# block 1

--- src/rtl/pcie_phy_pkg.sv ---
// Shared PCIe PHY datapath types: word width and the datapath word used by the
// lane-merge stage and the stripe output FIFO.
package pcie_phy_pkg;

  localparam int WORD_W = 32;

  typedef logic [WORD_W-1:0] word_t;

endpackage : pcie_phy_pkg

--- src/rtl/stripe_fifo_mem.sv ---
// DEPTH x WORD_W register array: one synchronous write port and one registered
// read port whose output holds between reads. The array itself is not reset.
module stripe_fifo_mem
  import pcie_phy_pkg::*;
#(
  parameter int DEPTH = 8,
  localparam int AW = $clog2(DEPTH)
) (
  input  logic          clk_i,
  input  logic          rst_ni,
  input  logic          wr_en_i,
  input  logic [AW-1:0] wr_addr_i,
  input  word_t         wr_data_i,
  input  logic          rd_en_i,
  input  logic [AW-1:0] rd_addr_i,
  output word_t         rd_data_o
);

  word_t mem_q [DEPTH];
  word_t rd_data_q;

  // Storage write; contents survive reset on purpose.
  always_ff @(posedge clk_i) begin
    if (wr_en_i) begin
      mem_q[wr_addr_i] <= wr_data_i;
    end
  end

  // Read register: captures the old entry even when written on the same edge.
  always_ff @(posedge clk_i or negedge rst_ni) begin
    if (!rst_ni) begin
      rd_data_q <= '0;
    end else if (rd_en_i) begin
      rd_data_q <= mem_q[rd_addr_i];
    end
  end

  assign rd_data_o = rd_data_q;

endmodule : stripe_fifo_mem

--- src/rtl/stripe_out_fifo.sv ---
// FIFO after the lane-merge stage: never backpressures, drops and flags words
// arriving while full. Threshold flags are built only with STRIPE_FIFO_ALMOST_EN.
module stripe_out_fifo
  import pcie_phy_pkg::*;
#(
  parameter int DEPTH    = 8,
  parameter int AF_LEVEL = 6,
  parameter int AE_LEVEL = 2,
  localparam int AW = $clog2(DEPTH),
  localparam int CW = $clog2(DEPTH + 1)
) (
  input  logic          clk_2f,
  input  logic          reset,
  input  word_t         data_in,
  input  logic          valid_in,
  input  logic          pop,
  output word_t         data_out,
  output logic          valid_out,
  output logic [CW-1:0] count,
  output logic          full,
  output logic          empty,
  output logic          almost_full,
  output logic          almost_empty,
  output logic          overflow,
  output logic          underflow
);

  logic [AW-1:0] wr_ptr_q, wr_ptr_d;
  logic [AW-1:0] rd_ptr_q, rd_ptr_d;
  logic [CW-1:0] count_q, count_d;
  logic          full_q, empty_q;
  logic          valid_out_q;
  logic          overflow_q, overflow_d;
  logic          underflow_q, underflow_d;
  logic          push_ok_s, pop_ok_s;

  // A pop frees a slot in the same cycle, so a full FIFO still accepts a push.
  assign pop_ok_s  = pop & ~empty_q;
  assign push_ok_s = valid_in & (~full_q | pop_ok_s);

  // Next-state for pointers, occupancy and sticky error flags.
  always_comb begin
    wr_ptr_d    = wr_ptr_q;
    rd_ptr_d    = rd_ptr_q;
    count_d     = count_q;
    overflow_d  = overflow_q | (valid_in & full_q & ~pop_ok_s);
    underflow_d = underflow_q | (pop & empty_q);
    if (push_ok_s) begin
      wr_ptr_d = wr_ptr_q + AW'(1);
    end else begin
      wr_ptr_d = wr_ptr_q;
    end
    if (pop_ok_s) begin
      rd_ptr_d = rd_ptr_q + AW'(1);
    end else begin
      rd_ptr_d = rd_ptr_q;
    end
    case ({push_ok_s, pop_ok_s})
      2'b10:   count_d = count_q + CW'(1);
      2'b01:   count_d = count_q - CW'(1);
      default: count_d = count_q;
    endcase
  end

  // State registers; flags are derived from the post-edge count.
  always_ff @(posedge clk_2f or negedge reset) begin
    if (!reset) begin
      wr_ptr_q    <= '0;
      rd_ptr_q    <= '0;
      count_q     <= '0;
      full_q      <= 1'b0;
      empty_q     <= 1'b1;
      valid_out_q <= 1'b0;
      overflow_q  <= 1'b0;
      underflow_q <= 1'b0;
    end else begin
      wr_ptr_q    <= wr_ptr_d;
      rd_ptr_q    <= rd_ptr_d;
      count_q     <= count_d;
      full_q      <= (count_d == CW'(DEPTH));
      empty_q     <= (count_d == CW'(0));
      valid_out_q <= pop_ok_s;
      overflow_q  <= overflow_d;
      underflow_q <= underflow_d;
    end
  end

`ifdef STRIPE_FIFO_ALMOST_EN
  logic almost_full_q, almost_empty_q;

  // Threshold flags, registered alongside count.
  always_ff @(posedge clk_2f or negedge reset) begin
    if (!reset) begin
      almost_full_q  <= 1'b0;
      almost_empty_q <= 1'b1;
    end else begin
      almost_full_q  <= (count_d >= CW'(AF_LEVEL));
      almost_empty_q <= (count_d <= CW'(AE_LEVEL));
    end
  end

  assign almost_full  = almost_full_q;
  assign almost_empty = almost_empty_q;
`else
  logic unused_levels_s;
  assign unused_levels_s = (AF_LEVEL > AE_LEVEL);
  assign almost_full     = 1'b0;
  assign almost_empty    = 1'b0;
`endif

  stripe_fifo_mem #(
    .DEPTH (DEPTH)
  ) u_mem (
    .clk_i     (clk_2f),
    .rst_ni    (reset),
    .wr_en_i   (push_ok_s),
    .wr_addr_i (wr_ptr_q),
    .wr_data_i (data_in),
    .rd_en_i   (pop_ok_s),
    .rd_addr_i (rd_ptr_q),
    .rd_data_o (data_out)
  );

  assign valid_out = valid_out_q;
  assign count     = count_q;
  assign full      = full_q;
  assign empty     = empty_q;
  assign overflow  = overflow_q;
  assign underflow = underflow_q;

endmodule : stripe_out_fifo
--- config.mk ---
export PLATFORM = sky130hd
export DESIGN_NAME = stripe_out_fifo
export DESIGN_NICKNAME = d
export VERILOG_FILES = /design/src/rtl/pcie_phy_pkg.sv /design/src/rtl/stripe_fifo_mem.sv /design/src/rtl/stripe_out_fifo.sv
export SDC_FILE = /design/constraint.sdc
export NUM_CORES = 1
export LEC_CHECK = 0
export CORE_UTILIZATION = 40
export DETAILED_ROUTE_END_ITERATION = 10
export GPL_TIMING_DRIVEN = 0
export PLACE_DENSITY = 0.55
export SETUP_SLACK_MARGIN = 0.05
export SYNTH_ARGS = -nofsm -noshare
export SYNTH_HDL_FRONTEND = slang
export SYNTH_HIERARCHICAL = 1
export SYNTH_SLANG_ARGS = --single-unit
--- constraint.sdc ---
create_clock -name clk_2f -period 4.03 [get_ports clk_2f]
set_clock_uncertainty 0.1 [all_clocks]
set_input_delay 1.0075 -clock clk_2f [delete_from_list [all_inputs] [get_ports clk_2f]]
set_output_delay 1.0075 -clock clk_2f [all_outputs]
set_load 0.01 [all_outputs]
### M2 wires, block 1

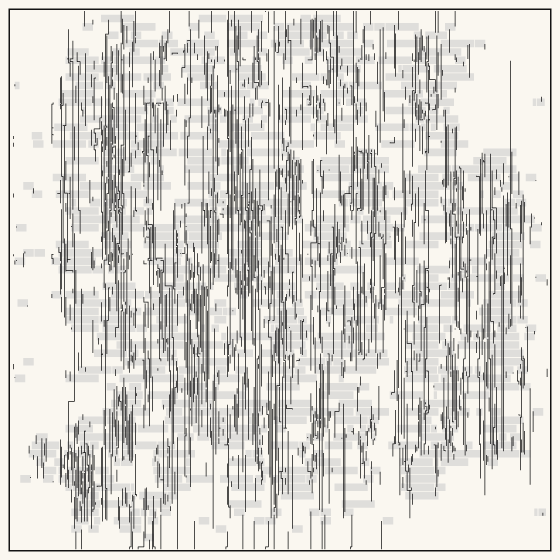
longest straight run = 83.0 um
share of all routed wire = 50%
wire length on this layer = 14200 um
main direction = vertical

==> summary.txt <==
Summary of implementation figures.

Power
The power report puts the leakage power at around 5.3 nW. The clock network power is approximately 2.5 mW. The power after layout is 10.6 mW.

The proportion of power drawn by flip-flops and latches is 41.0%. The cell internal power dissipation is a little over 7 mW. The largest power group is registers. Combinational logic burns between 30 and 40% of the power.

The script extracted a net switching power of around 3.5 mW.

Synth
The most used standard cell by instance count after synthesis is sky130_fd_sc_hd__edfxtp_1. During synthesis, Yosys emitted a total of 6 warnings. The biggest combinational cell group after synthesis is multiplexers. The synthesized design contains between 200 and 300 enable-type register cells. The synthesized netlist devotes less than 1% of its cell area to adder and majority cells. The mapped netlist covers between 10000 and 15000 um^2. Ranked by total cell area, the synthesized netlist is headed by sky130_fd_sc_hd__edfxtp_1 (64%), sky130_fd_sc_hd__dfrtp_1 (9.6%), sky130_fd_sc_hd__mux2i_1 (8.0%). The gate count of the mapped netlist is 704. The number of synthesized register bits is ~300.

Hold path
Along the worst hold path, the cell count comes to 1.

Placement
STA on the placed design reports a worst setup slack of 326 ps. The placement report lists the number of port buffers as 76. The placed instances occupy a cell area of 13600 um^2.

The HPWL after detailed placement is ~18 mm. The final estimated routing congestion in global placement is roughly 0.76. Once placement completed, the tool counted placed cells totaling approximately 1200.

Finish
The number of filler cells placed in the layout is between 2000 and 3000. The net total in the final layout is between 800 and 900. Registers take around 8900 um^2.

The antenna cell count is 0. The register with the most flip-flops in the layout has roughly 260 of them.

Timing
After layout, the worst path uses 78.2% of the clock period. Summed over all failing endpoints, the final setup total negative slack is 0 ps. The max-slew violation count is 0.

The worst slew margin relative to its limit is around two fifths. The critical path in the final layout is reported with a setup slack of approximately 900 ps. The minimum clock period is approximately 3200 ps. Setup repair after global routing left no endpoint under its margin.

Setup path
The startpoint type of the worst setup path is an input pin. The worst stage delay on the critical path is ~800 ps. The worst register-to-register path has a depth of 7. The worst setup path endpoint is u_mem/mem_q[0][8]. The critical setup path kind is input pin to flip-flop. The maximum fanout along the worst path is 10.

Routing
The final route contains 6604 vias. For this sky-water flow run, the detailed-routed wirelength per cell is reported as ~23 um. Per the log, the first TritonRoute iteration ended with a DRC count of between 400 and 500.

Clock tree
The number of H-tree levels is 1. At the later pin of the worst-skew pair, clock insertion delay measures between 500 and 600 ps. The number of buffers inserted for hold repair after clock tree synthesis is 0.

TritonCTS built the clock tree. The maximum buffer depth of the clock tree is 3.

Die
Per the OpenROAD floorplan log, the area of the core is approximately 30000 um^2. Pin placement for this block handled roughly 79 I/O pins. The die boundary height is approximately 180 um.

Outcome
The run finished with clean final reports.
### Wires at chosen ports, followed through buffers, block 1

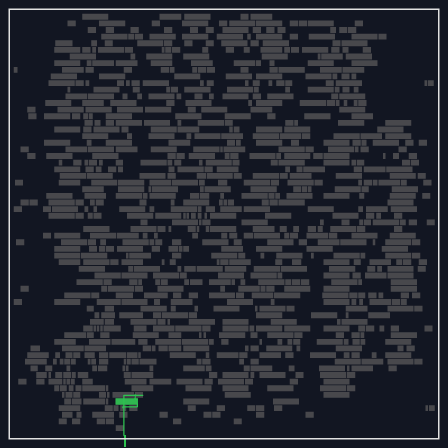
underflow -> green  # bits 1, direction output, end cells 1, wire 36.2 um

-- layout make-up --
type / count / share of cell area (%)
plain buffers: 45 / 2.33
clock inverters: 16 / 0.493
repair buffers: 87 / 6.88
well taps: 390 / 3.37
multi-input cells: 354 / 20.0
clock buffers: 38 / 5.54
flip-flops and latches: 303 / 61.3
inverters: 3 / 0.0778
-- worst max-delay path: cells and delay by family --
kind / cells / cell delay (ps)
buffers and inverters: 3 / 880
and+or+nand+nor: 5 / 1370
-- per-layer routing --
metal,part of all wire [%],global-route usage (%)
met1,45,25.1
met4,2.0,5.04
met5,0,0
met3,4.0,2.49
met2,50,32.4

# block 2

### Placement view, block 2

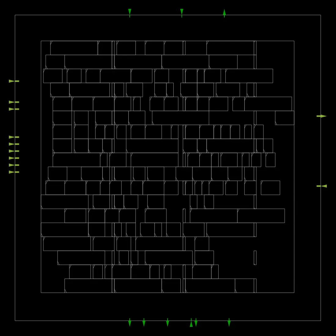
### Wires at chosen ports, followed through buffers, block 2

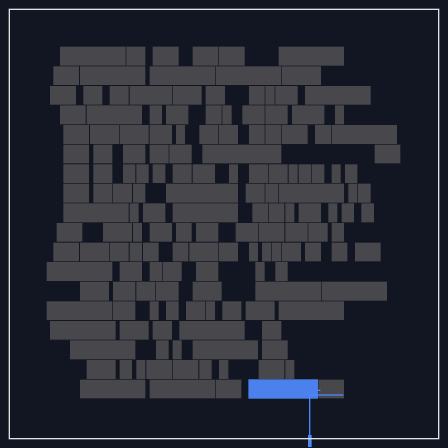
`config.mk`:
```
export PLATFORM = sky130hd
export DESIGN_NAME = keypad_debounce_encoder
export DESIGN_NICKNAME = d
export VERILOG_FILES = /design/src/rtl/keypad_debounce_encoder.sv
export SDC_FILE = /design/constraint.sdc
export NUM_CORES = 1
export LEC_CHECK = 0
export CORE_MARGIN = 5
export CORE_UTILIZATION = 52
export CTS_CLUSTER_DIAMETER = 120
export CTS_CLUSTER_SIZE = 24
export DETAILED_ROUTE_END_ITERATION = 6
export GPL_ROUTABILITY_DRIVEN = 0
export PLACE_DENSITY = 0.78
export SYNTH_ARGS = -nofsm -noshare
export SYNTH_HDL_FRONTEND = slang
export SYNTH_SLANG_ARGS = --single-unit
```
`constraint.sdc`:
```
create_clock -name clock -period 2.68 [get_ports clock]
set_clock_uncertainty 0.2 [all_clocks]
set_input_delay 0.402 -clock clock [delete_from_list [all_inputs] [get_ports clock]]
set_output_delay 0.402 -clock clock [all_outputs]
set_load 0.01 [all_outputs]
```
`src/rtl/keypad_debounce_encoder.sv`:
```
// Debounced one-hot keypad encoder: rejects multi-key presses, emits one
// active-low load strobe per debounced press and waits for a debounced release.
module keypad_debounce_encoder #(
    parameter int NUM_KEYS        = 10,
    parameter int CODE_W          = 4,
    parameter int DEBOUNCE_CYCLES = 4
) (
    input  logic                clock,
    input  logic                reset,
    input  logic                enablen,
    input  logic [NUM_KEYS-1:0] keypad,
    output logic [CODE_W-1:0]   BCD_OUT,
    output logic                loadn,
    output logic                key_held,
    output logic                multi_err
);
    localparam int CNT_W = (DEBOUNCE_CYCLES > 1) ? $clog2(DEBOUNCE_CYCLES) : 1;
    localparam logic [CNT_W-1:0]    CNT_LAST = CNT_W'(DEBOUNCE_CYCLES - 1);
    localparam logic [CNT_W-1:0]    CNT_ONE  = CNT_W'(1);
    localparam logic [NUM_KEYS-1:0] KEY_ONE  = NUM_KEYS'(1);

    typedef enum logic [2:0] {
        IDLE,
        DEBOUNCE,
        EMIT,
        HOLD,
        RELEASE
    } state_t;

    state_t              r_state;
    logic [NUM_KEYS-1:0] r_snapshot;
    logic [CNT_W-1:0]    r_cnt;
    logic [CODE_W-1:0]   r_bcd;
    logic                r_loadn;
    logic                r_key_held;
    logic                r_multi_err;

    logic w_any;
    logic w_onehot;
    logic w_match;
    logic w_cnt_done;

    // Clearing the lowest set bit leaves zero only for a single-bit vector.
    assign w_any      = (keypad != '0);
    assign w_onehot   = w_any && ((keypad & (keypad - KEY_ONE)) == '0);
    assign w_match    = (keypad == r_snapshot);
    assign w_cnt_done = (r_cnt == CNT_LAST);

    function automatic logic [CODE_W-1:0] f_encode(input logic [NUM_KEYS-1:0] v);
        logic [CODE_W-1:0] c;
        c = '0;
        for (int i = 0; i < NUM_KEYS; i++) begin
            if (v[i]) c = CODE_W'(i);
        end
        return c;
    endfunction

    always_ff @(posedge clock or posedge reset) begin
        if (reset) begin
            r_state     <= IDLE;
            r_snapshot  <= '0;
            r_cnt       <= '0;
            r_bcd       <= '0;
            r_loadn     <= 1'b1;
            r_key_held  <= 1'b0;
            r_multi_err <= 1'b0;
        end else if (enablen) begin
            r_state     <= IDLE;
            r_loadn     <= 1'b1;
            r_key_held  <= 1'b0;
            r_multi_err <= 1'b0;
        end else begin
            r_loadn     <= 1'b1;
            r_multi_err <= 1'b0;
            case (r_state)
                IDLE: begin
                    if (w_onehot) begin
                        r_snapshot <= keypad;
                        r_cnt      <= '0;
                        r_state    <= DEBOUNCE;
                    end else if (w_any) begin
                        r_multi_err <= 1'b1;
                    end
                end
                DEBOUNCE: begin
                    if (!w_match) begin
                        r_state <= IDLE;
                    end else if (w_cnt_done) begin
                        r_bcd   <= f_encode(r_snapshot);
                        r_loadn <= 1'b0;
                        r_state <= EMIT;
                    end else begin
                        r_cnt <= r_cnt + CNT_ONE;
                    end
                end
                EMIT: begin
                    r_key_held <= 1'b1;
                    r_state    <= HOLD;
                end
                HOLD: begin
                    if (!w_any) begin
                        r_cnt   <= '0;
                        r_state <= RELEASE;
                    end
                end
                RELEASE: begin
                    if (w_any) begin
                        r_state <= HOLD;
                    end else if (w_cnt_done) begin
                        r_key_held <= 1'b0;
                        r_state    <= IDLE;
                    end else begin
                        r_cnt <= r_cnt + CNT_ONE;
                    end
                end
                default: r_state <= IDLE;
            endcase
        end
    end

    assign BCD_OUT   = r_bcd;
    assign loadn     = r_loadn;
    assign key_held  = r_key_held;
    assign multi_err = r_multi_err;
endmodule

```
==> summary.txt <==
Summary of implementation figures.

Outcome
The flow ran to the end, but the final reports show violations. The final reports fail on negative setup slack.

Placement
STA on the placed design reports a worst setup slack of -339 ps.

GRT
The first-pass GRT wire length is roughly 4.8 mm.

Synth
The xor-xnor portion of the synthesized cell area is just under 7%. In the synthesized netlist, mux cells make up between 10 and 15% of the area. The average footprint of a synthesized cell is 10.2 um^2. Looking at the cell usage after synthesis, the top flip-flop cell is sky130_fd_sc_hd__dfrtp_1. After synthesis, the largest family of logic cells by area is AND-OR/OR-AND gates. Per the synthesis report, the AND-OR/OR-AND share of the synthesized area is a little under a fifth. After synthesis, the most frequently instantiated cells are sky130_fd_sc_hd__dfrtp_1 (21), sky130_fd_sc_hd__mux2_2 (11), sky130_fd_sc_hd__nor2_1 (10), sky130_fd_sc_hd__o21ai_0 (10).

Clock tree
TritonCTS built the clock tree. Looking at the clock tree report, the root buffer type is sky130_fd_sc_hd__clkbuf_4. The number of gates resized after cts is 0. The number of buffers inserted for hold repair after clock tree synthesis is 0.

Die
The area enclosed by the die boundary is 3530 um^2. The effective utilization at floorplan is a little over half. Pin placement for this block handled 20 I/O pins.

Timing
Across all setup checks in the final design, the least slack found is -8.99 ps. The final setup violation count is 1. Subtracting the final worst setup slack from the clock period gives ~2700 ps.

Finish
The net count of the finished layout is 174. Excluding fillers, the count of instances in the completed layout stands at between 150 and 200.

Setup path
The critical setup path kind is input pin to flip-flop. According to the timing report, the data required time at the worst endpoint equals ~2700 ps. STA classifies the critical path endpoint as a flip-flop. Per STA, the worst path is made up of clkdlybuf4s50_1, a222oi_1, o2111ai_1, a2111oi_4, a21oi_2, or3_1, mux2_4.

Power
Combinational logic is responsible for around 14% of the overall power.

Routing
In this run the top signal layer used is met4.
## Picture notes: 'Placement view' of block 2
fill cell instance count of the final layout: 182
share of the core filled with cells in the final layout: 69.2%
tap cell count: 30
area inside the core boundary: 2410 um^2
floorplan row count: 18

## Picture notes: 'Wires at chosen ports, followed through buffers' of block 2
loadn -> blue  # bits 1, direction output, end cells 1, wire 10.7 um

## worst min-delay path, delay by kind of cell (launching register included)
family | cells | cell delay [ps]
AOI/OAI and AO/OA | 1 | 60
DFF | 1 | 360
and+or+nand+nor | 1 | 40
## worst max-delay path by stage
stage	from	endpoint	depth (start not counted)
after floorplan	keypad[1]	r_cnt[0]	6
after global placement	keypad[0]	r_cnt[0]	7
after detailed placement	keypad[0]	r_cnt[0]	7
after CTS	keypad[0]	r_cnt[0]	7
after global routing	keypad[0]	r_cnt[0]	7
final	keypad[0]	r_cnt[0]	7

# block 3

==> src/rtl/serial_shift_rx.sv <==
// -----------------------------------------------------------------------------
// serial_shift_rx
//
// Receive end of the board's serial shift-out link (serial clock, serial data,
// active-low clear, latch strobe). The link is oversampled with the system
// clock. MSB-first frames of WIDTH bits are deserialized. On the latch strobe
// a complete frame is presented as a parallel word with a valid/ack handshake.
//
// Build option:
//   SRX_GLITCH_FILTER_EN  when defined, a 3-tap majority filter follows the
//                         synchronizers on sclk and spen. Single-cycle glitches
//                         are rejected. Shift and latch latency grow from
//                         3 to 5 clk.
//
// Parameters:
//   WIDTH      frame length in bits, 2..64
//
// Ports:
//   clk        system clock
//   rst        synchronous active-high reset
//   sclk       serial shift clock, asynchronous to clk
//   sdat       serial data, MSB first, sampled on the sclk rising edge
//   sclrn      active-low frame clear
//   spen       latch strobe; its rising edge ends a frame
//   rx_data    last accepted frame
//   rx_valid   rx_data holds an unacknowledged frame
//   rx_ack     consumer acknowledge, single-cycle pulse
//   frame_err  sticky: a latch arrived with the wrong bit count
//   overrun    sticky: a frame was accepted while rx_valid was still high
//   err_clr    clears frame_err and overrun
//   bit_cnt    bits shifted since the last clear or latch (debug)
// -----------------------------------------------------------------------------
`timescale 1ns/1ps

module serial_shift_rx #(
    parameter  int WIDTH = 16,
    localparam int CNT_W = $clog2(WIDTH + 2)
) (
    input  logic             clk,
    input  logic             rst,
    input  logic             sclk,
    input  logic             sdat,
    input  logic             sclrn,
    input  logic             spen,
    output logic [WIDTH-1:0] rx_data,
    output logic             rx_valid,
    input  logic             rx_ack,
    output logic             frame_err,
    output logic             overrun,
    input  logic             err_clr,
    output logic [CNT_W-1:0] bit_cnt
);

    // Count value that marks a complete frame, and the saturation value that
    // marks a frame that ran long.
    localparam logic [CNT_W-1:0] CNT_FULL = CNT_W'(WIDTH);
    localparam logic [CNT_W-1:0] CNT_SAT  = CNT_W'(WIDTH + 1);

    // -------------------------------------------------------------------------
    // Input synchronizers
    // -------------------------------------------------------------------------
    logic [1:0] sclk_sync_q;
    logic [1:0] sdat_sync_q;
    logic [1:0] sclrn_sync_q;
    logic [1:0] spen_sync_q;

    // NOTE: sequential state uses non-blocking assignments so every flop
    // samples the pre-edge value of its neighbours; blocking here would
    // collapse the two synchronizer stages into one.
    always_ff @(posedge clk) begin
        if (rst) begin
            sclk_sync_q  <= '0;
            sdat_sync_q  <= '0;
            // The clear synchronizer idles high so leaving reset is not
            // mistaken for a frame clear.
            sclrn_sync_q <= '1;
            spen_sync_q  <= '0;
        end else begin
            sclk_sync_q  <= {sclk_sync_q[0],  sclk};
            sdat_sync_q  <= {sdat_sync_q[0],  sdat};
            sclrn_sync_q <= {sclrn_sync_q[0], sclrn};
            spen_sync_q  <= {spen_sync_q[0],  spen};
        end
    end

    // -------------------------------------------------------------------------
    // Optional glitch filter. sdat is delayed by the same two cycles the
    // filter adds, so data is always sampled at the same point relative to
    // the sclk rise in both builds.
    // -------------------------------------------------------------------------
    logic sclk_cond;
    logic spen_cond;
    logic sdat_cond;

`ifdef SRX_GLITCH_FILTER_EN
    logic [1:0] sclk_hist_q;
    logic [1:0] spen_hist_q;
    logic [1:0] sdat_dly_q;
    logic       sclk_filt_q;
    logic       spen_filt_q;

    function automatic logic maj3(input logic a, input logic b, input logic c);
        return (a & b) | (a & c) | (b & c);
    endfunction

    always_ff @(posedge clk) begin
        if (rst) begin
            sclk_hist_q <= '0;
            spen_hist_q <= '0;
            sdat_dly_q  <= '0;
            sclk_filt_q <= 1'b0;
            spen_filt_q <= 1'b0;
        end else begin
            sclk_hist_q <= {sclk_hist_q[0], sclk_sync_q[1]};
            spen_hist_q <= {spen_hist_q[0], spen_sync_q[1]};
            sdat_dly_q  <= {sdat_dly_q[0],  sdat_sync_q[1]};
            // A one-cycle pulse only ever occupies one of the three taps,
            // so it never wins the vote.
            sclk_filt_q <= maj3(sclk_sync_q[1], sclk_hist_q[0], sclk_hist_q[1]);
            spen_filt_q <= maj3(spen_sync_q[1], spen_hist_q[0], spen_hist_q[1]);
        end
    end

    assign sclk_cond = sclk_filt_q;
    assign spen_cond = spen_filt_q;
    assign sdat_cond = sdat_dly_q[1];
`else
    assign sclk_cond = sclk_sync_q[1];
    assign spen_cond = spen_sync_q[1];
    assign sdat_cond = sdat_sync_q[1];
`endif

    logic sclrn_s;
    assign sclrn_s = sclrn_sync_q[1];

    // -------------------------------------------------------------------------
    // Edge detection. sclk and spen go through identical pipelines, so a
    // shift and a latch arriving one clk apart on the wire stay in order.
    // -------------------------------------------------------------------------
    logic sclk_prev_q;
    logic spen_prev_q;
    logic sclk_rise;
    logic spen_rise;

    always_ff @(posedge clk) begin
        if (rst) begin
            sclk_prev_q <= 1'b0;
            spen_prev_q <= 1'b0;
        end else begin
            sclk_prev_q <= sclk_cond;
            spen_prev_q <= spen_cond;
        end
    end

    assign sclk_rise = sclk_cond & ~sclk_prev_q;
    assign spen_rise = spen_cond & ~spen_prev_q;

    // -------------------------------------------------------------------------
    // Frame datapath
    // -------------------------------------------------------------------------
    logic [WIDTH-1:0] shreg_q,     shreg_d;
    logic [CNT_W-1:0] cnt_q,       cnt_d;
    logic [WIDTH-1:0] rx_data_q,   rx_data_d;
    logic             rx_valid_q,  rx_valid_d;
    logic             frame_err_q, frame_err_d;
    logic             overrun_q,   overrun_d;

    // NOTE: every signal driven here gets a default on entry, so no path
    // leaves a value unassigned and no latch is inferred.
    always_comb begin
        shreg_d     = shreg_q;
        cnt_d       = cnt_q;
        rx_data_d   = rx_data_q;
        rx_valid_d  = rx_valid_q;
        frame_err_d = frame_err_q;
        overrun_d   = overrun_q;

        // Shift stage. Clear wins over a shift in the same cycle.
        if (!sclrn_s) begin
            shreg_d = '0;
            cnt_d   = '0;
        end else if (sclk_rise) begin
            shreg_d = {shreg_q[WIDTH-2:0], sdat_cond};
            if (cnt_q != CNT_SAT) begin
                cnt_d = cnt_q + CNT_W'(1);
            end
        end

        // Clear first so an error event in the same cycle sets the flag.
        if (err_clr) begin
            frame_err_d = 1'b0;
            overrun_d   = 1'b0;
        end

        if (rx_ack && rx_valid_q) begin
            rx_valid_d = 1'b0;
        end

        // Latch stage sees the post-shift count and register, so a shift
        // that lands in the same cycle as the latch is included.
        if (spen_rise) begin
            if (cnt_d == CNT_FULL) begin
                rx_data_d  = shreg_d;
                rx_valid_d = 1'b1;
                // An ack in this same cycle consumes the old word, so the
                // replacement is not an overrun.
                if (rx_valid_q && !rx_ack) begin
                    overrun_d = 1'b1;
                end
            end else begin
                frame_err_d = 1'b1;
            end
            cnt_d = '0;
        end
    end

    always_ff @(posedge clk) begin
        if (rst) begin
            shreg_q     <= '0;
            cnt_q       <= '0;
            rx_data_q   <= '0;
            rx_valid_q  <= 1'b0;
            frame_err_q <= 1'b0;
            overrun_q   <= 1'b0;
        end else begin
            shreg_q     <= shreg_d;
            cnt_q       <= cnt_d;
            rx_data_q   <= rx_data_d;
            rx_valid_q  <= rx_valid_d;
            frame_err_q <= frame_err_d;
            overrun_q   <= overrun_d;
        end
    end

    assign rx_data   = rx_data_q;
    assign rx_valid  = rx_valid_q;
    assign frame_err = frame_err_q;
    assign overrun   = overrun_q;
    assign bit_cnt   = cnt_q;

endmodule
==> config.mk <==
export PLATFORM = sky130hd
export DESIGN_NAME = serial_shift_rx
export DESIGN_NICKNAME = d
export VERILOG_FILES = /design/src/rtl/serial_shift_rx.sv
export SDC_FILE = /design/constraint.sdc
export NUM_CORES = 1
export LEC_CHECK = 0
export ABC_AREA = 0
export ABC_CLOCK_PERIOD_IN_PS = 2620
export CORE_UTILIZATION = 52
export DETAILED_ROUTE_END_ITERATION = 6
export GPL_ROUTABILITY_DRIVEN = 0
export PLACE_DENSITY = 0.79
export SETUP_SLACK_MARGIN = 0.5
export SKIP_LAST_GASP = 1
export SLEW_MARGIN = 20
export SYNTH_ARGS = -nofsm -noshare
export SYNTH_HDL_FRONTEND = slang
export SYNTH_SLANG_ARGS = --single-unit
export TNS_END_PERCENT = 1
==> constraint.sdc <==
create_clock -name clk -period 2.62 [get_ports clk]
set_input_delay 0.393 -clock clk [delete_from_list [all_inputs] [get_ports clk]]
set_output_delay 0.393 -clock clk [all_outputs]
set_load 0.02 [all_outputs]
### M2 wires, block 3

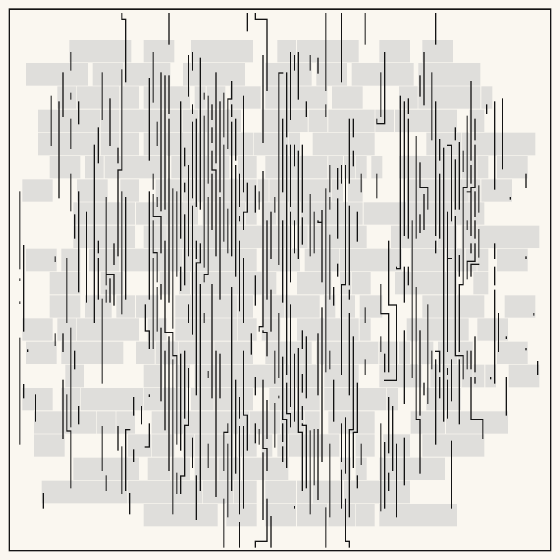
main direction = vertical
nets with wire on the layer = 228
share of all routed wire = 52%
longest straight run = 32.0 um

### Wires at chosen ports, followed through buffers, block 3

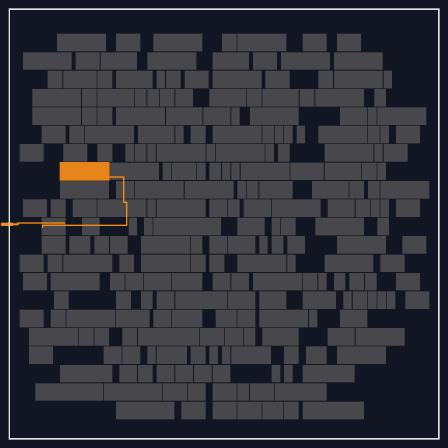
overrun -> orange  # bits 1, direction output, end cells 1, wire 30.4 um

### Placement view, block 3

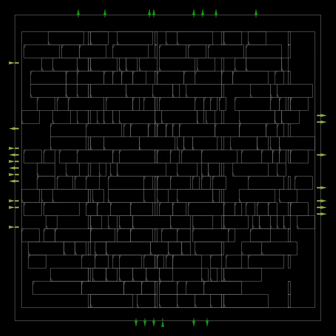
register share of the cell area: 38.7%
number of sequential cells: 50
share of the core filled with cells in the final layout: 75.5%

==> summary.txt <==
Summary of implementation figures.

Setup path
The worst setup path endpoint is rx_data[4]. The critical setup path kind is flip-flop to flip-flop. Looking at the reg2reg group, the worst path starts from bit_cnt[1].

Finish
The fraction of area in non-clock buffers is between 10% and 20%. The area of combinational cells with multiple inputs is a little under 1000 um^2. In the final layout, flip-flops and latches occupy around 1000 um^2.

The layout has 246 filler cells.

Synth
The xor-xnor portion of the synthesized cell area is approximately 1.8%. Among all cell types in the netlist, the one instantiated most often is sky130_fd_sc_hd__dfxtp_1. The commonest register cell is sky130_fd_sc_hd__dfxtp_1. The count of warnings emitted by yosys is 0. The number of cell instances after yosys synthesis is 194.

Placement
The minimum setup slack after placement is approximately 420 ps.

Timing
The slew at the pin with the worst max-slew slack is between 300 and 400 ps. The max-slew violation count is 0.

GRT
The first-pass GRT wire length is between 6 and 7 mm. The met2 usage is 38.3%.

Routing
The detailed-route wire length is about 4.4 mm. The amount of wire on met3 after detailed routing is between 150 and 200 um. The detailed router reports a met2 wire length of 2.27 mm.

Clock tree
The number of buffers added by the clock tree synthesis step is 5.

Power
For this design the ratio of total power to cell area is just under 500 nW/um^2. The cell internal power dissipation is about 990 uW.

Outcome
The flow ran to the end, and the final reports show no timing, DRC or antenna violations.
## stage by stage
step                area (um^2)  cells
floorplan                  1990    194
global placement           2350    266
detailed placement         2350    266
CTS                        2550    282
global route               2620    287
finish                     2620    287
## flip-flops by register name (all words and copies together) (netlist names)
name,flops
sclk_prev_q,1
bit_cnt,5
frame_err,1
sdat_sync_q,2
spen_prev_q,1
spen_sync_q,2
shreg_q,16
sclrn_sync_q,2
sclk_sync_q,2
rx_data,16
rx_valid,1
overrun,1

# block 4

File: src/rtl/instruction_fetch.sv
// instruction_fetch: single-outstanding instruction fetch with a one-entry decode buffer,
// stale-response dropping on redirect and sticky fault capture.
module instruction_fetch #(
    parameter logic [31:0] START_ADDRESS       = 32'h0100_0000,
    parameter logic [31:0] UPPER_ADDRESS_LIMIT = 32'h0100_0FFC,
    parameter int unsigned RESP_TIMEOUT        = 16
) (
    input  logic        clk_i,
    input  logic        rst_ni,
    input  logic [31:0] pc_i,
    input  logic        halt_i,
    input  logic        flush_i,
    output logic        pc_advance_o,
    output logic        imem_req_o,
    output logic [31:0] imem_addr_o,
    input  logic        imem_ack_i,
    input  logic [31:0] imem_rdata_i,
    input  logic        imem_err_i,
    output logic [31:0] instr_o,
    output logic [31:0] instr_pc_o,
    output logic        instr_valid_o,
    input  logic        instr_ready_i,
    output logic        fetch_fault_o,
    output logic [1:0]  fault_cause_o
);
    localparam int CW = $clog2(RESP_TIMEOUT + 1);

    typedef enum logic [1:0] {IDLE, REQ, HOLD, FAULT} state_e;

    state_e        state_q, state_d;
    logic          req_q, req_d;
    logic [31:0]   addr_q, addr_d;
    logic [31:0]   instr_q, instr_d;
    logic [31:0]   ipc_q, ipc_d;
    logic          valid_q, valid_d;
    logic          drop_q, drop_d;
    logic [CW-1:0] cnt_q, cnt_d;
    logic [1:0]    cause_q, cause_d;
    logic          bad_addr, timeout, issue;

    assign bad_addr = (pc_i[1:0] != 2'b00) || (pc_i < START_ADDRESS) || (pc_i > UPPER_ADDRESS_LIMIT);
    assign timeout  = (cnt_q + CW'(1)) == CW'(RESP_TIMEOUT);

    always_ff @(posedge clk_i or negedge rst_ni) begin
        if (!rst_ni) begin
            state_q <= IDLE;
            req_q   <= 1'b0;
            addr_q  <= START_ADDRESS;
            instr_q <= '0;
            ipc_q   <= '0;
            valid_q <= 1'b0;
            drop_q  <= 1'b0;
            cnt_q   <= '0;
            cause_q <= 2'b00;
        end else begin
            state_q <= state_d;
            req_q   <= req_d;
            addr_q  <= addr_d;
            instr_q <= instr_d;
            ipc_q   <= ipc_d;
            valid_q <= valid_d;
            drop_q  <= drop_d;
            cnt_q   <= cnt_d;
            cause_q <= cause_d;
        end
    end

    always_comb begin
        state_d = state_q;
        req_d   = req_q;
        addr_d  = addr_q;
        instr_d = instr_q;
        ipc_d   = ipc_q;
        valid_d = valid_q;
        drop_d  = drop_q;
        cnt_d   = cnt_q;
        cause_d = cause_q;
        issue   = 1'b0;
        case (state_q)
            IDLE: issue = !halt_i && !flush_i;
            REQ: begin
                if (imem_ack_i) begin
                    req_d  = 1'b0;
                    drop_d = 1'b0;
                    if (drop_q || flush_i) begin
                        state_d = IDLE;
                    end else if (imem_err_i) begin
                        state_d = FAULT;
                        cause_d = 2'b01;
                    end else begin
                        instr_d = imem_rdata_i;
                        ipc_d   = addr_q;
                        valid_d = 1'b1;
                        state_d = HOLD;
                    end
                end else begin
                    drop_d = drop_q || flush_i;
                    cnt_d  = cnt_q + CW'(1);
                    if (timeout) begin
                        state_d = FAULT;
                        cause_d = 2'b10;
                        req_d   = 1'b0;
                    end
                end
            end
            HOLD: begin
                if (flush_i) begin
                    valid_d = 1'b0;
                    state_d = IDLE;
                end else if (instr_ready_i) begin
                    valid_d = 1'b0;
                    state_d = halt_i ? IDLE : state_q;
                    issue   = !halt_i;
                end
            end
            default: ;
        endcase
        // Shared issue path: from IDLE and back-to-back from a HOLD handshake
        if (issue) begin
            if (bad_addr) begin
                state_d = FAULT;
                cause_d = 2'b11;
            end else begin
                state_d = REQ;
                req_d   = 1'b1;
                addr_d  = pc_i;
                cnt_d   = '0;
                drop_d  = 1'b0;
            end
        end
    end

    always_comb begin
        imem_req_o    = req_q;
        imem_addr_o   = addr_q;
        instr_o       = instr_q;
        instr_pc_o    = ipc_q;
        instr_valid_o = valid_q;
        fetch_fault_o = state_q == FAULT;
        fault_cause_o = cause_q;
        pc_advance_o  = (state_q == REQ) && imem_ack_i && !drop_q && !flush_i && !imem_err_i;
    end
endmodule

File: config.mk
export PLATFORM = sky130hd
export DESIGN_NAME = instruction_fetch
export DESIGN_NICKNAME = d
export VERILOG_FILES = /design/src/rtl/instruction_fetch.sv
export SDC_FILE = /design/constraint.sdc
export NUM_CORES = 1
export LEC_CHECK = 0
export ABC_AREA = 1
export CELL_PAD_IN_SITES_DETAIL_PLACEMENT = 0
export CELL_PAD_IN_SITES_GLOBAL_PLACEMENT = 1
export CORE_MARGIN = 4
export CORE_UTILIZATION = 29
export CTS_BUF_LIST = sky130_fd_sc_hd__clkbuf_8
export DETAILED_ROUTE_END_ITERATION = 7
export GPL_ROUTABILITY_DRIVEN = 0
export PLACE_DENSITY_LB_ADDON = 0.12
export SLEW_MARGIN = 0
export SYNTH_ARGS = -nofsm -noshare
export SYNTH_HDL_FRONTEND = slang
export SYNTH_SLANG_ARGS = --single-unit
File: constraint.sdc
create_clock -name clk_i -period 1.45 [get_ports clk_i]
set_clock_uncertainty 0.1 [all_clocks]
set_input_delay 0.29 -clock clk_i [delete_from_list [all_inputs] [get_ports clk_i]]
set_output_delay 0.29 -clock clk_i [all_outputs]
set_load 0.02 [all_outputs]
### Placed cells, one color a class, block 4

Fill, decap, tap and diode cells in gray.
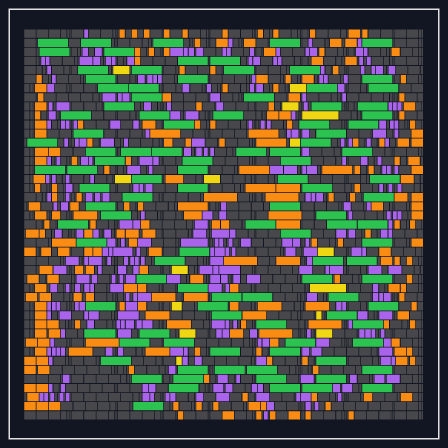
flip-flops -> green  # cells 108
clock drivers and dummy loads -> yellow  # cells 15
other buffers and delay cells -> orange  # cells 233
all other logic -> purple  # cells 333

==> summary.txt <==
Summary of implementation figures.

Outcome
The run finished, with violations left. The checks that failed: negative setup slack.

Synth
In the Yosys stats the netlist draws on 27 distinct library cells. The average footprint of a synthesized cell is 9.12 um^2. The portion of netlist area occupied by mux cells is less than 1%. The gate count of the mapped netlist is between 400 and 500. The Yosys step of the flow raised 0 warnings. In this run, synthesis produced a sequential element count of between 100 and 150.

Counting flops with an async set or reset pin after synthesis yields a share of 100%. Yosys reports that the leading cell type by area covers between 60% and 70% of the netlist area. After Yosys synthesis, full adders, half adders and majority gates account for 0.299% of the synthesized area. Sorting the synthesized cells by how often they occur yields sky130_fd_sc_hd__nand2_1 (165), sky130_fd_sc_hd__dfrtp_1 (107), sky130_fd_sc_hd__nor2_1 (49).

The share of synthesized cell area in and, or, nand and nor gates is a little over a fifth.

Setup path
The launching instance or port of the critical path is state_q[1]. Looking at the reg2reg group, the worst path ends at instr_pc_o[17]. Setup slack on the worst reg-to-reg path comes out at -210 ps. STA lists the maximum fanout along the critical path as 2. Logic depth along the worst register-to-register path is recorded as 10.

The startpoint type of the worst setup path is a flip-flop. The worst stage delay on the critical path is about 400 ps. The critical path endpoint has a required time of 1060 ps.

The cell that appears most often on the critical path is sky130_fd_sc_hd__nand2_4. The startpoint identified for the worst register-to-register timing path is state_q[1]. Listed in order, past its start point the critical path passes inv_2, nand2_4, nor2_4, nand2_4, inv_4, buf_6. The standard cell with the maximum stage delay on the critical path is sky130_fd_sc_hd__dfrtp_1.

Clock tree
Gates resized during post-CTS repair numbered 425. Clock latency on the worst-skew pair, taken at its later pin, is roughly 380 ps. The CTS tree is yes. The clock-pin slew on the worst setup and hold paths is roughly 100 ps. Per the repair_timing log after CTS, setup buffers inserted total 11. No sink is reached through more buffers than the 2 on the longest clock path. The number of sinks handled by clock tree synthesis is around 110.

Finish
Leaving out fill and tap cells, the most frequent cell in the layout is sky130_fd_sc_hd__dfrtp_1. Counting plain and timing-repair buffers in the layout gives ~230. The number of clock buffers in the layout is 9.

The finished layout reports a core utilization of approximately 52%. The fraction of standard cell area in multi-input logic is around a quarter. The proportion of cell area occupied by registers is between 30% and 40%. Leaving out fill and tap cells, the most frequent cells in the layout are sky130_fd_sc_hd__dfrtp_1 (107), sky130_fd_sc_hd__nand2_1 (104), sky130_fd_sc_hd__buf_2 (96).

In the final layout, flip-flops and latches occupy around 2700 um^2. There are ~110 flip-flops and latches. The area-dominant cell class after layout is flip-flops and latches. The area of combinational cells with multiple inputs is 1810 um^2. The finished design was reported to have a net count of 757.

Non-clock buffering takes up between 20% and 30% of total cell area after layout. The layout summary lists the proportion of cells stronger than drive strength 1 as approximately 46%. The count of multi-input combinational gates is 290.

Die
The count of boundary I/O pins is between 150 and 200. The die is between 100 and 150 um tall. Row generation in the floorplan step produced 43 rows.

The floorplan die width is 128 um.

Timing
The number of hold violations in the final report is 0. Looking at the max-slew report, the worst-margin pin has a slew of approximately 350 ps. The setup slack of the critical path after layout is -222 ps. The highest clock rate is 598 MHz. The final-layout setup total negative slack is -14940 ps. The final setup violation count is roughly 110. Of the available clock period, the critical path in the final layout requires 115%.

GRT
The first global-routing pass estimated about 21 mm of wire. The number of antenna violations at the first check in global routing is 0.

Placement
Prior to clock tree synthesis, the placed netlist has a worst setup slack of -770 ps. Port buffering added 172 buffers. The HPWL after detailed placement is 8.03 mm.

The number of placed instances, taps included is about 820.

Routing
The detailed router used layers up to and including met4. The via density per instance is 4.44. The DRC violation total after the first TritonRoute iteration is 150. After detailed routing, the met2 layer carries around 6.8 mm of wire.

Power
The cell area power density is 1640 nW/um^2. The worst vdd rail ir drop is 795 uV.
### M2 wires, block 4

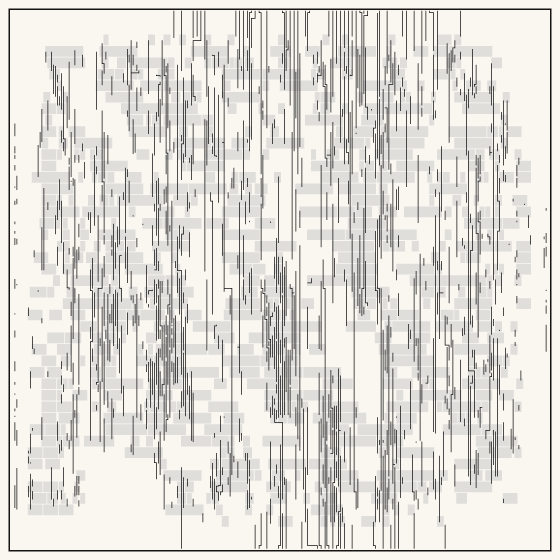
longest straight run = 53.7 um
share of all routed wire = 46%
wire length on this layer = 6840 um
nets with wire on the layer = 632
main direction = vertical

## per-layer routing
layer / vias up / global-route usage [%]
li1: 1880 / -
met1: 1837 / 21.6
met2: 129 / 26.2
met3: 15 / 5.17
met4: 0 / 4.31
met5: - / 0
## power breakdown
group	internal (mW)	total [mW]	switching, mW	leakage, nW
registers	3.99	4.67	0.686	1.22
logic	2.27	5.26	2.99	2.37
clock network	0.968	2.03	1.07	0.109
## critical path: cells and delay by family (launching register included)
kind / cells / cell delay, ps
flops: 1 / 410
buf+inv: 3 / 260
simple gates: 3 / 240

# block 5

<file path="config.mk">
export PLATFORM = sky130hd
export DESIGN_NAME = data_mem_arbiter
export DESIGN_NICKNAME = d
export VERILOG_FILES = /design/src/rtl/dmem_arb_pkg.sv /design/src/rtl/write_buffer.sv /design/src/rtl/data_mem_arbiter.sv
export SDC_FILE = /design/constraint.sdc
export NUM_CORES = 1
export LEC_CHECK = 0
export CORE_ASPECT_RATIO = 1.4
export CORE_UTILIZATION = 36
export DETAILED_ROUTE_END_ITERATION = 6
export PLACE_DENSITY = 0.69
export SYNTH_ARGS = -nofsm -noshare
export SYNTH_HDL_FRONTEND = slang
export SYNTH_SLANG_ARGS = --single-unit
</file>
<file path="constraint.sdc">
create_clock -name clk -period 7.1 [get_ports clk]
set_clock_uncertainty 0.05 [all_clocks]
set_input_delay 2.13 -clock clk [delete_from_list [all_inputs] [get_ports clk]]
set_output_delay 2.13 -clock clk [all_outputs]
set_load 0.02 [all_outputs]
</file>
<file path="src/rtl/dmem_arb_pkg.sv">
// Shared types and constants for the data-SRAM port arbiter.
package dmem_arb_pkg;

  // What the single SRAM port does in a given cycle.
  typedef enum logic [1:0] {
    SLOT_IDLE,
    SLOT_RD,
    SLOT_WR
  } slot_e;

  // Width of the write-buffer age counter (saturates at 15).
  localparam int AGE_W = 4;

  // Default number of lost arbitrations before a buffered write is forced out.
  localparam int STARVE_LIMIT_DEF = 4;

  // Saturating increment for the age counter.
  function automatic logic [AGE_W-1:0] age_sat_inc(input logic [AGE_W-1:0] age);
    return (age == {AGE_W{1'b1}}) ? age : age + AGE_W'(1);
  endfunction

endpackage

</file>
<file path="src/rtl/write_buffer.sv">
// One-entry posted write buffer: holds a write-back store until the SRAM
// port is free, tracks how long it has waited, and offers an address
// compare so reads can be served from the buffered word.
module write_buffer
  import dmem_arb_pkg::*;
#(
  parameter int ADDR_WIDTH = 16,
  parameter int DATA_WIDTH = 16
) (
  input  logic                  clk,
  input  logic                  reset_n,
  input  logic                  accept,
  input  logic [ADDR_WIDTH-1:0] acc_addr,
  input  logic [DATA_WIDTH-1:0] acc_data,
  input  logic                  drain,
  input  logic [ADDR_WIDTH-1:0] match_addr,
  output logic                  valid,
  output logic [ADDR_WIDTH-1:0] addr,
  output logic [DATA_WIDTH-1:0] data,
  output logic [AGE_W-1:0]      age,
  output logic                  match
);

  logic                  valid_q, valid_d;
  logic [AGE_W-1:0]      age_q, age_d;
  logic [ADDR_WIDTH-1:0] addr_q, addr_d;
  logic [DATA_WIDTH-1:0] data_q, data_d;

  // Next-state: drain empties the entry, a new accept (possibly in the same
  // cycle as a drain) refills it with a fresh age.
  always_comb begin
    valid_d = valid_q;
    age_d   = age_q;
    addr_d  = addr_q;
    data_d  = data_q;
    if (drain) begin
      valid_d = 1'b0;
      age_d   = '0;
    end else if (valid_q) begin
      age_d = age_sat_inc(age_q);
    end
    if (accept) begin
      valid_d = 1'b1;
      age_d   = '0;
      addr_d  = acc_addr;
      data_d  = acc_data;
    end
  end

  // Control state: reset discards any buffered write.
  always_ff @(posedge clk or negedge reset_n) begin
    if (!reset_n) begin
      valid_q <= 1'b0;
      age_q   <= '0;
    end else begin
      valid_q <= valid_d;
      age_q   <= age_d;
    end
  end

  // Payload is qualified by valid_q, so it carries no reset.
  always_ff @(posedge clk) begin
    addr_q <= addr_d;
    data_q <= data_d;
  end

  assign valid = valid_q;
  assign addr  = addr_q;
  assign data  = data_q;
  assign age   = age_q;
  assign match = valid_q && (addr_q == match_addr);

endmodule

</file>
<file path="src/rtl/data_mem_arbiter.sv">
// Data-SRAM port arbiter: shares sram1 between operand-fetch reads and
// write-back writes with a posted write buffer, fixed priority plus an
// anti-starvation override, and store-to-load forwarding.
module data_mem_arbiter
  import dmem_arb_pkg::*;
#(
  parameter int ADDR_WIDTH   = 16,
  parameter int DATA_WIDTH   = 16,
  parameter int STARVE_LIMIT = STARVE_LIMIT_DEF
) (
  input  logic                  clk,
  input  logic                  reset_n,
  input  logic                  rd_req,
  input  logic [ADDR_WIDTH-1:0] rd_addr,
  output logic                  rd_gnt,
  output logic                  rd_valid,
  output logic [DATA_WIDTH-1:0] rd_data,
  input  logic                  wr_req,
  input  logic [ADDR_WIDTH-1:0] wr_addr,
  input  logic [DATA_WIDTH-1:0] wr_data,
  output logic                  wr_gnt,
  input  logic                  flush,
  output logic                  wb_pending,
  output logic [ADDR_WIDTH-1:0] addr_1,
  output logic [DATA_WIDTH-1:0] data_out,
  output logic                  we_n,
  input  logic [DATA_WIDTH-1:0] data_in
);

  localparam logic [AGE_W-1:0] STARVE_AGE = AGE_W'(STARVE_LIMIT);

  logic                  buf_valid;
  logic [ADDR_WIDTH-1:0] buf_addr;
  logic [DATA_WIDTH-1:0] buf_data;
  logic [AGE_W-1:0]      buf_age;
  logic                  buf_match;

  slot_e                 slot;
  logic                  force_wr, wr_accept, drain, fwd_any, rd_accept;
  logic [DATA_WIDTH-1:0] fwd_word;

  logic [ADDR_WIDTH-1:0] addr_1_q, addr_1_d;
  logic [DATA_WIDTH-1:0] data_out_q, data_out_d;
  logic                  we_n_q, we_n_d;
  logic                  rd_vld_p1_q, rd_vld_p1_d;
  logic                  rd_fwd_p1_q, rd_fwd_p1_d;
  logic [DATA_WIDTH-1:0] rd_fwd_data_p1_q, rd_fwd_data_p1_d;
  logic                  rd_valid_q, rd_valid_d;
  logic [DATA_WIDTH-1:0] rd_data_q, rd_data_d;

  write_buffer #(
    .ADDR_WIDTH(ADDR_WIDTH),
    .DATA_WIDTH(DATA_WIDTH)
  ) u_wbuf (
    .clk        (clk),
    .reset_n    (reset_n),
    .accept     (wr_accept),
    .acc_addr   (wr_addr),
    .acc_data   (wr_data),
    .drain      (drain),
    .match_addr (rd_addr),
    .valid      (buf_valid),
    .addr       (buf_addr),
    .data       (buf_data),
    .age        (buf_age),
    .match      (buf_match)
  );

  // Slot arbitration. A full buffer with a new write pending always drains,
  // so the write grant never depends on the read side (no comb loop).
  always_comb begin
    force_wr  = buf_valid && ((buf_age >= STARVE_AGE) || wr_req);
    wr_accept = wr_req && (!buf_valid || force_wr);
    fwd_any   = rd_req && ((wr_accept && (wr_addr == rd_addr)) || buf_match);
    fwd_word  = (wr_accept && (wr_addr == rd_addr)) ? wr_data : buf_data;
    if (force_wr)                slot = SLOT_WR;
    else if (rd_req && !fwd_any) slot = SLOT_RD;
    else if (buf_valid)          slot = SLOT_WR;
    else                         slot = SLOT_IDLE;
    drain     = (slot == SLOT_WR);
    rd_accept = rd_req && ((slot == SLOT_RD) || fwd_any);
  end

  // SRAM pin drive for next cycle and the two-stage read return path.
  always_comb begin
    addr_1_d   = addr_1_q;
    data_out_d = data_out_q;
    we_n_d     = 1'b1;
    unique case (slot)
      SLOT_RD: addr_1_d = rd_addr;
      SLOT_WR: begin
        addr_1_d   = buf_addr;
        data_out_d = buf_data;
        we_n_d     = 1'b0;
      end
      default: ;
    endcase
    rd_vld_p1_d      = rd_accept && !flush;
    rd_fwd_p1_d      = fwd_any;
    rd_fwd_data_p1_d = fwd_word;
    rd_valid_d       = rd_vld_p1_q && !flush;
    rd_data_d        = rd_data_q;
    if (rd_vld_p1_q) rd_data_d = rd_fwd_p1_q ? rd_fwd_data_p1_q : data_in;
  end

  // Control and pin registers; reset parks the SRAM in read mode at 0.
  always_ff @(posedge clk or negedge reset_n) begin
    if (!reset_n) begin
      addr_1_q    <= '0;
      data_out_q  <= '0;
      we_n_q      <= 1'b1;
      rd_vld_p1_q <= 1'b0;
      rd_fwd_p1_q <= 1'b0;
      rd_valid_q  <= 1'b0;
      rd_data_q   <= '0;
    end else begin
      addr_1_q    <= addr_1_d;
      data_out_q  <= data_out_d;
      we_n_q      <= we_n_d;
      rd_vld_p1_q <= rd_vld_p1_d;
      rd_fwd_p1_q <= rd_fwd_p1_d;
      rd_valid_q  <= rd_valid_d;
      rd_data_q   <= rd_data_d;
    end
  end

  // Forwarded word rides along with stage-1 valid, no reset needed.
  always_ff @(posedge clk) begin
    rd_fwd_data_p1_q <= rd_fwd_data_p1_d;
  end

  assign rd_gnt     = rd_accept;
  assign wr_gnt     = wr_accept;
  assign rd_valid   = rd_valid_q;
  assign rd_data    = rd_data_q;
  assign wb_pending = buf_valid;
  assign addr_1     = addr_1_q;
  assign data_out   = data_out_q;
  assign we_n       = we_n_q;

endmodule

</file>
### M2 wires, block 5

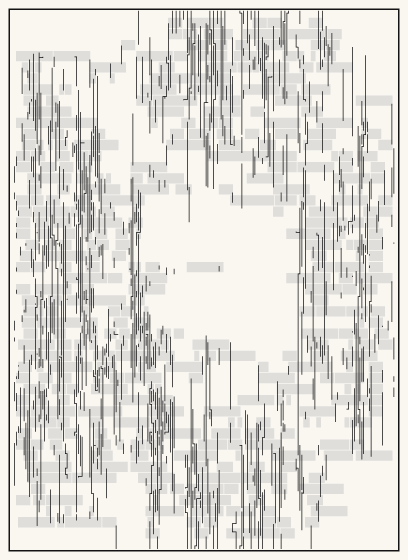
nets with wire on the layer = 456
main direction = vertical
longest straight run = 58.5 um
share of all routed wire = 51%

### Metal 3, block 5

Scale bar: 20 um.
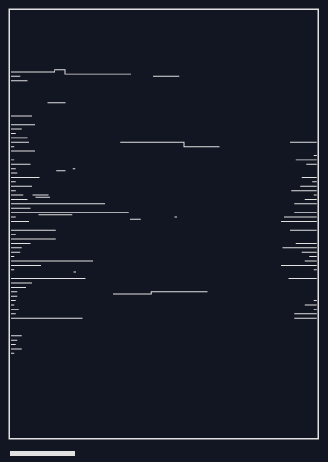
longest straight run = 36.1 um
share of all routed wire = 6.0%

how the worst min path moves through the flow:
stage / start / end / slack (ps)
finish: addr_1[10] / addr_1[10] / 430
floorplan: u_wbuf.data[0] / rd_fwd_data_p1_q[0] / 420
global route: u_wbuf.data[11] / rd_fwd_data_p1_q[11] / 470
global placement: addr_1[10] / addr_1[10] / 420
CTS: addr_1[11] / addr_1[11] / 440
detailed placement: addr_1[11] / addr_1[11] / 420
where the power goes:
part	internal [mW]	switching (mW)	leakage, nW
logic	0.235	0.228	1.16
clock network	0.261	0.218	0.137
registers	0.725	0.0560	1.12
total	1.22	0.502	2.42
==> summary.txt <==
Summary of implementation figures.

Outcome
The flow ran to the end, and the final reports show no timing, DRC or antenna violations.

Finish
The final antenna diode tally reported by the flow is 0. The fraction of standard cell area in multi-input logic is about a quarter. Of all the cell area in the finished design, the clock network holds under 10%. The fraction of area in non-clock buffers is between 20% and 30%. By instance count after routing, the leading logic cell types are sky130_fd_sc_hd__clkdlybuf4s50_1 (119), sky130_fd_sc_hd__dfrtp_1 (56), sky130_fd_sc_hd__mux2i_1 (33). The net total in the final layout is 519. The share of layout cells above drive strength 1 is about an eighth.

Across the whole layout, storage elements account for 2710 um^2.

Setup path
The worst setup path is launched from an input pin. According to the timing report, the critical path is launched from rd_addr[5]. The terminus of the critical flop-to-flop path is addr_1[5]. The standard cell with the maximum stage delay on the critical path is sky130_fd_sc_hd__clkdlybuf4s50_1. The number of gates on the worst path with buffers counted is 10. The depth of the most critical reg-to-reg path is 9.

The required time at the worst endpoint is listed as 4920 ps. The worst stage delay on the critical path is between 500 and 600 ps. STA classifies the critical path endpoint as an output port.

Power
After layout, the design draws a total of around 1.7 mW. The cell area power density is 287 nW/um^2.

Clock tree
The clock-pin slew on the worst setup and hold paths is 70 ps. The root cell of the clock tree is sky130_fd_sc_hd__clkbuf_16. The post-CTS setup repair buffer count is 0. The number of gates resized after CTS was 0. The clock H-tree reported by CTS has 3 levels.

Routing
For this run, the detailed router's first-pass iteration total came to 4. The total via count after detailed routing is around 2900. The detailed-route wire length is 9.73 mm. After the first detailed-routing iteration, the DRC count stood at 108. The routed layout reports a DRC error count of 0.

Die
The die boundary height is around 130 um. The count of boundary I/O pins is about 120. The flow inserted ~150 tap cells.

GRT
The number of global-route vias before repair is a little over 3000. The most crowded layer after global routing is met2.

Synth
The number of enable-type register cells in the synthesized netlist is 32. In this run the mean area of a mapped cell was about 13 um^2. The post-synthesis async set-or-reset flop share is a little over half. When the netlist entered floorplanning its net count stood at roughly 400. The cell-mix breakdown from Yosys lists the XOR/XNOR area share as under 10%. The gate count of the mapped netlist is 327. After synthesis, flip-flops and latches occupy 62.0% of the total area. For reference, compound AND-OR and OR-AND cells occupy under 10% of the area reported after synthesis.

Placement
Timing analysis after detailed placement gives a worst setup slack of approximately 53 ps.

Timing
The setup slack of the critical path after layout is about 160 ps. Adding up every negative setup slack in the final design gives 0 ps. The slew check shows that the tightest pin keeps a relative margin of between 20% and 30%.

Hold path
The hold-critical path depth is 2.

# block 6

`src/rtl/branch_resolve_ctrl_pkg.sv`:
```
// branch_resolve_ctrl_pkg: shared opcodes, REGIMM selectors, FSM states and constants for ID-stage branch resolution
package branch_resolve_ctrl_pkg;
  localparam logic [5:0] OP_REGIMM = 6'b000001;
  localparam logic [5:0] OP_BEQ    = 6'b000100;
  localparam logic [5:0] OP_BNE    = 6'b000101;
  localparam logic [5:0] OP_BLEZ   = 6'b000110;
  localparam logic [5:0] OP_BGTZ   = 6'b000111;
  localparam logic [4:0] RT_BLTZ   = 5'b00000;
  localparam logic [4:0] RT_BGEZ   = 5'b00001;
  localparam logic [4:0] RT_BLTZAL = 5'b10000;
  localparam logic [4:0] RT_BGEZAL = 5'b10001;
  localparam logic [31:0] ZERO_WORD = 32'h0000_0000;
  typedef enum logic {S_IDLE, S_STALL} state_t;
  function automatic logic is_regimm_br(input logic [4:0] rt);
    return rt == RT_BLTZ || rt == RT_BGEZ || rt == RT_BLTZAL || rt == RT_BGEZAL;
  endfunction
endpackage

```
`src/rtl/branch_resolve_ctrl_cond.sv`:
```
// branch_cond: combinational branch condition evaluator
// ports: op/rt select the branch kind, a/b are the resolved rs/rt operands, taken is the condition result
module branch_cond
  import branch_resolve_ctrl_pkg::*;
(
  input  logic [5:0]  op,
  input  logic [4:0]  rt,
  input  logic [31:0] a,
  input  logic [31:0] b,
  output logic        taken
);
  always_comb begin
    taken = op == OP_BEQ  ? a == b :
            op == OP_BNE  ? a != b :
            op == OP_BLEZ ? a[31] || a == ZERO_WORD :
            op == OP_BGTZ ? !a[31] && a != ZERO_WORD :
            op == OP_REGIMM ? ((rt == RT_BLTZ || rt == RT_BLTZAL) ? a[31] :
                               (rt == RT_BGEZ || rt == RT_BGEZAL) ? !a[31] : 1'b0) :
            1'b0;
  end
endmodule

```
`src/rtl/branch_resolve_ctrl.sv`:
```
// branch_resolve_ctrl: ID-stage branch hazard detection, operand forwarding, stall FSM, resolution and perf counters
// ports: clk/rst (async active-high); id_* is the ID instruction and regfile reads; ex_*/mem_* describe
// in-flight writers; ext_stall freezes all state; outputs are stall_id, branch_valid/taken, link_we/link_reg
// and saturating counters cnt_branch/cnt_taken/cnt_stall
module branch_resolve_ctrl
  import branch_resolve_ctrl_pkg::*;
#(
  parameter int CNT_W    = 32,
  parameter int LINK_REG = 31
) (
  input  logic             clk,
  input  logic             rst,
  input  logic             id_valid,
  input  logic [5:0]       id_op,
  input  logic [4:0]       id_rs,
  input  logic [4:0]       id_rt,
  input  logic [31:0]      rs_rdata,
  input  logic [31:0]      rt_rdata,
  input  logic             ex_we,
  input  logic             ex_is_load,
  input  logic [4:0]       ex_wreg,
  input  logic             mem_we,
  input  logic             mem_is_load,
  input  logic [4:0]       mem_wreg,
  input  logic [31:0]      mem_result,
  input  logic             ext_stall,
  output logic             stall_id,
  output logic             branch_valid,
  output logic             branch_taken,
  output logic             link_we,
  output logic [4:0]       link_reg,
  output logic [CNT_W-1:0] cnt_branch,
  output logic [CNT_W-1:0] cnt_taken,
  output logic [CNT_W-1:0] cnt_stall
);
  state_t state;
  logic [1:0] cnt, rs_wait, rt_wait, hz_wait;
  logic rs_fwd, rt_fwd, is_branch, need_rt, is_link, cond, detect, resolve;
  logic [31:0] a, b;
  // returns {forward_from_mem, wait_cycles}; WB needs no handling since the regfile writes first half-cycle
  function automatic logic [2:0] hazard(input logic [4:0] r, input logic need);
    if (!need || r == 5'd0) return 3'b000;
    if (ex_we && ex_wreg == r) return {1'b0, ex_is_load ? 2'd2 : 2'd1};
    if (mem_we && mem_wreg == r) return mem_is_load ? 3'b001 : 3'b100;
    return 3'b000;
  endfunction
  function automatic logic [CNT_W-1:0] sat(input logic [CNT_W-1:0] c, input logic inc);
    return (inc && c != '1) ? c + CNT_W'(1) : c;
  endfunction
  always_comb begin
    is_branch = id_valid && (id_op == OP_BEQ || id_op == OP_BNE || id_op == OP_BLEZ || id_op == OP_BGTZ ||
                             (id_op == OP_REGIMM && is_regimm_br(id_rt)));
    need_rt = id_op == OP_BEQ || id_op == OP_BNE;
    is_link = id_op == OP_REGIMM && (id_rt == RT_BLTZAL || id_rt == RT_BGEZAL);
    {rs_fwd, rs_wait} = hazard(id_rs, 1'b1);
    {rt_fwd, rt_wait} = hazard(id_rt, need_rt);
    hz_wait = rs_wait > rt_wait ? rs_wait : rt_wait;
    a = rs_fwd ? mem_result : rs_rdata;
    b = rt_fwd ? mem_result : rt_rdata;
    detect = state == S_IDLE && is_branch && hz_wait != 2'd0;
    resolve = state == S_IDLE && is_branch && hz_wait == 2'd0;
    // outputs read as 0 the instant async reset is applied, not just after the state clears
    stall_id = !rst && (state == S_STALL || detect);
    branch_valid = !rst && !ext_stall && resolve;
    branch_taken = branch_valid && cond;
    link_we = branch_valid && is_link;
    link_reg = 5'(LINK_REG);
  end
  branch_cond u_cond (
    .op   (id_op),
    .rt   (id_rt),
    .a    (a),
    .b    (b),
    .taken(cond)
  );
  // the detecting IDLE cycle is itself the first stall cycle, so STALL only covers the remaining wait-1
  always_ff @(posedge clk or posedge rst) begin
    if (rst) begin
      state      <= S_IDLE;
      cnt        <= 2'd0;
      cnt_branch <= '0;
      cnt_taken  <= '0;
      cnt_stall  <= '0;
    end else if (!ext_stall) begin
      if (detect) begin
        cnt   <= hz_wait - 2'd1;
        state <= hz_wait > 2'd1 ? S_STALL : S_IDLE;
      end else if (state == S_STALL) begin
        cnt   <= (id_valid && cnt > 2'd1) ? cnt - 2'd1 : 2'd0;
        state <= (id_valid && cnt > 2'd1) ? S_STALL : S_IDLE;
      end
      cnt_branch <= sat(cnt_branch, resolve);
      cnt_taken  <= sat(cnt_taken, resolve && cond);
      cnt_stall  <= sat(cnt_stall, stall_id);
    end
  end
endmodule

```
`config.mk`:
```
export PLATFORM = sky130hd
export DESIGN_NAME = branch_resolve_ctrl
export DESIGN_NICKNAME = d
export VERILOG_FILES = /design/src/rtl/branch_resolve_ctrl_pkg.sv /design/src/rtl/branch_resolve_ctrl_cond.sv /design/src/rtl/branch_resolve_ctrl.sv
export SDC_FILE = /design/constraint.sdc
export NUM_CORES = 1
export LEC_CHECK = 0
export CAP_MARGIN = 40
export CORE_ASPECT_RATIO = 1.2
export CORE_MARGIN = 2
export CORE_UTILIZATION = 30
export CTS_CLUSTER_DIAMETER = 100
export CTS_CLUSTER_SIZE = 20
export DETAILED_ROUTE_END_ITERATION = 12
export PLACE_DENSITY = 0.55
export SLEW_MARGIN = 20
export SYNTH_ARGS = -nofsm -noshare
export SYNTH_HDL_FRONTEND = slang
export SYNTH_SLANG_ARGS = --single-unit
```
`constraint.sdc`:
```
create_clock -name clk -period 12.9 [get_ports clk]
set_input_delay 3.87 -clock clk [delete_from_list [all_inputs] [get_ports clk]]
set_output_delay 3.87 -clock clk [all_outputs]
set_load 0.1 [all_outputs]
```
==> summary.txt <==
Summary of implementation figures.

Hold path
STA shows the worst min-delay path finishing at cnt_branch[24]. The start point of the worst min-delay path is cnt_branch[24]. Counting instances, the worst hold path has a depth of 1.

Synth
In the synthesis report, Yosys lists the chip area as 6550 um^2. Among the non-sequential cells, simple AND/OR/NAND/NOR gates take the most area. The most used standard cell by instance count after synthesis is sky130_fd_sc_hd__dfrtp_1.

Per the synthesis report, the adder-cell share of the synthesized area is under 10%. Summing the areas of all xor and xnor instances in the mapped netlist gives between 15 and 20% of the synthesized area. For this run, asynchronously set or reset flops after synthesis account for 100%. The portion of synthesized area spent on multiplexers is 5.94%. The biggest area contributor in the post-synthesis netlist is sky130_fd_sc_hd__dfrtp_1. Per the synth stats, the flop cell with the highest instance count is sky130_fd_sc_hd__dfrtp_1. A synthesized cell averages between 9 and 10 um^2. The synthesized netlist devotes ~8.6% of its cell area to compound gates. The synthesized design contains 0 enable-type register cells.

The gate count of the mapped netlist is around 710.

Setup path
Per the post-run analysis, buffers plus inverters along the critical path come to 3. STA classifies the critical path startpoint as an input pin. Max fanout on the critical path was recorded as 13.

The reg-to-reg critical path startpoint is cnt_branch[4]. The timing report attributes the biggest portion of critical-path delay to simple AND/OR/NAND/NOR gates. The worst stage delay on the critical path is roughly 540 ps.

The setup slack on the worst flop-to-flop path is 9560 ps. The worst register-to-register path ends at cnt_branch[29].

Finish
The count of flip-flops and latches is ~99. The final report gives the standard cell area, fillers excluded, as between 10000 and 15000 um^2. The share of layout cells above drive strength 1 is around 14%. The number of filler cells placed in the layout is 1892. The biggest slice of the area belongs to buffers. The layout has 14 inverters outside the clock class. The sequential cell area is 2480 um^2.

The number of antenna diodes in the final layout is 2. The count of plain and timing-repair buffers is between 300 and 400. The net count of the finished layout is ~1200.

By instance count after routing, the leading logic cell types are sky130_fd_sc_hd__clkdlybuf4s50_1 (225), sky130_fd_sc_hd__dfrtp_1 (99), sky130_fd_sc_hd__xnor2_1 (85). In the final layout, non-clock buffers account for about 37% of the cell area. The fraction of cell area in multi-input combinational cells is reported as between 30% and 40%. The most common logic cell in the routed design is sky130_fd_sc_hd__clkdlybuf4s50_1.

Routing
The wire length recorded after detailed routing is ~23 mm. The per-cell routed wire length is 17.7 um. The DRC violations left is 0.

Placement
Detailed placement finished with a half-perimeter wire length of around 18 mm. The placed standard-cell area is 11000 um^2. The number of placed instances, taps included is 1290. The congestion estimate from routability-driven global placement came to between 0.8 and 0.9.

Power
The power in sequential cells is roughly 320 uW. The cell leakage power is about 4.8 nW. The worst vdd rail ir drop is ~57 uV.

Clock tree
Looking at the post-CTS report, the setup buffer insertion count equals 0. At the later pin of the worst-skew pair, clock insertion delay measures between 300 and 400 ps. In this run, post-CTS hold repair placed 0 buffers.

For this design, the sink count on the clock tree is 99. The number of clock buffers added by TritonCTS is 9.

Timing
The slew at the pin with the worst max-slew slack is just under 700 ps. For this run, the top clock speed supported by timing is just over 80 MHz. The clock period could shrink to 12080 ps. The max-slew violation count is 0. The final setup violation count is 0. Headroom to the max-slew limit came out at a little over half. Setup repair after global routing left no endpoint under its margin. The final hold violation count recorded for this run is 0.

GRT
The largest net degree at the start of global routing is 65. The number of antenna violations at the first check in global routing was 2.

Outcome
The run finished with clean final reports.

Die
The chip occupies roughly 23000 um^2. For this design the top-level I/O count stands at between 200 and 250. The effective utilization at floorplan is between 30% and 40%.
[layer usage]
metal / vias to the layer above / global-route usage, % / part of all wire (%)
li1: 3210 / - / -
met1: 3188 / 24.0 / 41
met2: 218 / 34.2 / 49
met3: 26 / 4.79 / 7.6
met4: 0 / 5.84 / 2.0
met5: - / 0 / 0
[through the flow]
stage / utilization [%] / total power, mW / hold WS [ps]
3_3_place_gp: 42.5 / 0.457 / 483
4_1_cts: 52.5 / 0.749 / 495
5_1_grt: 52.5 / 0.771 / 513
6_report: 52.5 / 0.744 / 490
2_1_floorplan: - / 0.390 / 503
3_5_place_dp: 51.1 / 0.474 / 482
### Placement view, block 6

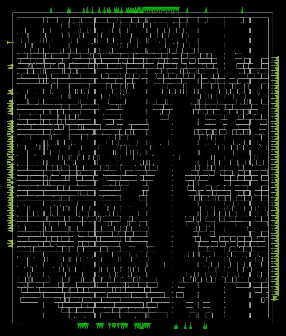
share of the core filled with cells in the final layout: 52.5%
floorplan row count: 59
area inside the core boundary: 21600 um^2
register share of the cell area: 21.9%

### Metal 3, block 6

Scale bar: 50 um.
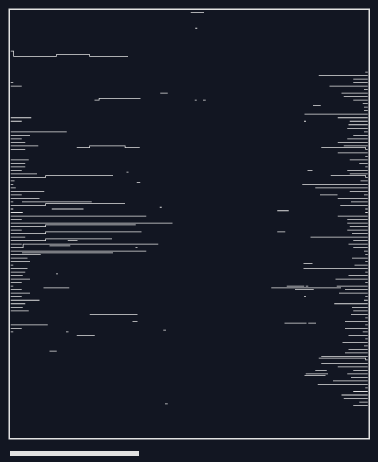
longest straight run = 62.3 um
nets with wire on the layer = 180


# block 7

### Metal 3, block 7

Scale bar: 20 um.
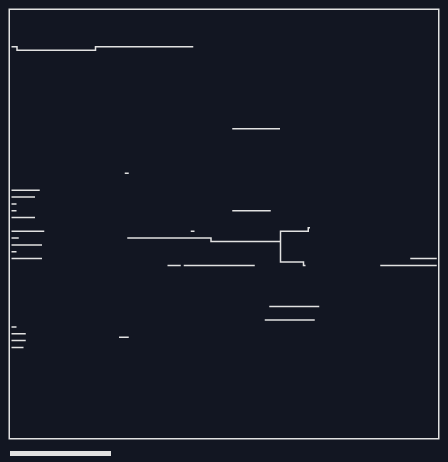
### Placed cells, one color a class, block 7

Fill, decap, tap and diode cells in gray.
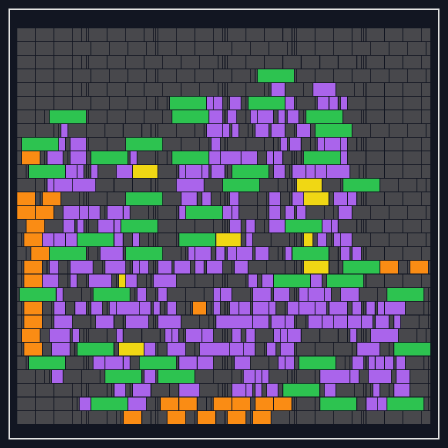
### M2 wires, block 7

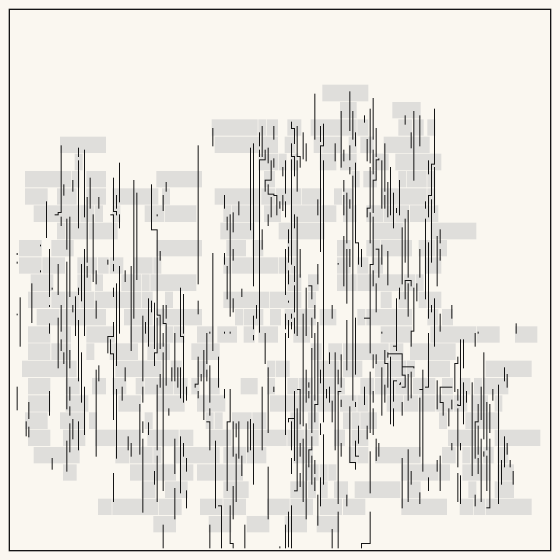
==> src/rtl/accel_stage_sequencer.sv <==
// ---------------------------------------------------------------------------
// accel_stage_sequencer
//
// Runs one accelerator job as num_iter iterations of LOAD (BRAM->AXIS reader)
// followed by STORE (AXIS->BRAM writer). Holds the level-sensitive
// stage_start of each mover until its stage_done is seen, keeps both starts
// low for GAP_CYCLES cycles between stages, ping-pongs the BRAM bank select
// once per completed iteration and flags a stage that stays active too long.
//
// Ports
//   clk       in   1       clock
//   rst_n     in   1       synchronous active-low reset
//   start     in   1       job start pulse, honoured only in IDLE or ERR
//   abort     in   1       return to IDLE from any state (highest priority)
//   num_iter  in   ITER_W  iteration count, latched on an accepted start
//   ld_done   in   1       LOAD mover stage_done (level)
//   st_done   in   1       STORE mover stage_done (level)
//   ld_start  out  1       LOAD mover stage_start (level)
//   st_start  out  1       STORE mover stage_start (level)
//   buf_sel   out  1       BRAM bank used by the current iteration
//   iter_cnt  out  ITER_W  completed iterations
//   busy      out  1       job in progress (any state but IDLE / ERR)
//   done      out  1       one-cycle job-complete pulse
//   error     out  1       sticky watchdog timeout flag
// ---------------------------------------------------------------------------
module accel_stage_sequencer #(
    parameter int ITER_W         = 8,
    parameter int GAP_CYCLES     = 2,      // 1..15
    parameter int TIMEOUT_CYCLES = 65535   // 0 disables the watchdog
) (
    input  logic              clk,
    input  logic              rst_n,
    input  logic              start,
    input  logic              abort,
    input  logic [ITER_W-1:0] num_iter,
    input  logic              ld_done,
    input  logic              st_done,
    output logic              ld_start,
    output logic              st_start,
    output logic              buf_sel,
    output logic [ITER_W-1:0] iter_cnt,
    output logic              busy,
    output logic              done,
    output logic              error
);

    localparam int WD_W = (TIMEOUT_CYCLES > 1) ? $clog2(TIMEOUT_CYCLES + 1) : 1;
    localparam bit WD_EN = (TIMEOUT_CYCLES != 0);
    // The counter reads 0 in the first stage cycle, so the stage has been
    // active TIMEOUT_CYCLES cycles when it reads TIMEOUT_CYCLES-1.
    localparam logic [WD_W-1:0] WD_LAST  = WD_W'((TIMEOUT_CYCLES > 0) ? TIMEOUT_CYCLES - 1 : 0);
    localparam logic [3:0]      GAP_LAST = 4'(GAP_CYCLES - 1);

    typedef enum logic [2:0] {
        S_IDLE,
        S_LOAD,
        S_GAP_L,
        S_STORE,
        S_GAP_S,
        S_DONE,
        S_ERR
    } state_t;

    state_t            state_q,    state_d;
    logic [ITER_W-1:0] num_iter_q, num_iter_d;
    logic [ITER_W-1:0] iter_cnt_q, iter_cnt_d;
    logic              buf_sel_q,  buf_sel_d;
    logic              error_q,    error_d;
    logic [WD_W-1:0]   wdog_q,     wdog_d;
    logic [3:0]        gap_q,      gap_d;
    // High only in the first cycle of LOAD/STORE: the mover's done is still
    // the registered value from its previous stage there, so it is ignored.
    logic              first_q,    first_d;

    logic              timeout;

    assign timeout = WD_EN && (wdog_q == WD_LAST);

    always_comb begin
        state_d    = state_q;
        num_iter_d = num_iter_q;
        iter_cnt_d = iter_cnt_q;
        buf_sel_d  = buf_sel_q;
        error_d    = error_q;
        wdog_d     = wdog_q;
        gap_d      = gap_q;
        first_d    = 1'b0;

        case (state_q)
            S_IDLE, S_ERR: begin
                if (start) begin
                    if (num_iter != '0) begin
                        state_d    = S_LOAD;
                        num_iter_d = num_iter;
                        iter_cnt_d = '0;
                        buf_sel_d  = 1'b0;
                        error_d    = 1'b0;
                        wdog_d     = '0;
                        first_d    = 1'b1;
                    end else begin
                        state_d = S_DONE;
                    end
                end
            end
            S_LOAD: begin
                wdog_d = wdog_q + 1'b1;
                // A genuine done wins over a timeout in the same cycle.
                if (!first_q && ld_done) begin
                    state_d = S_GAP_L;
                    gap_d   = '0;
                end else if (timeout) begin
                    state_d = S_ERR;
                    error_d = 1'b1;
                end
            end
            S_GAP_L: begin
                if (gap_q == GAP_LAST) begin
                    state_d = S_STORE;
                    wdog_d  = '0;
                    first_d = 1'b1;
                end else begin
                    gap_d = gap_q + 1'b1;
                end
            end
            S_STORE: begin
                wdog_d = wdog_q + 1'b1;
                if (!first_q && st_done) begin
                    state_d    = S_GAP_S;
                    gap_d      = '0;
                    iter_cnt_d = iter_cnt_q + 1'b1;
                    buf_sel_d  = ~buf_sel_q;
                end else if (timeout) begin
                    state_d = S_ERR;
                    error_d = 1'b1;
                end
            end
            S_GAP_S: begin
                if (gap_q == GAP_LAST) begin
                    if (iter_cnt_q < num_iter_q) begin
                        state_d = S_LOAD;
                        wdog_d  = '0;
                        first_d = 1'b1;
                    end else begin
                        state_d = S_DONE;
                    end
                end else begin
                    gap_d = gap_q + 1'b1;
                end
            end
            S_DONE: begin
                state_d = S_IDLE;
            end
            default: begin
                state_d = S_IDLE;
            end
        endcase

        // Abort discards whatever this cycle would have done (done, timeout,
        // start) and leaves the job bookkeeping and error flag untouched.
        if (abort) begin
            state_d    = S_IDLE;
            num_iter_d = num_iter_q;
            iter_cnt_d = iter_cnt_q;
            buf_sel_d  = buf_sel_q;
            error_d    = error_q;
            first_d    = 1'b0;
        end
    end

    always_ff @(posedge clk) begin
        if (!rst_n) begin
            state_q    <= S_IDLE;
            num_iter_q <= '0;
            iter_cnt_q <= '0;
            buf_sel_q  <= 1'b0;
            error_q    <= 1'b0;
            wdog_q     <= '0;
            gap_q      <= '0;
            first_q    <= 1'b0;
        end else begin
            state_q    <= state_d;
            num_iter_q <= num_iter_d;
            iter_cnt_q <= iter_cnt_d;
            buf_sel_q  <= buf_sel_d;
            error_q    <= error_d;
            wdog_q     <= wdog_d;
            gap_q      <= gap_d;
            first_q    <= first_d;
        end
    end

    // All outputs decode directly from registers, so they are glitch-free.
    assign ld_start = (state_q == S_LOAD);
    assign st_start = (state_q == S_STORE);
    assign done     = (state_q == S_DONE);
    assign busy     = (state_q != S_IDLE) && (state_q != S_ERR);
    assign buf_sel  = buf_sel_q;
    assign iter_cnt = iter_cnt_q;
    assign error    = error_q;

endmodule

==> config.mk <==
export PLATFORM = sky130hd
export DESIGN_NAME = accel_stage_sequencer
export DESIGN_NICKNAME = d
export VERILOG_FILES = /design/src/rtl/accel_stage_sequencer.sv
export SDC_FILE = /design/constraint.sdc
export NUM_CORES = 1
export LEC_CHECK = 0
export CORE_MARGIN = 1
export CORE_UTILIZATION = 35
export CTS_CLUSTER_DIAMETER = 100
export CTS_CLUSTER_SIZE = 30
export DETAILED_ROUTE_END_ITERATION = 8
export GPL_ROUTABILITY_DRIVEN = 1
export PLACE_DENSITY = 0.63
export SLEW_MARGIN = 30
export SYNTH_ARGS = -nofsm -noshare
export SYNTH_HDL_FRONTEND = slang
export SYNTH_SLANG_ARGS = --single-unit
==> constraint.sdc <==
create_clock -name clk -period 4.4 [get_ports clk]
set_clock_uncertainty 0.2 [all_clocks]
set_input_delay 0.88 -clock clk [delete_from_list [all_inputs] [get_ports clk]]
set_output_delay 0.88 -clock clk [all_outputs]
set_load 0.005 [all_outputs]
==> summary.txt <==
Summary of implementation figures.

Clock tree
The post-CTS setup repair buffer count is 0. The root cell of the clock tree is sky130_fd_sc_hd__clkbuf_8. Per the post-CTS timing run, clock transition at the registers of the reported paths is ~80 ps.

After clock tree synthesis, the repair step resized 0 gates. The number of H-tree levels is 2. The number of buffers inserted for hold repair after clock tree synthesis is 0. The CTS tree is yes.

Synth
Of all flip-flops after synthesis, the portion carrying an async set or reset was 0%. At floorplan, the net count of the design was reported as 306. The number of cell instances after yosys synthesis is between 200 and 300.

The largest area contributor in the netlist is sky130_fd_sc_hd__dfxtp_1. Among the non-sequential cells, simple AND/OR/NAND/NOR gates take the most area. The post-synthesis cell type count is around 59.

The portion of netlist area occupied by mux cells is 4.13%. The dominant register cell is sky130_fd_sc_hd__dfxtp_1. The area fraction in full adders, half adders and majority gates is under 10%. Per the synthesis report, the single largest cell type by area occupies 34.7% of cell area.

Routing
The number of iterations in the first detailed-routing pass is 4. The routed length on met1 is ~2.7 mm. The per-cell routed wire length is roughly 14 um. The total length of routed met2 wires is ~2.3 mm. The DRC violations left is 0.

Die
The area of the core region is 6490 um^2. The area enclosed by the die boundary is between 7000 and 8000 um^2. According to the tapcell log, the count of inserted taps is about 77.

The initialized floorplan defines 29 standard-cell rows. The initial utilization of the core area, before any placement, comes to 37.3%. The die boundary height is between 80 and 90 um.

Outcome
The flow ran to the end, and the final reports show no timing, DRC or antenna violations.

Placement
The congestion estimate from routability-driven global placement came to between 0.7 and 0.8. The HPWL after detailed placement is between 3 and 4 mm. Detailed placement reports a standard cell area of 2740 um^2.

GRT
Global routing consumed, on the met1 layer, a little over a fifth of the routing resources. The aggregate global-route resource usage is between 10% and 20%. The largest net degree at the start of global routing is 21.

Setup path
Per STA, the startpoint of the critical path is state_q[2]. The required time at the worst endpoint is listed as between 3000 and 4000 ps. The standard cell with the maximum stage delay on the critical path is sky130_fd_sc_hd__dfxtp_1. The maximum fanout along the worst path is 17.

Power
In this run, power in flip-flops and latches comes to between 300 and 400 uW. The analysis attributes to net switching a power of around 190 uW. The share of total power dissipated in combinational logic is 13.1%. The proportion of power drawn by flip-flops and latches is 52.7%. The cell area power density is roughly 270 nW/um^2. Cell internal power was estimated by the tool at 560 uW.

Timing
The pin closest to its max-slew limit shows a slew of between 700 and 800 ps. Setup repair after global routing left no endpoint under its margin. Pins over their slew limit in the final report were tallied at 0. The number of hold violations in the final report is 0. The minimum clock period is about 3200 ps.

Finish
The antenna cell count is 0. Per the layout area report, the sequential fraction of cell area is between 20 and 30%. The summed area of non-filler cells in the final layout is 2830 um^2. Per the layout area report, the combinational gate area comes to between 1000 and 1500 um^2. The finished design was reported to have a net count of 330. The number of filler cells placed in the layout is approximately 670. The area-dominant cell class after layout is multi-input combinational cells.

The non-clock inverter total of the final layout is 15.

Hold path
The worst hold path was traced through 2 stages.

Job
The number of violations of the max-capacitance limit is 0.
## Picture notes: 'Metal 3' of block 7
share of all routed wire = 3.8%
longest straight run = 19.3 um
wire length on this layer = 199 um
main direction = horizontal
nets with wire on the layer = 23

## Picture notes: 'Placed cells, one color a class' of block 7
clock drivers and dummy loads -> yellow  # cells 8
other buffers and delay cells -> orange  # cells 28
all other logic -> purple  # cells 227
flip-flops -> green  # cells 42

## Picture notes: 'M2 wires' of block 7
main direction = vertical
longest straight run = 41.1 um

## cell usage after synthesis, types with 7 or more instances
master	count
sky130_fd_sc_hd__nand2_1	15
sky130_fd_sc_hd__nand4_1	7
sky130_fd_sc_hd__mux2i_1	10
sky130_fd_sc_hd__nor2_1	26
sky130_fd_sc_hd__xnor2_1	8
sky130_fd_sc_hd__ha_1	12
sky130_fd_sc_hd__nand3_1	9
sky130_fd_sc_hd__inv_1	14
sky130_fd_sc_hd__dfxtp_1	42
sky130_fd_sc_hd__a21oi_1	18
sky130_fd_sc_hd__xor2_1	8
sky130_fd_sc_hd__nor2b_1	12

# block 8

<file path="config.mk">
export PLATFORM = sky130hd
export DESIGN_NAME = sram_arbiter
export DESIGN_NICKNAME = d
export VERILOG_FILES = /design/src/rtl/sram_arbiter_pkg.sv /design/src/rtl/sram_arbiter.sv
export SDC_FILE = /design/constraint.sdc
export NUM_CORES = 1
export LEC_CHECK = 0
export CORE_ASPECT_RATIO = 1.4
export CORE_MARGIN = 2
export CORE_UTILIZATION = 30
export CTS_BUF_LIST = sky130_fd_sc_hd__clkbuf_8
export CTS_CLUSTER_SIZE = 12
export DETAILED_ROUTE_END_ITERATION = 7
export DONT_BUFFER_PORTS = 1
export GPL_TIMING_DRIVEN = 0
export PLACE_DENSITY = 0.51
export REMOVE_ABC_BUFFERS = 1
export SYNTH_ARGS = -nofsm -noshare
export SYNTH_HDL_FRONTEND = slang
export SYNTH_SLANG_ARGS = --single-unit
</file>
<file path="constraint.sdc">
create_clock -name clk -period 2.1 [get_ports clk]
set_clock_uncertainty 0.15 [all_clocks]
set_input_delay 0.42 -clock clk [delete_from_list [all_inputs] [get_ports clk]]
set_output_delay 0.42 -clock clk [all_outputs]
set_load 0.02 [all_outputs]
</file>
<file path="src/rtl/sram_arbiter_pkg.sv">
// Shared types and constants for the DE1 SRAM arbiter: FSM states, port
// identifiers and the SRAM halfword address width.
package sram_arbiter_pkg;

    localparam int SRAM_AW = 18;
    localparam int WORD_AW = SRAM_AW - 1;

    typedef enum logic [2:0] {
        IDLE,
        LO_SETUP,
        LO_STROBE,
        HI_SETUP,
        HI_STROBE,
        DONE
    } state_t;

    typedef enum logic {
        PORT_I,
        PORT_D
    } port_t;

endpackage

</file>
<file path="src/rtl/sram_arbiter.sv">
// Round-robin arbiter sharing a 16-bit asynchronous SRAM between the instruction
// and data ports; each 32-bit word is two halfword accesses, low half first.
module sram_arbiter
    import sram_arbiter_pkg::*;
#(
    parameter int WAIT_STATES = 0
) (
    input  logic               clk,
    input  logic               reset,
    input  logic               i_req,
    input  logic [WORD_AW-1:0] i_addr,
    output logic               i_ack,
    output logic [31:0]        i_rdata,
    input  logic               d_req,
    input  logic               d_we,
    input  logic [3:0]         d_be,
    input  logic [WORD_AW-1:0] d_addr,
    input  logic [31:0]        d_wdata,
    output logic               d_ack,
    output logic [31:0]        d_rdata,
    output logic [SRAM_AW-1:0] sram_addr,
    input  logic [15:0]        sram_dq_i,
    output logic [15:0]        sram_dq_o,
    output logic               sram_dq_oe,
    output logic               sram_ce_n,
    output logic               sram_oe_n,
    output logic               sram_we_n,
    output logic               sram_ub_n,
    output logic               sram_lb_n
);

    localparam logic [1:0] CNT_INIT = 2'(WAIT_STATES);

    state_t             state, state_nx;
    port_t              grant, last_grant, pick;
    logic [WORD_AW-1:0] addr_q;
    logic               we_q;
    logic [3:0]         be_q;
    logic [31:0]        wdata_q;
    logic [15:0]        lo_q;
    logic [1:0]         cnt;
    logic               half, active, strobe, strobe_last;

    assign strobe_last = (cnt == 2'd0);

    // Under contention the port that was not served last wins.
    always_comb begin
        if (i_req && d_req)
            pick = (last_grant == PORT_I) ? PORT_D : PORT_I;
        else if (d_req)
            pick = PORT_D;
        else
            pick = PORT_I;
    end

    always_comb begin
        // NOTE: every output of this block gets a default first, so no path leaves one unassigned and no latch is inferred.
        state_nx   = state;
        half       = (state == HI_SETUP) || (state == HI_STROBE);
        active     = (state != IDLE) && (state != DONE);
        strobe     = (state == LO_STROBE) || (state == HI_STROBE);
        sram_addr  = {addr_q, half};
        sram_ce_n  = !active;
        sram_oe_n  = !(strobe && !we_q);
        sram_we_n  = !(strobe && we_q);
        sram_dq_oe = active && we_q;
        sram_dq_o  = 16'h0;
        sram_ub_n  = 1'b1;
        sram_lb_n  = 1'b1;

        if (sram_dq_oe)
            sram_dq_o = half ? wdata_q[31:16] : wdata_q[15:0];

        if (strobe) begin
            if (we_q) begin
                sram_lb_n = half ? !be_q[2] : !be_q[0];
                sram_ub_n = half ? !be_q[3] : !be_q[1];
            end else begin
                sram_lb_n = 1'b0;
                sram_ub_n = 1'b0;
            end
        end

        case (state)
            IDLE:      if (i_req || d_req) state_nx = LO_SETUP;
            LO_SETUP:  state_nx = LO_STROBE;
            LO_STROBE: if (strobe_last) state_nx = HI_SETUP;
            HI_SETUP:  state_nx = HI_STROBE;
            HI_STROBE: if (strobe_last) state_nx = DONE;
            DONE:      state_nx = IDLE;
            default:   state_nx = IDLE;
        endcase
    end

    // NOTE: sequential state uses non-blocking assignments so every flop samples pre-edge values.
    always_ff @(posedge clk) begin
        if (reset) begin
            state      <= IDLE;
            grant      <= PORT_I;
            last_grant <= PORT_I;
            addr_q     <= '0;
            we_q       <= 1'b0;
            be_q       <= 4'h0;
            wdata_q    <= 32'h0;
            lo_q       <= 16'h0;
            cnt        <= 2'd0;
            i_ack      <= 1'b0;
            d_ack      <= 1'b0;
            i_rdata    <= 32'h0;
            d_rdata    <= 32'h0;
        end else begin
            state <= state_nx;
            i_ack <= 1'b0;
            d_ack <= 1'b0;
            case (state)
                IDLE: begin
                    if (i_req || d_req) begin
                        grant <= pick;
                        if (pick == PORT_D) begin
                            addr_q  <= d_addr;
                            we_q    <= d_we;
                            be_q    <= d_be;
                            wdata_q <= d_wdata;
                        end else begin
                            addr_q  <= i_addr;
                            we_q    <= 1'b0;
                            be_q    <= 4'hF;
                            wdata_q <= 32'h0;
                        end
                    end
                end
                LO_SETUP, HI_SETUP: cnt <= CNT_INIT;
                LO_STROBE: begin
                    if (!strobe_last) cnt  <= cnt - 2'd1;
                    else              lo_q <= sram_dq_i;
                end
                HI_STROBE: begin
                    if (!strobe_last) begin
                        cnt <= cnt - 2'd1;
                    end else if (grant == PORT_D) begin
                        // Ack is registered so it and the read word appear together in DONE.
                        d_ack <= 1'b1;
                        if (!we_q) d_rdata <= {sram_dq_i, lo_q};
                    end else begin
                        i_ack   <= 1'b1;
                        i_rdata <= {sram_dq_i, lo_q};
                    end
                end
                DONE:    last_grant <= grant;
                default: ;
            endcase
        end
    end

endmodule

</file>
### Placed cells, one color a class, block 8

Fill, decap, tap and diode cells in gray.
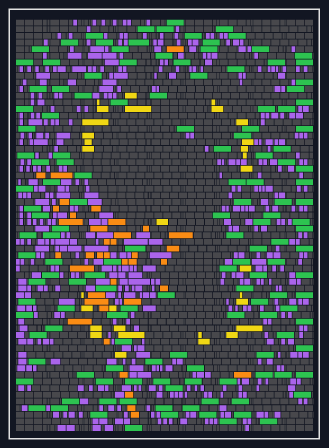
flip-flops -> green  # cells 143
clock drivers and dummy loads -> yellow  # cells 31
other buffers and delay cells -> orange  # cells 38
all other logic -> purple  # cells 516

==> worst max-delay path: stages (launching register included) <==
cell                      delay (ps)
sky130_fd_sc_hd__dfxtp_4         380
sky130_fd_sc_hd__buf_6           130
sky130_fd_sc_hd__and3b_4         300
sky130_fd_sc_hd__buf_12          160
sky130_fd_sc_hd__o21ai_4          70
sky130_fd_sc_hd__a21oi_4         250
==> power breakdown <==
| part | switching [mW] | internal, mW |
|---|---|---|
| Combinational | 1.01 | 0.624 |
| Clock | 1.10 | 1.31 |
| Sequential | 0.325 | 2.93 |
==> summary.txt <==
Summary of implementation figures.

Clock tree
The number of sinks handled by clock tree synthesis is about 140. The root cell of the clock tree is sky130_fd_sc_hd__clkbuf_8. TritonCTS built the clock tree.

Hold path
The worst hold-check path type is input pin to flip-flop. The endpoint of the worst hold-timing path is wdata_q[6].

Die
The floorplan die width is around 130 um. The effective utilization at floorplan is 30.5%.

GRT
The global route total overflow is 0. The number of antenna violations at the first check in global routing is 0. The largest net degree at the start of global routing is between 100 and 150.

Routing
The amount of wire on met3 after detailed routing is 1.47 mm. The via density per instance is approximately 5.7. The number of nets still failing antenna checks after routing is 0. The number of iterations in the first detailed-routing pass is 5. The total length of routed met2 wires is approximately 10 mm.

Synth
Per the synth stats, the flop cell with the highest instance count is sky130_fd_sc_hd__dfxtp_1. Summing every instance area after synthesis gives about 6300 um^2. Per the synthesis report, the AND-OR/OR-AND share of the synthesized area is ~27%.

The largest area contributor in the netlist is sky130_fd_sc_hd__dfxtp_1. Of the post-synthesis cell area, the part taken by muxes is ~2.7%. Yosys reports that the most numerous cell types are sky130_fd_sc_hd__a21oi_1 (156), sky130_fd_sc_hd__dfxtp_1 (143), sky130_fd_sc_hd__nand3_1 (81). The post-synthesis chip area from yosys is 6280 um^2. Looking at the gate-level netlist, the highest instance count belongs to sky130_fd_sc_hd__a21oi_1.

Timing
Counting endpoints that fail hold in the final report gives ~76. The final timing report counts setup violations totalling 32. The critical path in the final layout is reported with a setup slack of -203 ps. Looking at the max-slew report, the worst-margin pin has a slew of 941 ps. Across all checked pins, the minimum headroom to the slew limit is 37.1%.

The minimum clock period is 2300 ps. The worst slack on hold paths is -113 ps.

Setup path
The depth of the most critical reg-to-reg path is 4. The critical setup path kind is flip-flop to output port. The capture point of the critical path was reported as sram_dq_o[15].

Finish
The count of flip-flops and latches is 143. The proportion of cell area occupied by registers is a little under two fifths. The net total in the final layout is 808. The count of plain and timing-repair buffers is 38. The final design was reported to hold multi-input combinational gates totalling approximately 510. The largest registers in the layout are d_rdata: 32 flops, i_rdata: 32 flops, wdata_q: 32 flops.

For this run, the script counts the antenna cells in the layout as 0. Looking at the area split, the leading class of cells is multi-input combinational cells.

Outcome
The checks that failed: negative hold slack, negative setup slack. The flow ran to the end, but the final reports show violations.

Placement
The count of buffers inserted at the top-level ports is 0.

# block 9

File: src/rtl/out_display.sv
// Binary-to-BCD converter (double dabble) driving a multiplexed common-anode 7-segment display.
// Optional leading-zero blanking is enabled by defining OUT_DISPLAY_LZB_EN.
module out_display #(
  parameter int WIDTH       = 8,
  parameter int DIGITS      = 3,
  parameter int REFRESH_DIV = 1024
) (
  input  logic                  mclk,
  input  logic                  i_reset,
  input  logic [WIDTH-1:0]      i_data,
  output logic                  o_busy,
  output logic [4*DIGITS-1:0]   o_bcd,
  output logic [6:0]            o_seg,
  output logic [DIGITS-1:0]     o_an
);

  localparam int BCD_W = 4 * DIGITS;
  localparam int BIT_W = $clog2(WIDTH + 1);
  localparam int CNT_W = $clog2(REFRESH_DIV);
  localparam int IDX_W = (DIGITS > 1) ? $clog2(DIGITS) : 1;

  localparam logic [6:0] SEG_BLANK = 7'h7F;

  typedef enum logic [1:0] {
    IDLE,
    SHIFT,
    DONE
  } state_t;

  state_t             state;
  logic [WIDTH-1:0]   last;
  logic [WIDTH-1:0]   shift;
  logic [BCD_W-1:0]   scratch;
  logic [BCD_W-1:0]   adjusted;
  logic [BIT_W-1:0]   bit_cnt;

  logic [CNT_W-1:0]   refresh_cnt;
  logic [IDX_W-1:0]   digit_idx;
  logic [IDX_W-1:0]   lit_idx;
  logic               lit;
  logic               wrap;
  logic [IDX_W-1:0]   sel;
  logic [3:0]         nibble;
  logic [6:0]         seg_next;

  function automatic logic [6:0] seg_code(input logic [3:0] n);
    case (n)
      4'd0:    seg_code = 7'h40;
      4'd1:    seg_code = 7'h79;
      4'd2:    seg_code = 7'h24;
      4'd3:    seg_code = 7'h30;
      4'd4:    seg_code = 7'h19;
      4'd5:    seg_code = 7'h12;
      4'd6:    seg_code = 7'h02;
      4'd7:    seg_code = 7'h78;
      4'd8:    seg_code = 7'h00;
      4'd9:    seg_code = 7'h10;
      default: seg_code = SEG_BLANK;
    endcase
  endfunction

  // Add-3 correction applied to every BCD nibble before each shift.
  always_comb begin
    // NOTE: every always_comb output gets a default first so no latch can be inferred.
    adjusted = scratch;
    for (int i = 0; i < DIGITS; i++) begin
      if (scratch[4*i +: 4] >= 4'd5)
        adjusted[4*i +: 4] = scratch[4*i +: 4] + 4'd3;
    end
  end

  // NOTE: sequential state uses non-blocking assignments so every register samples pre-edge values.
  always_ff @(posedge mclk or posedge i_reset) begin
    if (i_reset) begin
      state   <= IDLE;
      last    <= '0;
      shift   <= '0;
      scratch <= '0;
      bit_cnt <= '0;
      o_busy  <= 1'b0;
      o_bcd   <= '0;
    end else begin
      case (state)
        IDLE: begin
          if (i_data != last) begin
            last    <= i_data;
            shift   <= i_data;
            scratch <= '0;
            bit_cnt <= '0;
            o_busy  <= 1'b1;
            state   <= SHIFT;
          end
        end
        SHIFT: begin
          {scratch, shift} <= {adjusted, shift} << 1;
          bit_cnt          <= bit_cnt + BIT_W'(1);
          if (bit_cnt == BIT_W'(WIDTH - 1))
            state <= DONE;
        end
        DONE: begin
          o_bcd  <= scratch;
          o_busy <= 1'b0;
          state  <= IDLE;
        end
        default: state <= IDLE;
      endcase
    end
  end

  assign wrap = (refresh_cnt == CNT_W'(REFRESH_DIV - 1));

  // On a wrap the incoming digit is shown on the same edge as its anode; otherwise
  // the lit digit keeps tracking o_bcd so a new result appears one edge later.
  assign sel = wrap ? digit_idx : lit_idx;

  always_comb begin
    nibble = '0;
    for (int i = 0; i < DIGITS; i++) begin
      if (IDX_W'(i) == sel)
        nibble = o_bcd[4*i +: 4];
    end
  end

`ifdef OUT_DISPLAY_LZB_EN
  logic upper_nz;

  always_comb begin
    upper_nz = 1'b0;
    for (int i = 0; i < DIGITS; i++) begin
      if (IDX_W'(i) >= sel && o_bcd[4*i +: 4] != 4'd0)
        upper_nz = 1'b1;
    end
    seg_next = (sel != '0 && !upper_nz) ? SEG_BLANK : seg_code(nibble);
  end
`else
  assign seg_next = seg_code(nibble);
`endif

  always_ff @(posedge mclk or posedge i_reset) begin
    if (i_reset) begin
      refresh_cnt <= '0;
      digit_idx   <= '0;
      lit_idx     <= '0;
      lit         <= 1'b0;
      o_an        <= '1;
      o_seg       <= SEG_BLANK;
    end else begin
      if (wrap) begin
        refresh_cnt <= '0;
        lit_idx     <= digit_idx;
        lit         <= 1'b1;
        o_an        <= ~(DIGITS'(1) << digit_idx);
        digit_idx   <= (digit_idx == IDX_W'(DIGITS - 1)) ? '0 : digit_idx + IDX_W'(1);
      end else begin
        refresh_cnt <= refresh_cnt + CNT_W'(1);
      end
      o_seg <= (wrap || lit) ? seg_next : SEG_BLANK;
    end
  end

endmodule

File: config.mk
export PLATFORM = sky130hd
export DESIGN_NAME = out_display
export DESIGN_NICKNAME = d
export VERILOG_FILES = /design/src/rtl/out_display.sv
export SDC_FILE = /design/constraint.sdc
export NUM_CORES = 1
export LEC_CHECK = 0
export CAP_MARGIN = 5
export CORE_ASPECT_RATIO = 1.75
export CORE_UTILIZATION = 35
export DETAILED_ROUTE_END_ITERATION = 8
export MAX_ROUTING_LAYER = met4
export PLACE_DENSITY = 0.49
export SLEW_MARGIN = 15
export SYNTH_ARGS = -nofsm -noshare
export SYNTH_HDL_FRONTEND = slang
export SYNTH_SLANG_ARGS = --single-unit
File: constraint.sdc
create_clock -name mclk -period 8.56 [get_ports mclk]
set_input_delay 1.284 -clock mclk [delete_from_list [all_inputs] [get_ports mclk]]
set_output_delay 1.284 -clock mclk [all_outputs]
set_load 0.005 [all_outputs]
==> summary.txt <==
Summary of implementation figures.

Setup path
The depth of the most critical reg-to-reg path is 8. The setup slack on the worst flop-to-flop path is between 5000 and 6000 ps. The reg-to-reg critical path startpoint is refresh_cnt[0].

STA puts the critical path data required time at 8810 ps.

Finish
Summing all multi-input logic gate instances after layout gives 1550 um^2. The area-dominant cell class after layout is flip-flops and latches. Compared with the post-synthesis result, the final layout area differs by 21.2%. The layout report lists the clock-cell share of area as under 10%.

The count of plain and timing-repair buffers is 37. The non-filler instance count after layout is 480. The fraction of area in non-clock buffers is roughly 8.5%.

The count of flip-flops and latches is about 70. 0 antenna diodes ended up in the layout.

Clock tree
TritonCTS built the clock tree. The registers of the reported paths see a clock transition of roughly 60 ps. The post-CTS hold buffer count recorded in the log is 0. The number of gates resized after cts is 0.

The post-CTS setup repair buffer count is 0.

Synth
The fraction of synthesized cell area taken by the top area cell type is around 45%. The post-synthesis chip area from yosys is between 3000 and 4000 um^2. The post-synthesis async set-or-reset flop share is 100%. Summing every instance area after synthesis gives roughly 3500 um^2. The gate count of the mapped netlist is 319. The net count after synthesis is roughly 340. In this run, the synthesized area fraction spent on xor and xnor cells is recorded as 5.28%.

The biggest combinational cell group after synthesis is AND-OR/OR-AND gates. The count of warnings emitted by yosys is 0. For reference, the top cells by count after synthesis are sky130_fd_sc_hd__dfrtp_1 (62), sky130_fd_sc_hd__nand2_1 (38), sky130_fd_sc_hd__nor2_1 (20).

GRT
The fraction of met3 tracks used by global routing is around 2.4%. The layer flagged by global routing as most heavily used is met2. met1 track demand over resource after global routing is between 15 and 20%.

Entering global routing, the biggest net connects ~73 pins.

Power
The largest power group is registers. In the power breakdown, the internal column shows roughly 900 uW. The clock network power is approximately 370 uW. The design draws 1.36 mW.

Job
The number of warning messages in the logs is 29.

Die
The area enclosed by the die boundary is slightly above 10000 um^2. Before placement the cells fill 36.4% of the core. In this run the core area contains around 47 standard-cell rows.

Timing
Post-route period utilization is reported as around two fifths. The worst slew margin relative to its limit is between 30% and 40%. The setup slack of the critical path after layout is 5260 ps.

The max-slew violation count is 0.

Placement
The congestion estimate from routability-driven global placement came to roughly 0.76. The number of placed instances, taps included is around 460.

Routing
For this block, the via count after detailed routing is between 2000 and 2500. The DRC violations left is 0.

Outcome
The run finished with clean final reports.
-- metrics by stage --
stage | hold slack, ps | cell area [um^2]
6_report | 462 | 4220
5_1_grt | 493 | 4220
4_1_cts | 467 | 4220
3_5_place_dp | 459 | 3930
3_3_place_gp | 447 | 3930
2_1_floorplan | 433 | 3480
-- metal layers --
layer / vias up / part of all wire [%] / wire, um
li1: 1206 / - / -
met1: 1224 / 40 / 2910
met2: 39 / 55 / 3960
met3: 11 / 2.2 / 161
met4: 0 / 2.4 / 175
met5: - / 0 / 0
### Placed cells, one color a class, block 9

Fill, decap, tap and diode cells in gray.
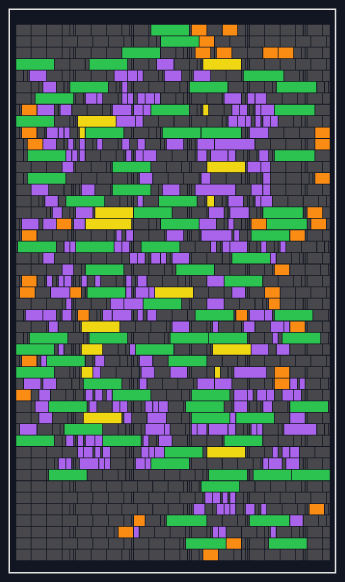
clock drivers and dummy loads -> yellow  # cells 16
flip-flops -> green  # cells 72
other buffers and delay cells -> orange  # cells 37
all other logic -> purple  # cells 233


# block 10

--- config.mk ---
export PLATFORM = sky130hd
export DESIGN_NAME = lcd_hd44780_ctrl
export DESIGN_NICKNAME = d
export VERILOG_FILES = /design/src/rtl/lcd_hd44780_ctrl.sv
export SDC_FILE = /design/constraint.sdc
export NUM_CORES = 1
export LEC_CHECK = 0
export CORE_UTILIZATION = 60
export DETAILED_ROUTE_END_ITERATION = 10
export PLACE_DENSITY = 0.83
export SLEW_MARGIN = 20
export SYNTH_ARGS = -nofsm -noshare
export SYNTH_HDL_FRONTEND = slang
export SYNTH_SLANG_ARGS = --single-unit
--- constraint.sdc ---
create_clock -name i_clk -period 7 [get_ports i_clk]
set_clock_uncertainty 0.15 [all_clocks]
set_input_delay 1.05 -clock i_clk [delete_from_list [all_inputs] [get_ports i_clk]]
set_output_delay 1.05 -clock i_clk [all_outputs]
set_load 0.01 [all_outputs]
--- src/rtl/lcd_hd44780_ctrl.sv ---
// HD44780 character LCD write engine: pin timing, power-on init,
// and busy/done/count status for software polling.
module lcd_hd44780_ctrl #(
  parameter int SETUP_CYC      = 3,
  parameter int EN_HIGH_CYC    = 12,
  parameter int HOLD_CYC       = 2,
  parameter int CMD_WAIT_CYC   = 2000,
  parameter int CLEAR_WAIT_CYC = 82000,
  parameter int POWERON_CYC    = 750000,
  parameter bit INIT_EN        = 1'b1
) (
  input  logic        i_clk,
  input  logic        i_reset,
  input  logic        i_cmd_valid,
  input  logic        i_cmd_rs,
  input  logic [7:0]  i_cmd_data,
  input  logic        i_lcd_on,
  output logic        o_cmd_ready,
  output logic        o_busy,
  output logic        o_done,
  output logic [15:0] o_cmd_count,
  output logic [7:0]  o_lcd_data,
  output logic        o_lcd_rs,
  output logic        o_lcd_rw,
  output logic        o_lcd_en,
  output logic        o_lcd_on
);

  function automatic int imax(input int a, input int b);
    return (a > b) ? a : b;
  endfunction

  localparam int MAXC = imax(
    imax(imax(SETUP_CYC, EN_HIGH_CYC), imax(HOLD_CYC, CMD_WAIT_CYC)),
    imax(CLEAR_WAIT_CYC, POWERON_CYC));
  localparam int CW = $clog2(MAXC) + 1;

  localparam logic [CW-1:0] L_SETUP = CW'(SETUP_CYC - 1);
  localparam logic [CW-1:0] L_EN    = CW'(EN_HIGH_CYC - 1);
  localparam logic [CW-1:0] L_HOLD  = CW'(HOLD_CYC - 1);
  localparam logic [CW-1:0] L_CMD   = CW'(CMD_WAIT_CYC - 1);
  localparam logic [CW-1:0] L_CLEAR = CW'(CLEAR_WAIT_CYC - 1);
  localparam logic [CW-1:0] L_PON   = CW'(POWERON_CYC - 1);

  typedef enum logic [2:0] {
    ST_PWR,
    ST_SETUP,
    ST_EN,
    ST_HOLD,
    ST_EXEC,
    ST_IDLE
  } state_t;

  localparam state_t RST_ST = INIT_EN ? ST_PWR : ST_IDLE;

  function automatic logic [7:0] init_byte(input logic [1:0] i);
    case (i)
      2'd0:    return 8'h38;
      2'd1:    return 8'h0C;
      2'd2:    return 8'h01;
      default: return 8'h06;
    endcase
  endfunction

  state_t         r_state;
  logic [CW-1:0]  r_cnt;
  logic [1:0]     r_idx;
  logic           r_host;
  logic           r_ready;
  logic [15:0]    r_cmd_count;

  logic           w_zero;
  logic           w_accept;
  logic           w_clear;
  logic [CW-1:0]  w_exec_ld;

  assign w_zero    = (r_cnt == '0);
  assign w_accept  = i_cmd_valid & r_ready & (r_state == ST_IDLE);
  // clear (0x01) and return-home (0x02/0x03) need the long wait
  assign w_clear   = ~o_lcd_rs & (o_lcd_data[7:2] == 6'd0)
                   & (o_lcd_data[1:0] != 2'd0);
  assign w_exec_ld = w_clear ? L_CLEAR : L_CMD;

  assign o_cmd_ready = r_ready;
  assign o_busy      = ~r_ready;
  assign o_cmd_count = r_cmd_count;
  assign o_lcd_rw    = 1'b0;

  always_ff @(posedge i_clk) begin
    if (i_reset) begin
      r_state     <= RST_ST;
      r_cnt       <= '0;
      r_idx       <= 2'd0;
      r_host      <= 1'b0;
      r_ready     <= 1'b0;
      r_cmd_count <= 16'd0;
      o_done      <= 1'b0;
      o_lcd_data  <= 8'd0;
      o_lcd_rs    <= 1'b0;
      o_lcd_en    <= 1'b0;
      o_lcd_on    <= 1'b0;
    end else begin
      o_lcd_on <= i_lcd_on;
      o_done   <= 1'b0;
      case (r_state)
        ST_PWR: begin
          if (r_cnt == L_PON) begin
            r_state    <= ST_SETUP;
            r_cnt      <= L_SETUP;
            r_host     <= 1'b0;
            o_lcd_rs   <= 1'b0;
            o_lcd_data <= init_byte(2'd0);
          end else begin
            r_cnt <= r_cnt + CW'(1);
          end
        end
        ST_SETUP: begin
          if (w_zero) begin
            r_state  <= ST_EN;
            r_cnt    <= L_EN;
            o_lcd_en <= 1'b1;
          end else begin
            r_cnt <= r_cnt - CW'(1);
          end
        end
        ST_EN: begin
          if (w_zero) begin
            r_state  <= ST_HOLD;
            r_cnt    <= L_HOLD;
            o_lcd_en <= 1'b0;
          end else begin
            r_cnt <= r_cnt - CW'(1);
          end
        end
        ST_HOLD: begin
          if (w_zero) begin
            r_state <= ST_EXEC;
            r_cnt   <= w_exec_ld;
          end else begin
            r_cnt <= r_cnt - CW'(1);
          end
        end
        ST_EXEC: begin
          if (!w_zero) begin
            r_cnt <= r_cnt - CW'(1);
          end else if (r_host) begin
            r_state     <= ST_IDLE;
            r_ready     <= 1'b1;
            o_done      <= 1'b1;
            r_cmd_count <= r_cmd_count + 16'd1;
          end else if (r_idx == 2'd3) begin
            r_state <= ST_IDLE;
            r_ready <= 1'b1;
          end else begin
            r_state    <= ST_SETUP;
            r_cnt      <= L_SETUP;
            r_idx      <= r_idx + 2'd1;
            o_lcd_data <= init_byte(r_idx + 2'd1);
          end
        end
        ST_IDLE: begin
          if (w_accept) begin
            r_state    <= ST_SETUP;
            r_cnt      <= L_SETUP;
            r_host     <= 1'b1;
            r_ready    <= 1'b0;
            o_lcd_rs   <= i_cmd_rs;
            o_lcd_data <= i_cmd_data;
          end else begin
            r_ready <= 1'b1;
          end
        end
        default: r_state <= ST_IDLE;
      endcase
    end
  end

endmodule

### Wires at chosen ports, followed through buffers, block 10

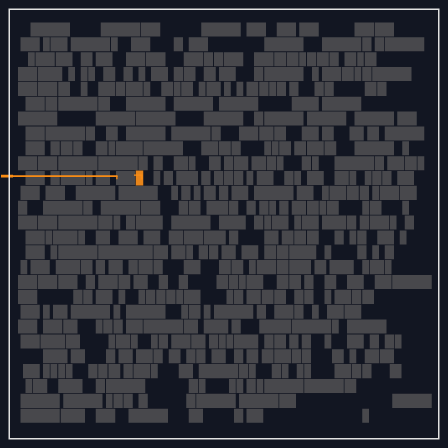
i_cmd_rs -> orange  # bits 1, direction input, end cells 1, wire 21.7 um

==> summary.txt <==
Summary of implementation figures.

Power
The cell internal power dissipation is approximately 430 uW. The relative contribution of combinational cells to total power is between 10% and 20%. The proportion of power drawn by flip-flops and latches is a little over half.

The cell area power density is around 150 nW/um^2.

Finish
After filler insertion, the fill cell instance count of the layout stands at approximately 470. The count of plain and timing-repair buffers is 44. Per the cell usage report, the commonest logic cells after layout are sky130_fd_sc_hd__dfxtp_1 (56), sky130_fd_sc_hd__nor2_1 (48), sky130_fd_sc_hd__clkdlybuf4s50_1 (41). In the finished layout, the clock tree contains a buffer count of 5. The net count of the finished layout is roughly 500. Cells with a size suffix above 1 make up about 5.0% of the layout. The non-clock inverter total of the final layout is 14.

The count of flip-flops and latches is 56. The count of multi-input combinational gates is roughly 350. The area-dominant cell class after layout is multi-input combinational cells. The area of combinational cells with multiple inputs is between 2000 and 2500 um^2.

Timing
The final timing report lists a hold violation count of 0. The slew at the pin with the worst max-slew slack is approximately 1100 ps. The tightest hold path in the finished design has a slack of about 350 ps. The highest clock rate is about 270 MHz.

Routing
After detailed routing, the met3 layer carries slightly above 800 um of wire. Per the detail_route log, met2 wirelength is about 4.4 mm. Once detail routing completed, the nets flagged for antenna violations numbered 0.

The DRC violations left is 0. The routed length on met1 is 4.06 mm. The uppermost signal routing layer after detailed routing is met4. The final route contains ~3600 vias.

Synth
The number of cell instances after yosys synthesis is about 460. The post-synth design cell area is between 3000 and 4000 um^2. For reference, the top cells by count after synthesis are sky130_fd_sc_hd__dfxtp_1 (56), sky130_fd_sc_hd__nor2_1 (48), sky130_fd_sc_hd__a21oi_1 (35).

After Yosys synthesis, AND-OR and OR-AND compound gates account for ~24% of the synthesized area. The count of warnings emitted by yosys is 0. For reference, full adder, half adder and majority cells occupy about 2.5% of the area reported after synthesis.

The share of synthesized cell area in and, or, nand and nor gates is 29.0%. The synthesis report names the predominant flop master as sky130_fd_sc_hd__dfxtp_1. Per the synthesis report, the dominant area consumer among library cells is sky130_fd_sc_hd__dfxtp_1.

Yosys mapped a number of flops with a built-in enable equal to 0.

Placement
The minimum setup slack after placement is 3270 ps. The HPWL after detailed placement is ~6.5 mm. The placed standard-cell area is 3870 um^2.

Die
According to the floorplan report, the total die area is roughly 6100 um^2. Across the placement rows, the number of tap cells is between 70 and 80. Per the OpenROAD floorplan log, the width of the die is about 80 um. For this design the top-level I/O count stands at around 44. The area of the core region is around 5600 um^2.

Setup path
Looking at the setup timing report, the critical path kind is flip-flop to flip-flop. The depth of the most critical reg-to-reg path is 6. Per the post-run analysis, buffers plus inverters along the critical path come to 0. The number of gates on the worst path with buffers counted is 6. The worst path required time is around 7000 ps. On the critical path the data arrives at 3710 ps. Among all stages on the critical path, the largest delay is contributed by sky130_fd_sc_hd__a2111oi_4.

Outcome
The run finished with clean final reports.

GRT
Global routing consumed, over all layers together, 31.1% of the routing resources. The global route total overflow is 0. The first global-routing pass estimated approximately 15 mm of wire.

Clock tree
Per the post-CTS timing run, clock transition at the registers of the reported paths is about 110 ps. Post-CTS repair ended up resizing 0 cells. In this run, CTS created clock tree buffers numbering 5. TritonCTS built the clock tree. Clock latency on the worst-skew pair, taken at its later pin, is 320 ps.

Job
The number of warning messages in the logs is 30.
### Metal 3, block 10

Scale bar: 20 um.
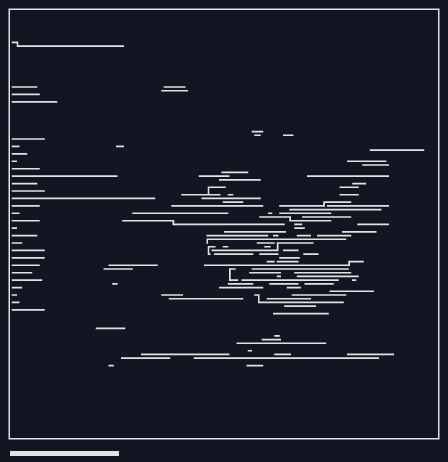
nets with wire on the layer = 78
share of all routed wire = 8.7%
wire length on this layer = 829 um
main direction = horizontal
longest straight run = 33.6 um

power groups by stage:
stage	sequential [mW]	combinational [mW]	clock [mW]
after floorplan	0.332	0.0674	0
after global placement	0.337	0.0849	0
after detailed placement	0.337	0.0868	0
after CTS	0.330	0.0875	0.195
after global routing	0.331	0.0975	0.206
final	0.330	0.0897	0.193
worst paths after layout:
path,from,end,slack (ps)
min reg2reg,o_cmd_count[15],o_cmd_count[15],350
max reg2reg,r_state[2],o_lcd_data[3],3310
min,o_cmd_count[15],o_cmd_count[15],350
max,r_state[2],o_lcd_data[3],3310

# block 11

$ cat config.mk
export PLATFORM = sky130hd
export DESIGN_NAME = spi_slave_os_flat
export DESIGN_NICKNAME = d
export VERILOG_FILES = /design/src/rtl/spi_slave_os_if.sv /design/src/rtl/spi_slave_os.sv /design/src/flat_wrapper.sv
export SDC_FILE = /design/constraint.sdc
export NUM_CORES = 1
export LEC_CHECK = 0
export CORE_UTILIZATION = 50
export DETAILED_ROUTE_END_ITERATION = 16
export PLACE_DENSITY = 0.75
export RECOVER_POWER = 100
export REMOVE_ABC_BUFFERS = 1
export SKIP_CTS_REPAIR_TIMING = 1
export SLEW_MARGIN = 10
export SYNTH_ARGS = -nofsm -noshare
export SYNTH_HDL_FRONTEND = slang
export SYNTH_SLANG_ARGS = --single-unit
$ cat constraint.sdc
create_clock -name sclk -period 3.75 [get_ports sclk]
set_clock_uncertainty 0.2 [all_clocks]
set_input_delay 0.75 -clock sclk [delete_from_list [all_inputs] [get_ports sclk]]
set_output_delay 0.75 -clock sclk [all_outputs]
set_load 0.005 [all_outputs]
$ cat src/rtl/spi_slave_os_if.sv
// spi_slave_os bus bundle: SPI pins plus
// TX/RX word handshakes and status.
interface spi_slave_os_if #(
  parameter int DATA_W = 8
);
  logic [1:0]        mode;
  logic              spi_clk;
  logic              cs_n;
  logic              mosi;
  logic              miso;
  logic              miso_oe;
  logic [DATA_W-1:0] tx_data;
  logic              tx_valid;
  logic              tx_ready;
  logic [DATA_W-1:0] rx_data;
  logic              rx_valid;
  logic              rx_ready;
  logic              rx_overrun;
  logic              tx_underrun;
  logic              busy;

  modport slave (
    input  mode,
    input  spi_clk,
    input  cs_n,
    input  mosi,
    input  tx_data,
    input  tx_valid,
    input  rx_ready,
    output miso,
    output miso_oe,
    output tx_ready,
    output rx_data,
    output rx_valid,
    output rx_overrun,
    output tx_underrun,
    output busy
  );

  modport master (
    output mode,
    output spi_clk,
    output cs_n,
    output mosi,
    output tx_data,
    output tx_valid,
    output rx_ready,
    input  miso,
    input  miso_oe,
    input  tx_ready,
    input  rx_data,
    input  rx_valid,
    input  rx_overrun,
    input  tx_underrun,
    input  busy
  );
endinterface

$ cat src/rtl/spi_slave_os.sv
// spi_slave_os: oversampled SPI slave, all four
// modes, any width, handshaked TX/RX words.
module spi_slave_os #(
  parameter int DATA_W      = 8,
  parameter int LSB_FIRST   = 0,
  parameter int SYNC_STAGES = 2
) (
  input  logic sclk,
  input  logic reset,
  spi_slave_os_if.slave bus
);

  localparam int CNT_W = $clog2(DATA_W) + 1;

  typedef enum logic {
    IDLE,
    SHIFT
  } state_t;

  state_t state_q;
  state_t state_n;

  logic [SYNC_STAGES-1:0] clk_sync;
  logic [SYNC_STAGES-1:0] cs_sync;
  logic [SYNC_STAGES-1:0] mosi_sync;
  logic                   clk_d;
  logic                   clk_s;
  logic                   cs_s;
  logic                   mosi_s;

  logic [1:0]        mode_q;
  logic [CNT_W-1:0]  bit_cnt;
  logic [DATA_W-1:0] rx_sr;
  logic [DATA_W-1:0] tx_sr;
  logic              tx_bit;
  logic              miso_q;

  logic [DATA_W-1:0] hold;
  logic              hold_full;

  logic [DATA_W-1:0] rx_data_q;
  logic              rx_valid_q;
  logic              rx_ovr_q;
  logic              tx_und_q;

  logic              start;
  logic              active;
  logic              rise;
  logic              fall;
  logic              lead;
  logic              trail;
  logic              sample;
  logic              launch;
  logic              last;
  logic              load;
  logic              tx_shift;
  logic              cpha_eff;
  logic [DATA_W-1:0] load_word;
  logic [DATA_W-1:0] rx_next;

  function automatic logic first_bit(
    input logic [DATA_W-1:0] w
  );
    return (LSB_FIRST != 0) ?
      w[0] : w[DATA_W-1];
  endfunction

  function automatic logic [DATA_W-1:0] shift_w(
    input logic [DATA_W-1:0] w
  );
    return (LSB_FIRST != 0) ?
      (w >> 1) : (w << 1);
  endfunction

  assign clk_s  = clk_sync[SYNC_STAGES-1];
  assign cs_s   = cs_sync[SYNC_STAGES-1];
  assign mosi_s = mosi_sync[SYNC_STAGES-1];

  // Pin synchronisers; cs_n idles high so a
  // reset never looks like a frame start.
  always_ff @(posedge sclk or posedge reset) begin
    if (reset) begin
      clk_sync  <= '0;
      cs_sync   <= '1;
      mosi_sync <= '0;
      clk_d     <= 1'b0;
    end else begin
      clk_sync  <= {clk_sync[SYNC_STAGES-2:0],
                    bus.spi_clk};
      cs_sync   <= {cs_sync[SYNC_STAGES-2:0],
                    bus.cs_n};
      mosi_sync <= {mosi_sync[SYNC_STAGES-2:0],
                    bus.mosi};
      clk_d     <= clk_s;
    end
  end

  // Frame state register.
  always_ff @(posedge sclk or posedge reset) begin
    if (reset) begin
      state_q <= IDLE;
    end else begin
      state_q <= state_n;
    end
  end

  // Frame start on cs_n low, abort on cs_n high.
  always_comb begin
    state_n = state_q;
    start   = 1'b0;
    active  = 1'b0;
    unique case (state_q)
      IDLE: begin
        if (!cs_s) begin
          state_n = SHIFT;
          start   = 1'b1;
        end
      end
      SHIFT: begin
        if (cs_s) begin
          state_n = IDLE;
        end else begin
          active = 1'b1;
        end
      end
      default: state_n = IDLE;
    endcase
  end

  // Edge classification and per-cycle actions.
  always_comb begin
    rise      = clk_s & ~clk_d;
    fall      = ~clk_s & clk_d;
    lead      = mode_q[1] ? fall : rise;
    trail     = mode_q[1] ? rise : fall;
    sample    = active & (mode_q[0] ? trail : lead);
    launch    = active & (mode_q[0] ? lead : trail);
    last      = sample &&
                (bit_cnt == CNT_W'(DATA_W - 1));
    load      = start | last;
    tx_shift  = launch &&
                (mode_q[0] || (bit_cnt != '0));
    cpha_eff  = start ? bus.mode[0] : mode_q[0];
    load_word = hold_full ? hold : '0;
    if (LSB_FIRST != 0) begin
      rx_next = {mosi_s, rx_sr[DATA_W-1:1]};
    end else begin
      rx_next = {rx_sr[DATA_W-2:0], mosi_s};
    end
  end

  // TX holding register; a load empties it
  // before a same-cycle write can refill it.
  always_ff @(posedge sclk or posedge reset) begin
    if (reset) begin
      hold      <= '0;
      hold_full <= 1'b0;
      tx_und_q  <= 1'b0;
    end else begin
      tx_und_q <= load && !hold_full;
      if (load) begin
        hold_full <= 1'b0;
      end
      if (bus.tx_valid && !hold_full) begin
        hold      <= bus.tx_data;
        hold_full <= 1'b1;
      end
    end
  end

  // Mode latch and bit counter.
  always_ff @(posedge sclk or posedge reset) begin
    if (reset) begin
      mode_q  <= 2'b00;
      bit_cnt <= '0;
    end else begin
      if (start) begin
        mode_q <= bus.mode;
      end
      if (load) begin
        bit_cnt <= '0;
      end else if (sample) begin
        bit_cnt <= bit_cnt + CNT_W'(1);
      end
    end
  end

  // RX shift and completed-word handoff.
  always_ff @(posedge sclk or posedge reset) begin
    if (reset) begin
      rx_sr      <= '0;
      rx_data_q  <= '0;
      rx_valid_q <= 1'b0;
      rx_ovr_q   <= 1'b0;
    end else begin
      rx_ovr_q <= last && rx_valid_q &&
                  !bus.rx_ready;
      if (start) begin
        rx_sr <= '0;
      end else if (sample) begin
        rx_sr <= rx_next;
      end
      if (last) begin
        rx_data_q  <= rx_next;
        rx_valid_q <= 1'b1;
      end else if (rx_valid_q && bus.rx_ready) begin
        rx_valid_q <= 1'b0;
      end
    end
  end

  // TX shift: CPHA=0 presents bit 0 at load,
  // CPHA=1 presents it on the first leading edge.
  always_ff @(posedge sclk or posedge reset) begin
    if (reset) begin
      tx_sr  <= '0;
      tx_bit <= 1'b0;
    end else begin
      if (load) begin
        if (cpha_eff) begin
          tx_sr <= load_word;
        end else begin
          tx_bit <= first_bit(load_word);
          tx_sr  <= shift_w(load_word);
        end
      end else if (tx_shift) begin
        tx_bit <= first_bit(tx_sr);
        tx_sr  <= shift_w(tx_sr);
      end
    end
  end

  // Registered miso, forced low outside a frame.
  always_ff @(posedge sclk or posedge reset) begin
    if (reset) begin
      miso_q <= 1'b0;
    end else begin
      miso_q <= (state_q == SHIFT) ? tx_bit : 1'b0;
    end
  end

  assign bus.miso        = miso_q;
  assign bus.miso_oe     = (state_q == SHIFT);
  assign bus.busy        = (state_q == SHIFT);
  assign bus.tx_ready    = !hold_full;
  assign bus.rx_data     = rx_data_q;
  assign bus.rx_valid    = rx_valid_q;
  assign bus.rx_overrun  = rx_ovr_q;
  assign bus.tx_underrun = tx_und_q;

endmodule
$ cat src/flat_wrapper.sv
// flat-port wrapper written by rule: the top's interface ports become plain ports
module spi_slave_os_flat 
#(
  parameter int DATA_W      = 8,
  parameter int LSB_FIRST   = 0,
  parameter int SYNC_STAGES = 2
)
  (sclk, reset, bus_mode, bus_spi_clk, bus_cs_n, bus_mosi, bus_tx_data, bus_tx_valid, bus_rx_ready, bus_miso, bus_miso_oe, bus_tx_ready, bus_rx_data, bus_rx_valid, bus_rx_overrun, bus_tx_underrun, bus_busy);
  spi_slave_os_if #(.DATA_W(DATA_W)) bus_i ();
  input  logic sclk;
  input  logic reset;
  input wire logic [$bits(bus_i.mode)-1:0] bus_mode;
  input wire logic [$bits(bus_i.spi_clk)-1:0] bus_spi_clk;
  input wire logic [$bits(bus_i.cs_n)-1:0] bus_cs_n;
  input wire logic [$bits(bus_i.mosi)-1:0] bus_mosi;
  input wire logic [$bits(bus_i.tx_data)-1:0] bus_tx_data;
  input wire logic [$bits(bus_i.tx_valid)-1:0] bus_tx_valid;
  input wire logic [$bits(bus_i.rx_ready)-1:0] bus_rx_ready;
  output wire logic [$bits(bus_i.miso)-1:0] bus_miso;
  output wire logic [$bits(bus_i.miso_oe)-1:0] bus_miso_oe;
  output wire logic [$bits(bus_i.tx_ready)-1:0] bus_tx_ready;
  output wire logic [$bits(bus_i.rx_data)-1:0] bus_rx_data;
  output wire logic [$bits(bus_i.rx_valid)-1:0] bus_rx_valid;
  output wire logic [$bits(bus_i.rx_overrun)-1:0] bus_rx_overrun;
  output wire logic [$bits(bus_i.tx_underrun)-1:0] bus_tx_underrun;
  output wire logic [$bits(bus_i.busy)-1:0] bus_busy;
  assign bus_i.mode = bus_mode;
  assign bus_i.spi_clk = bus_spi_clk;
  assign bus_i.cs_n = bus_cs_n;
  assign bus_i.mosi = bus_mosi;
  assign bus_i.tx_data = bus_tx_data;
  assign bus_i.tx_valid = bus_tx_valid;
  assign bus_i.rx_ready = bus_rx_ready;
  assign bus_miso = bus_i.miso;
  assign bus_miso_oe = bus_i.miso_oe;
  assign bus_tx_ready = bus_i.tx_ready;
  assign bus_rx_data = bus_i.rx_data;
  assign bus_rx_valid = bus_i.rx_valid;
  assign bus_rx_overrun = bus_i.rx_overrun;
  assign bus_tx_underrun = bus_i.tx_underrun;
  assign bus_busy = bus_i.busy;
  spi_slave_os #(.DATA_W(DATA_W), .LSB_FIRST(LSB_FIRST), .SYNC_STAGES(SYNC_STAGES)) u_core (.sclk(sclk), .reset(reset), .bus(bus_i));
endmodule
==> summary.txt <==
Summary of implementation figures.

Job
The number of violations of the max-capacitance limit is 1.

Outcome
The flow ran to the end, but the final reports show violations. The final reports fail on max-capacitance violations, max-slew violations.

Finish
The count of plain and timing-repair buffers is 31. Among all cell classes, the greatest summed area belongs to flip-flops and latches. The share of layout cells above drive strength 1 is approximately 8.4%. The most common logic cell in the routed design is sky130_fd_sc_hd__dfrtp_1.

GRT
The aggregate global-route resource usage is between 10% and 20%. The global route total overflow is 0.

Power
The part of the power in the clock network is 28.9%. Power attributed to the clock group is roughly 370 uW. The final power report lists total power as approximately 1.3 mW.

Clock tree
The number of H-tree levels is 2.

Die
Measured along the x axis, the die boundary spans between 60 and 70 um. In the floorplan report the effective utilization is a little over half.

Synth
Per the synth stats, the proportion of register bits with asynchronous set or reset is 100%. The fraction of synthesized cell area taken by the top area cell type is 55.1%. Yosys mapped the design onto between 40 and 50 distinct sky130hd cell types. After Yosys synthesis, and, or, nand and nor cells account for a little over an eighth of the synthesized area. The largest area contributor in the netlist is sky130_fd_sc_hd__dfrtp_1. The number of synthesized register bits is slightly above 50.

In the synthesized netlist, the cells that appear most often are sky130_fd_sc_hd__dfrtp_1 (49), sky130_fd_sc_hd__nand2_1 (28), sky130_fd_sc_hd__mux2_4 (9), sky130_fd_sc_hd__mux2i_1 (9), sky130_fd_sc_hd__nand3_1 (9).

Timing
The max-slew violation count is between 50 and 60. Adding up every negative setup slack in the final design gives 0 ps. The minimum clock period is around 2900 ps.

Routing
The detailed-route wire length is between 3 and 4 mm. Once detail routing completed, the nets flagged for antenna violations numbered 0.

Setup path
The worst path required time is between 3000 and 4000 ps.

Hold path
The start point of the worst min-delay path is u_core.clk_sync[0].
[how the worst max path moves through the flow]
stage                      start           endpoint  slack, ps  cells past startpoint
2_1_floorplan              reset  u_core.bit_cnt[0]       1570                      1
3_3_place_gp        bus_tx_valid     u_core.hold[0]       1320                      3
3_5_place_dp        bus_tx_valid     u_core.hold[0]       1220                      3
4_1_cts        u_core.cs_sync[1]      u_core.tx_bit       1380                      5
5_1_grt        u_core.cs_sync[1]      u_core.tx_bit        650                      5
6_report       u_core.cs_sync[1]      u_core.tx_bit        820                      5
### Placement view, block 11

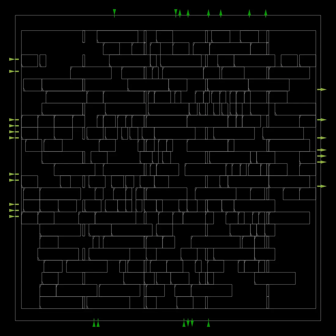
register share of the cell area: 49.2%
fill cell instance count of the final layout: 328
area inside the core boundary: 4140 um^2
number of sequential cells: 51


# block 12

**config.mk**
```make
export PLATFORM = sky130hd
export DESIGN_NAME = qspi_rx_deser
export DESIGN_NICKNAME = d
export VERILOG_FILES = /design/src/rtl/qspi_pkg.sv /design/src/rtl/qspi_lane_sel.sv /design/src/rtl/qspi_rx_deser.sv
export SDC_FILE = /design/constraint.sdc
export NUM_CORES = 1
export LEC_CHECK = 0
export ABC_CLOCK_PERIOD_IN_PS = 2800
export CELL_PAD_IN_SITES_DETAIL_PLACEMENT = 1
export CELL_PAD_IN_SITES_GLOBAL_PLACEMENT = 2
export CORE_MARGIN = 4
export CORE_UTILIZATION = 31
export CTS_CLUSTER_SIZE = 20
export DETAILED_ROUTE_END_ITERATION = 8
export HOLD_SLACK_MARGIN = 0.02
export PLACE_DENSITY = 0.84
export REMOVE_ABC_BUFFERS = 1
export SETUP_SLACK_MARGIN = 0.15
export SLEW_MARGIN = 30
export SYNTH_ARGS = -nofsm -noshare
export SYNTH_HDL_FRONTEND = slang
export SYNTH_HIERARCHICAL = 1
export SYNTH_SLANG_ARGS = --single-unit
```
**constraint.sdc**
```tcl
create_clock -name clk_i -period 2.8 [get_ports clk_i]
set_clock_uncertainty 0.05 [all_clocks]
set_input_delay 0.28 -clock clk_i [delete_from_list [all_inputs] [get_ports clk_i]]
set_output_delay 0.28 -clock clk_i [all_outputs]
set_load 0.005 [all_outputs]
```
**src/rtl/qspi_pkg.sv**
```systemverilog
// QSPI receive deserializer shared types.
// Lane-mode encoding and FSM state encoding.
package qspi_pkg;

  typedef enum logic [1:0] {
    MODE_SINGLE = 2'b00,
    MODE_DUAL   = 2'b01,
    MODE_QUAD   = 2'b10,
    MODE_RSVD   = 2'b11
  } mode_e;

  typedef enum logic [1:0] {
    ST_IDLE  = 2'b00,
    ST_SHIFT = 2'b01,
    ST_HOLD  = 2'b10
  } state_e;

endpackage

```
**src/rtl/qspi_lane_sel.sv**
```systemverilog
// Maps the lane mode to lanes-per-sample and
// the right-aligned lane bits taken from sd_i.
module qspi_lane_sel
  import qspi_pkg::*;
(
  input  logic [1:0] mode_i,
  input  logic [3:0] sd_i,
  output logic [2:0] k_o,
  output logic [3:0] lanes_o
);

  mode_e mode;
  assign mode = mode_e'(mode_i);

  // Reserved mode falls back to single-lane on IO1
  always_comb begin
    k_o     = 3'd1;
    lanes_o = {3'b000, sd_i[1]};
    unique case (1'b1)
      (mode == MODE_DUAL): begin
        k_o     = 3'd2;
        lanes_o = {2'b00, sd_i[1:0]};
      end
      (mode == MODE_QUAD): begin
        k_o     = 3'd4;
        lanes_o = sd_i;
      end
      default: begin
        k_o     = 3'd1;
        lanes_o = {3'b000, sd_i[1]};
      end
    endcase
  end

endmodule

```
**src/rtl/qspi_rx_deser.sv**
```systemverilog
// QSPI receive deserializer: assembles 1/2/4-lane
// samples into a word and holds it for a handshake.
module qspi_rx_deser
  import qspi_pkg::*;
#(
  parameter int DATA_W = 32,
  parameter int LEN_W  = $clog2(DATA_W/8) + 1
) (
  input  logic              clk_i,
  input  logic              rst_i,
  input  logic              start_i,
  input  logic [1:0]        mode_i,
  input  logic              msb_first_i,
  input  logic [LEN_W-1:0]  len_i,
  input  logic              sample_i,
  input  logic [3:0]        sd_i,
  output logic [DATA_W-1:0] data_o,
  output logic              valid_o,
  input  logic              ready_i,
  output logic              busy_o,
  output logic              overrun_o
);

  localparam int CNT_W = $clog2(DATA_W + 4) + 1;
  localparam logic [CNT_W-1:0] FULL = CNT_W'(DATA_W);

  state_e            state_q, state_d;
  logic [1:0]        mode_q;
  logic              msb_q;
  logic [LEN_W-1:0]  len_q;
  logic [CNT_W-1:0]  cnt_q, cnt_d;
  logic [CNT_W-1:0]  len_bits, nbits;
  logic [DATA_W-1:0] data_q, data_d;
  logic [DATA_W-1:0] mask, lanes_w;
  logic              ovr_q;
  logic [2:0]        k;
  logic [3:0]        lanes;
  logic              last;

  qspi_lane_sel u_lane_sel (
    .mode_i  (mode_q),
    .sd_i    (sd_i),
    .k_o     (k),
    .lanes_o (lanes)
  );

  // Word length in bits; 0 or oversize means full width
  assign len_bits = CNT_W'({len_q, 3'b000});
  assign nbits = ((len_q == '0) || (len_bits > FULL))
               ? FULL : len_bits;

  // Out-of-range shift yields zero, so full width gives all ones
  assign mask    = ~({DATA_W{1'b1}} << nbits);
  assign lanes_w = DATA_W'(lanes);
  assign cnt_d   = cnt_q + CNT_W'(k);
  assign last    = (cnt_d >= nbits);

  // Next word value for one sample, bits above length forced to 0
  always_comb begin
    data_d = data_q;
    if (msb_q) begin
      data_d = ((data_q << k) | lanes_w) & mask;
    end else begin
      data_d = (data_q | (lanes_w << cnt_q)) & mask;
    end
  end

  // State register
  always_ff @(posedge clk_i) begin
    if (rst_i) begin
      state_q <= ST_IDLE;
    end else begin
      state_q <= state_d;
    end
  end

  // Next-state logic
  always_comb begin
    state_d = state_q;
    unique case (state_q)
      ST_IDLE:  if (start_i) state_d = ST_SHIFT;
      ST_SHIFT: if (sample_i && last) state_d = ST_HOLD;
      ST_HOLD:  if (ready_i) state_d = ST_IDLE;
      default:  state_d = ST_IDLE;
    endcase
  end

  // State-decoded outputs
  always_comb begin
    valid_o = (state_q == ST_HOLD);
    busy_o  = (state_q == ST_SHIFT) || (state_q == ST_HOLD);
  end

  // Config latch, shift register, counter and overrun flag
  always_ff @(posedge clk_i) begin
    if (rst_i) begin
      mode_q <= '0;
      msb_q  <= 1'b0;
      len_q  <= '0;
      cnt_q  <= '0;
      data_q <= '0;
      ovr_q  <= 1'b0;
    end else begin
      ovr_q <= (state_q == ST_HOLD) && sample_i;
      if ((state_q == ST_IDLE) && start_i) begin
        mode_q <= mode_i;
        msb_q  <= msb_first_i;
        len_q  <= len_i;
        cnt_q  <= '0;
        data_q <= '0;
      end else if ((state_q == ST_SHIFT) && sample_i) begin
        cnt_q  <= cnt_d;
        data_q <= data_d;
      end
    end
  end

  assign data_o    = data_q;
  assign overrun_o = ovr_q;

endmodule

```
### Placed cells, one color a class, block 12

Fill, decap, tap and diode cells in gray.
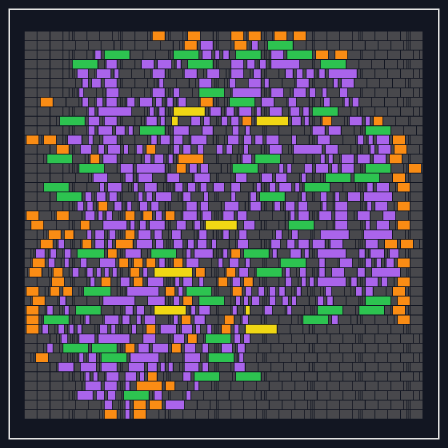
flip-flops -> green  # cells 48
clock drivers and dummy loads -> yellow  # cells 8
all other logic -> purple  # cells 411
other buffers and delay cells -> orange  # cells 94

==> summary.txt <==
Summary of implementation figures.

Clock tree
The number of hold buffers added after CTS was 0. The root cell of the clock tree is sky130_fd_sc_hd__clkbuf_16. The number of H-tree levels is 2. The number of buffers added by the clock tree synthesis step is 5. The post-CTS setup repair buffer count is 2. TritonCTS built the clock tree.

Setup path
The worst path required time is between 2000 and 3000 ps. The depth of the most critical reg-to-reg path is 14. The signal arrival time at the worst endpoint is 3070 ps. The standard cell with the maximum stage delay on the critical path is sky130_fd_sc_hd__fa_2.

The worst stage delay on the critical path is about 370 ps. The reg-to-reg critical path startpoint is mode_q[0]. The timing report attributes the biggest portion of critical-path delay to adder cells.

Placement
The number of placed instances, taps included, is 721. The count of buffers inserted at the top-level ports is between 40 and 50. The placed standard-cell area is slightly below 5000 um^2.

GRT
The aggregate global-route resource usage is about a fifth. The first-pass GRT wire length is 24.4 mm. In the global route stage, met1 resource usage came out at between 20% and 30%. The number of global-route vias before repair was approximately 4500.

Synth
The synthesized instance count is just under 500. The number of synthesized register bits is roughly 48. The share of the yosys chip area belonging to registers is 23.4%. Sorting the synthesis cell report by count puts at the top sky130_fd_sc_hd__mux2i_1. The warning tally printed by Yosys for this design is 6. The post-synthesis chip area from yosys is roughly 4000 um^2. In the post-synthesis netlist, the biggest area contributors are sky130_fd_sc_hd__dfxtp_1 (23%), sky130_fd_sc_hd__mux2i_1 (12%), sky130_fd_sc_hd__mux4_2 (6.0%). The number of enable-type register cells in the synthesized netlist is 0.

Routing
After detailed routing, the total wire length is between 10 and 15 mm. The uppermost signal routing layer after detailed routing is met4. After detailed routing, the number of vias per cell comes to ~5.7.

The total length of routed met2 wires is approximately 7 mm.

Die
The horizontal die dimension reported for this design is 123 um. The number of placement rows is 41.

Finish
The most common logic cell in the final layout is sky130_fd_sc_hd__mux2i_1. The number of antenna diodes in the final layout is 0. Per the cell usage report, the commonest logic cells after layout are sky130_fd_sc_hd__mux2i_1 (51), sky130_fd_sc_hd__clkdlybuf4s50_1 (49), sky130_fd_sc_hd__dfxtp_1 (46).

According to the finish report, the design has a final net count of 592. Leaving out filler cells and counting taps, the final layout contains 733. In the final layout, the share of cells above drive strength 1 is between 10% and 20%. The sequential cell area is roughly 960 um^2.

Outcome
The checks that failed: negative setup slack. The flow ran to the end, but the final reports show violations.

Timing
The setup slack of the critical path after layout is -102 ps. The worst path uses 104% of the clock period. The final setup violation count is 2. On the final layout, the worst hold slack is between 400 and 500 ps.

Power
Total power normalized to cell area comes to about 520 nW/um^2. The part of the power in the clock network is about a quarter. The clock network consumes a total of a little under 700 uW.

Hold path
The hold-critical path depth is 2. The path with the worst hold slack has its endpoint at len_q[2].

Job
The number of warning messages in the logs is 34.
logic make-up (layout without fill, tap and decap cells):
kind of cell / Yosys count / count (layout) / synth area share, %
and+or+nand+nor: 156 / 156 / 19.0
xor gates and xnor gates: 6 / 6 / 1.28
adders and majority gates: 17 / 17 / 5.37
DFF: 48 / 48 / 23.4
muxes: 74 / 74 / 22.1
AOI/OAI and AO/OA: 138 / 138 / 22.6
buffers and inverters: 52 / 122 / 6.22

# block 13

### Placement view, block 13

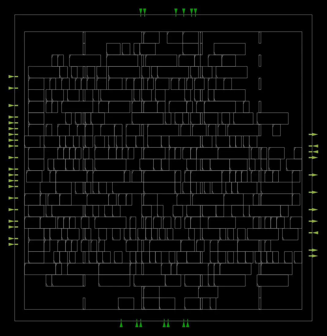
### Wires at chosen ports, followed through buffers, block 13

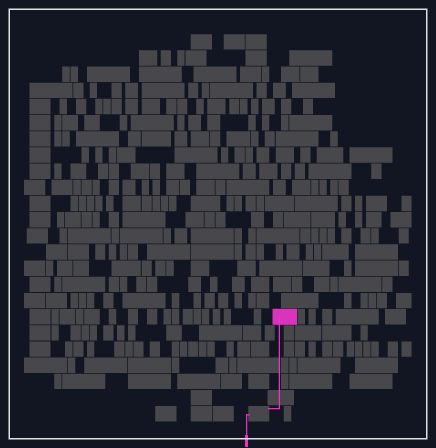
### M2 wires, block 13

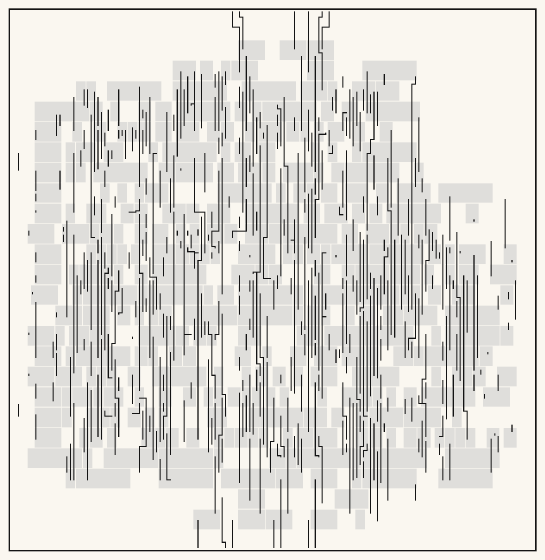
<file path="src/rtl/seq_magnitude_comparator_if.sv">
// Handshake and operand/result bundle for the chunked magnitude comparator.
// The requester drives start/abort/a/b and the comparator returns status and result.
interface seq_magnitude_comparator_if #(
    parameter int WIDTH = 16,
    parameter int CHUNK = 4
);
    localparam int N  = WIDTH / CHUNK;
    localparam int CW = $clog2(N + 1);

    logic             start;
    logic             abort;
    logic [WIDTH-1:0] a;
    logic [WIDTH-1:0] b;
    logic             busy;
    logic             done;
    logic             a_eq_b;
    logic             a_lt_b;
    logic             a_gt_b;
    logic [CW-1:0]    cycles;

    modport master (
        output start, abort, a, b,
        input  busy, done, a_eq_b, a_lt_b, a_gt_b, cycles
    );

    modport slave (
        input  start, abort, a, b,
        output busy, done, a_eq_b, a_lt_b, a_gt_b, cycles
    );
endinterface

</file>
<file path="src/rtl/seq_magnitude_comparator.sv">
// Multi-cycle magnitude comparator: walks the operands CHUNK bits per cycle from the
// MSB end and stops at the first differing chunk. Signed mode uses offset-binary.
module seq_magnitude_comparator #(
    parameter int WIDTH  = 16,
    parameter int CHUNK  = 4,
    parameter int SIGNED = 0
) (
    input  logic                        clk,
    input  logic                        rst,
    seq_magnitude_comparator_if.slave   bus
);
    localparam int N  = WIDTH / CHUNK;
    localparam int CW = $clog2(N + 1);

    localparam logic [CW-1:0]    N_CW     = CW'(N);
    localparam logic [WIDTH-1:0] MSB_MASK = (SIGNED != 0) ? {1'b1, {(WIDTH-1){1'b0}}}
                                                          : {WIDTH{1'b0}};

    typedef enum logic [0:0] {
        IDLE = 1'b0,
        CMP  = 1'b1
    } state_t;

    // Flipping the sign bit maps two's-complement order onto unsigned order.
    function automatic logic [WIDTH-1:0] to_offset(input logic [WIDTH-1:0] v);
        to_offset = v ^ MSB_MASK;
    endfunction

    state_t            state_r;
    state_t            state_nx_s;

    logic [WIDTH-1:0]  a_sh_r;
    logic [WIDTH-1:0]  b_sh_r;
    logic [CW-1:0]     idx_r;
    logic              busy_r;
    logic              done_r;
    logic              eq_r;
    logic              lt_r;
    logic              gt_r;
    logic [CW-1:0]     cyc_r;

    logic [WIDTH-1:0]  a_sh_nx_s;
    logic [WIDTH-1:0]  b_sh_nx_s;
    logic [CW-1:0]     idx_nx_s;
    logic              busy_nx_s;
    logic              done_nx_s;
    logic              eq_nx_s;
    logic              lt_nx_s;
    logic              gt_nx_s;
    logic [CW-1:0]     cyc_nx_s;

    logic [CHUNK-1:0]  top_a_s;
    logic [CHUNK-1:0]  top_b_s;
    logic              chunk_diff_s;
    logic              last_chunk_s;

    assign top_a_s      = a_sh_r[WIDTH-1 -: CHUNK];
    assign top_b_s      = b_sh_r[WIDTH-1 -: CHUNK];
    assign chunk_diff_s = (top_a_s != top_b_s);
    assign last_chunk_s = (idx_r == N_CW);

    // FSM state register.
    always_ff @(posedge clk) begin
        if (rst) begin
            state_r <= IDLE;
        end else begin
            state_r <= state_nx_s;
        end
    end

    // Next-state decode; abort wins over chunk resolution.
    always_comb begin
        state_nx_s = state_r;
        case (state_r)
            IDLE: begin
                if (bus.start) begin
                    state_nx_s = CMP;
                end else begin
                    state_nx_s = IDLE;
                end
            end
            CMP: begin
                if (bus.abort || chunk_diff_s || last_chunk_s) begin
                    state_nx_s = IDLE;
                end else begin
                    state_nx_s = CMP;
                end
            end
            default: begin
                state_nx_s = IDLE;
            end
        endcase
    end

    // Next values for the datapath and the registered result/status outputs.
    always_comb begin
        a_sh_nx_s = a_sh_r;
        b_sh_nx_s = b_sh_r;
        idx_nx_s  = idx_r;
        busy_nx_s = busy_r;
        done_nx_s = 1'b0;
        eq_nx_s   = eq_r;
        lt_nx_s   = lt_r;
        gt_nx_s   = gt_r;
        cyc_nx_s  = cyc_r;
        case (state_r)
            IDLE: begin
                if (bus.start) begin
                    a_sh_nx_s = to_offset(bus.a);
                    b_sh_nx_s = to_offset(bus.b);
                    idx_nx_s  = CW'(1'b1);
                    busy_nx_s = 1'b1;
                end else begin
                    busy_nx_s = 1'b0;
                end
            end
            CMP: begin
                if (bus.abort) begin
                    busy_nx_s = 1'b0;
                end else if (chunk_diff_s) begin
                    gt_nx_s   = (top_a_s > top_b_s);
                    lt_nx_s   = (top_a_s < top_b_s);
                    eq_nx_s   = 1'b0;
                    cyc_nx_s  = idx_r;
                    done_nx_s = 1'b1;
                    busy_nx_s = 1'b0;
                end else if (last_chunk_s) begin
                    eq_nx_s   = 1'b1;
                    lt_nx_s   = 1'b0;
                    gt_nx_s   = 1'b0;
                    cyc_nx_s  = idx_r;
                    done_nx_s = 1'b1;
                    busy_nx_s = 1'b0;
                end else begin
                    a_sh_nx_s = a_sh_r << CHUNK;
                    b_sh_nx_s = b_sh_r << CHUNK;
                    idx_nx_s  = idx_r + CW'(1'b1);
                    busy_nx_s = 1'b1;
                end
            end
            default: begin
                busy_nx_s = 1'b0;
            end
        endcase
    end

    // Datapath and output registers; results reset to the equal state.
    always_ff @(posedge clk) begin
        if (rst) begin
            a_sh_r <= {WIDTH{1'b0}};
            b_sh_r <= {WIDTH{1'b0}};
            idx_r  <= {CW{1'b0}};
            busy_r <= 1'b0;
            done_r <= 1'b0;
            eq_r   <= 1'b1;
            lt_r   <= 1'b0;
            gt_r   <= 1'b0;
            cyc_r  <= {CW{1'b0}};
        end else begin
            a_sh_r <= a_sh_nx_s;
            b_sh_r <= b_sh_nx_s;
            idx_r  <= idx_nx_s;
            busy_r <= busy_nx_s;
            done_r <= done_nx_s;
            eq_r   <= eq_nx_s;
            lt_r   <= lt_nx_s;
            gt_r   <= gt_nx_s;
            cyc_r  <= cyc_nx_s;
        end
    end

    assign bus.busy   = busy_r;
    assign bus.done   = done_r;
    assign bus.a_eq_b = eq_r;
    assign bus.a_lt_b = lt_r;
    assign bus.a_gt_b = gt_r;
    assign bus.cycles = cyc_r;

endmodule

</file>
<file path="src/flat_wrapper.sv">
// flat-port wrapper written by rule: the top's interface ports become plain ports
module seq_magnitude_comparator_flat 
#(
    parameter int WIDTH  = 16,
    parameter int CHUNK  = 4,
    parameter int SIGNED = 0
)
  (clk, rst, bus_start, bus_abort, bus_a, bus_b, bus_busy, bus_done, bus_a_eq_b, bus_a_lt_b, bus_a_gt_b, bus_cycles);
  seq_magnitude_comparator_if #(.WIDTH(WIDTH), .CHUNK(CHUNK)) bus_i ();
  input  logic clk;
  input  logic rst;
  input wire logic [$bits(bus_i.start)-1:0] bus_start;
  input wire logic [$bits(bus_i.abort)-1:0] bus_abort;
  input wire logic [$bits(bus_i.a)-1:0] bus_a;
  input wire logic [$bits(bus_i.b)-1:0] bus_b;
  output wire logic [$bits(bus_i.busy)-1:0] bus_busy;
  output wire logic [$bits(bus_i.done)-1:0] bus_done;
  output wire logic [$bits(bus_i.a_eq_b)-1:0] bus_a_eq_b;
  output wire logic [$bits(bus_i.a_lt_b)-1:0] bus_a_lt_b;
  output wire logic [$bits(bus_i.a_gt_b)-1:0] bus_a_gt_b;
  output wire logic [$bits(bus_i.cycles)-1:0] bus_cycles;
  assign bus_i.start = bus_start;
  assign bus_i.abort = bus_abort;
  assign bus_i.a = bus_a;
  assign bus_i.b = bus_b;
  assign bus_busy = bus_i.busy;
  assign bus_done = bus_i.done;
  assign bus_a_eq_b = bus_i.a_eq_b;
  assign bus_a_lt_b = bus_i.a_lt_b;
  assign bus_a_gt_b = bus_i.a_gt_b;
  assign bus_cycles = bus_i.cycles;
  seq_magnitude_comparator #(.WIDTH(WIDTH), .CHUNK(CHUNK), .SIGNED(SIGNED)) u_core (.clk(clk), .rst(rst), .bus(bus_i));
endmodule
</file>
<file path="config.mk">
export PLATFORM = sky130hd
export DESIGN_NAME = seq_magnitude_comparator_flat
export DESIGN_NICKNAME = d
export VERILOG_FILES = /design/src/rtl/seq_magnitude_comparator_if.sv /design/src/rtl/seq_magnitude_comparator.sv /design/src/flat_wrapper.sv
export SDC_FILE = /design/constraint.sdc
export NUM_CORES = 1
export LEC_CHECK = 0
export ABC_AREA = 1
export CORE_AREA = 2 2 68 70
export DETAILED_ROUTE_END_ITERATION = 10
export DIE_AREA = 0 0 70 72
export HOLD_SLACK_MARGIN = 0.05
export PLACE_DENSITY = 0.9
export SETUP_SLACK_MARGIN = 0.3
export SLEW_MARGIN = 40
export SYNTH_ARGS = -nofsm -noshare
export SYNTH_HDL_FRONTEND = slang
export SYNTH_SLANG_ARGS = --single-unit
</file>
<file path="constraint.sdc">
create_clock -name clk -period 3.5 [get_ports clk]
set_input_delay 0.35 -clock clk [delete_from_list [all_inputs] [get_ports clk]]
set_output_delay 0.35 -clock clk [all_outputs]
set_load 0.1 [all_outputs]
</file>
==> summary.txt <==
Summary of implementation figures.

Outcome
The run finished with clean final reports.

GRT
The number of global-route vias before repair came to about 2000. The number of antenna violations at the first check in global routing is 0. Entering global routing, the biggest net connects between 40 and 50 pins.

Timing
The routed design could run at a clock period as short as 2480 ps. Hold is met by about 470 ps. The pin closest to its max-slew limit shows a slew of slightly above 700 ps. From the final report, the count of setup violators was given as 0.

Routing
The DRC violation total after the first TritonRoute iteration is 97. The via density per instance is 5.12. The total length of routed met2 wires is between 2 and 2.5 mm. The detailed-route wire length is approximately 4.7 mm.

Synth
The mapped netlist covers 2270 um^2. The post-synthesis chip area from yosys is around 2300 um^2. Yosys attributes the largest share of cell area to sky130_fd_sc_hd__dfxtp_1 (39%), sky130_fd_sc_hd__nand2_1 (13%), sky130_fd_sc_hd__nand3_1 (7.7%).

Per Yosys stat, the portion of area used by sequential elements is around 39%. The area fraction in full adders, half adders and majority gates is between 3 and 4%. Summing the areas of all xor and xnor instances in the mapped netlist gives less than 1% of the synthesized area. The portion of synthesized area spent on multiplexers is 0%.

Setup path
The buffer and inverter count on the worst path is 1.

Clock tree
Clock-pin slew was measured on the worst setup and hold paths at about 90 ps. TritonCTS created 5 clock buffers. The root cell of the clock tree is sky130_fd_sc_hd__clkbuf_8. The report lists the number of cells resized after CTS as 0. The number of buffers inserted for hold repair after clock tree synthesis is 0. The post-CTS setup repair buffer count is 0.

Finish
The fraction of area in clock buffers and inverters is under 10%. The share of layout cells above drive strength 1 is roughly 18%. After filler insertion, the fill cell instance count of the layout stands at just under 400.

Die
approximately 44 I/O pins were placed. For this floorplan the total number of well-tap instances is 52. The floorplan die width is around 70 um.

Power
The switching portion of total power comes to about 32%.
About 'Placement view' of block 13:
number of sequential cells: 44
floorplan row count: 24

About 'Wires at chosen ports, followed through buffers' of block 13:
bus_abort -> magenta  # bits 1, direction input, end cells 1, wire 21.2 um

About 'M2 wires' of block 13:
main direction = vertical
wire length on this layer = 2400 um
nets with wire on the layer = 299

stage by stage:
| stage | cells | instance area (um^2) |
|---|---|---|
| 2_1_floorplan | 312 | 2270 |
| 5_1_grt | 397 | 2730 |
| 4_1_cts | 397 | 2730 |
| 6_report | 397 | 2730 |
| 3_5_place_dp | 389 | 2640 |
| 3_3_place_gp | 389 | 2680 |
power by group through the flow:
stage	combinational [mW]	clock [mW]	sequential (mW)
finish	0.281	0.316	0.556
global route	0.315	0.336	0.561
CTS	0.282	0.318	0.557
detailed placement	0.280	0	0.568
global placement	0.276	0	0.566
floorplan	0.177	0	0.601

# block 14

$ cat config.mk
export PLATFORM = sky130hd
export DESIGN_NAME = seg_scan_driver
export DESIGN_NICKNAME = d
export VERILOG_FILES = /design/src/rtl/seg_scan_driver.sv
export SDC_FILE = /design/constraint.sdc
export NUM_CORES = 1
export LEC_CHECK = 0
export CAP_MARGIN = 20
export CELL_PAD_IN_SITES_DETAIL_PLACEMENT = 1
export CELL_PAD_IN_SITES_GLOBAL_PLACEMENT = 1
export CORE_MARGIN = 2
export CORE_UTILIZATION = 49
export CTS_CLUSTER_SIZE = 14
export DETAILED_ROUTE_END_ITERATION = 8
export HOLD_SLACK_MARGIN = 0.03
export PLACE_DENSITY_LB_ADDON = 0.1
export SYNTH_ARGS = -nofsm -noshare
export SYNTH_HDL_FRONTEND = slang
export SYNTH_SLANG_ARGS = --single-unit
$ cat constraint.sdc
create_clock -name clk -period 6.3 [get_ports clk]
set_input_delay 0.945 -clock clk [delete_from_list [all_inputs] [get_ports clk]]
set_output_delay 0.945 -clock clk [all_outputs]
set_load 0.02 [all_outputs]
$ cat src/rtl/seg_scan_driver.sv
// Multiplexed hex display scan driver: walks a one-hot digit select, presents the
// matching nibble/decimal point, and swaps in new values only at frame boundaries.
module seg_scan_driver #(
  parameter int DIGITS   = 4,
  parameter int DIV      = 50000,
  parameter int LZ_BLANK = 1
) (
  input  logic                  clk,
  input  logic                  rst,
  input  logic                  load,
  input  logic [4*DIGITS-1:0]   value,
  input  logic [DIGITS-1:0]     dp_in,
  output logic [3:0]            nib,
  output logic                  dp,
  output logic [DIGITS-1:0]     sel,
  output logic                  frame_tick,
  output logic                  pending
);

  localparam int CW = $clog2(DIV);
  localparam int IW = $clog2(DIGITS);
  localparam bit BLANK_EN = (LZ_BLANK != 0);
  localparam logic [DIGITS-1:0] SEL0 = DIGITS'(1);

  logic [CW-1:0]         cnt_q, cnt_n;
  logic [IW-1:0]         idx_q, idx_n;
  logic [4*DIGITS-1:0]   sh_val_q, sh_val_n, d_val_q, d_val_n;
  logic [DIGITS-1:0]     sh_dp_q, sh_dp_n, d_dp_q, d_dp_n;
  logic                  pending_n;
  logic                  step, last, boundary;

  logic [3:0]            nib_n;
  logic                  dp_n;
  logic [DIGITS-1:0]     sel_n;
  logic [DIGITS-1:0]     zsuf;
  logic                  zacc;
  logic                  blank;

  // State register
  always_ff @(posedge clk or posedge rst) begin
    if (rst) begin
      cnt_q      <= '0;
      idx_q      <= '0;
      sh_val_q   <= '0;
      sh_dp_q    <= '0;
      d_val_q    <= '0;
      d_dp_q     <= '0;
      pending    <= 1'b0;
      nib        <= '0;
      dp         <= 1'b0;
      sel        <= SEL0;
      frame_tick <= 1'b0;
    end else begin
      cnt_q      <= cnt_n;
      idx_q      <= idx_n;
      sh_val_q   <= sh_val_n;
      sh_dp_q    <= sh_dp_n;
      d_val_q    <= d_val_n;
      d_dp_q     <= d_dp_n;
      pending    <= pending_n;
      nib        <= nib_n;
      dp         <= dp_n;
      sel        <= sel_n;
      frame_tick <= boundary;
    end
  end

  // Next-state logic. The shadow always tracks the most recent load so a
  // boundary-cycle load is also re-committed correctly at the following boundary.
  always_comb begin
    step      = (cnt_q == CW'(DIV - 1));
    last      = (idx_q == IW'(DIGITS - 1));
    boundary  = step && last;
    cnt_n     = step ? '0 : cnt_q + 1'b1;
    idx_n     = idx_q;
    if (step) idx_n = last ? '0 : idx_q + 1'b1;
    sh_val_n  = load ? value : sh_val_q;
    sh_dp_n   = load ? dp_in : sh_dp_q;
    d_val_n   = d_val_q;
    d_dp_n    = d_dp_q;
    pending_n = pending;
    if (boundary) begin
      d_val_n   = load ? value : sh_val_q;
      d_dp_n    = load ? dp_in : sh_dp_q;
      pending_n = 1'b0;
    end else if (load) begin
      pending_n = 1'b1;
    end
  end

  // Output logic, evaluated on next-state index/value so outputs move with idx
  always_comb begin
    zacc  = 1'b1;
    zsuf  = '0;
    for (int unsigned k = 0; k < DIGITS; k++) begin
      zacc = zacc && (d_val_n[4*(DIGITS-1-k) +: 4] == 4'h0);
      zsuf[DIGITS-1-k] = zacc;
    end
    blank = 1'b0;
    nib_n = '0;
    dp_n  = 1'b0;
    sel_n = '0;
    for (int unsigned i = 0; i < DIGITS; i++) begin
      if (idx_n == IW'(i)) begin
        blank    = BLANK_EN && (i != 0) && zsuf[i];
        nib_n    = d_val_n[4*i +: 4];
        dp_n     = d_dp_n[i];
        sel_n[i] = 1'b1;
      end
    end
    if (blank) begin
      nib_n = '0;
      dp_n  = 1'b0;
      sel_n = '0;
    end
  end

endmodule

==> summary.txt <==
Summary of implementation figures.

Outcome
The run finished with clean final reports.

Finish
The net total in the final layout is approximately 320. There are 69 flip-flops and latches. From synthesis to final layout, the design area changed by 19.0%.

The count of plain and timing-repair buffers is 37. The share of layout cells above drive strength 1 is a little over 20%. The fraction of area in clock buffers and inverters is under 10%.

The sequential cell area is 1730 um^2. The number of filler cells placed in the layout is approximately 640. The fraction of standard cell area in multi-input logic is between 30% and 40%. The final antenna diode tally reported by the flow is 0. Measured on the final layout, buffering overhead outside the clock network stands at around a tenth.

Routing
The script logs the mean routed wire length per placed instance as between 15 and 20 um. The uppermost signal routing layer after detailed routing is met4. The total via count after detailed routing is slightly above 2000. The number of iterations in the first detailed-routing pass is 4. The detailed-route wire length is 6.71 mm.

Clock tree
TritonCTS reports the number of clock sinks as between 60 and 70. The number of gates resized after cts is 0. The number of buffers added by the clock tree synthesis step is 9.

Die
The floorplan die width is ~84 um. After floorplanning, the core was divided into 29 placement rows. The number of tap cells inserted is 77.

GRT
The largest net degree at the start of global routing is roughly 70. The number of antenna violations at the first check in global routing is 0. The first global-routing pass estimated ~12 mm of wire.

The layer flagged by global routing as most heavily used is met2. The fraction of met3 tracks used by global routing is 5.44%. The aggregate global-route resource usage is about a fifth.

Setup path
The report lists the cells along the critical path as clkdlybuf4s50_1, buf_4, mux2_2, or4_1, a211o_2, o21ai_0, a31oi_1. The endpoint kind of the worst setup timing path is a flip-flop. The signal arrival time at the worst endpoint is 3250 ps.

The largest single stage delay on the critical path is 600 ps. The top cell family by delay on the critical path is buffers and inverters. The worst path required time is between 6000 and 7000 ps.

The buffer and inverter count on the worst path is 2.

Placement
The placed standard-cell area is 3530 um^2. STA on the placed design reports a worst setup slack of approximately 2900 ps.

Timing
The final-layout setup total negative slack is 0 ps. Final hold analysis gives a worst-case slack of roughly 500 ps. The final timing report derives a shortest allowable period of slightly above 3000 ps. The max-slew check reports its worst relative slack as about a third. Between clock sinks in the finished design, the worst skew comes to 8.97 ps. The final setup violation count is 0.

Synth
The average footprint of a synthesized cell is around 12 um^2. The number of enable-type register cells in the synthesized netlist is 0. Per the synthesis report, the XOR/XNOR share of the synthesized area is under 10%.

The number of cell instances after yosys synthesis is between 200 and 300. The largest area contributor in the netlist is sky130_fd_sc_hd__dfrtp_1. Counting flops and latches in the post-synthesis netlist gives between 60 and 70. The post-synthesis chip area from yosys is between 3000 and 4000 um^2. The cell count after synthesis came out at 257. The area fraction in full adders, half adders and majority gates is less than 1%. The share of the yosys chip area belonging to registers is a little under three fifths. The fraction of synthesized cell area taken by the top area cell type is a little over half.

Power
Summed over the clock group, the power is approximately 350 uW. The report lists the power per cell area as 231 nW/um^2. Looking at the power breakdown, sequential logic takes ~53% of the total. For this design the total switching power over the nets is about 180 uW. Per report_power, the clock group accounts for 40.7% of the total. The power in sequential cells is between 400 and 500 uW. The largest power group is registers.

Job
Warnings raised by the tools during the run amount to 26.
==> worst paths after layout <==
kind,startpoint,to,slack (ps),cells after the start
worst max-delay path,load,dp,3260,7
worst min-delay path,d_val_q[1],d_val_q[1],500,1
worst max register to register,cnt_q[4],sel[2],3350,5
worst min register to register,d_val_q[1],d_val_q[1],500,1
max in group asynchronous,rst,cnt_q[0],4540,3
min in group asynchronous,rst,sh_val_q[10],1200,3
==> kinds of logic after synthesis <==
family / Yosys count
AOI/OAI and AO/OA: 18
xor gates and xnor gates: 12
adders and majority gates: 2
buffers and inverters: 28
DFF: 69
muxes: 58
and+or+nand+nor: 70
### M2 wires, block 14

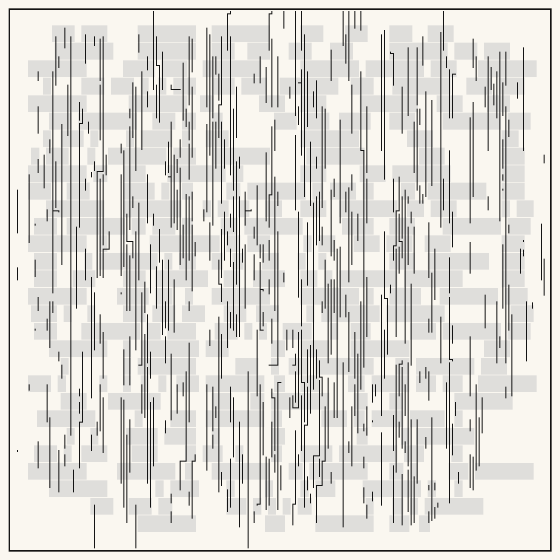
nets with wire on the layer = 295
wire length on this layer = 3440 um
main direction = vertical
share of all routed wire = 51%
longest straight run = 61.9 um


# block 15

### M2 wires, block 15

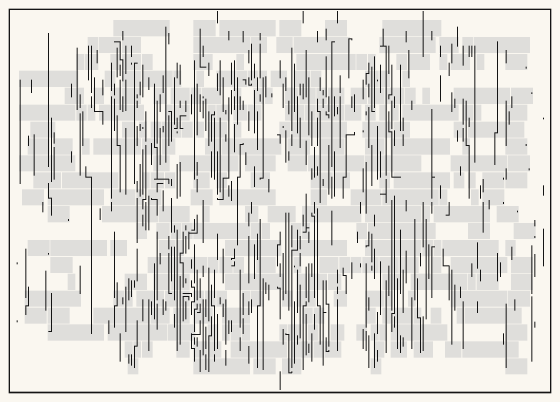
**config.mk**
```make
export PLATFORM = sky130hd
export DESIGN_NAME = vga_timing_gen
export DESIGN_NICKNAME = d
export VERILOG_FILES = /design/src/rtl/vga_pkg.sv /design/src/rtl/vga_axis_cnt.sv /design/src/rtl/vga_timing_gen.sv
export SDC_FILE = /design/constraint.sdc
export NUM_CORES = 1
export LEC_CHECK = 0
export CAP_MARGIN = 20
export CORE_ASPECT_RATIO = 0.7
export CORE_UTILIZATION = 53
export DETAILED_ROUTE_END_ITERATION = 16
export PLACE_DENSITY_LB_ADDON = 0.1
export SLEW_MARGIN = 20
export SYNTH_ARGS = -nofsm -noshare
export SYNTH_HDL_FRONTEND = slang
export SYNTH_SLANG_ARGS = --single-unit
```
**constraint.sdc**
```tcl
create_clock -name clk -period 3.8 [get_ports clk]
set_clock_uncertainty 0.15 [all_clocks]
set_input_delay 0.76 -clock clk [delete_from_list [all_inputs] [get_ports clk]]
set_output_delay 0.76 -clock clk [all_outputs]
set_load 0.1 [all_outputs]
```
**src/rtl/vga_pkg.sv**
```systemverilog
// Shared raster timing constants and the width helper used by the timing generator.
package vga_pkg;

  function automatic int vga_clog2(input int value);
    int r;
    int p;
    r = 0;
    p = 1;
    while (p < value) begin
      p = p * 2;
      r = r + 1;
    end
    return (r < 1) ? 1 : r;
  endfunction

  // 640x480@60, 25.175 MHz nominal pixel clock, negative syncs
  localparam int VGA640_H_ACTIVE = 640;
  localparam int VGA640_H_FP     = 16;
  localparam int VGA640_H_SYNC   = 96;
  localparam int VGA640_H_BP     = 48;
  localparam int VGA640_V_ACTIVE = 480;
  localparam int VGA640_V_FP     = 10;
  localparam int VGA640_V_SYNC   = 2;
  localparam int VGA640_V_BP     = 33;

  // 800x600@60, 40 MHz nominal pixel clock, positive syncs
  localparam int VGA800_H_ACTIVE = 800;
  localparam int VGA800_H_FP     = 40;
  localparam int VGA800_H_SYNC   = 128;
  localparam int VGA800_H_BP     = 88;
  localparam int VGA800_V_ACTIVE = 600;
  localparam int VGA800_V_FP     = 1;
  localparam int VGA800_V_SYNC   = 4;
  localparam int VGA800_V_BP     = 23;

endpackage

```
**src/rtl/vga_axis_cnt.sv**
```systemverilog
// One raster axis: wrapping position counter with registered active/sync decode.
module vga_axis_cnt
  import vga_pkg::*;
#(
  parameter int TOTAL  = 800,
  parameter int ACTIVE = 640,
  parameter int FP     = 16,
  parameter int SYNC   = 96,
  parameter int W      = vga_clog2(TOTAL)
) (
  input  logic         clk,
  input  logic         reset,
  input  logic         step,
  output logic [W-1:0] count_o,
  output logic [W-1:0] next_o,
  output logic         active_o,
  output logic         sync_o,
  output logic         wrap_o
);

  localparam logic [W-1:0] LAST = W'(TOTAL - 1);

  logic [W-1:0] cnt_q, cnt_d;
  logic [W-1:0] count_q, count_d;
  logic         active_q, active_d;
  logic         sync_q, sync_d;
  logic         wrap;

  // cnt_q starts on the last position so the first step lands on 0;
  // count_q is the visible copy, which reads 0 until that first step.
  always_comb begin
    wrap     = step && (cnt_q == LAST);
    cnt_d    = cnt_q;
    count_d  = count_q;
    active_d = active_q;
    sync_d   = sync_q;
    if (step) begin
      cnt_d    = wrap ? '0 : cnt_q + 1'b1;
      count_d  = cnt_d;
      active_d = int'(cnt_d) < ACTIVE;
      sync_d   = (int'(cnt_d) >= ACTIVE + FP) && (int'(cnt_d) < ACTIVE + FP + SYNC);
    end
  end

  always_ff @(posedge clk or posedge reset) begin
    if (reset) begin
      cnt_q    <= LAST;
      count_q  <= '0;
      active_q <= 1'b0;
      sync_q   <= 1'b0;
    end else begin
      cnt_q    <= cnt_d;
      count_q  <= count_d;
      active_q <= active_d;
      sync_q   <= sync_d;
    end
  end

  assign count_o  = count_q;
  assign next_o   = cnt_d;
  assign active_o = active_q;
  assign sync_o   = sync_q;
  assign wrap_o   = wrap;

endmodule

```
**src/rtl/vga_timing_gen.sv**
```systemverilog
// Parametrised raster timing generator: fractional pixel strobe, HS/VS/DE, position, event pulses.
// Optional frame counter output enabled by defining VGA_FRAME_CNT_EN.
module vga_timing_gen
  import vga_pkg::*;
#(
  parameter int              ACC_W    = 16,
  parameter logic [ACC_W-1:0] STRB_INC = 16'h4000,
  parameter int              H_ACTIVE = VGA640_H_ACTIVE,
  parameter int              H_FP     = VGA640_H_FP,
  parameter int              H_SYNC   = VGA640_H_SYNC,
  parameter int              H_BP     = VGA640_H_BP,
  parameter int              V_ACTIVE = VGA640_V_ACTIVE,
  parameter int              V_FP     = VGA640_V_FP,
  parameter int              V_SYNC   = VGA640_V_SYNC,
  parameter int              V_BP     = VGA640_V_BP,
  parameter bit              HS_POL   = 1'b0,
  parameter bit              VS_POL   = 1'b0,
  parameter int              FC_W     = 8,
  localparam int             H_TOTAL  = H_ACTIVE + H_FP + H_SYNC + H_BP,
  localparam int             V_TOTAL  = V_ACTIVE + V_FP + V_SYNC + V_BP,
  localparam int             X_W      = vga_clog2(H_TOTAL),
  localparam int             Y_W      = vga_clog2(V_TOTAL)
) (
  input  logic            clk,
  input  logic            reset,
  input  logic            en_i,
  output logic            pix_strb_o,
  output logic            hs_o,
  output logic            vs_o,
  output logic            de_o,
  output logic [X_W-1:0]  x_o,
  output logic [Y_W-1:0]  y_o,
  output logic            frame_start_o,
  output logic            line_end_o,
`ifdef VGA_FRAME_CNT_EN
  output logic            animate_o,
  output logic [FC_W-1:0] frame_cnt_o
`else
  output logic            animate_o
`endif
);

  localparam logic [X_W-1:0] H_LAST = X_W'(H_TOTAL - 1);
  localparam logic [Y_W-1:0] V_ACT  = Y_W'(V_ACTIVE);

  logic [ACC_W-1:0] acc_q, acc_d;
  logic [ACC_W:0]   sum;
  logic             strb_q, strb_d;
  logic             fs_q, fs_d;
  logic             le_q, le_d;
  logic             an_q, an_d;

  logic [X_W-1:0] h_count, h_next;
  logic [Y_W-1:0] v_count, v_next;
  logic           h_active, h_sync, h_wrap;
  logic           v_active, v_sync, v_wrap;

  // The carry drives the counters on the same edge that registers it, so
  // position and pulses are already updated in the clk where pix_strb_o is high.
  always_comb begin
    sum    = {1'b0, acc_q} + {1'b0, STRB_INC};
    acc_d  = acc_q;
    strb_d = 1'b0;
    if (en_i) begin
      acc_d  = sum[ACC_W-1:0];
      strb_d = sum[ACC_W];
    end
    fs_d = h_wrap && v_wrap;
    le_d = strb_d && (h_next == H_LAST);
    an_d = h_wrap && (v_next == V_ACT);
  end

  vga_axis_cnt #(
    .TOTAL (H_TOTAL),
    .ACTIVE(H_ACTIVE),
    .FP    (H_FP),
    .SYNC  (H_SYNC),
    .W     (X_W)
  ) u_h_cnt (
    .clk     (clk),
    .reset   (reset),
    .step    (strb_d),
    .count_o (h_count),
    .next_o  (h_next),
    .active_o(h_active),
    .sync_o  (h_sync),
    .wrap_o  (h_wrap)
  );

  vga_axis_cnt #(
    .TOTAL (V_TOTAL),
    .ACTIVE(V_ACTIVE),
    .FP    (V_FP),
    .SYNC  (V_SYNC),
    .W     (Y_W)
  ) u_v_cnt (
    .clk     (clk),
    .reset   (reset),
    .step    (h_wrap),
    .count_o (v_count),
    .next_o  (v_next),
    .active_o(v_active),
    .sync_o  (v_sync),
    .wrap_o  (v_wrap)
  );

  always_ff @(posedge clk or posedge reset) begin
    if (reset) begin
      acc_q  <= '0;
      strb_q <= 1'b0;
      fs_q   <= 1'b0;
      le_q   <= 1'b0;
      an_q   <= 1'b0;
    end else begin
      acc_q  <= acc_d;
      strb_q <= strb_d;
      fs_q   <= fs_d;
      le_q   <= le_d;
      an_q   <= an_d;
    end
  end

`ifdef VGA_FRAME_CNT_EN
  logic [FC_W-1:0] fc_q, fc_d;

  // Starts at all-ones so the first frame_start brings it to 0.
  always_comb begin
    fc_d = fc_q;
    if (fs_d) fc_d = fc_q + 1'b1;
  end

  always_ff @(posedge clk or posedge reset) begin
    if (reset) fc_q <= '1;
    else       fc_q <= fc_d;
  end

  assign frame_cnt_o = fc_q;
`endif

  assign pix_strb_o    = strb_q;
  assign x_o           = h_count;
  assign y_o           = v_count;
  assign de_o          = h_active && v_active;
  assign hs_o          = HS_POL ? h_sync : ~h_sync;
  assign vs_o          = VS_POL ? v_sync : ~v_sync;
  assign frame_start_o = fs_q;
  assign line_end_o    = le_q;
  assign animate_o     = an_q;

endmodule
```
==> summary.txt <==
Summary of implementation figures.

Power
The flow reported a cell area power density of approximately 460 nW/um^2. The script extracted a total leakage power of 1.27 nW. The power report lists the combinational group at 388 uW.

Setup path
In this design, the stage delay of the slowest critical-path cell is 1130 ps. Listed in order, past its start point the critical path passes and2_1, clkdlybuf4s50_1. In the setup report, the worst path falls into the class flip-flop to output port.

The startpoint type of the worst setup path is a flip-flop. STA classifies the critical path endpoint as an output port. The signal arrival time at the worst endpoint is 1920 ps. The worst path required time is between 2000 and 3000 ps.

Timing
The final timing report lists a max-slew violation count of 0. The slew at the pin with the worst max-slew slack is 970 ps. The final-layout setup total negative slack is 0 ps. Setup slack on the critical path of the routed design comes to 967 ps.

Synth
The share of synthesized cell area in and, or, nand and nor gates is between 20% and 30%. The largest area contributor in the netlist is sky130_fd_sc_hd__dfrtp_1. Sorting the synthesized cells by area gives the leading types as sky130_fd_sc_hd__dfrtp_1 (37%), sky130_fd_sc_hd__dfstp_2 (9.8%), sky130_fd_sc_hd__o21ai_0 (6.2%). The gate count of the mapped netlist is around 280. The number of synthesized register bits is roughly 50. In the synthesized netlist, the cells that appear most often are sky130_fd_sc_hd__dfrtp_1 (40), sky130_fd_sc_hd__o21ai_0 (33), sky130_fd_sc_hd__nand2_1 (32). The number of nets handed over by synthesis was about 290.

The biggest combinational cell group after synthesis is simple AND/OR/NAND/NOR gates. The area fraction in full adders, half adders and majority gates is 1.87%. Summed over its instances, the top area cell type makes up about 37% of the synthesized netlist area.

Clock tree
The number of H-tree levels is 2. Clock tree synthesis selected as its root buffer the cell sky130_fd_sc_hd__clkbuf_8. TritonCTS reports the number of clock sinks as approximately 50. The clock passes through at most 2 buffers.

Finish
Multi-input gates account for 41.2% of the area. The count of flip-flops and latches is around 50. Counting the inverters off the clock network in the layout gives 8. In the final layout, excluding clock buffers the buffer count is 32.

GRT
met2 track demand over resource after global routing is 32.5%. Global routing used between 30% and 40% of the available met1 tracks. The aggregate global-route resource usage is around a quarter. The largest net degree at the start of global routing is 51.

Outcome
The flow ran to the end, and the final reports show no timing, DRC or antenna violations.

Placement
Per the gpl log, the routability congestion estimate is 0.893.

Die
The die boundary height is just over 60 um.
About 'M2 wires' of block 15:
share of all routed wire = 39%
longest straight run = 25.1 um
nets with wire on the layer = 239
wire length on this layer = 2250 um
main direction = vertical

-- worst min-delay path by stage --
| stage | endpoint | startpoint | depth (start not counted) |
|---|---|---|---|
| 6_report | u_h_cnt.count_o[3] | u_h_cnt.count_o[3] | 2 |
| 5_1_grt | acc_q[14] | acc_q[14] | 1 |
| 4_1_cts | u_h_cnt.count_o[3] | u_h_cnt.count_o[3] | 2 |
| 3_5_place_dp | u_h_cnt.count_o[3] | u_h_cnt.count_o[3] | 2 |
| 3_3_place_gp | u_v_cnt.active_o | u_v_cnt.active_o | 2 |
| 2_1_floorplan | u_v_cnt.active_o | u_v_cnt.active_o | 2 |

# block 16

$ cat src/rtl/div_pkg.sv
// Shared constants and FSM encoding for the sequential restoring divider.
package div_pkg;

    localparam int unsigned DEF_WIDTH = 16;
    localparam int unsigned CNT_W     = $clog2(DEF_WIDTH);

    localparam logic [1:0] ST_IDLE = 2'd0;
    localparam logic [1:0] ST_RUN  = 2'd1;
    localparam logic [1:0] ST_DONE = 2'd2;

    function automatic int unsigned cnt_width(input int unsigned w);
        return (w > 1) ? $clog2(w) : 1;
    endfunction

endpackage

$ cat src/rtl/seq_div_32_16_if.sv
// Request/response handshake bundle for seq_div_32_16.
interface seq_div_32_16_if
    import div_pkg::*;
#(
    parameter int unsigned WIDTH = DEF_WIDTH
);
    logic                   in_valid;
    logic                   in_ready;
    logic [2*WIDTH-1:0]     dividend;
    logic [WIDTH-1:0]       divisor;
    logic                   out_valid;
    logic                   out_ready;
    logic [WIDTH-1:0]       quotient;
    logic [WIDTH-1:0]       remainder;
    logic                   div_by_zero;
    logic                   overflow;

    modport master (
        output in_valid, dividend, divisor, out_ready,
        input  in_ready, out_valid, quotient, remainder, div_by_zero, overflow
    );

    modport slave (
        input  in_valid, dividend, divisor, out_ready,
        output in_ready, out_valid, quotient, remainder, div_by_zero, overflow
    );
endinterface

$ cat src/rtl/div_step.sv
// One combinational restoring-division iteration: shift in a dividend bit, try to subtract.
module div_step #(
    parameter int unsigned WIDTH = 16
) (
    input  logic [WIDTH-1:0] rem,
    input  logic             bit_in,
    input  logic [WIDTH-1:0] divisor,
    output logic [WIDTH-1:0] rem_next,
    output logic             q_bit
);
    // One extra guard bit so the sign of the trial subtraction is explicit.
    logic [WIDTH+1:0] trial;

    always_comb begin
        trial = {1'b0, rem, bit_in} - {2'b00, divisor};
        q_bit = ~trial[WIDTH+1];
        rem_next = q_bit ? trial[WIDTH-1:0] : {rem[WIDTH-2:0], bit_in};
    end
endmodule

$ cat src/rtl/seq_div_32_16.sv
// Iterative unsigned 2W/W restoring divider, one quotient bit per clock, valid/ready both sides.
module seq_div_32_16
    import div_pkg::*;
#(
    parameter int unsigned WIDTH = DEF_WIDTH
) (
    input  logic           clk,
    input  logic           rst,
    seq_div_32_16_if.slave bus
);
    localparam int unsigned CW = cnt_width(WIDTH);

    logic [1:0]       state_q, state_d;
    logic [WIDTH-1:0] rem_q, rem_d;
    logic [WIDTH-1:0] sh_q, sh_d;
    logic [WIDTH-1:0] dvs_q, dvs_d;
    logic [CW-1:0]    cnt_q, cnt_d;
    logic             dbz_q, dbz_d;
    logic             ovf_q, ovf_d;

    logic [WIDTH-1:0] step_rem;
    logic             step_q;

    div_step #(.WIDTH(WIDTH)) u_step (
        .rem      (rem_q),
        .bit_in   (sh_q[WIDTH-1]),
        .divisor  (dvs_q),
        .rem_next (step_rem),
        .q_bit    (step_q)
    );

    always_comb begin
        state_d = state_q;
        rem_d   = rem_q;
        sh_d    = sh_q;
        dvs_d   = dvs_q;
        cnt_d   = cnt_q;
        dbz_d   = dbz_q;
        ovf_d   = ovf_q;
        case (state_q)
            ST_IDLE: begin
                if (bus.in_valid) begin
                    if (bus.divisor == '0) begin
                        state_d = ST_DONE;
                        sh_d    = '1;
                        rem_d   = bus.dividend[WIDTH-1:0];
                        dbz_d   = 1'b1;
                        ovf_d   = 1'b1;
                    end else if (bus.dividend[2*WIDTH-1:WIDTH] >= bus.divisor) begin
                        // High half already >= divisor: quotient needs more than WIDTH bits.
                        state_d = ST_DONE;
                        sh_d    = '1;
                        rem_d   = '0;
                        ovf_d   = 1'b1;
                    end else begin
                        state_d = ST_RUN;
                        rem_d   = bus.dividend[2*WIDTH-1:WIDTH];
                        sh_d    = bus.dividend[WIDTH-1:0];
                        dvs_d   = bus.divisor;
                        cnt_d   = '0;
                    end
                end
            end
            ST_RUN: begin
                rem_d = step_rem;
                sh_d  = {sh_q[WIDTH-2:0], step_q};
                cnt_d = cnt_q + 1'b1;
                if (cnt_q == CW'(WIDTH - 1)) begin
                    state_d = ST_DONE;
                    cnt_d   = '0;
                end
            end
            ST_DONE: begin
                if (bus.out_ready) begin
                    state_d = ST_IDLE;
                    dbz_d   = 1'b0;
                    ovf_d   = 1'b0;
                end
            end
            default: state_d = ST_IDLE;
        endcase
    end

    always_ff @(posedge clk or posedge rst) begin
        if (rst) begin
            state_q <= ST_IDLE;
            rem_q   <= '0;
            sh_q    <= '0;
            dvs_q   <= '0;
            cnt_q   <= '0;
            dbz_q   <= 1'b0;
            ovf_q   <= 1'b0;
        end else begin
            state_q <= state_d;
            rem_q   <= rem_d;
            sh_q    <= sh_d;
            dvs_q   <= dvs_d;
            cnt_q   <= cnt_d;
            dbz_q   <= dbz_d;
            ovf_q   <= ovf_d;
        end
    end

    // sh ends holding the quotient and rem the remainder; only meaningful while out_valid.
    assign bus.in_ready    = (state_q == ST_IDLE);
    assign bus.out_valid   = (state_q == ST_DONE);
    assign bus.quotient    = sh_q;
    assign bus.remainder   = rem_q;
    assign bus.div_by_zero = dbz_q;
    assign bus.overflow    = ovf_q;
endmodule
$ cat src/flat_wrapper.sv
// flat-port wrapper written by rule: the top's interface ports become plain ports
module seq_div_32_16_flat import div_pkg::*;
#(
    parameter int unsigned WIDTH = DEF_WIDTH
)
  (clk, rst, bus_in_valid, bus_dividend, bus_divisor, bus_out_ready, bus_in_ready, bus_out_valid, bus_quotient, bus_remainder, bus_div_by_zero, bus_overflow);
  seq_div_32_16_if #(.WIDTH(WIDTH)) bus_i ();
  input  logic clk;
  input  logic rst;
  input wire logic [$bits(bus_i.in_valid)-1:0] bus_in_valid;
  input wire logic [$bits(bus_i.dividend)-1:0] bus_dividend;
  input wire logic [$bits(bus_i.divisor)-1:0] bus_divisor;
  input wire logic [$bits(bus_i.out_ready)-1:0] bus_out_ready;
  output wire logic [$bits(bus_i.in_ready)-1:0] bus_in_ready;
  output wire logic [$bits(bus_i.out_valid)-1:0] bus_out_valid;
  output wire logic [$bits(bus_i.quotient)-1:0] bus_quotient;
  output wire logic [$bits(bus_i.remainder)-1:0] bus_remainder;
  output wire logic [$bits(bus_i.div_by_zero)-1:0] bus_div_by_zero;
  output wire logic [$bits(bus_i.overflow)-1:0] bus_overflow;
  assign bus_i.in_valid = bus_in_valid;
  assign bus_i.dividend = bus_dividend;
  assign bus_i.divisor = bus_divisor;
  assign bus_i.out_ready = bus_out_ready;
  assign bus_in_ready = bus_i.in_ready;
  assign bus_out_valid = bus_i.out_valid;
  assign bus_quotient = bus_i.quotient;
  assign bus_remainder = bus_i.remainder;
  assign bus_div_by_zero = bus_i.div_by_zero;
  assign bus_overflow = bus_i.overflow;
  seq_div_32_16 #(.WIDTH(WIDTH)) u_core (.clk(clk), .rst(rst), .bus(bus_i));
endmodule
$ cat config.mk
export PLATFORM = sky130hd
export DESIGN_NAME = seq_div_32_16_flat
export DESIGN_NICKNAME = d
export VERILOG_FILES = /design/src/rtl/div_pkg.sv /design/src/rtl/seq_div_32_16_if.sv /design/src/rtl/div_step.sv /design/src/rtl/seq_div_32_16.sv /design/src/flat_wrapper.sv
export SDC_FILE = /design/constraint.sdc
export NUM_CORES = 1
export LEC_CHECK = 0
export ABC_AREA = 1
export CELL_PAD_IN_SITES_DETAIL_PLACEMENT = 0
export CELL_PAD_IN_SITES_GLOBAL_PLACEMENT = 1
export CORE_MARGIN = 3
export CORE_UTILIZATION = 34
export CTS_CLUSTER_SIZE = 30
export DETAILED_ROUTE_END_ITERATION = 8
export GPL_TIMING_DRIVEN = 0
export PLACE_DENSITY_LB_ADDON = 0.05
export SETUP_SLACK_MARGIN = 0.1
export SYNTH_ARGS = -nofsm -noshare
export SYNTH_HDL_FRONTEND = slang
export SYNTH_SLANG_ARGS = --single-unit
$ cat constraint.sdc
create_clock -name clk -period 2.14 [get_ports clk]
set_clock_uncertainty 0.2 [all_clocks]
set_input_delay 0.321 -clock clk [delete_from_list [all_inputs] [get_ports clk]]
set_output_delay 0.321 -clock clk [all_outputs]
set_load 0.05 [all_outputs]
### Placed cells, one color a class, block 16

Fill, decap, tap and diode cells in gray.
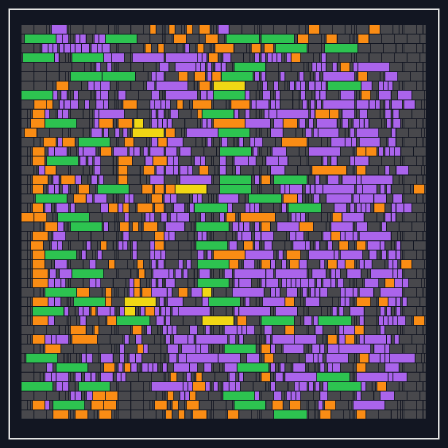
all other logic -> purple  # cells 624
other buffers and delay cells -> orange  # cells 178
clock drivers and dummy loads -> yellow  # cells 8
flip-flops -> green  # cells 56

==> summary.txt <==
Summary of implementation figures.

Synth
The dominant register cell is sky130_fd_sc_hd__dfrtp_1. The average footprint of a synthesized cell is 6.75 um^2. The number of enable-type register cells in the synthesized netlist is 0. The post-synth design cell area is 4730 um^2.

For reference, simple AND, OR, NAND and NOR cells occupy 39.2% of the area reported after synthesis. After Yosys synthesis, full adders, half adders and majority gates account for a little under a tenth of the synthesized area.

Timing
Across all setup checks in the final design, the least slack found is -21.8 ps. The final setup violation count is 4. The max-slew violation count is 0.

Clock tree
On the worst setup and hold paths after CTS, the clock-pin slew comes to roughly 80 ps. The number of setup buffers added after CTS is about 50. Looking at the clock tree report, the H-tree level count equals 2.

Setup path
The worst stage delay on the critical path is around 430 ps. The critical path starts at u_core.bus.remainder[7]. The setup slack on the worst flop-to-flop path is -20 ps. At the worst endpoint, the arrival time is between 2000 and 2500 ps.

Die
In the floorplan report the effective utilization is between 30% and 40%. The number of placement rows is ~42.

Outcome
The final reports fail on negative setup slack. The flow ran to the end, but the final reports show violations.

Routing
The total via count after detailed routing is just over 5000. The per-cell routed wire length is between 15 and 20 um.

Finish
The summed area of non-filler cells in the final layout is about 7500 um^2. The non-filler instance count after layout is approximately 1000. Per the cell usage report, the commonest logic cells after layout are sky130_fd_sc_hd__nand2_1 (174), sky130_fd_sc_hd__inv_1 (73), sky130_fd_sc_hd__buf_4 (58).

Placement
The number of placed instances, taps included is just under 1000.

GRT
Total global-route track usage over all layers is 22.9%.

Hold path
Hold analysis shows the worst path with a depth of 3.
### M2 wires, block 16

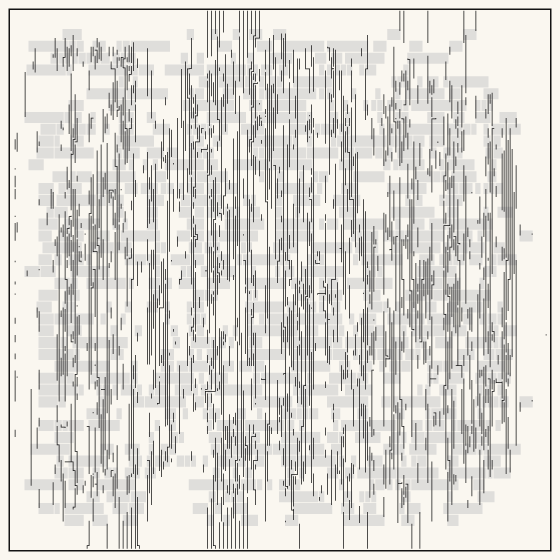
longest straight run = 61.9 um
main direction = vertical

final cells by class:
class                           count  area [um^2]  area share, %
Clock inverter                      3         23.8          0.316
Clock buffer                        5          125           1.66
Sequential cell                    56         1420           18.9
Timing Repair Buffer              157         1420           18.9
Buffer                             21          169           2.25
Multi-Input combinational cell    513         3720           49.4
Inverter                          111          419           5.57
Tap cell                          176          220           2.93
Antenna cell                        1         2.50         0.0333
worst min-delay path: stages:
cell,delay [ps]
sky130_fd_sc_hd__clkbuf_2,100
sky130_fd_sc_hd__inv_1,50
sky130_fd_sc_hd__o21ai_1,60

# block 17

<file path="src/rtl/major_state_seq_pkg.sv">
// Shared definitions for the PDP-8/e major/minor state sequencer.
// State codes: F0..F3 = 0..3, D0..D3 = 4..7, E0..E3 = 8..11, H0 = 12.
// Codes 13..15 are unused and recover to H0.
// Opcode constants AND..OPR = 0..7 (instruction bits 0..2).
package major_state_seq_pkg;

    typedef enum logic [3:0] {
        ST_F0 = 4'd0,
        ST_F1 = 4'd1,
        ST_F2 = 4'd2,
        ST_F3 = 4'd3,
        ST_D0 = 4'd4,
        ST_D1 = 4'd5,
        ST_D2 = 4'd6,
        ST_D3 = 4'd7,
        ST_E0 = 4'd8,
        ST_E1 = 4'd9,
        ST_E2 = 4'd10,
        ST_E3 = 4'd11,
        ST_H0 = 4'd12
    } state_e;

    localparam logic [2:0] OP_AND = 3'd0;
    localparam logic [2:0] OP_TAD = 3'd1;
    localparam logic [2:0] OP_ISZ = 3'd2;
    localparam logic [2:0] OP_DCA = 3'd3;
    localparam logic [2:0] OP_JMS = 3'd4;
    localparam logic [2:0] OP_JMP = 3'd5;
    localparam logic [2:0] OP_IOT = 3'd6;
    localparam logic [2:0] OP_OPR = 3'd7;

    // True when the given X3 state is the last minor state of the instruction.
    function automatic logic ends_at(input state_e st, input logic [2:0] op, input logic ind);
        logic res;
        case (st)
            ST_F3:   res = (op == OP_IOT) || (op == OP_OPR) || ((op == OP_JMP) && !ind);
            ST_D3:   res = (op == OP_JMP);
            ST_E3:   res = 1'b1;
            default: res = 1'b0;
        endcase
        return res;
    endfunction

    // OPR group 2 (bits 0..3 = 1111, bit 11 = 0) with the evaluator's skip asserted.
    function automatic logic group2_skip(input logic [3:0] top4, input logic bit11, input logic skip);
        return (top4 == 4'b1111) && !bit11 && skip;
    endfunction

    // Codes above H0 are not part of the sequence.
    function automatic logic state_legal(input state_e st);
        return (st <= ST_H0);
    endfunction

endpackage

</file>
<file path="src/rtl/major_state_seq_switch.sv">
// Front-panel switch synchroniser with registered rising-edge detector.
// Ports:
//   clk        system clock
//   rst_n      asynchronous active-low reset, clears all flops
//   async_in   asynchronous switch level
//   sync_level synchronised level (last synchroniser stage)
//   sync_rise  one-cycle pulse after a 0->1 transition of sync_level
module switch_sync #(
    parameter int SYNC_STAGES = 2
) (
    input  logic clk,
    input  logic rst_n,
    input  logic async_in,
    output logic sync_level,
    output logic sync_rise
);

    logic [SYNC_STAGES-1:0] sync_r;
    logic                   prev_r;
    logic                   rise_r;

    // Synchroniser chain plus edge-detect history.
    always_ff @(posedge clk or negedge rst_n) begin
        if (!rst_n) begin
            sync_r <= '0;
            prev_r <= 1'b0;
            rise_r <= 1'b0;
        end else begin
            sync_r <= {sync_r[SYNC_STAGES-2:0], async_in};
            prev_r <= sync_r[SYNC_STAGES-1];
            rise_r <= sync_r[SYNC_STAGES-1] & ~prev_r;
        end
    end

    assign sync_level = sync_r[SYNC_STAGES-1];
    assign sync_rise  = rise_r;

endmodule

</file>
<file path="src/rtl/major_state_seq.sv">
// PDP-8/e major/minor state sequencer.
// Ports:
//   clk100      system clock
//   reset_n     asynchronous active-low reset
//   instruction current instruction, bit 0 = MSB (op = [0:2], indirect = [3])
//   skip        registered OPR group-2 skip, valid from F2
//   mem_wait    memory not ready, stalls F1/D1/E1
//   sw_halt     HALT/SING-INST switch (asynchronous level)
//   sw_cont     CONT switch (asynchronous level, rising edge acts)
//   int_req     OR of device interrupt requests
//   int_enable  ION (delay already applied)
//   state       current minor state code
//   run         RUN lamp
//   int_ack     pulse in the F0 that fetches the substituted JMS 0
//   pc_skip     pulse in F3 for a taken group-2 skip
//   instr_done  pulse in the last minor state of each instruction
module major_state_seq
    import major_state_seq_pkg::*;
#(
    parameter int SYNC_STAGES = 2
) (
    input  logic        clk100,
    input  logic        reset_n,
    input  logic [0:11] instruction,
    input  logic        skip,
    input  logic        mem_wait,
    input  logic        sw_halt,
    input  logic        sw_cont,
    input  logic        int_req,
    input  logic        int_enable,
    output logic [3:0]  state,
    output logic        run,
    output logic        int_ack,
    output logic        pc_skip,
    output logic        instr_done
);

    state_e     state_r;
    state_e     seq_next_s;
    state_e     next_state_s;
    logic       run_r;
    logic       int_ack_r;
    logic       pc_skip_r;
    logic       instr_done_r;
    logic       halt_s;
    logic       cont_rise_s;
    logic       end_s;
    logic [2:0] op_s;
    logic       ind_s;
    logic       unused_halt_rise_s;
    logic       unused_cont_level_s;
    logic       unused_instr_s;

    assign op_s           = instruction[0:2];
    assign ind_s          = instruction[3];
    assign unused_instr_s = ^instruction[4:10];

    switch_sync #(.SYNC_STAGES(SYNC_STAGES)) u_halt_sync (
        .clk        (clk100),
        .rst_n      (reset_n),
        .async_in   (sw_halt),
        .sync_level (halt_s),
        .sync_rise  (unused_halt_rise_s)
    );

    switch_sync #(.SYNC_STAGES(SYNC_STAGES)) u_cont_sync (
        .clk        (clk100),
        .rst_n      (reset_n),
        .async_in   (sw_cont),
        .sync_level (unused_cont_level_s),
        .sync_rise  (cont_rise_s)
    );

    // Next minor state; END (last X3 of the instruction) overrides the walk.
    always_comb begin
        seq_next_s   = state_r;
        next_state_s = state_r;
        end_s        = ends_at(state_r, op_s, ind_s);
        case (state_r)
            ST_F0: seq_next_s = ST_F1;
            ST_F1: seq_next_s = mem_wait ? ST_F1 : ST_F2;
            ST_F2: seq_next_s = ST_F3;
            ST_F3: seq_next_s = ind_s ? ST_D0 : ST_E0;
            ST_D0: seq_next_s = ST_D1;
            ST_D1: seq_next_s = mem_wait ? ST_D1 : ST_D2;
            ST_D2: seq_next_s = ST_D3;
            ST_D3: seq_next_s = ST_E0;
            ST_E0: seq_next_s = ST_E1;
            ST_E1: seq_next_s = mem_wait ? ST_E1 : ST_E2;
            ST_E2: seq_next_s = ST_E3;
            ST_E3: seq_next_s = ST_F0;
            ST_H0: seq_next_s = cont_rise_s ? ST_F0 : ST_H0;
            default: seq_next_s = ST_H0;
        endcase
        if (end_s) begin
            next_state_s = halt_s ? ST_H0 : ST_F0;
        end else begin
            next_state_s = seq_next_s;
        end
    end

    // State register and registered outputs; pulses are computed for the state being entered.
    always_ff @(posedge clk100 or negedge reset_n) begin
        if (!reset_n) begin
            state_r      <= ST_H0;
            run_r        <= 1'b0;
            int_ack_r    <= 1'b0;
            pc_skip_r    <= 1'b0;
            instr_done_r <= 1'b0;
        end else begin
            state_r      <= next_state_s;
            instr_done_r <= ends_at(next_state_s, op_s, ind_s);
            pc_skip_r    <= (next_state_s == ST_F3) &&
                            group2_skip(instruction[0:3], instruction[11], skip);
            // Halt has priority: a pending interrupt waits for a later boundary.
            int_ack_r    <= end_s && !halt_s && int_req && int_enable;
            if ((state_r == ST_H0) && cont_rise_s) begin
                run_r <= 1'b1;
            end else if (end_s && halt_s) begin
                run_r <= 1'b0;
            end else if (!state_legal(state_r)) begin
                run_r <= 1'b0;
            end else begin
                run_r <= run_r;
            end
        end
    end

    assign state      = state_r;
    assign run        = run_r;
    assign int_ack    = int_ack_r;
    assign pc_skip    = pc_skip_r;
    assign instr_done = instr_done_r;

endmodule

</file>
<file path="config.mk">
export PLATFORM = sky130hd
export DESIGN_NAME = major_state_seq
export DESIGN_NICKNAME = d
export VERILOG_FILES = /design/src/rtl/major_state_seq_pkg.sv /design/src/rtl/major_state_seq_switch.sv /design/src/rtl/major_state_seq.sv
export SDC_FILE = /design/constraint.sdc
export NUM_CORES = 1
export LEC_CHECK = 0
export ABC_CLOCK_PERIOD_IN_PS = 2200
export CAP_MARGIN = 40
export CORE_MARGIN = 2
export CORE_UTILIZATION = 40
export CTS_CLUSTER_SIZE = 12
export DETAILED_ROUTE_END_ITERATION = 6
export PLACE_DENSITY_LB_ADDON = 0.12
export SLEW_MARGIN = 20
export SYNTH_ARGS = -nofsm -noshare
export SYNTH_HDL_FRONTEND = slang
export SYNTH_SLANG_ARGS = --single-unit
</file>
<file path="constraint.sdc">
create_clock -name clk100 -period 2.2 [get_ports clk100]
set_input_delay 0.33 -clock clk100 [delete_from_list [all_inputs] [get_ports clk100]]
set_output_delay 0.33 -clock clk100 [all_outputs]
set_load 0.01 [all_outputs]
</file>
==> summary.txt <==
Summary of implementation figures.

Outcome
The run finished with clean final reports.

Timing
The number of hold violations in the final report is 0. The highest clock rate is approximately 550 MHz. The final worst-path cycle share is about 83%.

Routing
In the final routed layout, each cell accounts on average for between 10 and 15 um. The routed layout reports a DRC error count of 0. The number of nets still failing antenna checks after routing is 0. The routed length on met1 is about 540 um. In the routed layout, each cell is associated on average with a via count of ~5.2.

Power
The clock network power is 175 uW. Net switching is between 30% and 40% of the power. Per the summary, power density relative to cell area is 1060 nW/um^2.

The power consumed by combinational cells is approximately 370 uW. Combinational cells account for 38.7% of the total power. The cell internal power dissipation is 635 uW.

Synth
The share of the yosys chip area belonging to registers is a little over half. The biggest combinational cell group after synthesis is simple AND/OR/NAND/NOR gates. The number of cells reported by Yosys stat comes to 56. In this run, the synthesized area fraction spent on AND-OR/OR-AND gates is recorded as between 15 and 20%.

The number of enable-type register cells in the synthesized netlist is 0. The fraction of synthesized cell area taken by the top area cell type is roughly 46%. Post-synthesis, Yosys gives the total cell area as roughly 660 um^2. After synthesis, the netlist uses 28 different library cells.

After synthesis the netlist holds a flip-flop and latch count of 14. The area fraction in full adders, half adders and majority gates is 0%.

Setup path
The setup check on the worst reg-to-reg path leaves a slack of between 500 and 600 ps. The critical path ends at state[3]. The number of gates on the worst path with buffers counted is 1. The timing report notes that buffer and inverter cells on the critical path total 1.

STA classifies the critical path startpoint as a flip-flop. The required time at the worst endpoint is listed as 1870 ps. The number of cells on the worst reg-to-reg path is 4. The startpoint identified for the worst register-to-register timing path is state[2].

The top cell family by delay on the critical path is flip-flops. The timing report gives the biggest stage delay along the critical path as around 660 ps. The maximum fanout along the worst path is 12. The signal arrival time at the worst endpoint is about 1500 ps. For reference, the critical path is launched at state[3].

Finish
The summed area of non-filler cells in the final layout is 897 um^2. Leaving out fill and tap cells, the most frequent cell in the layout is sky130_fd_sc_hd__clkdlybuf4s50_1. The non-filler instance count after layout is around 94. The finished design was reported to have a net count of approximately 99.

The antenna cell count is 0. Cells with a size suffix above 1 make up 15.4% of the layout.

GRT
The global route total overflow is 0. Global routing used 22.3% of the available met2 tracks. In the global route stage, met3 resource usage came out at about 6.1%. The largest net degree at the start of global routing is 15. The number of antenna violations at the first check in global routing came to 0. The aggregate global-route resource usage is 14.0%.

Placement
Once placement finished, the instance area stood at between 800 and 900 um^2. The minimum setup slack after placement is 332 ps. The number of placed instances, taps included is roughly 90. The count of buffers inserted at the top-level ports is 20.

Clock tree
TritonCTS built the clock tree. The number of H-tree levels is 1. Buffers inserted during clock tree synthesis total 3. After clock tree synthesis, the setup repair step added 0 buffers. Per the CTS log, the root buffer master is sky130_fd_sc_hd__clkbuf_4.

The number of sinks handled by clock tree synthesis is 14. The longest clock path from root to sink contains 2 buffers. For reference, the clock transition at the flip-flops on the worst setup and hold paths is roughly 80 ps.

Hold path
The worst hold path terminates at u_halt_sync.sync_r[1].

Job
The tool warning count for the run is 33.

Die
The area enclosed by the die boundary is about 2000 um^2.
-- area by class of cell --
class | instances | area (um^2)
Multi-Input combinational cell | 37 | 277
Tap cell | 16 | 20.0
Timing Repair Buffer | 20 | 200
Clock buffer | 4 | 36.3
Fill cell | 135 | 627
Inverter | 3 | 11.3
Sequential cell | 14 | 353
-- state kept, by name, indices dropped and copies added (netlist names) --
register / cells
instr_done: 1
int_ack: 1
pc_skip: 1
run: 1
state: 4
u_cont_sync.prev_r: 1
u_cont_sync.sync_r: 2
u_cont_sync.sync_rise: 1
u_halt_sync.sync_r: 2
### Placed cells, one color a class, block 17

Fill, decap, tap and diode cells in gray.
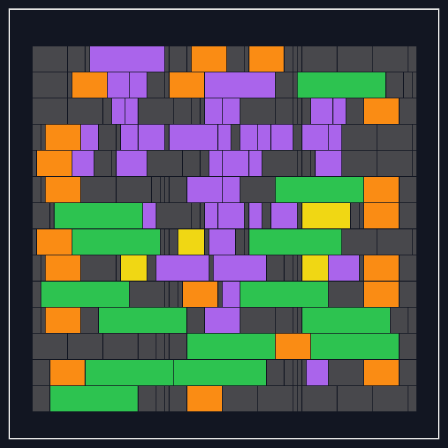
other buffers and delay cells -> orange  # cells 20
clock drivers and dummy loads -> yellow  # cells 4
flip-flops -> green  # cells 14
all other logic -> purple  # cells 40

### Wires at chosen ports, followed through buffers, block 17

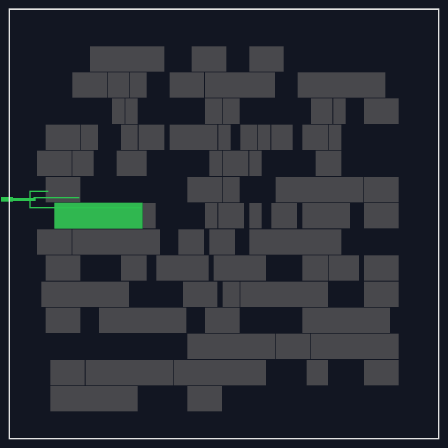
pc_skip -> green  # bits 1, direction output, end cells 1, wire 21.9 um

### M2 wires, block 17

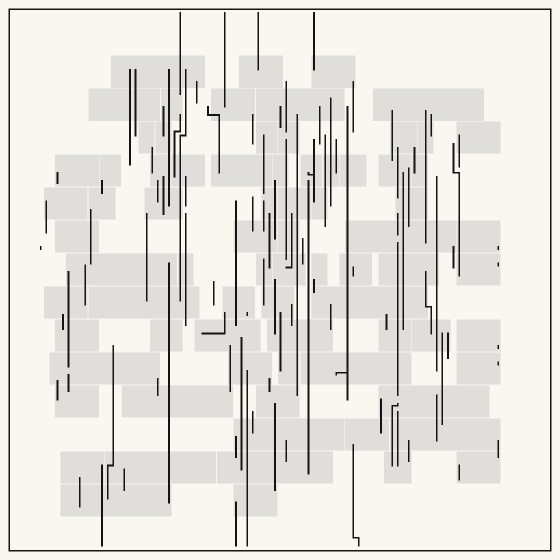
nets with wire on the layer = 77
longest straight run = 24.1 um
share of all routed wire = 47%
main direction = vertical


# block 18

### Wires at chosen ports, followed through buffers, block 18

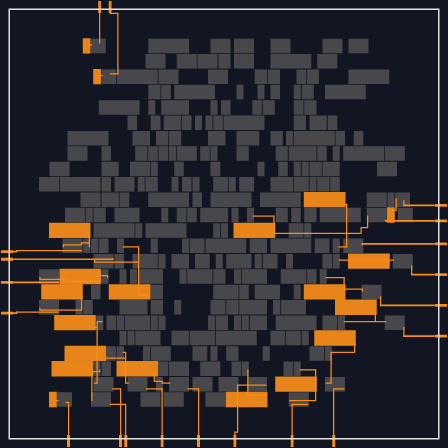
### M2 wires, block 18

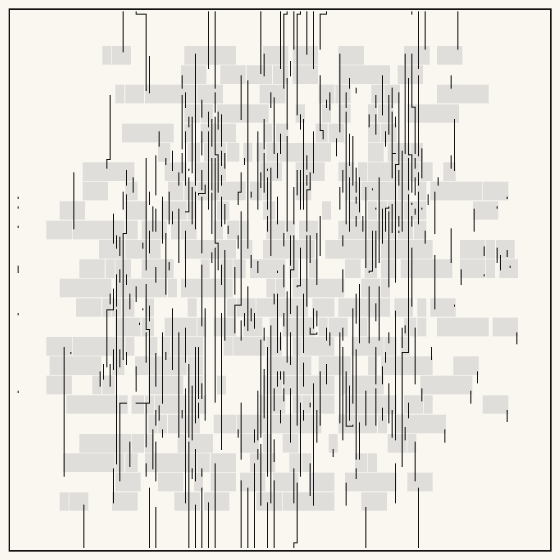
File: config.mk
export PLATFORM = sky130hd
export DESIGN_NAME = viterbi_bmu_soft
export DESIGN_NICKNAME = d
export VERILOG_FILES = /design/src/rtl/viterbi_pkg.sv /design/src/rtl/bmu_sym_dist.sv /design/src/rtl/viterbi_bmu_soft.sv
export SDC_FILE = /design/constraint.sdc
export NUM_CORES = 1
export LEC_CHECK = 0
export CAP_MARGIN = 40
export CORE_MARGIN = 4
export CORE_UTILIZATION = 40
export DETAILED_ROUTE_END_ITERATION = 8
export GPL_TIMING_DRIVEN = 0
export PLACE_DENSITY = 0.69
export SLEW_MARGIN = 20
export SYNTH_ARGS = -nofsm -noshare
export SYNTH_HDL_FRONTEND = slang
export SYNTH_SLANG_ARGS = --single-unit
File: constraint.sdc
create_clock -name clk -period 3.1 [get_ports clk]
set_clock_uncertainty 0.2 [all_clocks]
set_input_delay 0.31 -clock clk [delete_from_list [all_inputs] [get_ports clk]]
set_output_delay 0.31 -clock clk [all_outputs]
set_load 0.005 [all_outputs]
File: src/rtl/viterbi_pkg.sv
// Shared constants and types for the Viterbi decoder branch-metric datapath.
// Latency: n/a (package only).
// Backpressure: n/a (package only).
package viterbi_pkg;

  // Default code: rate 1/2, constraint length 3, 3-bit soft symbols.
  localparam int DEF_N_OUT  = 2;
  localparam int DEF_K      = 3;
  localparam int DEF_SOFT_W = 3;

  // Metric width large enough for n_out symbols at full soft distance,
  // so the hypothesis sum never needs saturation.
  function automatic int bm_width(input int soft_w, input int n_out);
    return soft_w + $clog2(n_out + 1);
  endfunction

  localparam int DEF_BM_W = bm_width(DEF_SOFT_W, DEF_N_OUT);

  typedef logic [DEF_BM_W-1:0] bm_t;

endpackage

File: src/rtl/bmu_sym_dist.sv
// Soft distance of one received symbol to an expected '0' and an expected '1'.
// Latency: combinational.
// Backpressure: none (pure datapath cell).
// Ports: sym (offset-binary soft symbol), erase (1 = no information),
//        dist0 / dist1 (distance assuming coded bit 0 / 1, zero when erased).
module bmu_sym_dist #(
  parameter int SOFT_W = 3
) (
  input  logic [SOFT_W-1:0] sym,
  input  logic              erase,
  output logic [SOFT_W-1:0] dist0,
  output logic [SOFT_W-1:0] dist1
);

  // Offset-binary: (2**SOFT_W-1) - sym is simply the bitwise complement.
  assign dist0 = erase ? '0 : sym;
  assign dist1 = erase ? '0 : ~sym;

endmodule

File: src/rtl/viterbi_bmu_soft.sv
// Soft-decision branch metric unit with periodic depuncturing, rate 1/N_OUT.
// Latency: 1 cycle from accept to registered metrics.
// Backpressure: single output register; in_ready = !out_valid || out_ready.
// Ports: clk/rst (sync, active-high); in_valid/in_ready/rx_sym/in_erase/
//        frame_start input group; out_valid/out_ready/bm/out_phase output
//        group; erase_cnt saturating count of erased symbols since reset.
module viterbi_bmu_soft
  import viterbi_pkg::*;
#(
  parameter int                            SOFT_W       = 3,
  parameter int                            N_OUT        = 2,
  parameter int                            PUNCT_PERIOD = 1,
  parameter logic [PUNCT_PERIOD*N_OUT-1:0] PUNCT_MASK   = '1,
  localparam int                           BM_W         = bm_width(SOFT_W, N_OUT),
  localparam int                           N_HYP        = 2**N_OUT,
  localparam int                           PH_W         = $clog2(PUNCT_PERIOD + 1)
) (
  input  logic                    clk,
  input  logic                    rst,
  input  logic                    in_valid,
  output logic                    in_ready,
  input  logic [N_OUT*SOFT_W-1:0] rx_sym,
  input  logic [N_OUT-1:0]        in_erase,
  input  logic                    frame_start,
  output logic                    out_valid,
  input  logic                    out_ready,
  output logic [N_HYP*BM_W-1:0]   bm,
  output logic [PH_W-1:0]         out_phase,
  output logic [15:0]             erase_cnt
);

  logic                  out_valid_q, out_valid_d;
  logic [N_HYP*BM_W-1:0] bm_q, bm_d;
  logic [PH_W-1:0]       out_phase_q, out_phase_d;
  logic [PH_W-1:0]       phase_q, phase_d;
  logic [15:0]           erase_cnt_q, erase_cnt_d;

  logic                  accept;
  logic [PH_W-1:0]       cur_phase;
  logic [N_OUT-1:0]      mask_sh;
  logic [N_OUT-1:0]      erase_vec;
  logic [SOFT_W-1:0]     dist0 [N_OUT];
  logic [SOFT_W-1:0]     dist1 [N_OUT];
  logic [BM_W-1:0]       hyp_acc;
  logic [N_HYP*BM_W-1:0] bm_sum;
  logic [16:0]           erase_acc;

  assign in_ready = !out_valid_q || out_ready;
  assign accept   = in_valid && in_ready;

  // A frame start forces this group onto phase 0 of the puncture pattern.
  assign cur_phase = frame_start ? '0 : phase_q;

  // Bring the N_OUT keep-bits of the current phase down to bit 0.
  assign mask_sh = N_OUT'(PUNCT_MASK >> (32'(cur_phase) * N_OUT));

  for (genvar g = 0; g < N_OUT; g++) begin : g_sym
    assign erase_vec[g] = in_erase[g] || !mask_sh[g];

    bmu_sym_dist #(
      .SOFT_W (SOFT_W)
    ) u_dist (
      .sym   (rx_sym[g*SOFT_W +: SOFT_W]),
      .erase (erase_vec[g]),
      .dist0 (dist0[g]),
      .dist1 (dist1[g])
    );
  end

  // Hypothesis h: bit i of h selects which per-symbol distance to add.
  always_comb begin
    bm_sum  = '0;
    hyp_acc = '0;
    for (int h = 0; h < N_HYP; h++) begin
      hyp_acc = '0;
      for (int i = 0; i < N_OUT; i++) begin
        if (((h >> i) & 1) != 0) begin
          hyp_acc = hyp_acc + BM_W'(dist1[i]);
        end else begin
          hyp_acc = hyp_acc + BM_W'(dist0[i]);
        end
      end
      bm_sum[h*BM_W +: BM_W] = hyp_acc;
    end
  end

  // One spare bit catches overflow for saturation.
  assign erase_acc = {1'b0, erase_cnt_q} + 17'($countones(erase_vec));

  always_comb begin
    out_valid_d = out_valid_q;
    bm_d        = bm_q;
    out_phase_d = out_phase_q;
    phase_d     = phase_q;
    erase_cnt_d = erase_cnt_q;

    if (out_valid_q && out_ready) begin
      out_valid_d = 1'b0;
    end

    if (accept) begin
      out_valid_d = 1'b1;
      bm_d        = bm_sum;
      out_phase_d = cur_phase;
      if (cur_phase == PH_W'(PUNCT_PERIOD - 1)) begin
        phase_d = '0;
      end else begin
        phase_d = cur_phase + PH_W'(1);
      end
      erase_cnt_d = erase_acc[16] ? 16'hFFFF : erase_acc[15:0];
    end
  end

  always_ff @(posedge clk) begin
    if (rst) begin
      out_valid_q <= 1'b0;
      bm_q        <= '0;
      out_phase_q <= '0;
      phase_q     <= '0;
      erase_cnt_q <= '0;
    end else begin
      out_valid_q <= out_valid_d;
      bm_q        <= bm_d;
      out_phase_q <= out_phase_d;
      phase_q     <= phase_d;
      erase_cnt_q <= erase_cnt_d;
    end
  end

  assign out_valid = out_valid_q;
  assign bm        = bm_q;
  assign out_phase = out_phase_q;
  assign erase_cnt = erase_cnt_q;

endmodule
==> summary.txt <==
Summary of implementation figures.

Clock tree
The number of gates resized after cts is 0. The post-CTS hold buffer count recorded in the log is 0.

Synth
The post-synth count of flops with an enable pin is 0. The synthesized design contains 33 register bits. By area the synthesized netlist is led by sky130_fd_sc_hd__dfxtp_1 (36%), sky130_fd_sc_hd__ha_1 (8.9%), sky130_fd_sc_hd__nand2_1 (5.5%).

After synthesis, the largest area contributor takes up roughly 36% of total cell area. For reference, the mux area share after synthesis is 0%. By count the netlist is led by sky130_fd_sc_hd__dfxtp_1 (33), sky130_fd_sc_hd__nand2_1 (27), sky130_fd_sc_hd__nor2_1 (17). The count of warnings emitted by yosys is 0.

After synthesis, the mean cell area works out to approximately 8.3 um^2.

Placement
The minimum setup slack after placement is -229 ps.

Setup path
The OpenROAD report gives the critical path a data arrival time of 2950 ps. The startpoint type of the worst setup path is an input pin.

Timing
The minimum clock period is between 2000 and 3000 ps. Per the timing report, the achievable frequency comes out to ~340 MHz.

Routing
The amount of wire on met3 after detailed routing is between 200 and 300 um.

Die
The report lists the number of standard-cell rows as 24.

Outcome
The flow ran to the end, and the final reports show no timing, DRC or antenna violations.

GRT
Global routing used between 15 and 20% of the available tracks.
Notes on 'Wires at chosen ports, followed through buffers' of block 18 above:
bm -> orange  # bits 20, direction output, end cells 20, wire 383 um

Notes on 'M2 wires' of block 18 above:
wire length on this layer = 1980 um
share of all routed wire = 44%
nets with wire on the layer = 247

[final cells by class]
type	instances	area, um^2
Multi-Input combinational cell	162	1060
Tap cell	52	65.1
Buffer	15	77.6
Sequential cell	33	661
Inverter	16	60.1
Fill cell	435	1940
Clock buffer	6	72.6
Clock inverter	2	10.0
Timing Repair Buffer	44	440
[path summary, 6_finish.rpt]
check                                   from       endpoint  slack, ps  cells after the start
worst min register to register        bm[12]         bm[12]        260                      2
worst max-delay path             in_erase[0]  erase_cnt[10]        170                      9
worst max register to register  erase_cnt[0]  erase_cnt[10]        530                      8
worst min-delay path                     rst  erase_cnt[14]        190                      2

# block 19

### Placed cells, one color a class, block 19

Fill, decap, tap and diode cells in gray.
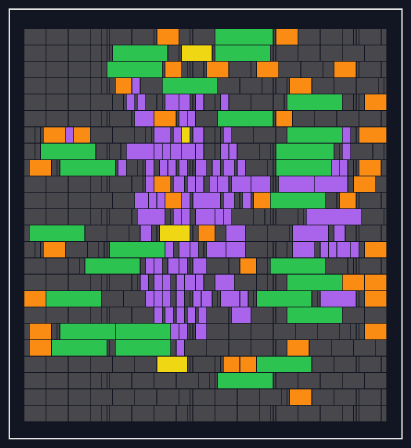
### Wires at chosen ports, followed through buffers, block 19

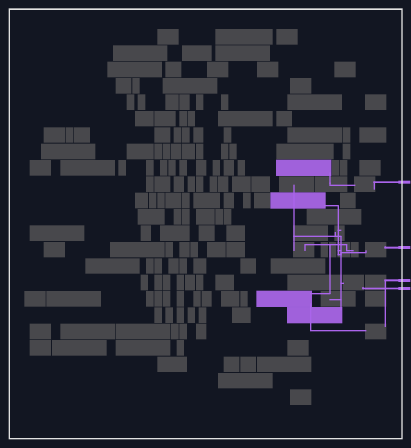
### Metal 3, block 19

Scale bar: 20 um.
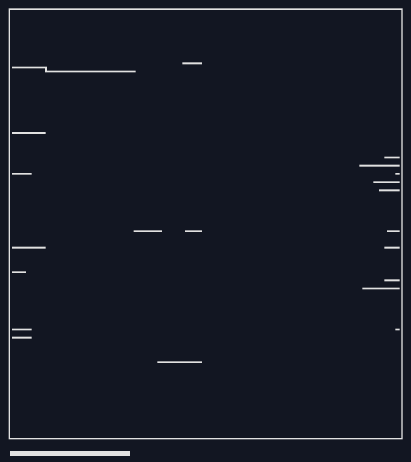
`src/rtl/fifo_rd_ctrl.sv`:
```
// Read-domain control for an asynchronous FIFO: write-pointer synchroniser,
// binary/gray read pointer, RAM read address and empty/level/underflow flags.
module fifo_rd_ctrl #(
  parameter int ADDRSIZE    = 4,
  parameter int SYNC_STAGES = 2,
  parameter int AEMPTY_TH   = 2
) (
  input  logic                i_rd_clk,
  input  logic                i_rd_rst,
  input  logic                i_rd_en,
  input  logic [ADDRSIZE:0]   i_wr_ptr_async,
  output logic [ADDRSIZE-1:0] o_rd_addr,
  output logic [ADDRSIZE:0]   o_rd_ptr,
  output logic                o_empty,
  output logic                o_aempty,
  output logic [ADDRSIZE:0]   o_rd_level,
  output logic                o_underflow
);

  localparam int PW = ADDRSIZE + 1;
  localparam logic [PW-1:0] AEMPTY_LIM = PW'(AEMPTY_TH);

  logic [PW-1:0] sync_q [SYNC_STAGES];
  logic [PW-1:0] wptr_sync;
  logic [PW-1:0] wbin_sync;
  logic [PW-1:0] rd_bin;
  logic [PW-1:0] rd_bin_next;
  logic [PW-1:0] rd_gray_next;
  logic [PW-1:0] level_next;
  logic          rd_inc;

  // Plain flop chain; the gray code guarantees at most one bit in flight.
  always_ff @(posedge i_rd_clk or posedge i_rd_rst) begin
    if (i_rd_rst) begin
      for (int i = 0; i < SYNC_STAGES; i++) sync_q[i] <= '0;
    end else begin
      sync_q[0] <= i_wr_ptr_async;
      for (int i = 1; i < SYNC_STAGES; i++) sync_q[i] <= sync_q[i-1];
    end
  end

  assign wptr_sync = sync_q[SYNC_STAGES-1];

  // Each binary bit is the XOR of the gray bits from its position up to the MSB.
  always_comb begin
    wbin_sync = '0;
    for (int i = 0; i < PW; i++) wbin_sync[i] = ^(wptr_sync >> i);
  end

  always_comb begin
    rd_inc       = i_rd_en & ~o_empty;
    rd_bin_next  = rd_bin + PW'(rd_inc);
    rd_gray_next = (rd_bin_next >> 1) ^ rd_bin_next;
    level_next   = wbin_sync - rd_bin_next;
  end

  always_ff @(posedge i_rd_clk or posedge i_rd_rst) begin
    if (i_rd_rst) begin
      rd_bin      <= '0;
      o_rd_ptr    <= '0;
      o_empty     <= 1'b1;
      o_aempty    <= 1'b1;
      o_rd_level  <= '0;
      o_underflow <= 1'b0;
    end else begin
      rd_bin      <= rd_bin_next;
      o_rd_ptr    <= rd_gray_next;
      o_empty     <= (rd_gray_next == wptr_sync);
      o_aempty    <= (level_next <= AEMPTY_LIM);
      o_rd_level  <= level_next;
      o_underflow <= i_rd_en & o_empty;
    end
  end

  assign o_rd_addr = rd_bin[ADDRSIZE-1:0];

endmodule
```
`config.mk`:
```
export PLATFORM = sky130hd
export DESIGN_NAME = fifo_rd_ctrl
export DESIGN_NICKNAME = d
export VERILOG_FILES = /design/src/rtl/fifo_rd_ctrl.sv
export SDC_FILE = /design/constraint.sdc
export NUM_CORES = 1
export LEC_CHECK = 0
export ABC_AREA = 1
export CORE_ASPECT_RATIO = 1.1
export CORE_MARGIN = 2
export CORE_UTILIZATION = 30
export CTS_CLUSTER_DIAMETER = 120
export DETAILED_ROUTE_END_ITERATION = 8
export GPL_ROUTABILITY_DRIVEN = 0
export PLACE_DENSITY_LB_ADDON = 0.25
export SYNTH_ARGS = -nofsm -noshare
export SYNTH_HDL_FRONTEND = slang
export SYNTH_SLANG_ARGS = --single-unit
```
`constraint.sdc`:
```
create_clock -name i_rd_clk -period 2.3 [get_ports i_rd_clk]
set_input_delay 0.46 -clock i_rd_clk [delete_from_list [all_inputs] [get_ports i_rd_clk]]
set_output_delay 0.46 -clock i_rd_clk [all_outputs]
set_load 0.05 [all_outputs]
```
==> summary.txt <==
Summary of implementation figures.

Timing
The minimum clock period is between 2000 and 2500 ps. The max-slew violation count is 0. The final setup skew is between 3 and 4 ps. In the final report, the number of endpoints failing setup comes to 0. Per the timing report, the achievable frequency comes out to approximately 470 MHz. The worst slack on hold paths is 355 ps.

Setup path
The number of gates on the worst path with buffers counted is 1. The startpoint identified for the worst register-to-register timing path is wptr_sync[2]. The maximum fanout along the worst path is 6.

The buffer and inverter count on the worst path is 1. The top cell family by delay on the critical path is buffers and inverters. The setup slack on the worst flop-to-flop path is between 200 and 300 ps.

Routing
The number of nets still failing antenna checks after routing is 0. The routed length on met1 is slightly below 900 um. Detailed-route iteration 0 reported a violation count of 3. The number of iterations in the first detailed-routing pass is 4.

Hold path
The endpoint of the worst hold-timing path is wptr_sync[3].

Synth
The cell-mix breakdown from Yosys lists the XOR/XNOR area share as a little over a tenth. The post-synthesis cell type count is 15. The cell-mix breakdown from Yosys lists the adder-cell area share as between 5 and 6%. The net count after synthesis is around 150.

The synthesized netlist was found by Yosys to have about 130 cells. Of the total synthesized cell area, the portion taken by AND, OR, NAND and NOR gates is 22.6%. Counting flops with a built-in enable in the synthesized netlist gives 0.

Outcome
The run finished with clean final reports.

Job
The number of violations of the max-capacitance limit is 0. Warnings raised by the tools during the run amount to 26.

Finish
The area of combinational cells with multiple inputs is between 500 and 600 um^2.

Die
According to the floorplan report, the placeable core area is 3930 um^2.

Clock tree
The number of H-tree levels is 1. The clock-pin slew on the worst setup and hold paths is approximately 80 ps. The maximum buffer depth of the clock tree is 2.

Placement
Per the detailed placement report, the placed cell area equals ~1600 um^2.

GRT
The number of global-route vias before repair is between 900 and 1000.
About 'Placed cells, one color a class' of block 19:
other buffers and delay cells -> orange  # cells 36
flip-flops -> green  # cells 27
all other logic -> purple  # cells 105
clock drivers and dummy loads -> yellow  # cells 4

About 'Wires at chosen ports, followed through buffers' of block 19:
o_rd_addr -> purple  # bits 4, direction output, end cells 4, wire 116 um

About 'Metal 3' of block 19:
main direction = horizontal
nets with wire on the layer = 18

## layer usage
layer  vias up  track usage (%)
li1        484                -
met1       437             12.0
met2        20             19.2
met3         5             1.91
met4         0             8.51
met5         -                0
## final cells by class
| class | instances | area share [%] |
|---|---|---|
| flip-flops and latches | 27 | 39.8 |
| multi-input cells | 85 | 29.8 |
| repair buffers | 36 | 19.5 |
| inverters | 20 | 4.41 |
| well taps | 52 | 3.82 |
| clock buffers | 4 | 2.65 |

# block 20

`src/rtl/mem_arb_pkg.sv`:
```
// Shared types for the two-master RAM arbiter.
// States and owner encodings used by mem_arbiter and arb_pick.
package mem_arb_pkg;

  typedef enum logic [1:0] {
    IDLE   = 2'd0,
    ACCESS = 2'd1,
    RESP   = 2'd2
  } state_e;

  localparam logic [1:0] OWN_NONE = 2'b00;
  localparam logic [1:0] OWN_M0   = 2'b01;
  localparam logic [1:0] OWN_M1   = 2'b10;

endpackage

```
`src/rtl/mem_arbiter_pick.sv`:
```
// Winner selection for mem_arbiter (combinational).
// MEM_ARB_RR_EN selects round-robin; default is fixed m0 priority.
module arb_pick
  import mem_arb_pkg::*;
(
  input  logic       req0,
  input  logic       req1,
  input  logic       last_grant,
  output logic [1:0] winner
);

`ifdef MEM_ARB_RR_EN
  always_comb begin
    winner = OWN_NONE;
    unique case (1'b1)
      (req0 && !req1): winner = OWN_M0;
      (req1 && !req0): winner = OWN_M1;
      (req0 && req1):  winner = last_grant ? OWN_M0 : OWN_M1;
      default:         winner = OWN_NONE;
    endcase
  end
`else
  logic unused_last_grant;
  assign unused_last_grant = last_grant;

  always_comb begin
    winner = OWN_NONE;
    unique case (1'b1)
      req0:            winner = OWN_M0;
      (!req0 && req1): winner = OWN_M1;
      default:         winner = OWN_NONE;
    endcase
  end
`endif

endmodule

```
`src/rtl/mem_arbiter.sv`:
```
// Two-master arbiter for a synchronous-read RAM port.
// Arbitration policy set by MEM_ARB_RR_EN (see arb_pick).
module mem_arbiter
  import mem_arb_pkg::*;
#(
  parameter int ADDR_W = 8,
  parameter int DATA_W = 16
) (
  input  logic              clk,
  input  logic              rst_n,
  input  logic              m0_req,
  input  logic              m0_we,
  input  logic [ADDR_W-1:0] m0_addr,
  input  logic [DATA_W-1:0] m0_wdata,
  output logic              m0_ack,
  output logic [DATA_W-1:0] m0_rdata,
  input  logic              m1_req,
  input  logic              m1_we,
  input  logic [ADDR_W-1:0] m1_addr,
  input  logic [DATA_W-1:0] m1_wdata,
  output logic              m1_ack,
  output logic [DATA_W-1:0] m1_rdata,
  output logic [ADDR_W-1:0] ram_addr,
  output logic [DATA_W-1:0] ram_wdata,
  output logic              ram_w_en,
  input  logic [DATA_W-1:0] ram_rdata,
  output logic [1:0]        owner
);

  state_e            state_q, state_d;
  logic [1:0]        owner_q, owner_d;
  logic [ADDR_W-1:0] addr_q, addr_d;
  logic [DATA_W-1:0] wdata_q, wdata_d;
  logic              wen_q, wen_d;
  logic              last_q, last_d;
  logic [1:0]        winner;

  // last_q only has a load in the round-robin build
  arb_pick u_pick (
    .req0       (m0_req),
    .req1       (m1_req),
    .last_grant (last_q),
    .winner     (winner)
  );

  always_comb begin
    state_d = state_q;
    owner_d = owner_q;
    addr_d  = addr_q;
    wdata_d = wdata_q;
    wen_d   = 1'b0;
    last_d  = last_q;
    unique case (state_q)
      IDLE: begin
        if (winner != OWN_NONE) begin
          state_d = ACCESS;
          owner_d = winner;
          if (winner == OWN_M1) begin
            addr_d  = m1_addr;
            wdata_d = m1_wdata;
            wen_d   = m1_we;
            last_d  = 1'b1;
          end else begin
            addr_d  = m0_addr;
            wdata_d = m0_wdata;
            wen_d   = m0_we;
            last_d  = 1'b0;
          end
        end
      end
      ACCESS: state_d = RESP;
      RESP: begin
        state_d = IDLE;
        owner_d = OWN_NONE;
      end
      default: begin
        state_d = IDLE;
        owner_d = OWN_NONE;
      end
    endcase
  end

  always_ff @(posedge clk or negedge rst_n) begin
    if (!rst_n) begin
      state_q <= IDLE;
      owner_q <= OWN_NONE;
      addr_q  <= '0;
      wdata_q <= '0;
      wen_q   <= 1'b0;
      last_q  <= 1'b0;
    end else begin
      state_q <= state_d;
      owner_q <= owner_d;
      addr_q  <= addr_d;
      wdata_q <= wdata_d;
      wen_q   <= wen_d;
      last_q  <= last_d;
    end
  end

  logic in_resp;
  assign in_resp = (state_q == RESP);

  assign m0_ack   = in_resp && (owner_q == OWN_M0);
  assign m1_ack   = in_resp && (owner_q == OWN_M1);
  assign m0_rdata = m0_ack ? ram_rdata : '0;
  assign m1_rdata = m1_ack ? ram_rdata : '0;

  assign ram_addr  = addr_q;
  assign ram_wdata = wdata_q;
  assign ram_w_en  = wen_q;
  assign owner     = owner_q;

endmodule

```
`config.mk`:
```
export PLATFORM = sky130hd
export DESIGN_NAME = mem_arbiter
export DESIGN_NICKNAME = d
export VERILOG_FILES = /design/src/rtl/mem_arb_pkg.sv /design/src/rtl/mem_arbiter_pick.sv /design/src/rtl/mem_arbiter.sv
export SDC_FILE = /design/constraint.sdc
export NUM_CORES = 1
export LEC_CHECK = 0
export CORE_MARGIN = 2
export CORE_UTILIZATION = 37
export CTS_CLUSTER_DIAMETER = 60
export CTS_CLUSTER_SIZE = 8
export DETAILED_ROUTE_END_ITERATION = 10
export GPL_ROUTABILITY_DRIVEN = 0
export GPL_TIMING_DRIVEN = 0
export HOLD_SLACK_MARGIN = 0.05
export MAX_ROUTING_LAYER = met4
export PLACE_DENSITY = 0.88
export SETUP_SLACK_MARGIN = 0.15
export SYNTH_ARGS = -nofsm -noshare
export SYNTH_HDL_FRONTEND = slang
export SYNTH_SLANG_ARGS = --single-unit
```
`constraint.sdc`:
```
create_clock -name clk -period 2.35 [get_ports clk]
set_input_delay 0.47 -clock clk [delete_from_list [all_inputs] [get_ports clk]]
set_output_delay 0.47 -clock clk [all_outputs]
set_load 0.03 [all_outputs]
```
==> summary.txt <==
Summary of implementation figures.

Setup path
The setup slack on the worst flop-to-flop path is 690 ps. STA classifies the critical path endpoint as an output port. The critical path is of the flip-flop to output port type. The depth of the most critical reg-to-reg path is 4. The startpoint type of the worst setup path is a flip-flop. According to the timing report, the arrival time at the worst endpoint equals roughly 1700 ps. The startpoint identified for the worst register-to-register timing path is state_q[0].

Power
The flow reports that combinational logic draws roughly 59% of the design power. The worst vdd rail ir drop is 636 uV. Sequential power for this build is about 930 uW. After layout, the design draws a total of around 3.4 mW.

The power report puts the net switching power at 1.33 mW. Power spread over the standard cell area amounts to roughly 1100 nW/um^2. The switching portion of total power comes to approximately two fifths. The cell leakage power is 1.48 nW.

The proportion of power drawn by flip-flops and latches is roughly 27%. The largest power group is combinational logic.

Finish
The net total in the final layout is between 300 and 400. The fraction of area in non-clock buffers is between 40% and 50%. The non-clock inverter total of the final layout is 1. Relative to the synthesized area, the layout overhead comes to 78.9%. After layout, the clock buffer instance count stands at 5. Among logic cells in the layout, the one with the most instances is sky130_fd_sc_hd__clkdlybuf4s50_1. 0 antenna diodes ended up in the layout.

In the final layout, clock buffers and inverters account for between 3 and 4% of the cell area. For this run, the number of standard cells in the final layout without fillers is between 300 and 400.

GRT
The global route total overflow is 0. Entering global routing, the biggest net connects 30 pins. Global route summary, busiest routing layer listed as met2.

Routing
The amount of wire on met3 after detailed routing is between 300 and 400 um. In the routed layout, each cell is associated on average with a via count of ~4.5. The total length of routed met2 wires is between 2 and 3 mm. For this block, the routed nets add up to ~4.7 mm of wire. The routed length on met1 is ~1.8 mm.

Synth
Looking at area per cell type in the netlist, the leader is sky130_fd_sc_hd__dfrtp_1. By area the synthesized netlist is led by sky130_fd_sc_hd__dfrtp_1 (40%), sky130_fd_sc_hd__mux2_4 (32%), sky130_fd_sc_hd__and2_1 (11%). The synth_stat.txt file lists the number of cells as roughly 130.

The biggest combinational cell group after synthesis is multiplexers. Yosys reported that registers with async set or reset make up 100%. Of the total synthesized cell area, the portion taken by full adders, half adders and majority gates is 0%. During synthesis, Yosys emitted a total of 0 warnings.

The portion of netlist area occupied by mux cells is about 38%. The gate count of the mapped netlist is roughly 130. The fraction of synthesized cell area taken by the top area cell type is 40.1%.

Clock tree
The number of gates resized after cts is between 70 and 80. The number of sinks handled by clock tree synthesis is 29.

Die
Before placement the cells fill approximately two fifths of the core. The number of placement rows is 25. The area of the core region is between 4000 and 5000 um^2.

Placement
Summing all placed instances gives a cell area of 3200 um^2. The count of buffers inserted at the top-level ports is 130. The HPWL after detailed placement is around 3.8 mm. Timing analysis after detailed placement gives a worst setup slack of -120 ps.

Timing
Setup repair after global routing could not meet its margin everywhere. The highest clock rate is 465 MHz. The clock period could shrink to between 2000 and 2500 ps.

Per the final report, max-transition violations number 0.

Outcome
The flow ran to the end, and the final reports show no timing, DRC or antenna violations.

Hold path
The worst hold-check path type is input pin to async pin.
[registers in the layout, indices dropped and copies added, names as in the netlist]
name	flops
owner	2
ram_addr	8
ram_w_en	1
ram_wdata	16
state_q	2
[critical path, stage by stage (launching register included)]
cell	delay, ps
sky130_fd_sc_hd__dfrtp_2	460
sky130_fd_sc_hd__and4bb_4	370
sky130_fd_sc_hd__buf_4	170
sky130_fd_sc_hd__and2_1	130
sky130_fd_sc_hd__clkdlybuf4s18_2	290
### Wires at chosen ports, followed through buffers, block 20

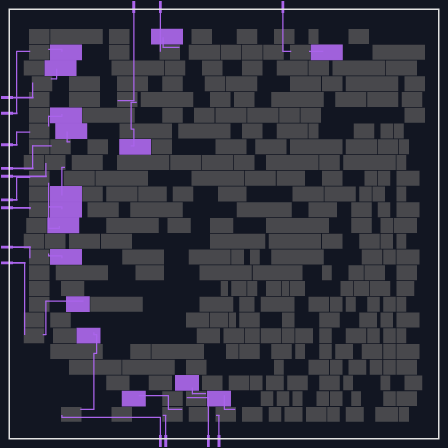
m1_wdata -> purple  # bits 16, direction input, end cells 16, wire 241 um

### M2 wires, block 20

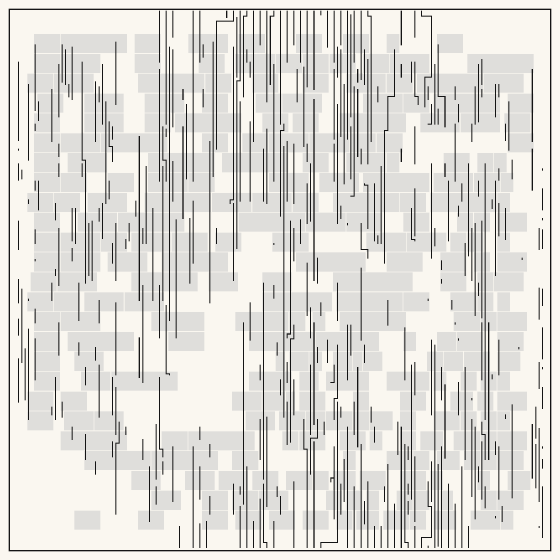
longest straight run = 37.4 um
share of all routed wire = 55%
wire length on this layer = 2560 um
main direction = vertical

### Metal 3, block 20

Scale bar: 20 um.
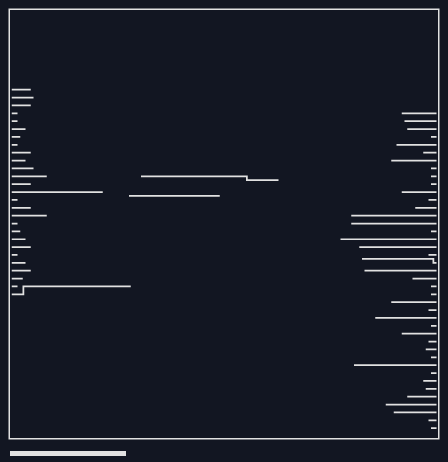
share of all routed wire = 7.2%
nets with wire on the layer = 69
main direction = horizontal


# block 21

### Placement view, block 21

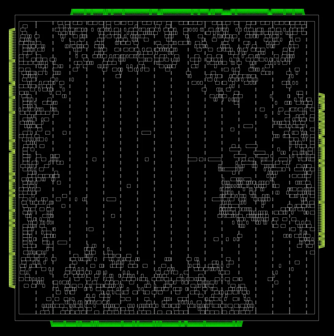
### M2 wires, block 21

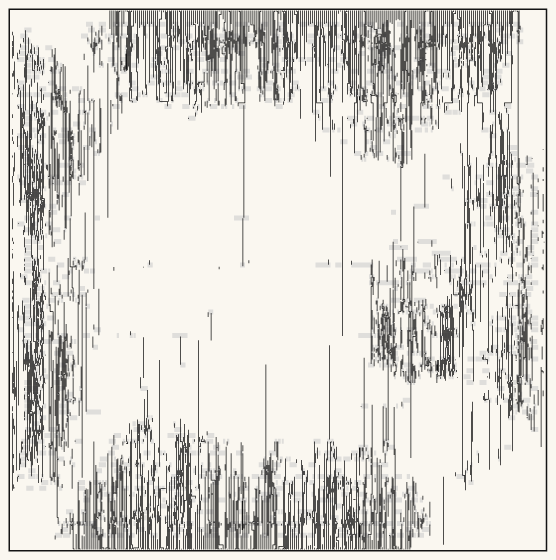
### Wires at chosen ports, followed through buffers, block 21

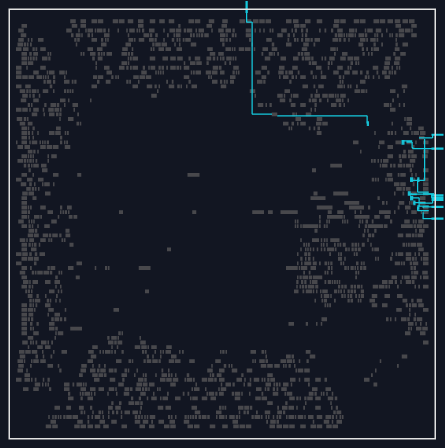
### config.mk
export PLATFORM = sky130hd
export DESIGN_NAME = rr_bus_arbiter
export DESIGN_NICKNAME = d
export VERILOG_FILES = /design/src/rtl/rr_bus_arbiter.sv
export SDC_FILE = /design/constraint.sdc
export NUM_CORES = 1
export LEC_CHECK = 0
export ABC_AREA = 1
export CAP_MARGIN = 20
export CORE_AREA = 3 3 245 247
export DETAILED_ROUTE_END_ITERATION = 7
export DIE_AREA = 0 0 248 250
export HOLD_SLACK_MARGIN = 0.08
export PLACE_DENSITY = 0.43
export SYNTH_ARGS = -nofsm -noshare
export SYNTH_HDL_FRONTEND = slang
export SYNTH_SLANG_ARGS = --single-unit
### constraint.sdc
create_clock -name clk -period 3.9 [get_ports clk]
set_input_delay 0.39 -clock clk [delete_from_list [all_inputs] [get_ports clk]]
set_output_delay 0.39 -clock clk [all_outputs]
set_load 0.02 [all_outputs]
### src/rtl/rr_bus_arbiter.sv
// Registered round-robin arbiter and master mux for the shared system bus.
// Define BUS_ARB_TIMEOUT_EN to add forced revoke of owners starved of bus_ready.
module rr_bus_arbiter #(
  parameter int NREQ    = 8,
  parameter int TIMEOUT = 256
) (
  input  logic               clk,
  input  logic               rst,
  input  logic [NREQ-1:0]    bus_req,
  output logic [NREQ-1:0]    bus_ack,
  input  logic [NREQ*32-1:0] m_addr,
  input  logic [NREQ*32-1:0] m_wdata,
  input  logic [NREQ-1:0]    m_rd,
  input  logic [NREQ-1:0]    m_wr,
  output logic [31:0]        bus_addr,
  output logic [31:0]        bus_wdata,
  output logic               bus_rd,
  output logic               bus_wr,
  input  logic               bus_ready,
  output logic [NREQ-1:0]    m_ready,
  output logic               owner_valid,
  output logic [2:0]         owner_id,
  output logic               timeout
);

  // state | meaning
  // IDLE  | no grant; arbitrate among eligible requests from ptr+1 upward
  // OWNED | owner_id holds the bus until its request drops (or is revoked)
  typedef enum logic {IDLE, OWNED} state_t;

  state_t          state, state_nxt;
  logic [2:0]      owner_nxt;
  logic [2:0]      ptr, ptr_nxt;
  logic [2:0]      pick, idx;
  logic            found;
  logic [NREQ-1:0] eligible;

`ifdef BUS_ARB_TIMEOUT_EN
  localparam int CW = $clog2(TIMEOUT + 1);
  logic [CW-1:0]   cnt, cnt_nxt;
  logic [NREQ-1:0] mask, mask_nxt;
  logic            timeout_nxt;

  // A revoked master stays masked until it lets go of its request.
  assign eligible = bus_req & ~mask;
`else
  assign eligible = bus_req;
  assign timeout  = 1'b0;
`endif

  always_comb begin
    found = 1'b0;
    pick  = ptr;
    idx   = '0;
    for (int i = 1; i <= NREQ; i++) begin
      idx = 3'((int'(ptr) + i) % NREQ);
      if (!found && eligible[idx]) begin
        found = 1'b1;
        pick  = idx;
      end
    end
  end

  always_comb begin
    state_nxt = state;
    owner_nxt = owner_id;
    ptr_nxt   = ptr;
`ifdef BUS_ARB_TIMEOUT_EN
    cnt_nxt     = cnt;
    mask_nxt    = mask & bus_req;
    timeout_nxt = 1'b0;
`endif
    case (state)
      IDLE: begin
        if (found) begin
          state_nxt = OWNED;
          owner_nxt = pick;
          ptr_nxt   = pick;
`ifdef BUS_ARB_TIMEOUT_EN
          cnt_nxt   = '0;
`endif
        end
      end
      OWNED: begin
        if (!bus_req[owner_id]) begin
          state_nxt = IDLE;
        end
`ifdef BUS_ARB_TIMEOUT_EN
        // ptr already equals the owner, so the next scan starts past it.
        else if (cnt == CW'(TIMEOUT - 1)) begin
          state_nxt          = IDLE;
          timeout_nxt        = 1'b1;
          mask_nxt[owner_id] = 1'b1;
        end else if (bus_ready) begin
          cnt_nxt = '0;
        end else begin
          cnt_nxt = cnt + CW'(1);
        end
`endif
      end
      default: state_nxt = IDLE;
    endcase
  end

  always_ff @(posedge clk or posedge rst) begin
    if (rst) begin
      state    <= IDLE;
      owner_id <= '0;
      ptr      <= 3'(NREQ - 1);
`ifdef BUS_ARB_TIMEOUT_EN
      cnt      <= '0;
      mask     <= '0;
      timeout  <= 1'b0;
`endif
    end else begin
      state    <= state_nxt;
      owner_id <= owner_nxt;
      ptr      <= ptr_nxt;
`ifdef BUS_ARB_TIMEOUT_EN
      cnt      <= cnt_nxt;
      mask     <= mask_nxt;
      timeout  <= timeout_nxt;
`endif
    end
  end

  assign owner_valid = (state == OWNED);

  always_comb begin
    bus_ack = '0;
    if (owner_valid) bus_ack[owner_id] = 1'b1;
  end

  assign m_ready   = bus_ack & {NREQ{bus_ready}};
  assign bus_addr  = owner_valid ? m_addr[int'(owner_id)*32 +: 32] : '0;
  assign bus_wdata = owner_valid ? m_wdata[int'(owner_id)*32 +: 32] : '0;
  assign bus_rd    = owner_valid & m_rd[owner_id];
  assign bus_wr    = owner_valid & m_wr[owner_id];

endmodule

==> summary.txt <==
Summary of implementation figures.

Timing
Derived from the worst setup path, the maximum achievable clock frequency is between 200 and 300 MHz. The pin closest to its max-slew limit shows a slew of between 1000 and 1500 ps. The max-slew violation count is 0. On the final layout, the worst clock skew is roughly 4.9 ps. The final setup violation count is 0.

The number of hold violations in the final report is 0. The final worst-path cycle share is between 80% and 90%.

Synth
Per the synthesis report, the dominant area consumer among library cells is sky130_fd_sc_hd__nor2_1. Per the synth stats, the proportion of register bits with asynchronous set or reset is 100%. Of the total synthesized cell area, the portion taken by AND, OR, NAND and NOR gates is between 40% and 50%. In this run, distinct cell masters in the synthesized netlist total 34. The share of the yosys chip area belonging to registers is between 3 and 4%. The dominant register cell is sky130_fd_sc_hd__dfrtp_1. Ranked by total cell area, the synthesized netlist is headed by sky130_fd_sc_hd__nor2_1 (38%), sky130_fd_sc_hd__o21ai_0 (25%), sky130_fd_sc_hd__a41oi_1 (11%).

Setup path
The cell seen most often among critical-path stages is sky130_fd_sc_hd__nor2_1. The setup slack on the worst flop-to-flop path is approximately 1000 ps. The standard cell with the maximum stage delay on the critical path is sky130_fd_sc_hd__clkdlybuf4s50_1.

The timing report attributes the biggest portion of critical-path delay to buffers and inverters. The reg-to-reg critical path startpoint is ptr[0]. The signal on the critical path passes through inv_1, nor2_1, clkinv_2, buf_12, nor2_1, o21ai_0, a41oi_1, clkdlybuf4s50_1. The critical setup path kind is flip-flop to output port.

Clock tree
The clock-pin slew on the worst setup and hold paths is approximately 40 ps. The number of buffers inserted for hold repair after clock tree synthesis is 0. The post-CTS setup repair buffer count is 0.

Power
Power spread over the standard cell area amounts to 637 nW/um^2. The switching power as a share of total power is between 60% and 70%. The largest power group is combinational logic. The script extracted a net switching power of about 5 mW. The power report lists the combinational group at 7.66 mW.

Finish
The post-route core utilization is a little over a fifth. In the final layout, the multi-input gates occupy around 4800 um^2. The net total in the final layout is 2270.

The area growth from synthesis to layout is 132%. In the finished layout, the clock tree contains a buffer count of 4.

Placement
The count of buffers inserted at the top-level ports is 624. The minimum setup slack after placement is 795 ps.

Die
According to the I/O placement log, the pin count is approximately 630. Measured along the x axis, the die boundary spans roughly 250 um. The die is 250 um tall.

GRT
The met1 usage is about a fifth. The most crowded layer after global routing is met2. The number of antenna violations at the first check in global routing is 10. For this run, global-route usage on met2 was measured as 25.1%.

Outcome
The run finished with clean final reports.

Hold path
The most critical min-delay path falls under input pin to async pin.

Routing
The via density per instance is between 4 and 5.
About 'Placement view' of block 21:
number of sequential cells: 7
floorplan row count: 88
area inside the core boundary: 57800 um^2
register share of the cell area: 1.44%

About 'M2 wires' of block 21:
longest straight run = 102 um
main direction = vertical

About 'Wires at chosen ports, followed through buffers' of block 21:
m_wr -> cyan  # bits 8, direction input, end cells 8, wire 300 um

-- worst max-delay path by stage --
| stage | cells after the start | to | from | slack (ps) |
|---|---|---|---|---|
| 4_1_cts | 8 | bus_wdata[15] | owner_id[1] | 530 |
| 5_1_grt | 8 | bus_wdata[15] | owner_id[1] | 380 |
| 6_report | 8 | bus_wdata[15] | owner_id[1] | 540 |
| 2_1_floorplan | 16 | owner_id[0] | ptr[0] | 1580 |
| 3_5_place_dp | 8 | bus_wdata[15] | owner_id[1] | 790 |
| 3_3_place_gp | 8 | bus_wdata[15] | owner_id[1] | 810 |

# block 22

### Metal 3, block 22

Scale bar: 200 um.
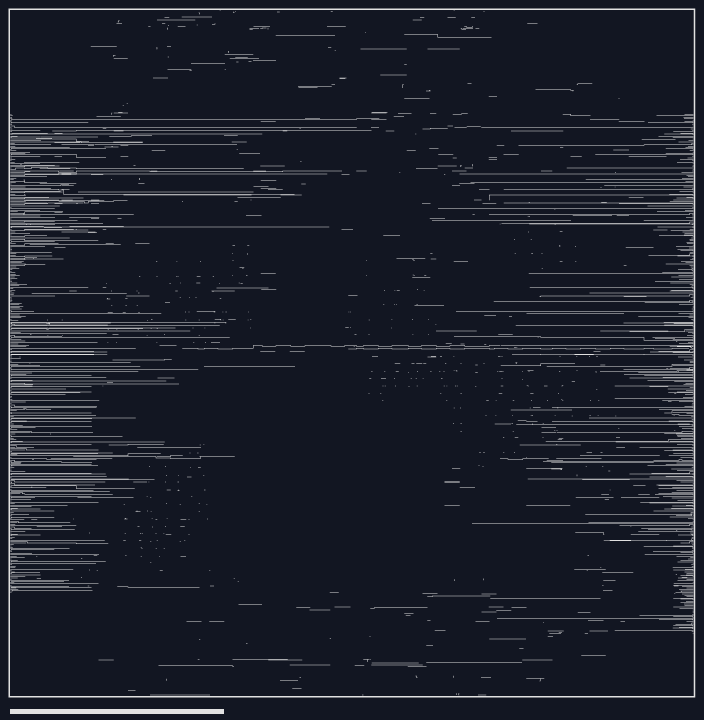
### Placed cells, one color a class, block 22

Fill, decap, tap and diode cells in gray.
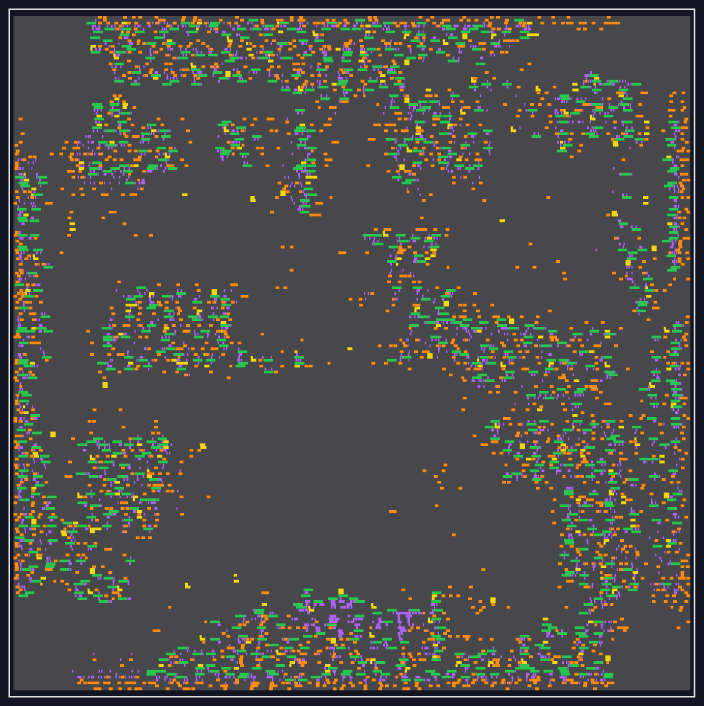
### Wires at chosen ports, followed through buffers, block 22

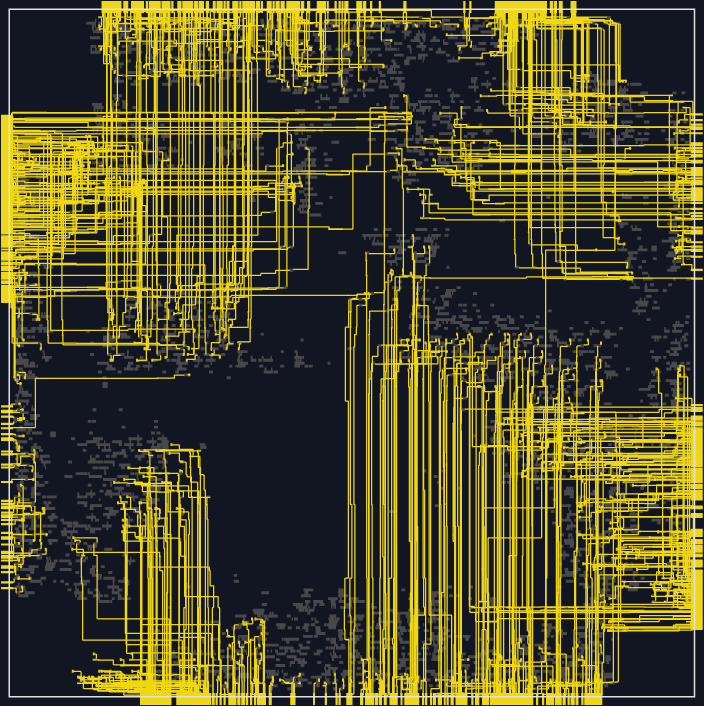
--- src/rtl/vrf_operand_collector_pkg.sv ---
// Shared widths and types for the VRF operand collector.
// The FSM state enum and the latched uop record live here.
package vrf_operand_collector_pkg;

  localparam int unsigned RPORT_NUM = 3;
  localparam int unsigned VADDR_W   = 6;
  localparam int unsigned DATA_W    = 256;
  localparam int unsigned TAG_W     = 8;
  localparam int unsigned CNT_W     = 16;

  typedef enum logic [1:0] {
    StIdle,
    StCollect,
    StOut
  } opc_state_e;

  typedef struct packed {
    logic [RPORT_NUM-1:0]         need;
    logic [RPORT_NUM*VADDR_W-1:0] vaddr;
    logic [TAG_W-1:0]             tag;
  } opc_uop_t;

endpackage

--- src/rtl/vrf_opc_slot.sv ---
// One read-port capture register with its got flag.
// The first capture after a clear wins; later captures are ignored until the next clear.
module vrf_opc_slot #(
  parameter int unsigned DataW = 256
) (
  input  logic             clk,
  input  logic             rstn,
  input  logic             clr,
  input  logic             cap,
  input  logic [DataW-1:0] wdata,
  output logic             got,
  output logic [DataW-1:0] data
);

  always_ff @(posedge clk or negedge rstn) begin
    if (!rstn) begin
      got  <= 1'b0;
      data <= '0;
    end else if (clr) begin
      got  <= 1'b0;
      data <= '0;
    end else if (cap && !got) begin
      got  <= 1'b1;
      data <= wdata;
    end
  end

endmodule

--- src/rtl/vrf_operand_collector.sv ---
// Collects one vector uop's source operands from the VRF read ports and hands the
// complete bundle to the execution unit over valid/ready.
module vrf_operand_collector
  import vrf_operand_collector_pkg::*;
(
  input  logic                         clk,
  input  logic                         rstn,
  input  logic                         flush,
  input  logic                         in_valid,
  output logic                         in_ready,
  input  logic [RPORT_NUM-1:0]         in_need,
  input  logic [RPORT_NUM*VADDR_W-1:0] in_vaddr,
  input  logic [TAG_W-1:0]             in_tag,
  output logic [RPORT_NUM-1:0]         vrf_req,
  output logic [RPORT_NUM*VADDR_W-1:0] vrf_vaddr,
  input  logic                         vrf_busy,
  input  logic [RPORT_NUM-1:0]         vrf_rvld,
  input  logic [RPORT_NUM*DATA_W-1:0]  vrf_rdata,
  output logic                         out_valid,
  input  logic                         out_ready,
  output logic [RPORT_NUM*DATA_W-1:0]  out_data,
  output logic [TAG_W-1:0]             out_tag,
  output logic [CNT_W-1:0]             stall_cnt
);

  opc_state_e           state_q, state_d;
  opc_uop_t             uop_q;
  logic [CNT_W-1:0]     stall_q;
  logic [RPORT_NUM-1:0] got, cap;
  logic                 accept, collecting, done, clr;

  // Busy only tells us the VRF is still arbitrating; requests are held regardless.
  logic unused_busy;
  assign unused_busy = vrf_busy;

  assign collecting = (state_q == StCollect);
  assign in_ready   = !flush && ((state_q == StIdle) || ((state_q == StOut) && out_ready));
  assign accept     = in_valid && in_ready;
  assign cap        = {RPORT_NUM{collecting}} & vrf_rvld & uop_q.need & ~got;
  assign done       = ((got | cap) == uop_q.need);
  assign clr        = accept || flush;

  assign vrf_req   = collecting ? (uop_q.need & ~got) : '0;
  assign vrf_vaddr = uop_q.vaddr;
  assign out_valid = (state_q == StOut);
  assign out_tag   = uop_q.tag;
  assign stall_cnt = stall_q;

  for (genvar i = 0; i < RPORT_NUM; i++) begin : g_slot
    vrf_opc_slot #(
      .DataW(DATA_W)
    ) u_slot (
      .clk  (clk),
      .rstn (rstn),
      .clr  (clr),
      .cap  (cap[i]),
      .wdata(vrf_rdata[i*DATA_W +: DATA_W]),
      .got  (got[i]),
      .data (out_data[i*DATA_W +: DATA_W])
    );
  end

  always_comb begin
    state_d = state_q;
    if (flush) begin
      state_d = StIdle;
    end else begin
      unique case (state_q)
        StIdle: begin
          if (accept) state_d = (in_need != '0) ? StCollect : StOut;
        end
        StCollect: begin
          if (done) state_d = StOut;
        end
        StOut: begin
          if (out_ready) begin
            if (accept) state_d = (in_need != '0) ? StCollect : StOut;
            else        state_d = StIdle;
          end
        end
        default: state_d = StIdle;
      endcase
    end
  end

  always_ff @(posedge clk or negedge rstn) begin
    if (!rstn) begin
      state_q <= StIdle;
    end else begin
      state_q <= state_d;
    end
  end

  always_ff @(posedge clk or negedge rstn) begin
    if (!rstn) begin
      uop_q <= '0;
    end else if (flush) begin
      uop_q.need <= '0;
    end else if (accept) begin
      uop_q <= '{need: in_need, vaddr: in_vaddr, tag: in_tag};
    end
  end

  always_ff @(posedge clk or negedge rstn) begin
    if (!rstn) begin
      stall_q <= '0;
    end else if (accept) begin
      stall_q <= '0;
    end else if (collecting && !done && !flush && (stall_q != '1)) begin
      stall_q <= stall_q + 1'b1;
    end
  end

endmodule

--- config.mk ---
export PLATFORM = sky130hd
export DESIGN_NAME = vrf_operand_collector
export DESIGN_NICKNAME = d
export VERILOG_FILES = /design/src/rtl/vrf_operand_collector_pkg.sv /design/src/rtl/vrf_opc_slot.sv /design/src/rtl/vrf_operand_collector.sv
export SDC_FILE = /design/constraint.sdc
export NUM_CORES = 1
export LEC_CHECK = 0
export CAP_MARGIN = 10
export CORE_AREA = 3 3 637 639
export CTS_BUF_LIST = sky130_fd_sc_hd__clkbuf_8
export DETAILED_ROUTE_END_ITERATION = 10
export DIE_AREA = 0 0 640 642
export PLACE_DENSITY = 0.3
export SYNTH_ARGS = -nofsm -noshare
export SYNTH_HDL_FRONTEND = slang
export SYNTH_SLANG_ARGS = --single-unit
--- constraint.sdc ---
create_clock -name clk -period 5.3 [get_ports clk]
set_clock_uncertainty 0.1 [all_clocks]
set_input_delay 1.59 -clock clk [delete_from_list [all_inputs] [get_ports clk]]
set_output_delay 1.59 -clock clk [all_outputs]
set_load 0.02 [all_outputs]
==> summary.txt <==
Summary of implementation figures.

Timing
The max-slew violation count is 0. Timing would allow up to roughly 210 MHz. The final timing report counts setup violations totalling 0. The slew at the pin with the worst max-slew slack is roughly 1100 ps. In the final report, the number of hold violations comes to 0.

The final worst-path cycle share is between 90% and 100%.

Die
The count of boundary I/O pins is 1621. The number of tap cells inserted is roughly 5300.

Synth
The number of synthesized register bits is about 820. Of the post-synthesis cell area, the part taken by muxes is less than 1%. Counting every net in the synthesized netlist gives ~4400. Summed over its instances, the top area cell type makes up between 60% and 70% of the synthesized netlist area. The most used standard cell by instance count after synthesis is sky130_fd_sc_hd__nand2_1. The synthesis run shows the most used standard cells to be sky130_fd_sc_hd__nand2_1 (1628), sky130_fd_sc_hd__dfrtp_1 (818), sky130_fd_sc_hd__a21oi_1 (781). The average footprint of a synthesized cell is roughly 9 um^2. Counting flops with an async set or reset pin after synthesis yields a share of 100%. In this run, synthesis inferred 0 flip-flops with an integrated enable. Counting distinct cell types in the post-synthesis netlist gives 38. By area, the combinational part of the netlist is dominated by simple AND/OR/NAND/NOR gates.

Yosys stat counts about 3600 cells in the synthesized netlist. The synthesized netlist handed to floorplanning was reported with a cell count of between 3000 and 4000. In the post-synthesis netlist, the biggest area contributors are sky130_fd_sc_hd__dfrtp_1 (63%), sky130_fd_sc_hd__nand2_1 (19%), sky130_fd_sc_hd__a21oi_1 (12%). Summing the areas of all fa, ha and maj instances in the mapped netlist gives 0.0385% of the synthesized area.

Finish
Once layout is done, the placed cells without fillers occupy between 50000 and 60000 um^2. Among logic cells in the layout, the one with the most instances is sky130_fd_sc_hd__nand2_1. The area-dominant cell class after layout is flip-flops and latches.

The fraction of area in non-clock buffers is approximately 29%. The non-clock inverter total of the final layout is 3. The number of clock buffers in the layout is 239. The non-filler instance count after layout is ~11000. After layout the clock buffers and inverters come to ~6.6% of cell area. The register with the most flip-flops in the layout has ~770 of them. The repair_antennas step left the layout with diodes totalling 36.

Power
For the combinational group, total power comes out at 1.68 mW. Total power normalized to cell area comes to 270 nW/um^2. Combinational cells account for a little over a tenth of the total power. The part of the power in the clock network is 49.6%.

Setup path
The number of gates on the worst path with buffers counted is 4. The depth of the most critical reg-to-reg path is 6. The cell that appears most often on the critical path is sky130_fd_sc_hd__clkdlybuf4s50_1. The launching instance or port of the critical path is out_ready. The standard cell with the maximum stage delay on the critical path is sky130_fd_sc_hd__clkdlybuf4s50_1. The worst stage delay on the critical path is about 700 ps. The critical setup path kind is input pin to output port. The data arrival time reported for the critical path is about 3200 ps. Looking at the reg2reg group, the worst path starts from state_q[0]. STA classifies the critical path endpoint as an output port. The worst path required time is approximately 3600 ps.

In this run the critical path is formed by clkdlybuf4s50_1, nor2b_1, nor3_1, clkdlybuf4s50_1.

Clock tree
The number of gates resized after cts is 0. Buffers inserted to repair hold after CTS numbered 0. The post-CTS setup repair buffer count is 0. The number of clock buffers added by TritonCTS is 191. The maximum buffer depth of the clock tree is 4. The source-to-sink clock delay at the later pin of the worst-skew pair is around 1000 ps.

Placement
The placed standard-cell area is around 55000 um^2. The HPWL after detailed placement is 284 mm. The number of placed instances, taps included is 10300.

Outcome
The run finished with clean final reports.

Routing
The iteration count recorded for the first detailed-route pass is 5. The detailed-route wire length is 335 mm. The via density per instance is 3.25. The per-cell routed wire length is about 31 um.

GRT
Global routing finished with a remaining overflow of 0. The largest net degree at the start of global routing is approximately 110. The number of global-route vias before repair is 35700.

Hold path
The worst hold path begins at out_tag[1]. The worst hold-check path type is flip-flop to flip-flop.
Notes on 'Metal 3' of block 22 above:
main direction = horizontal
wire length on this layer = 33.6 mm

Notes on 'Placed cells, one color a class' of block 22 above:
flip-flops -> green  # cells 818
clock drivers and dummy loads -> yellow  # cells 331
other buffers and delay cells -> orange  # cells 1726
all other logic -> purple  # cells 2509

Notes on 'Wires at chosen ports, followed through buffers' of block 22 above:
vrf_rdata -> yellow  # bits 768, direction input, end cells 768, wire 115 mm

## per-stage QoR
step	worst slack, ps	utilization, %
after floorplan	1440	-
after global routing	380	14.8
final	452	14.8
after CTS	352	14.8
after global placement	466	13.8
after detailed placement	431	13.8
## per-layer routing
layer | up-vias | share of wire, % | GRT usage [%]
li1 | 15000 | - | -
met1 | 17300 | 34 | 15.8
met2 | 1641 | 53 | 29.7
met3 | 707 | 10 | 6.78
met4 | 122 | 2.6 | 3.13
met5 | - | 0.23 | 0


## Gallery

Metal 3.
panel A
Scale bar: 50 um.
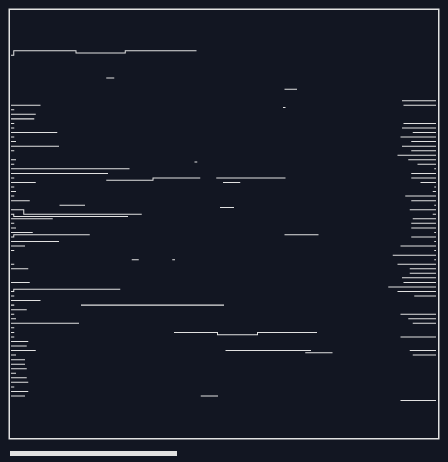
panel B
Scale bar: 20 um.
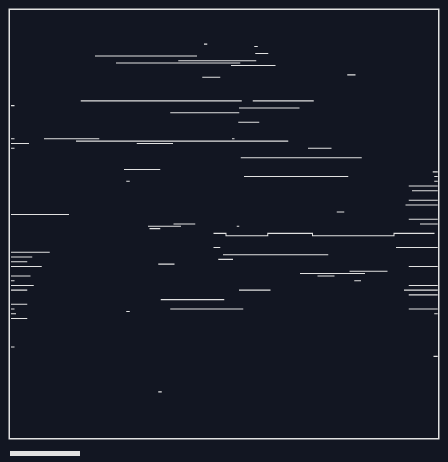
panel C
Scale bar: 20 um.
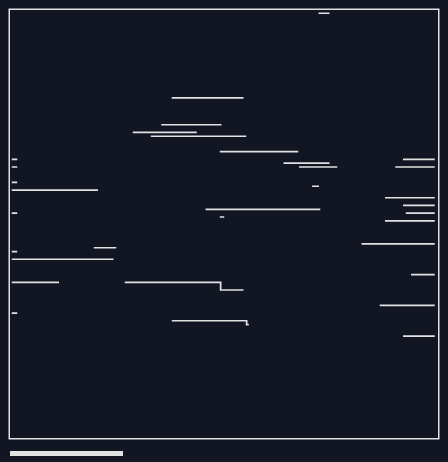
panel D
Scale bar: 20 um.
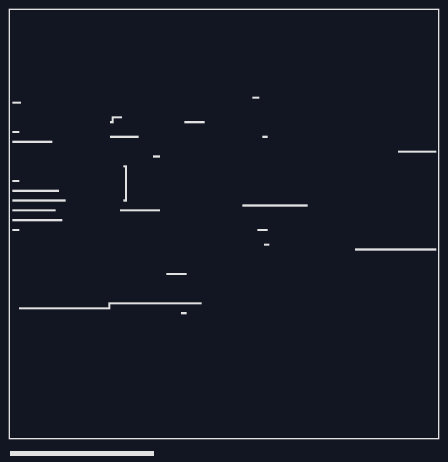
panel E
Scale bar: 20 um.
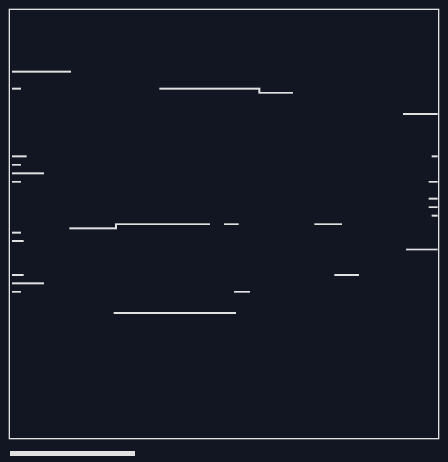
panel F
Scale bar: 20 um.
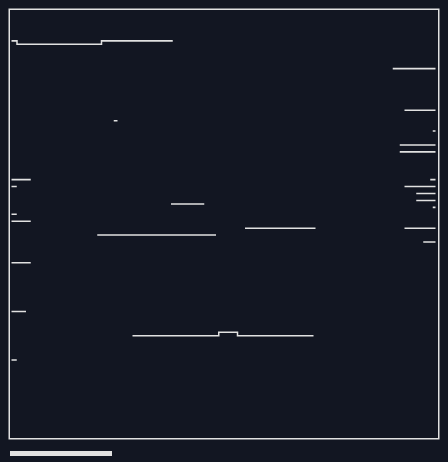
Of these, smallest die: panel D
block 4: panel A
block 14: panel F
block 18: panel C
block 12: panel B
block 2: panel D
block 11: panel E


==> layout pictures side by side <==
Placement view.
shot_01.png
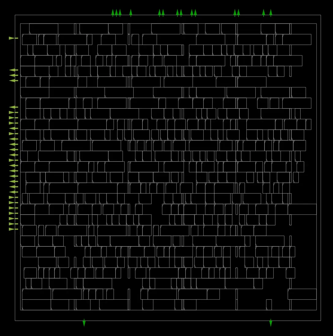
shot_02.png
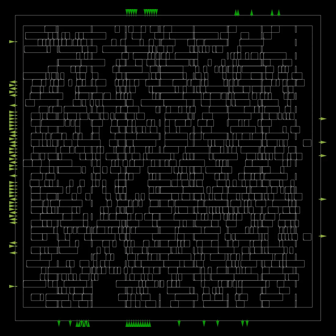
shot_03.png
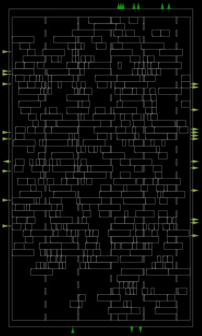
shot_04.png
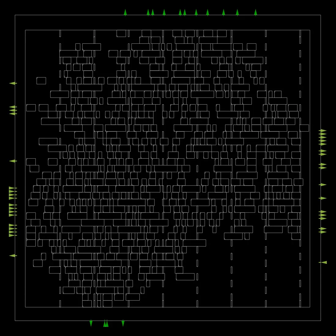
shot_05.png
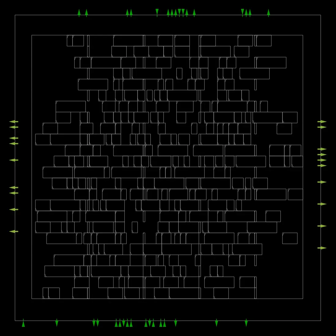
shot_06.png
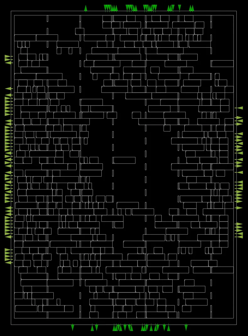
- shot_05.png = block 18
- shot_04.png = block 12
- shot_01.png = block 10
- shot_02.png = block 16
- shot_06.png = block 5
- shot_03.png = block 9
Of these, most cells: shot_02.png
Of these, fewest cells: shot_05.png

Power figures rest on the tool's default switching activity, not on a simulated workload.
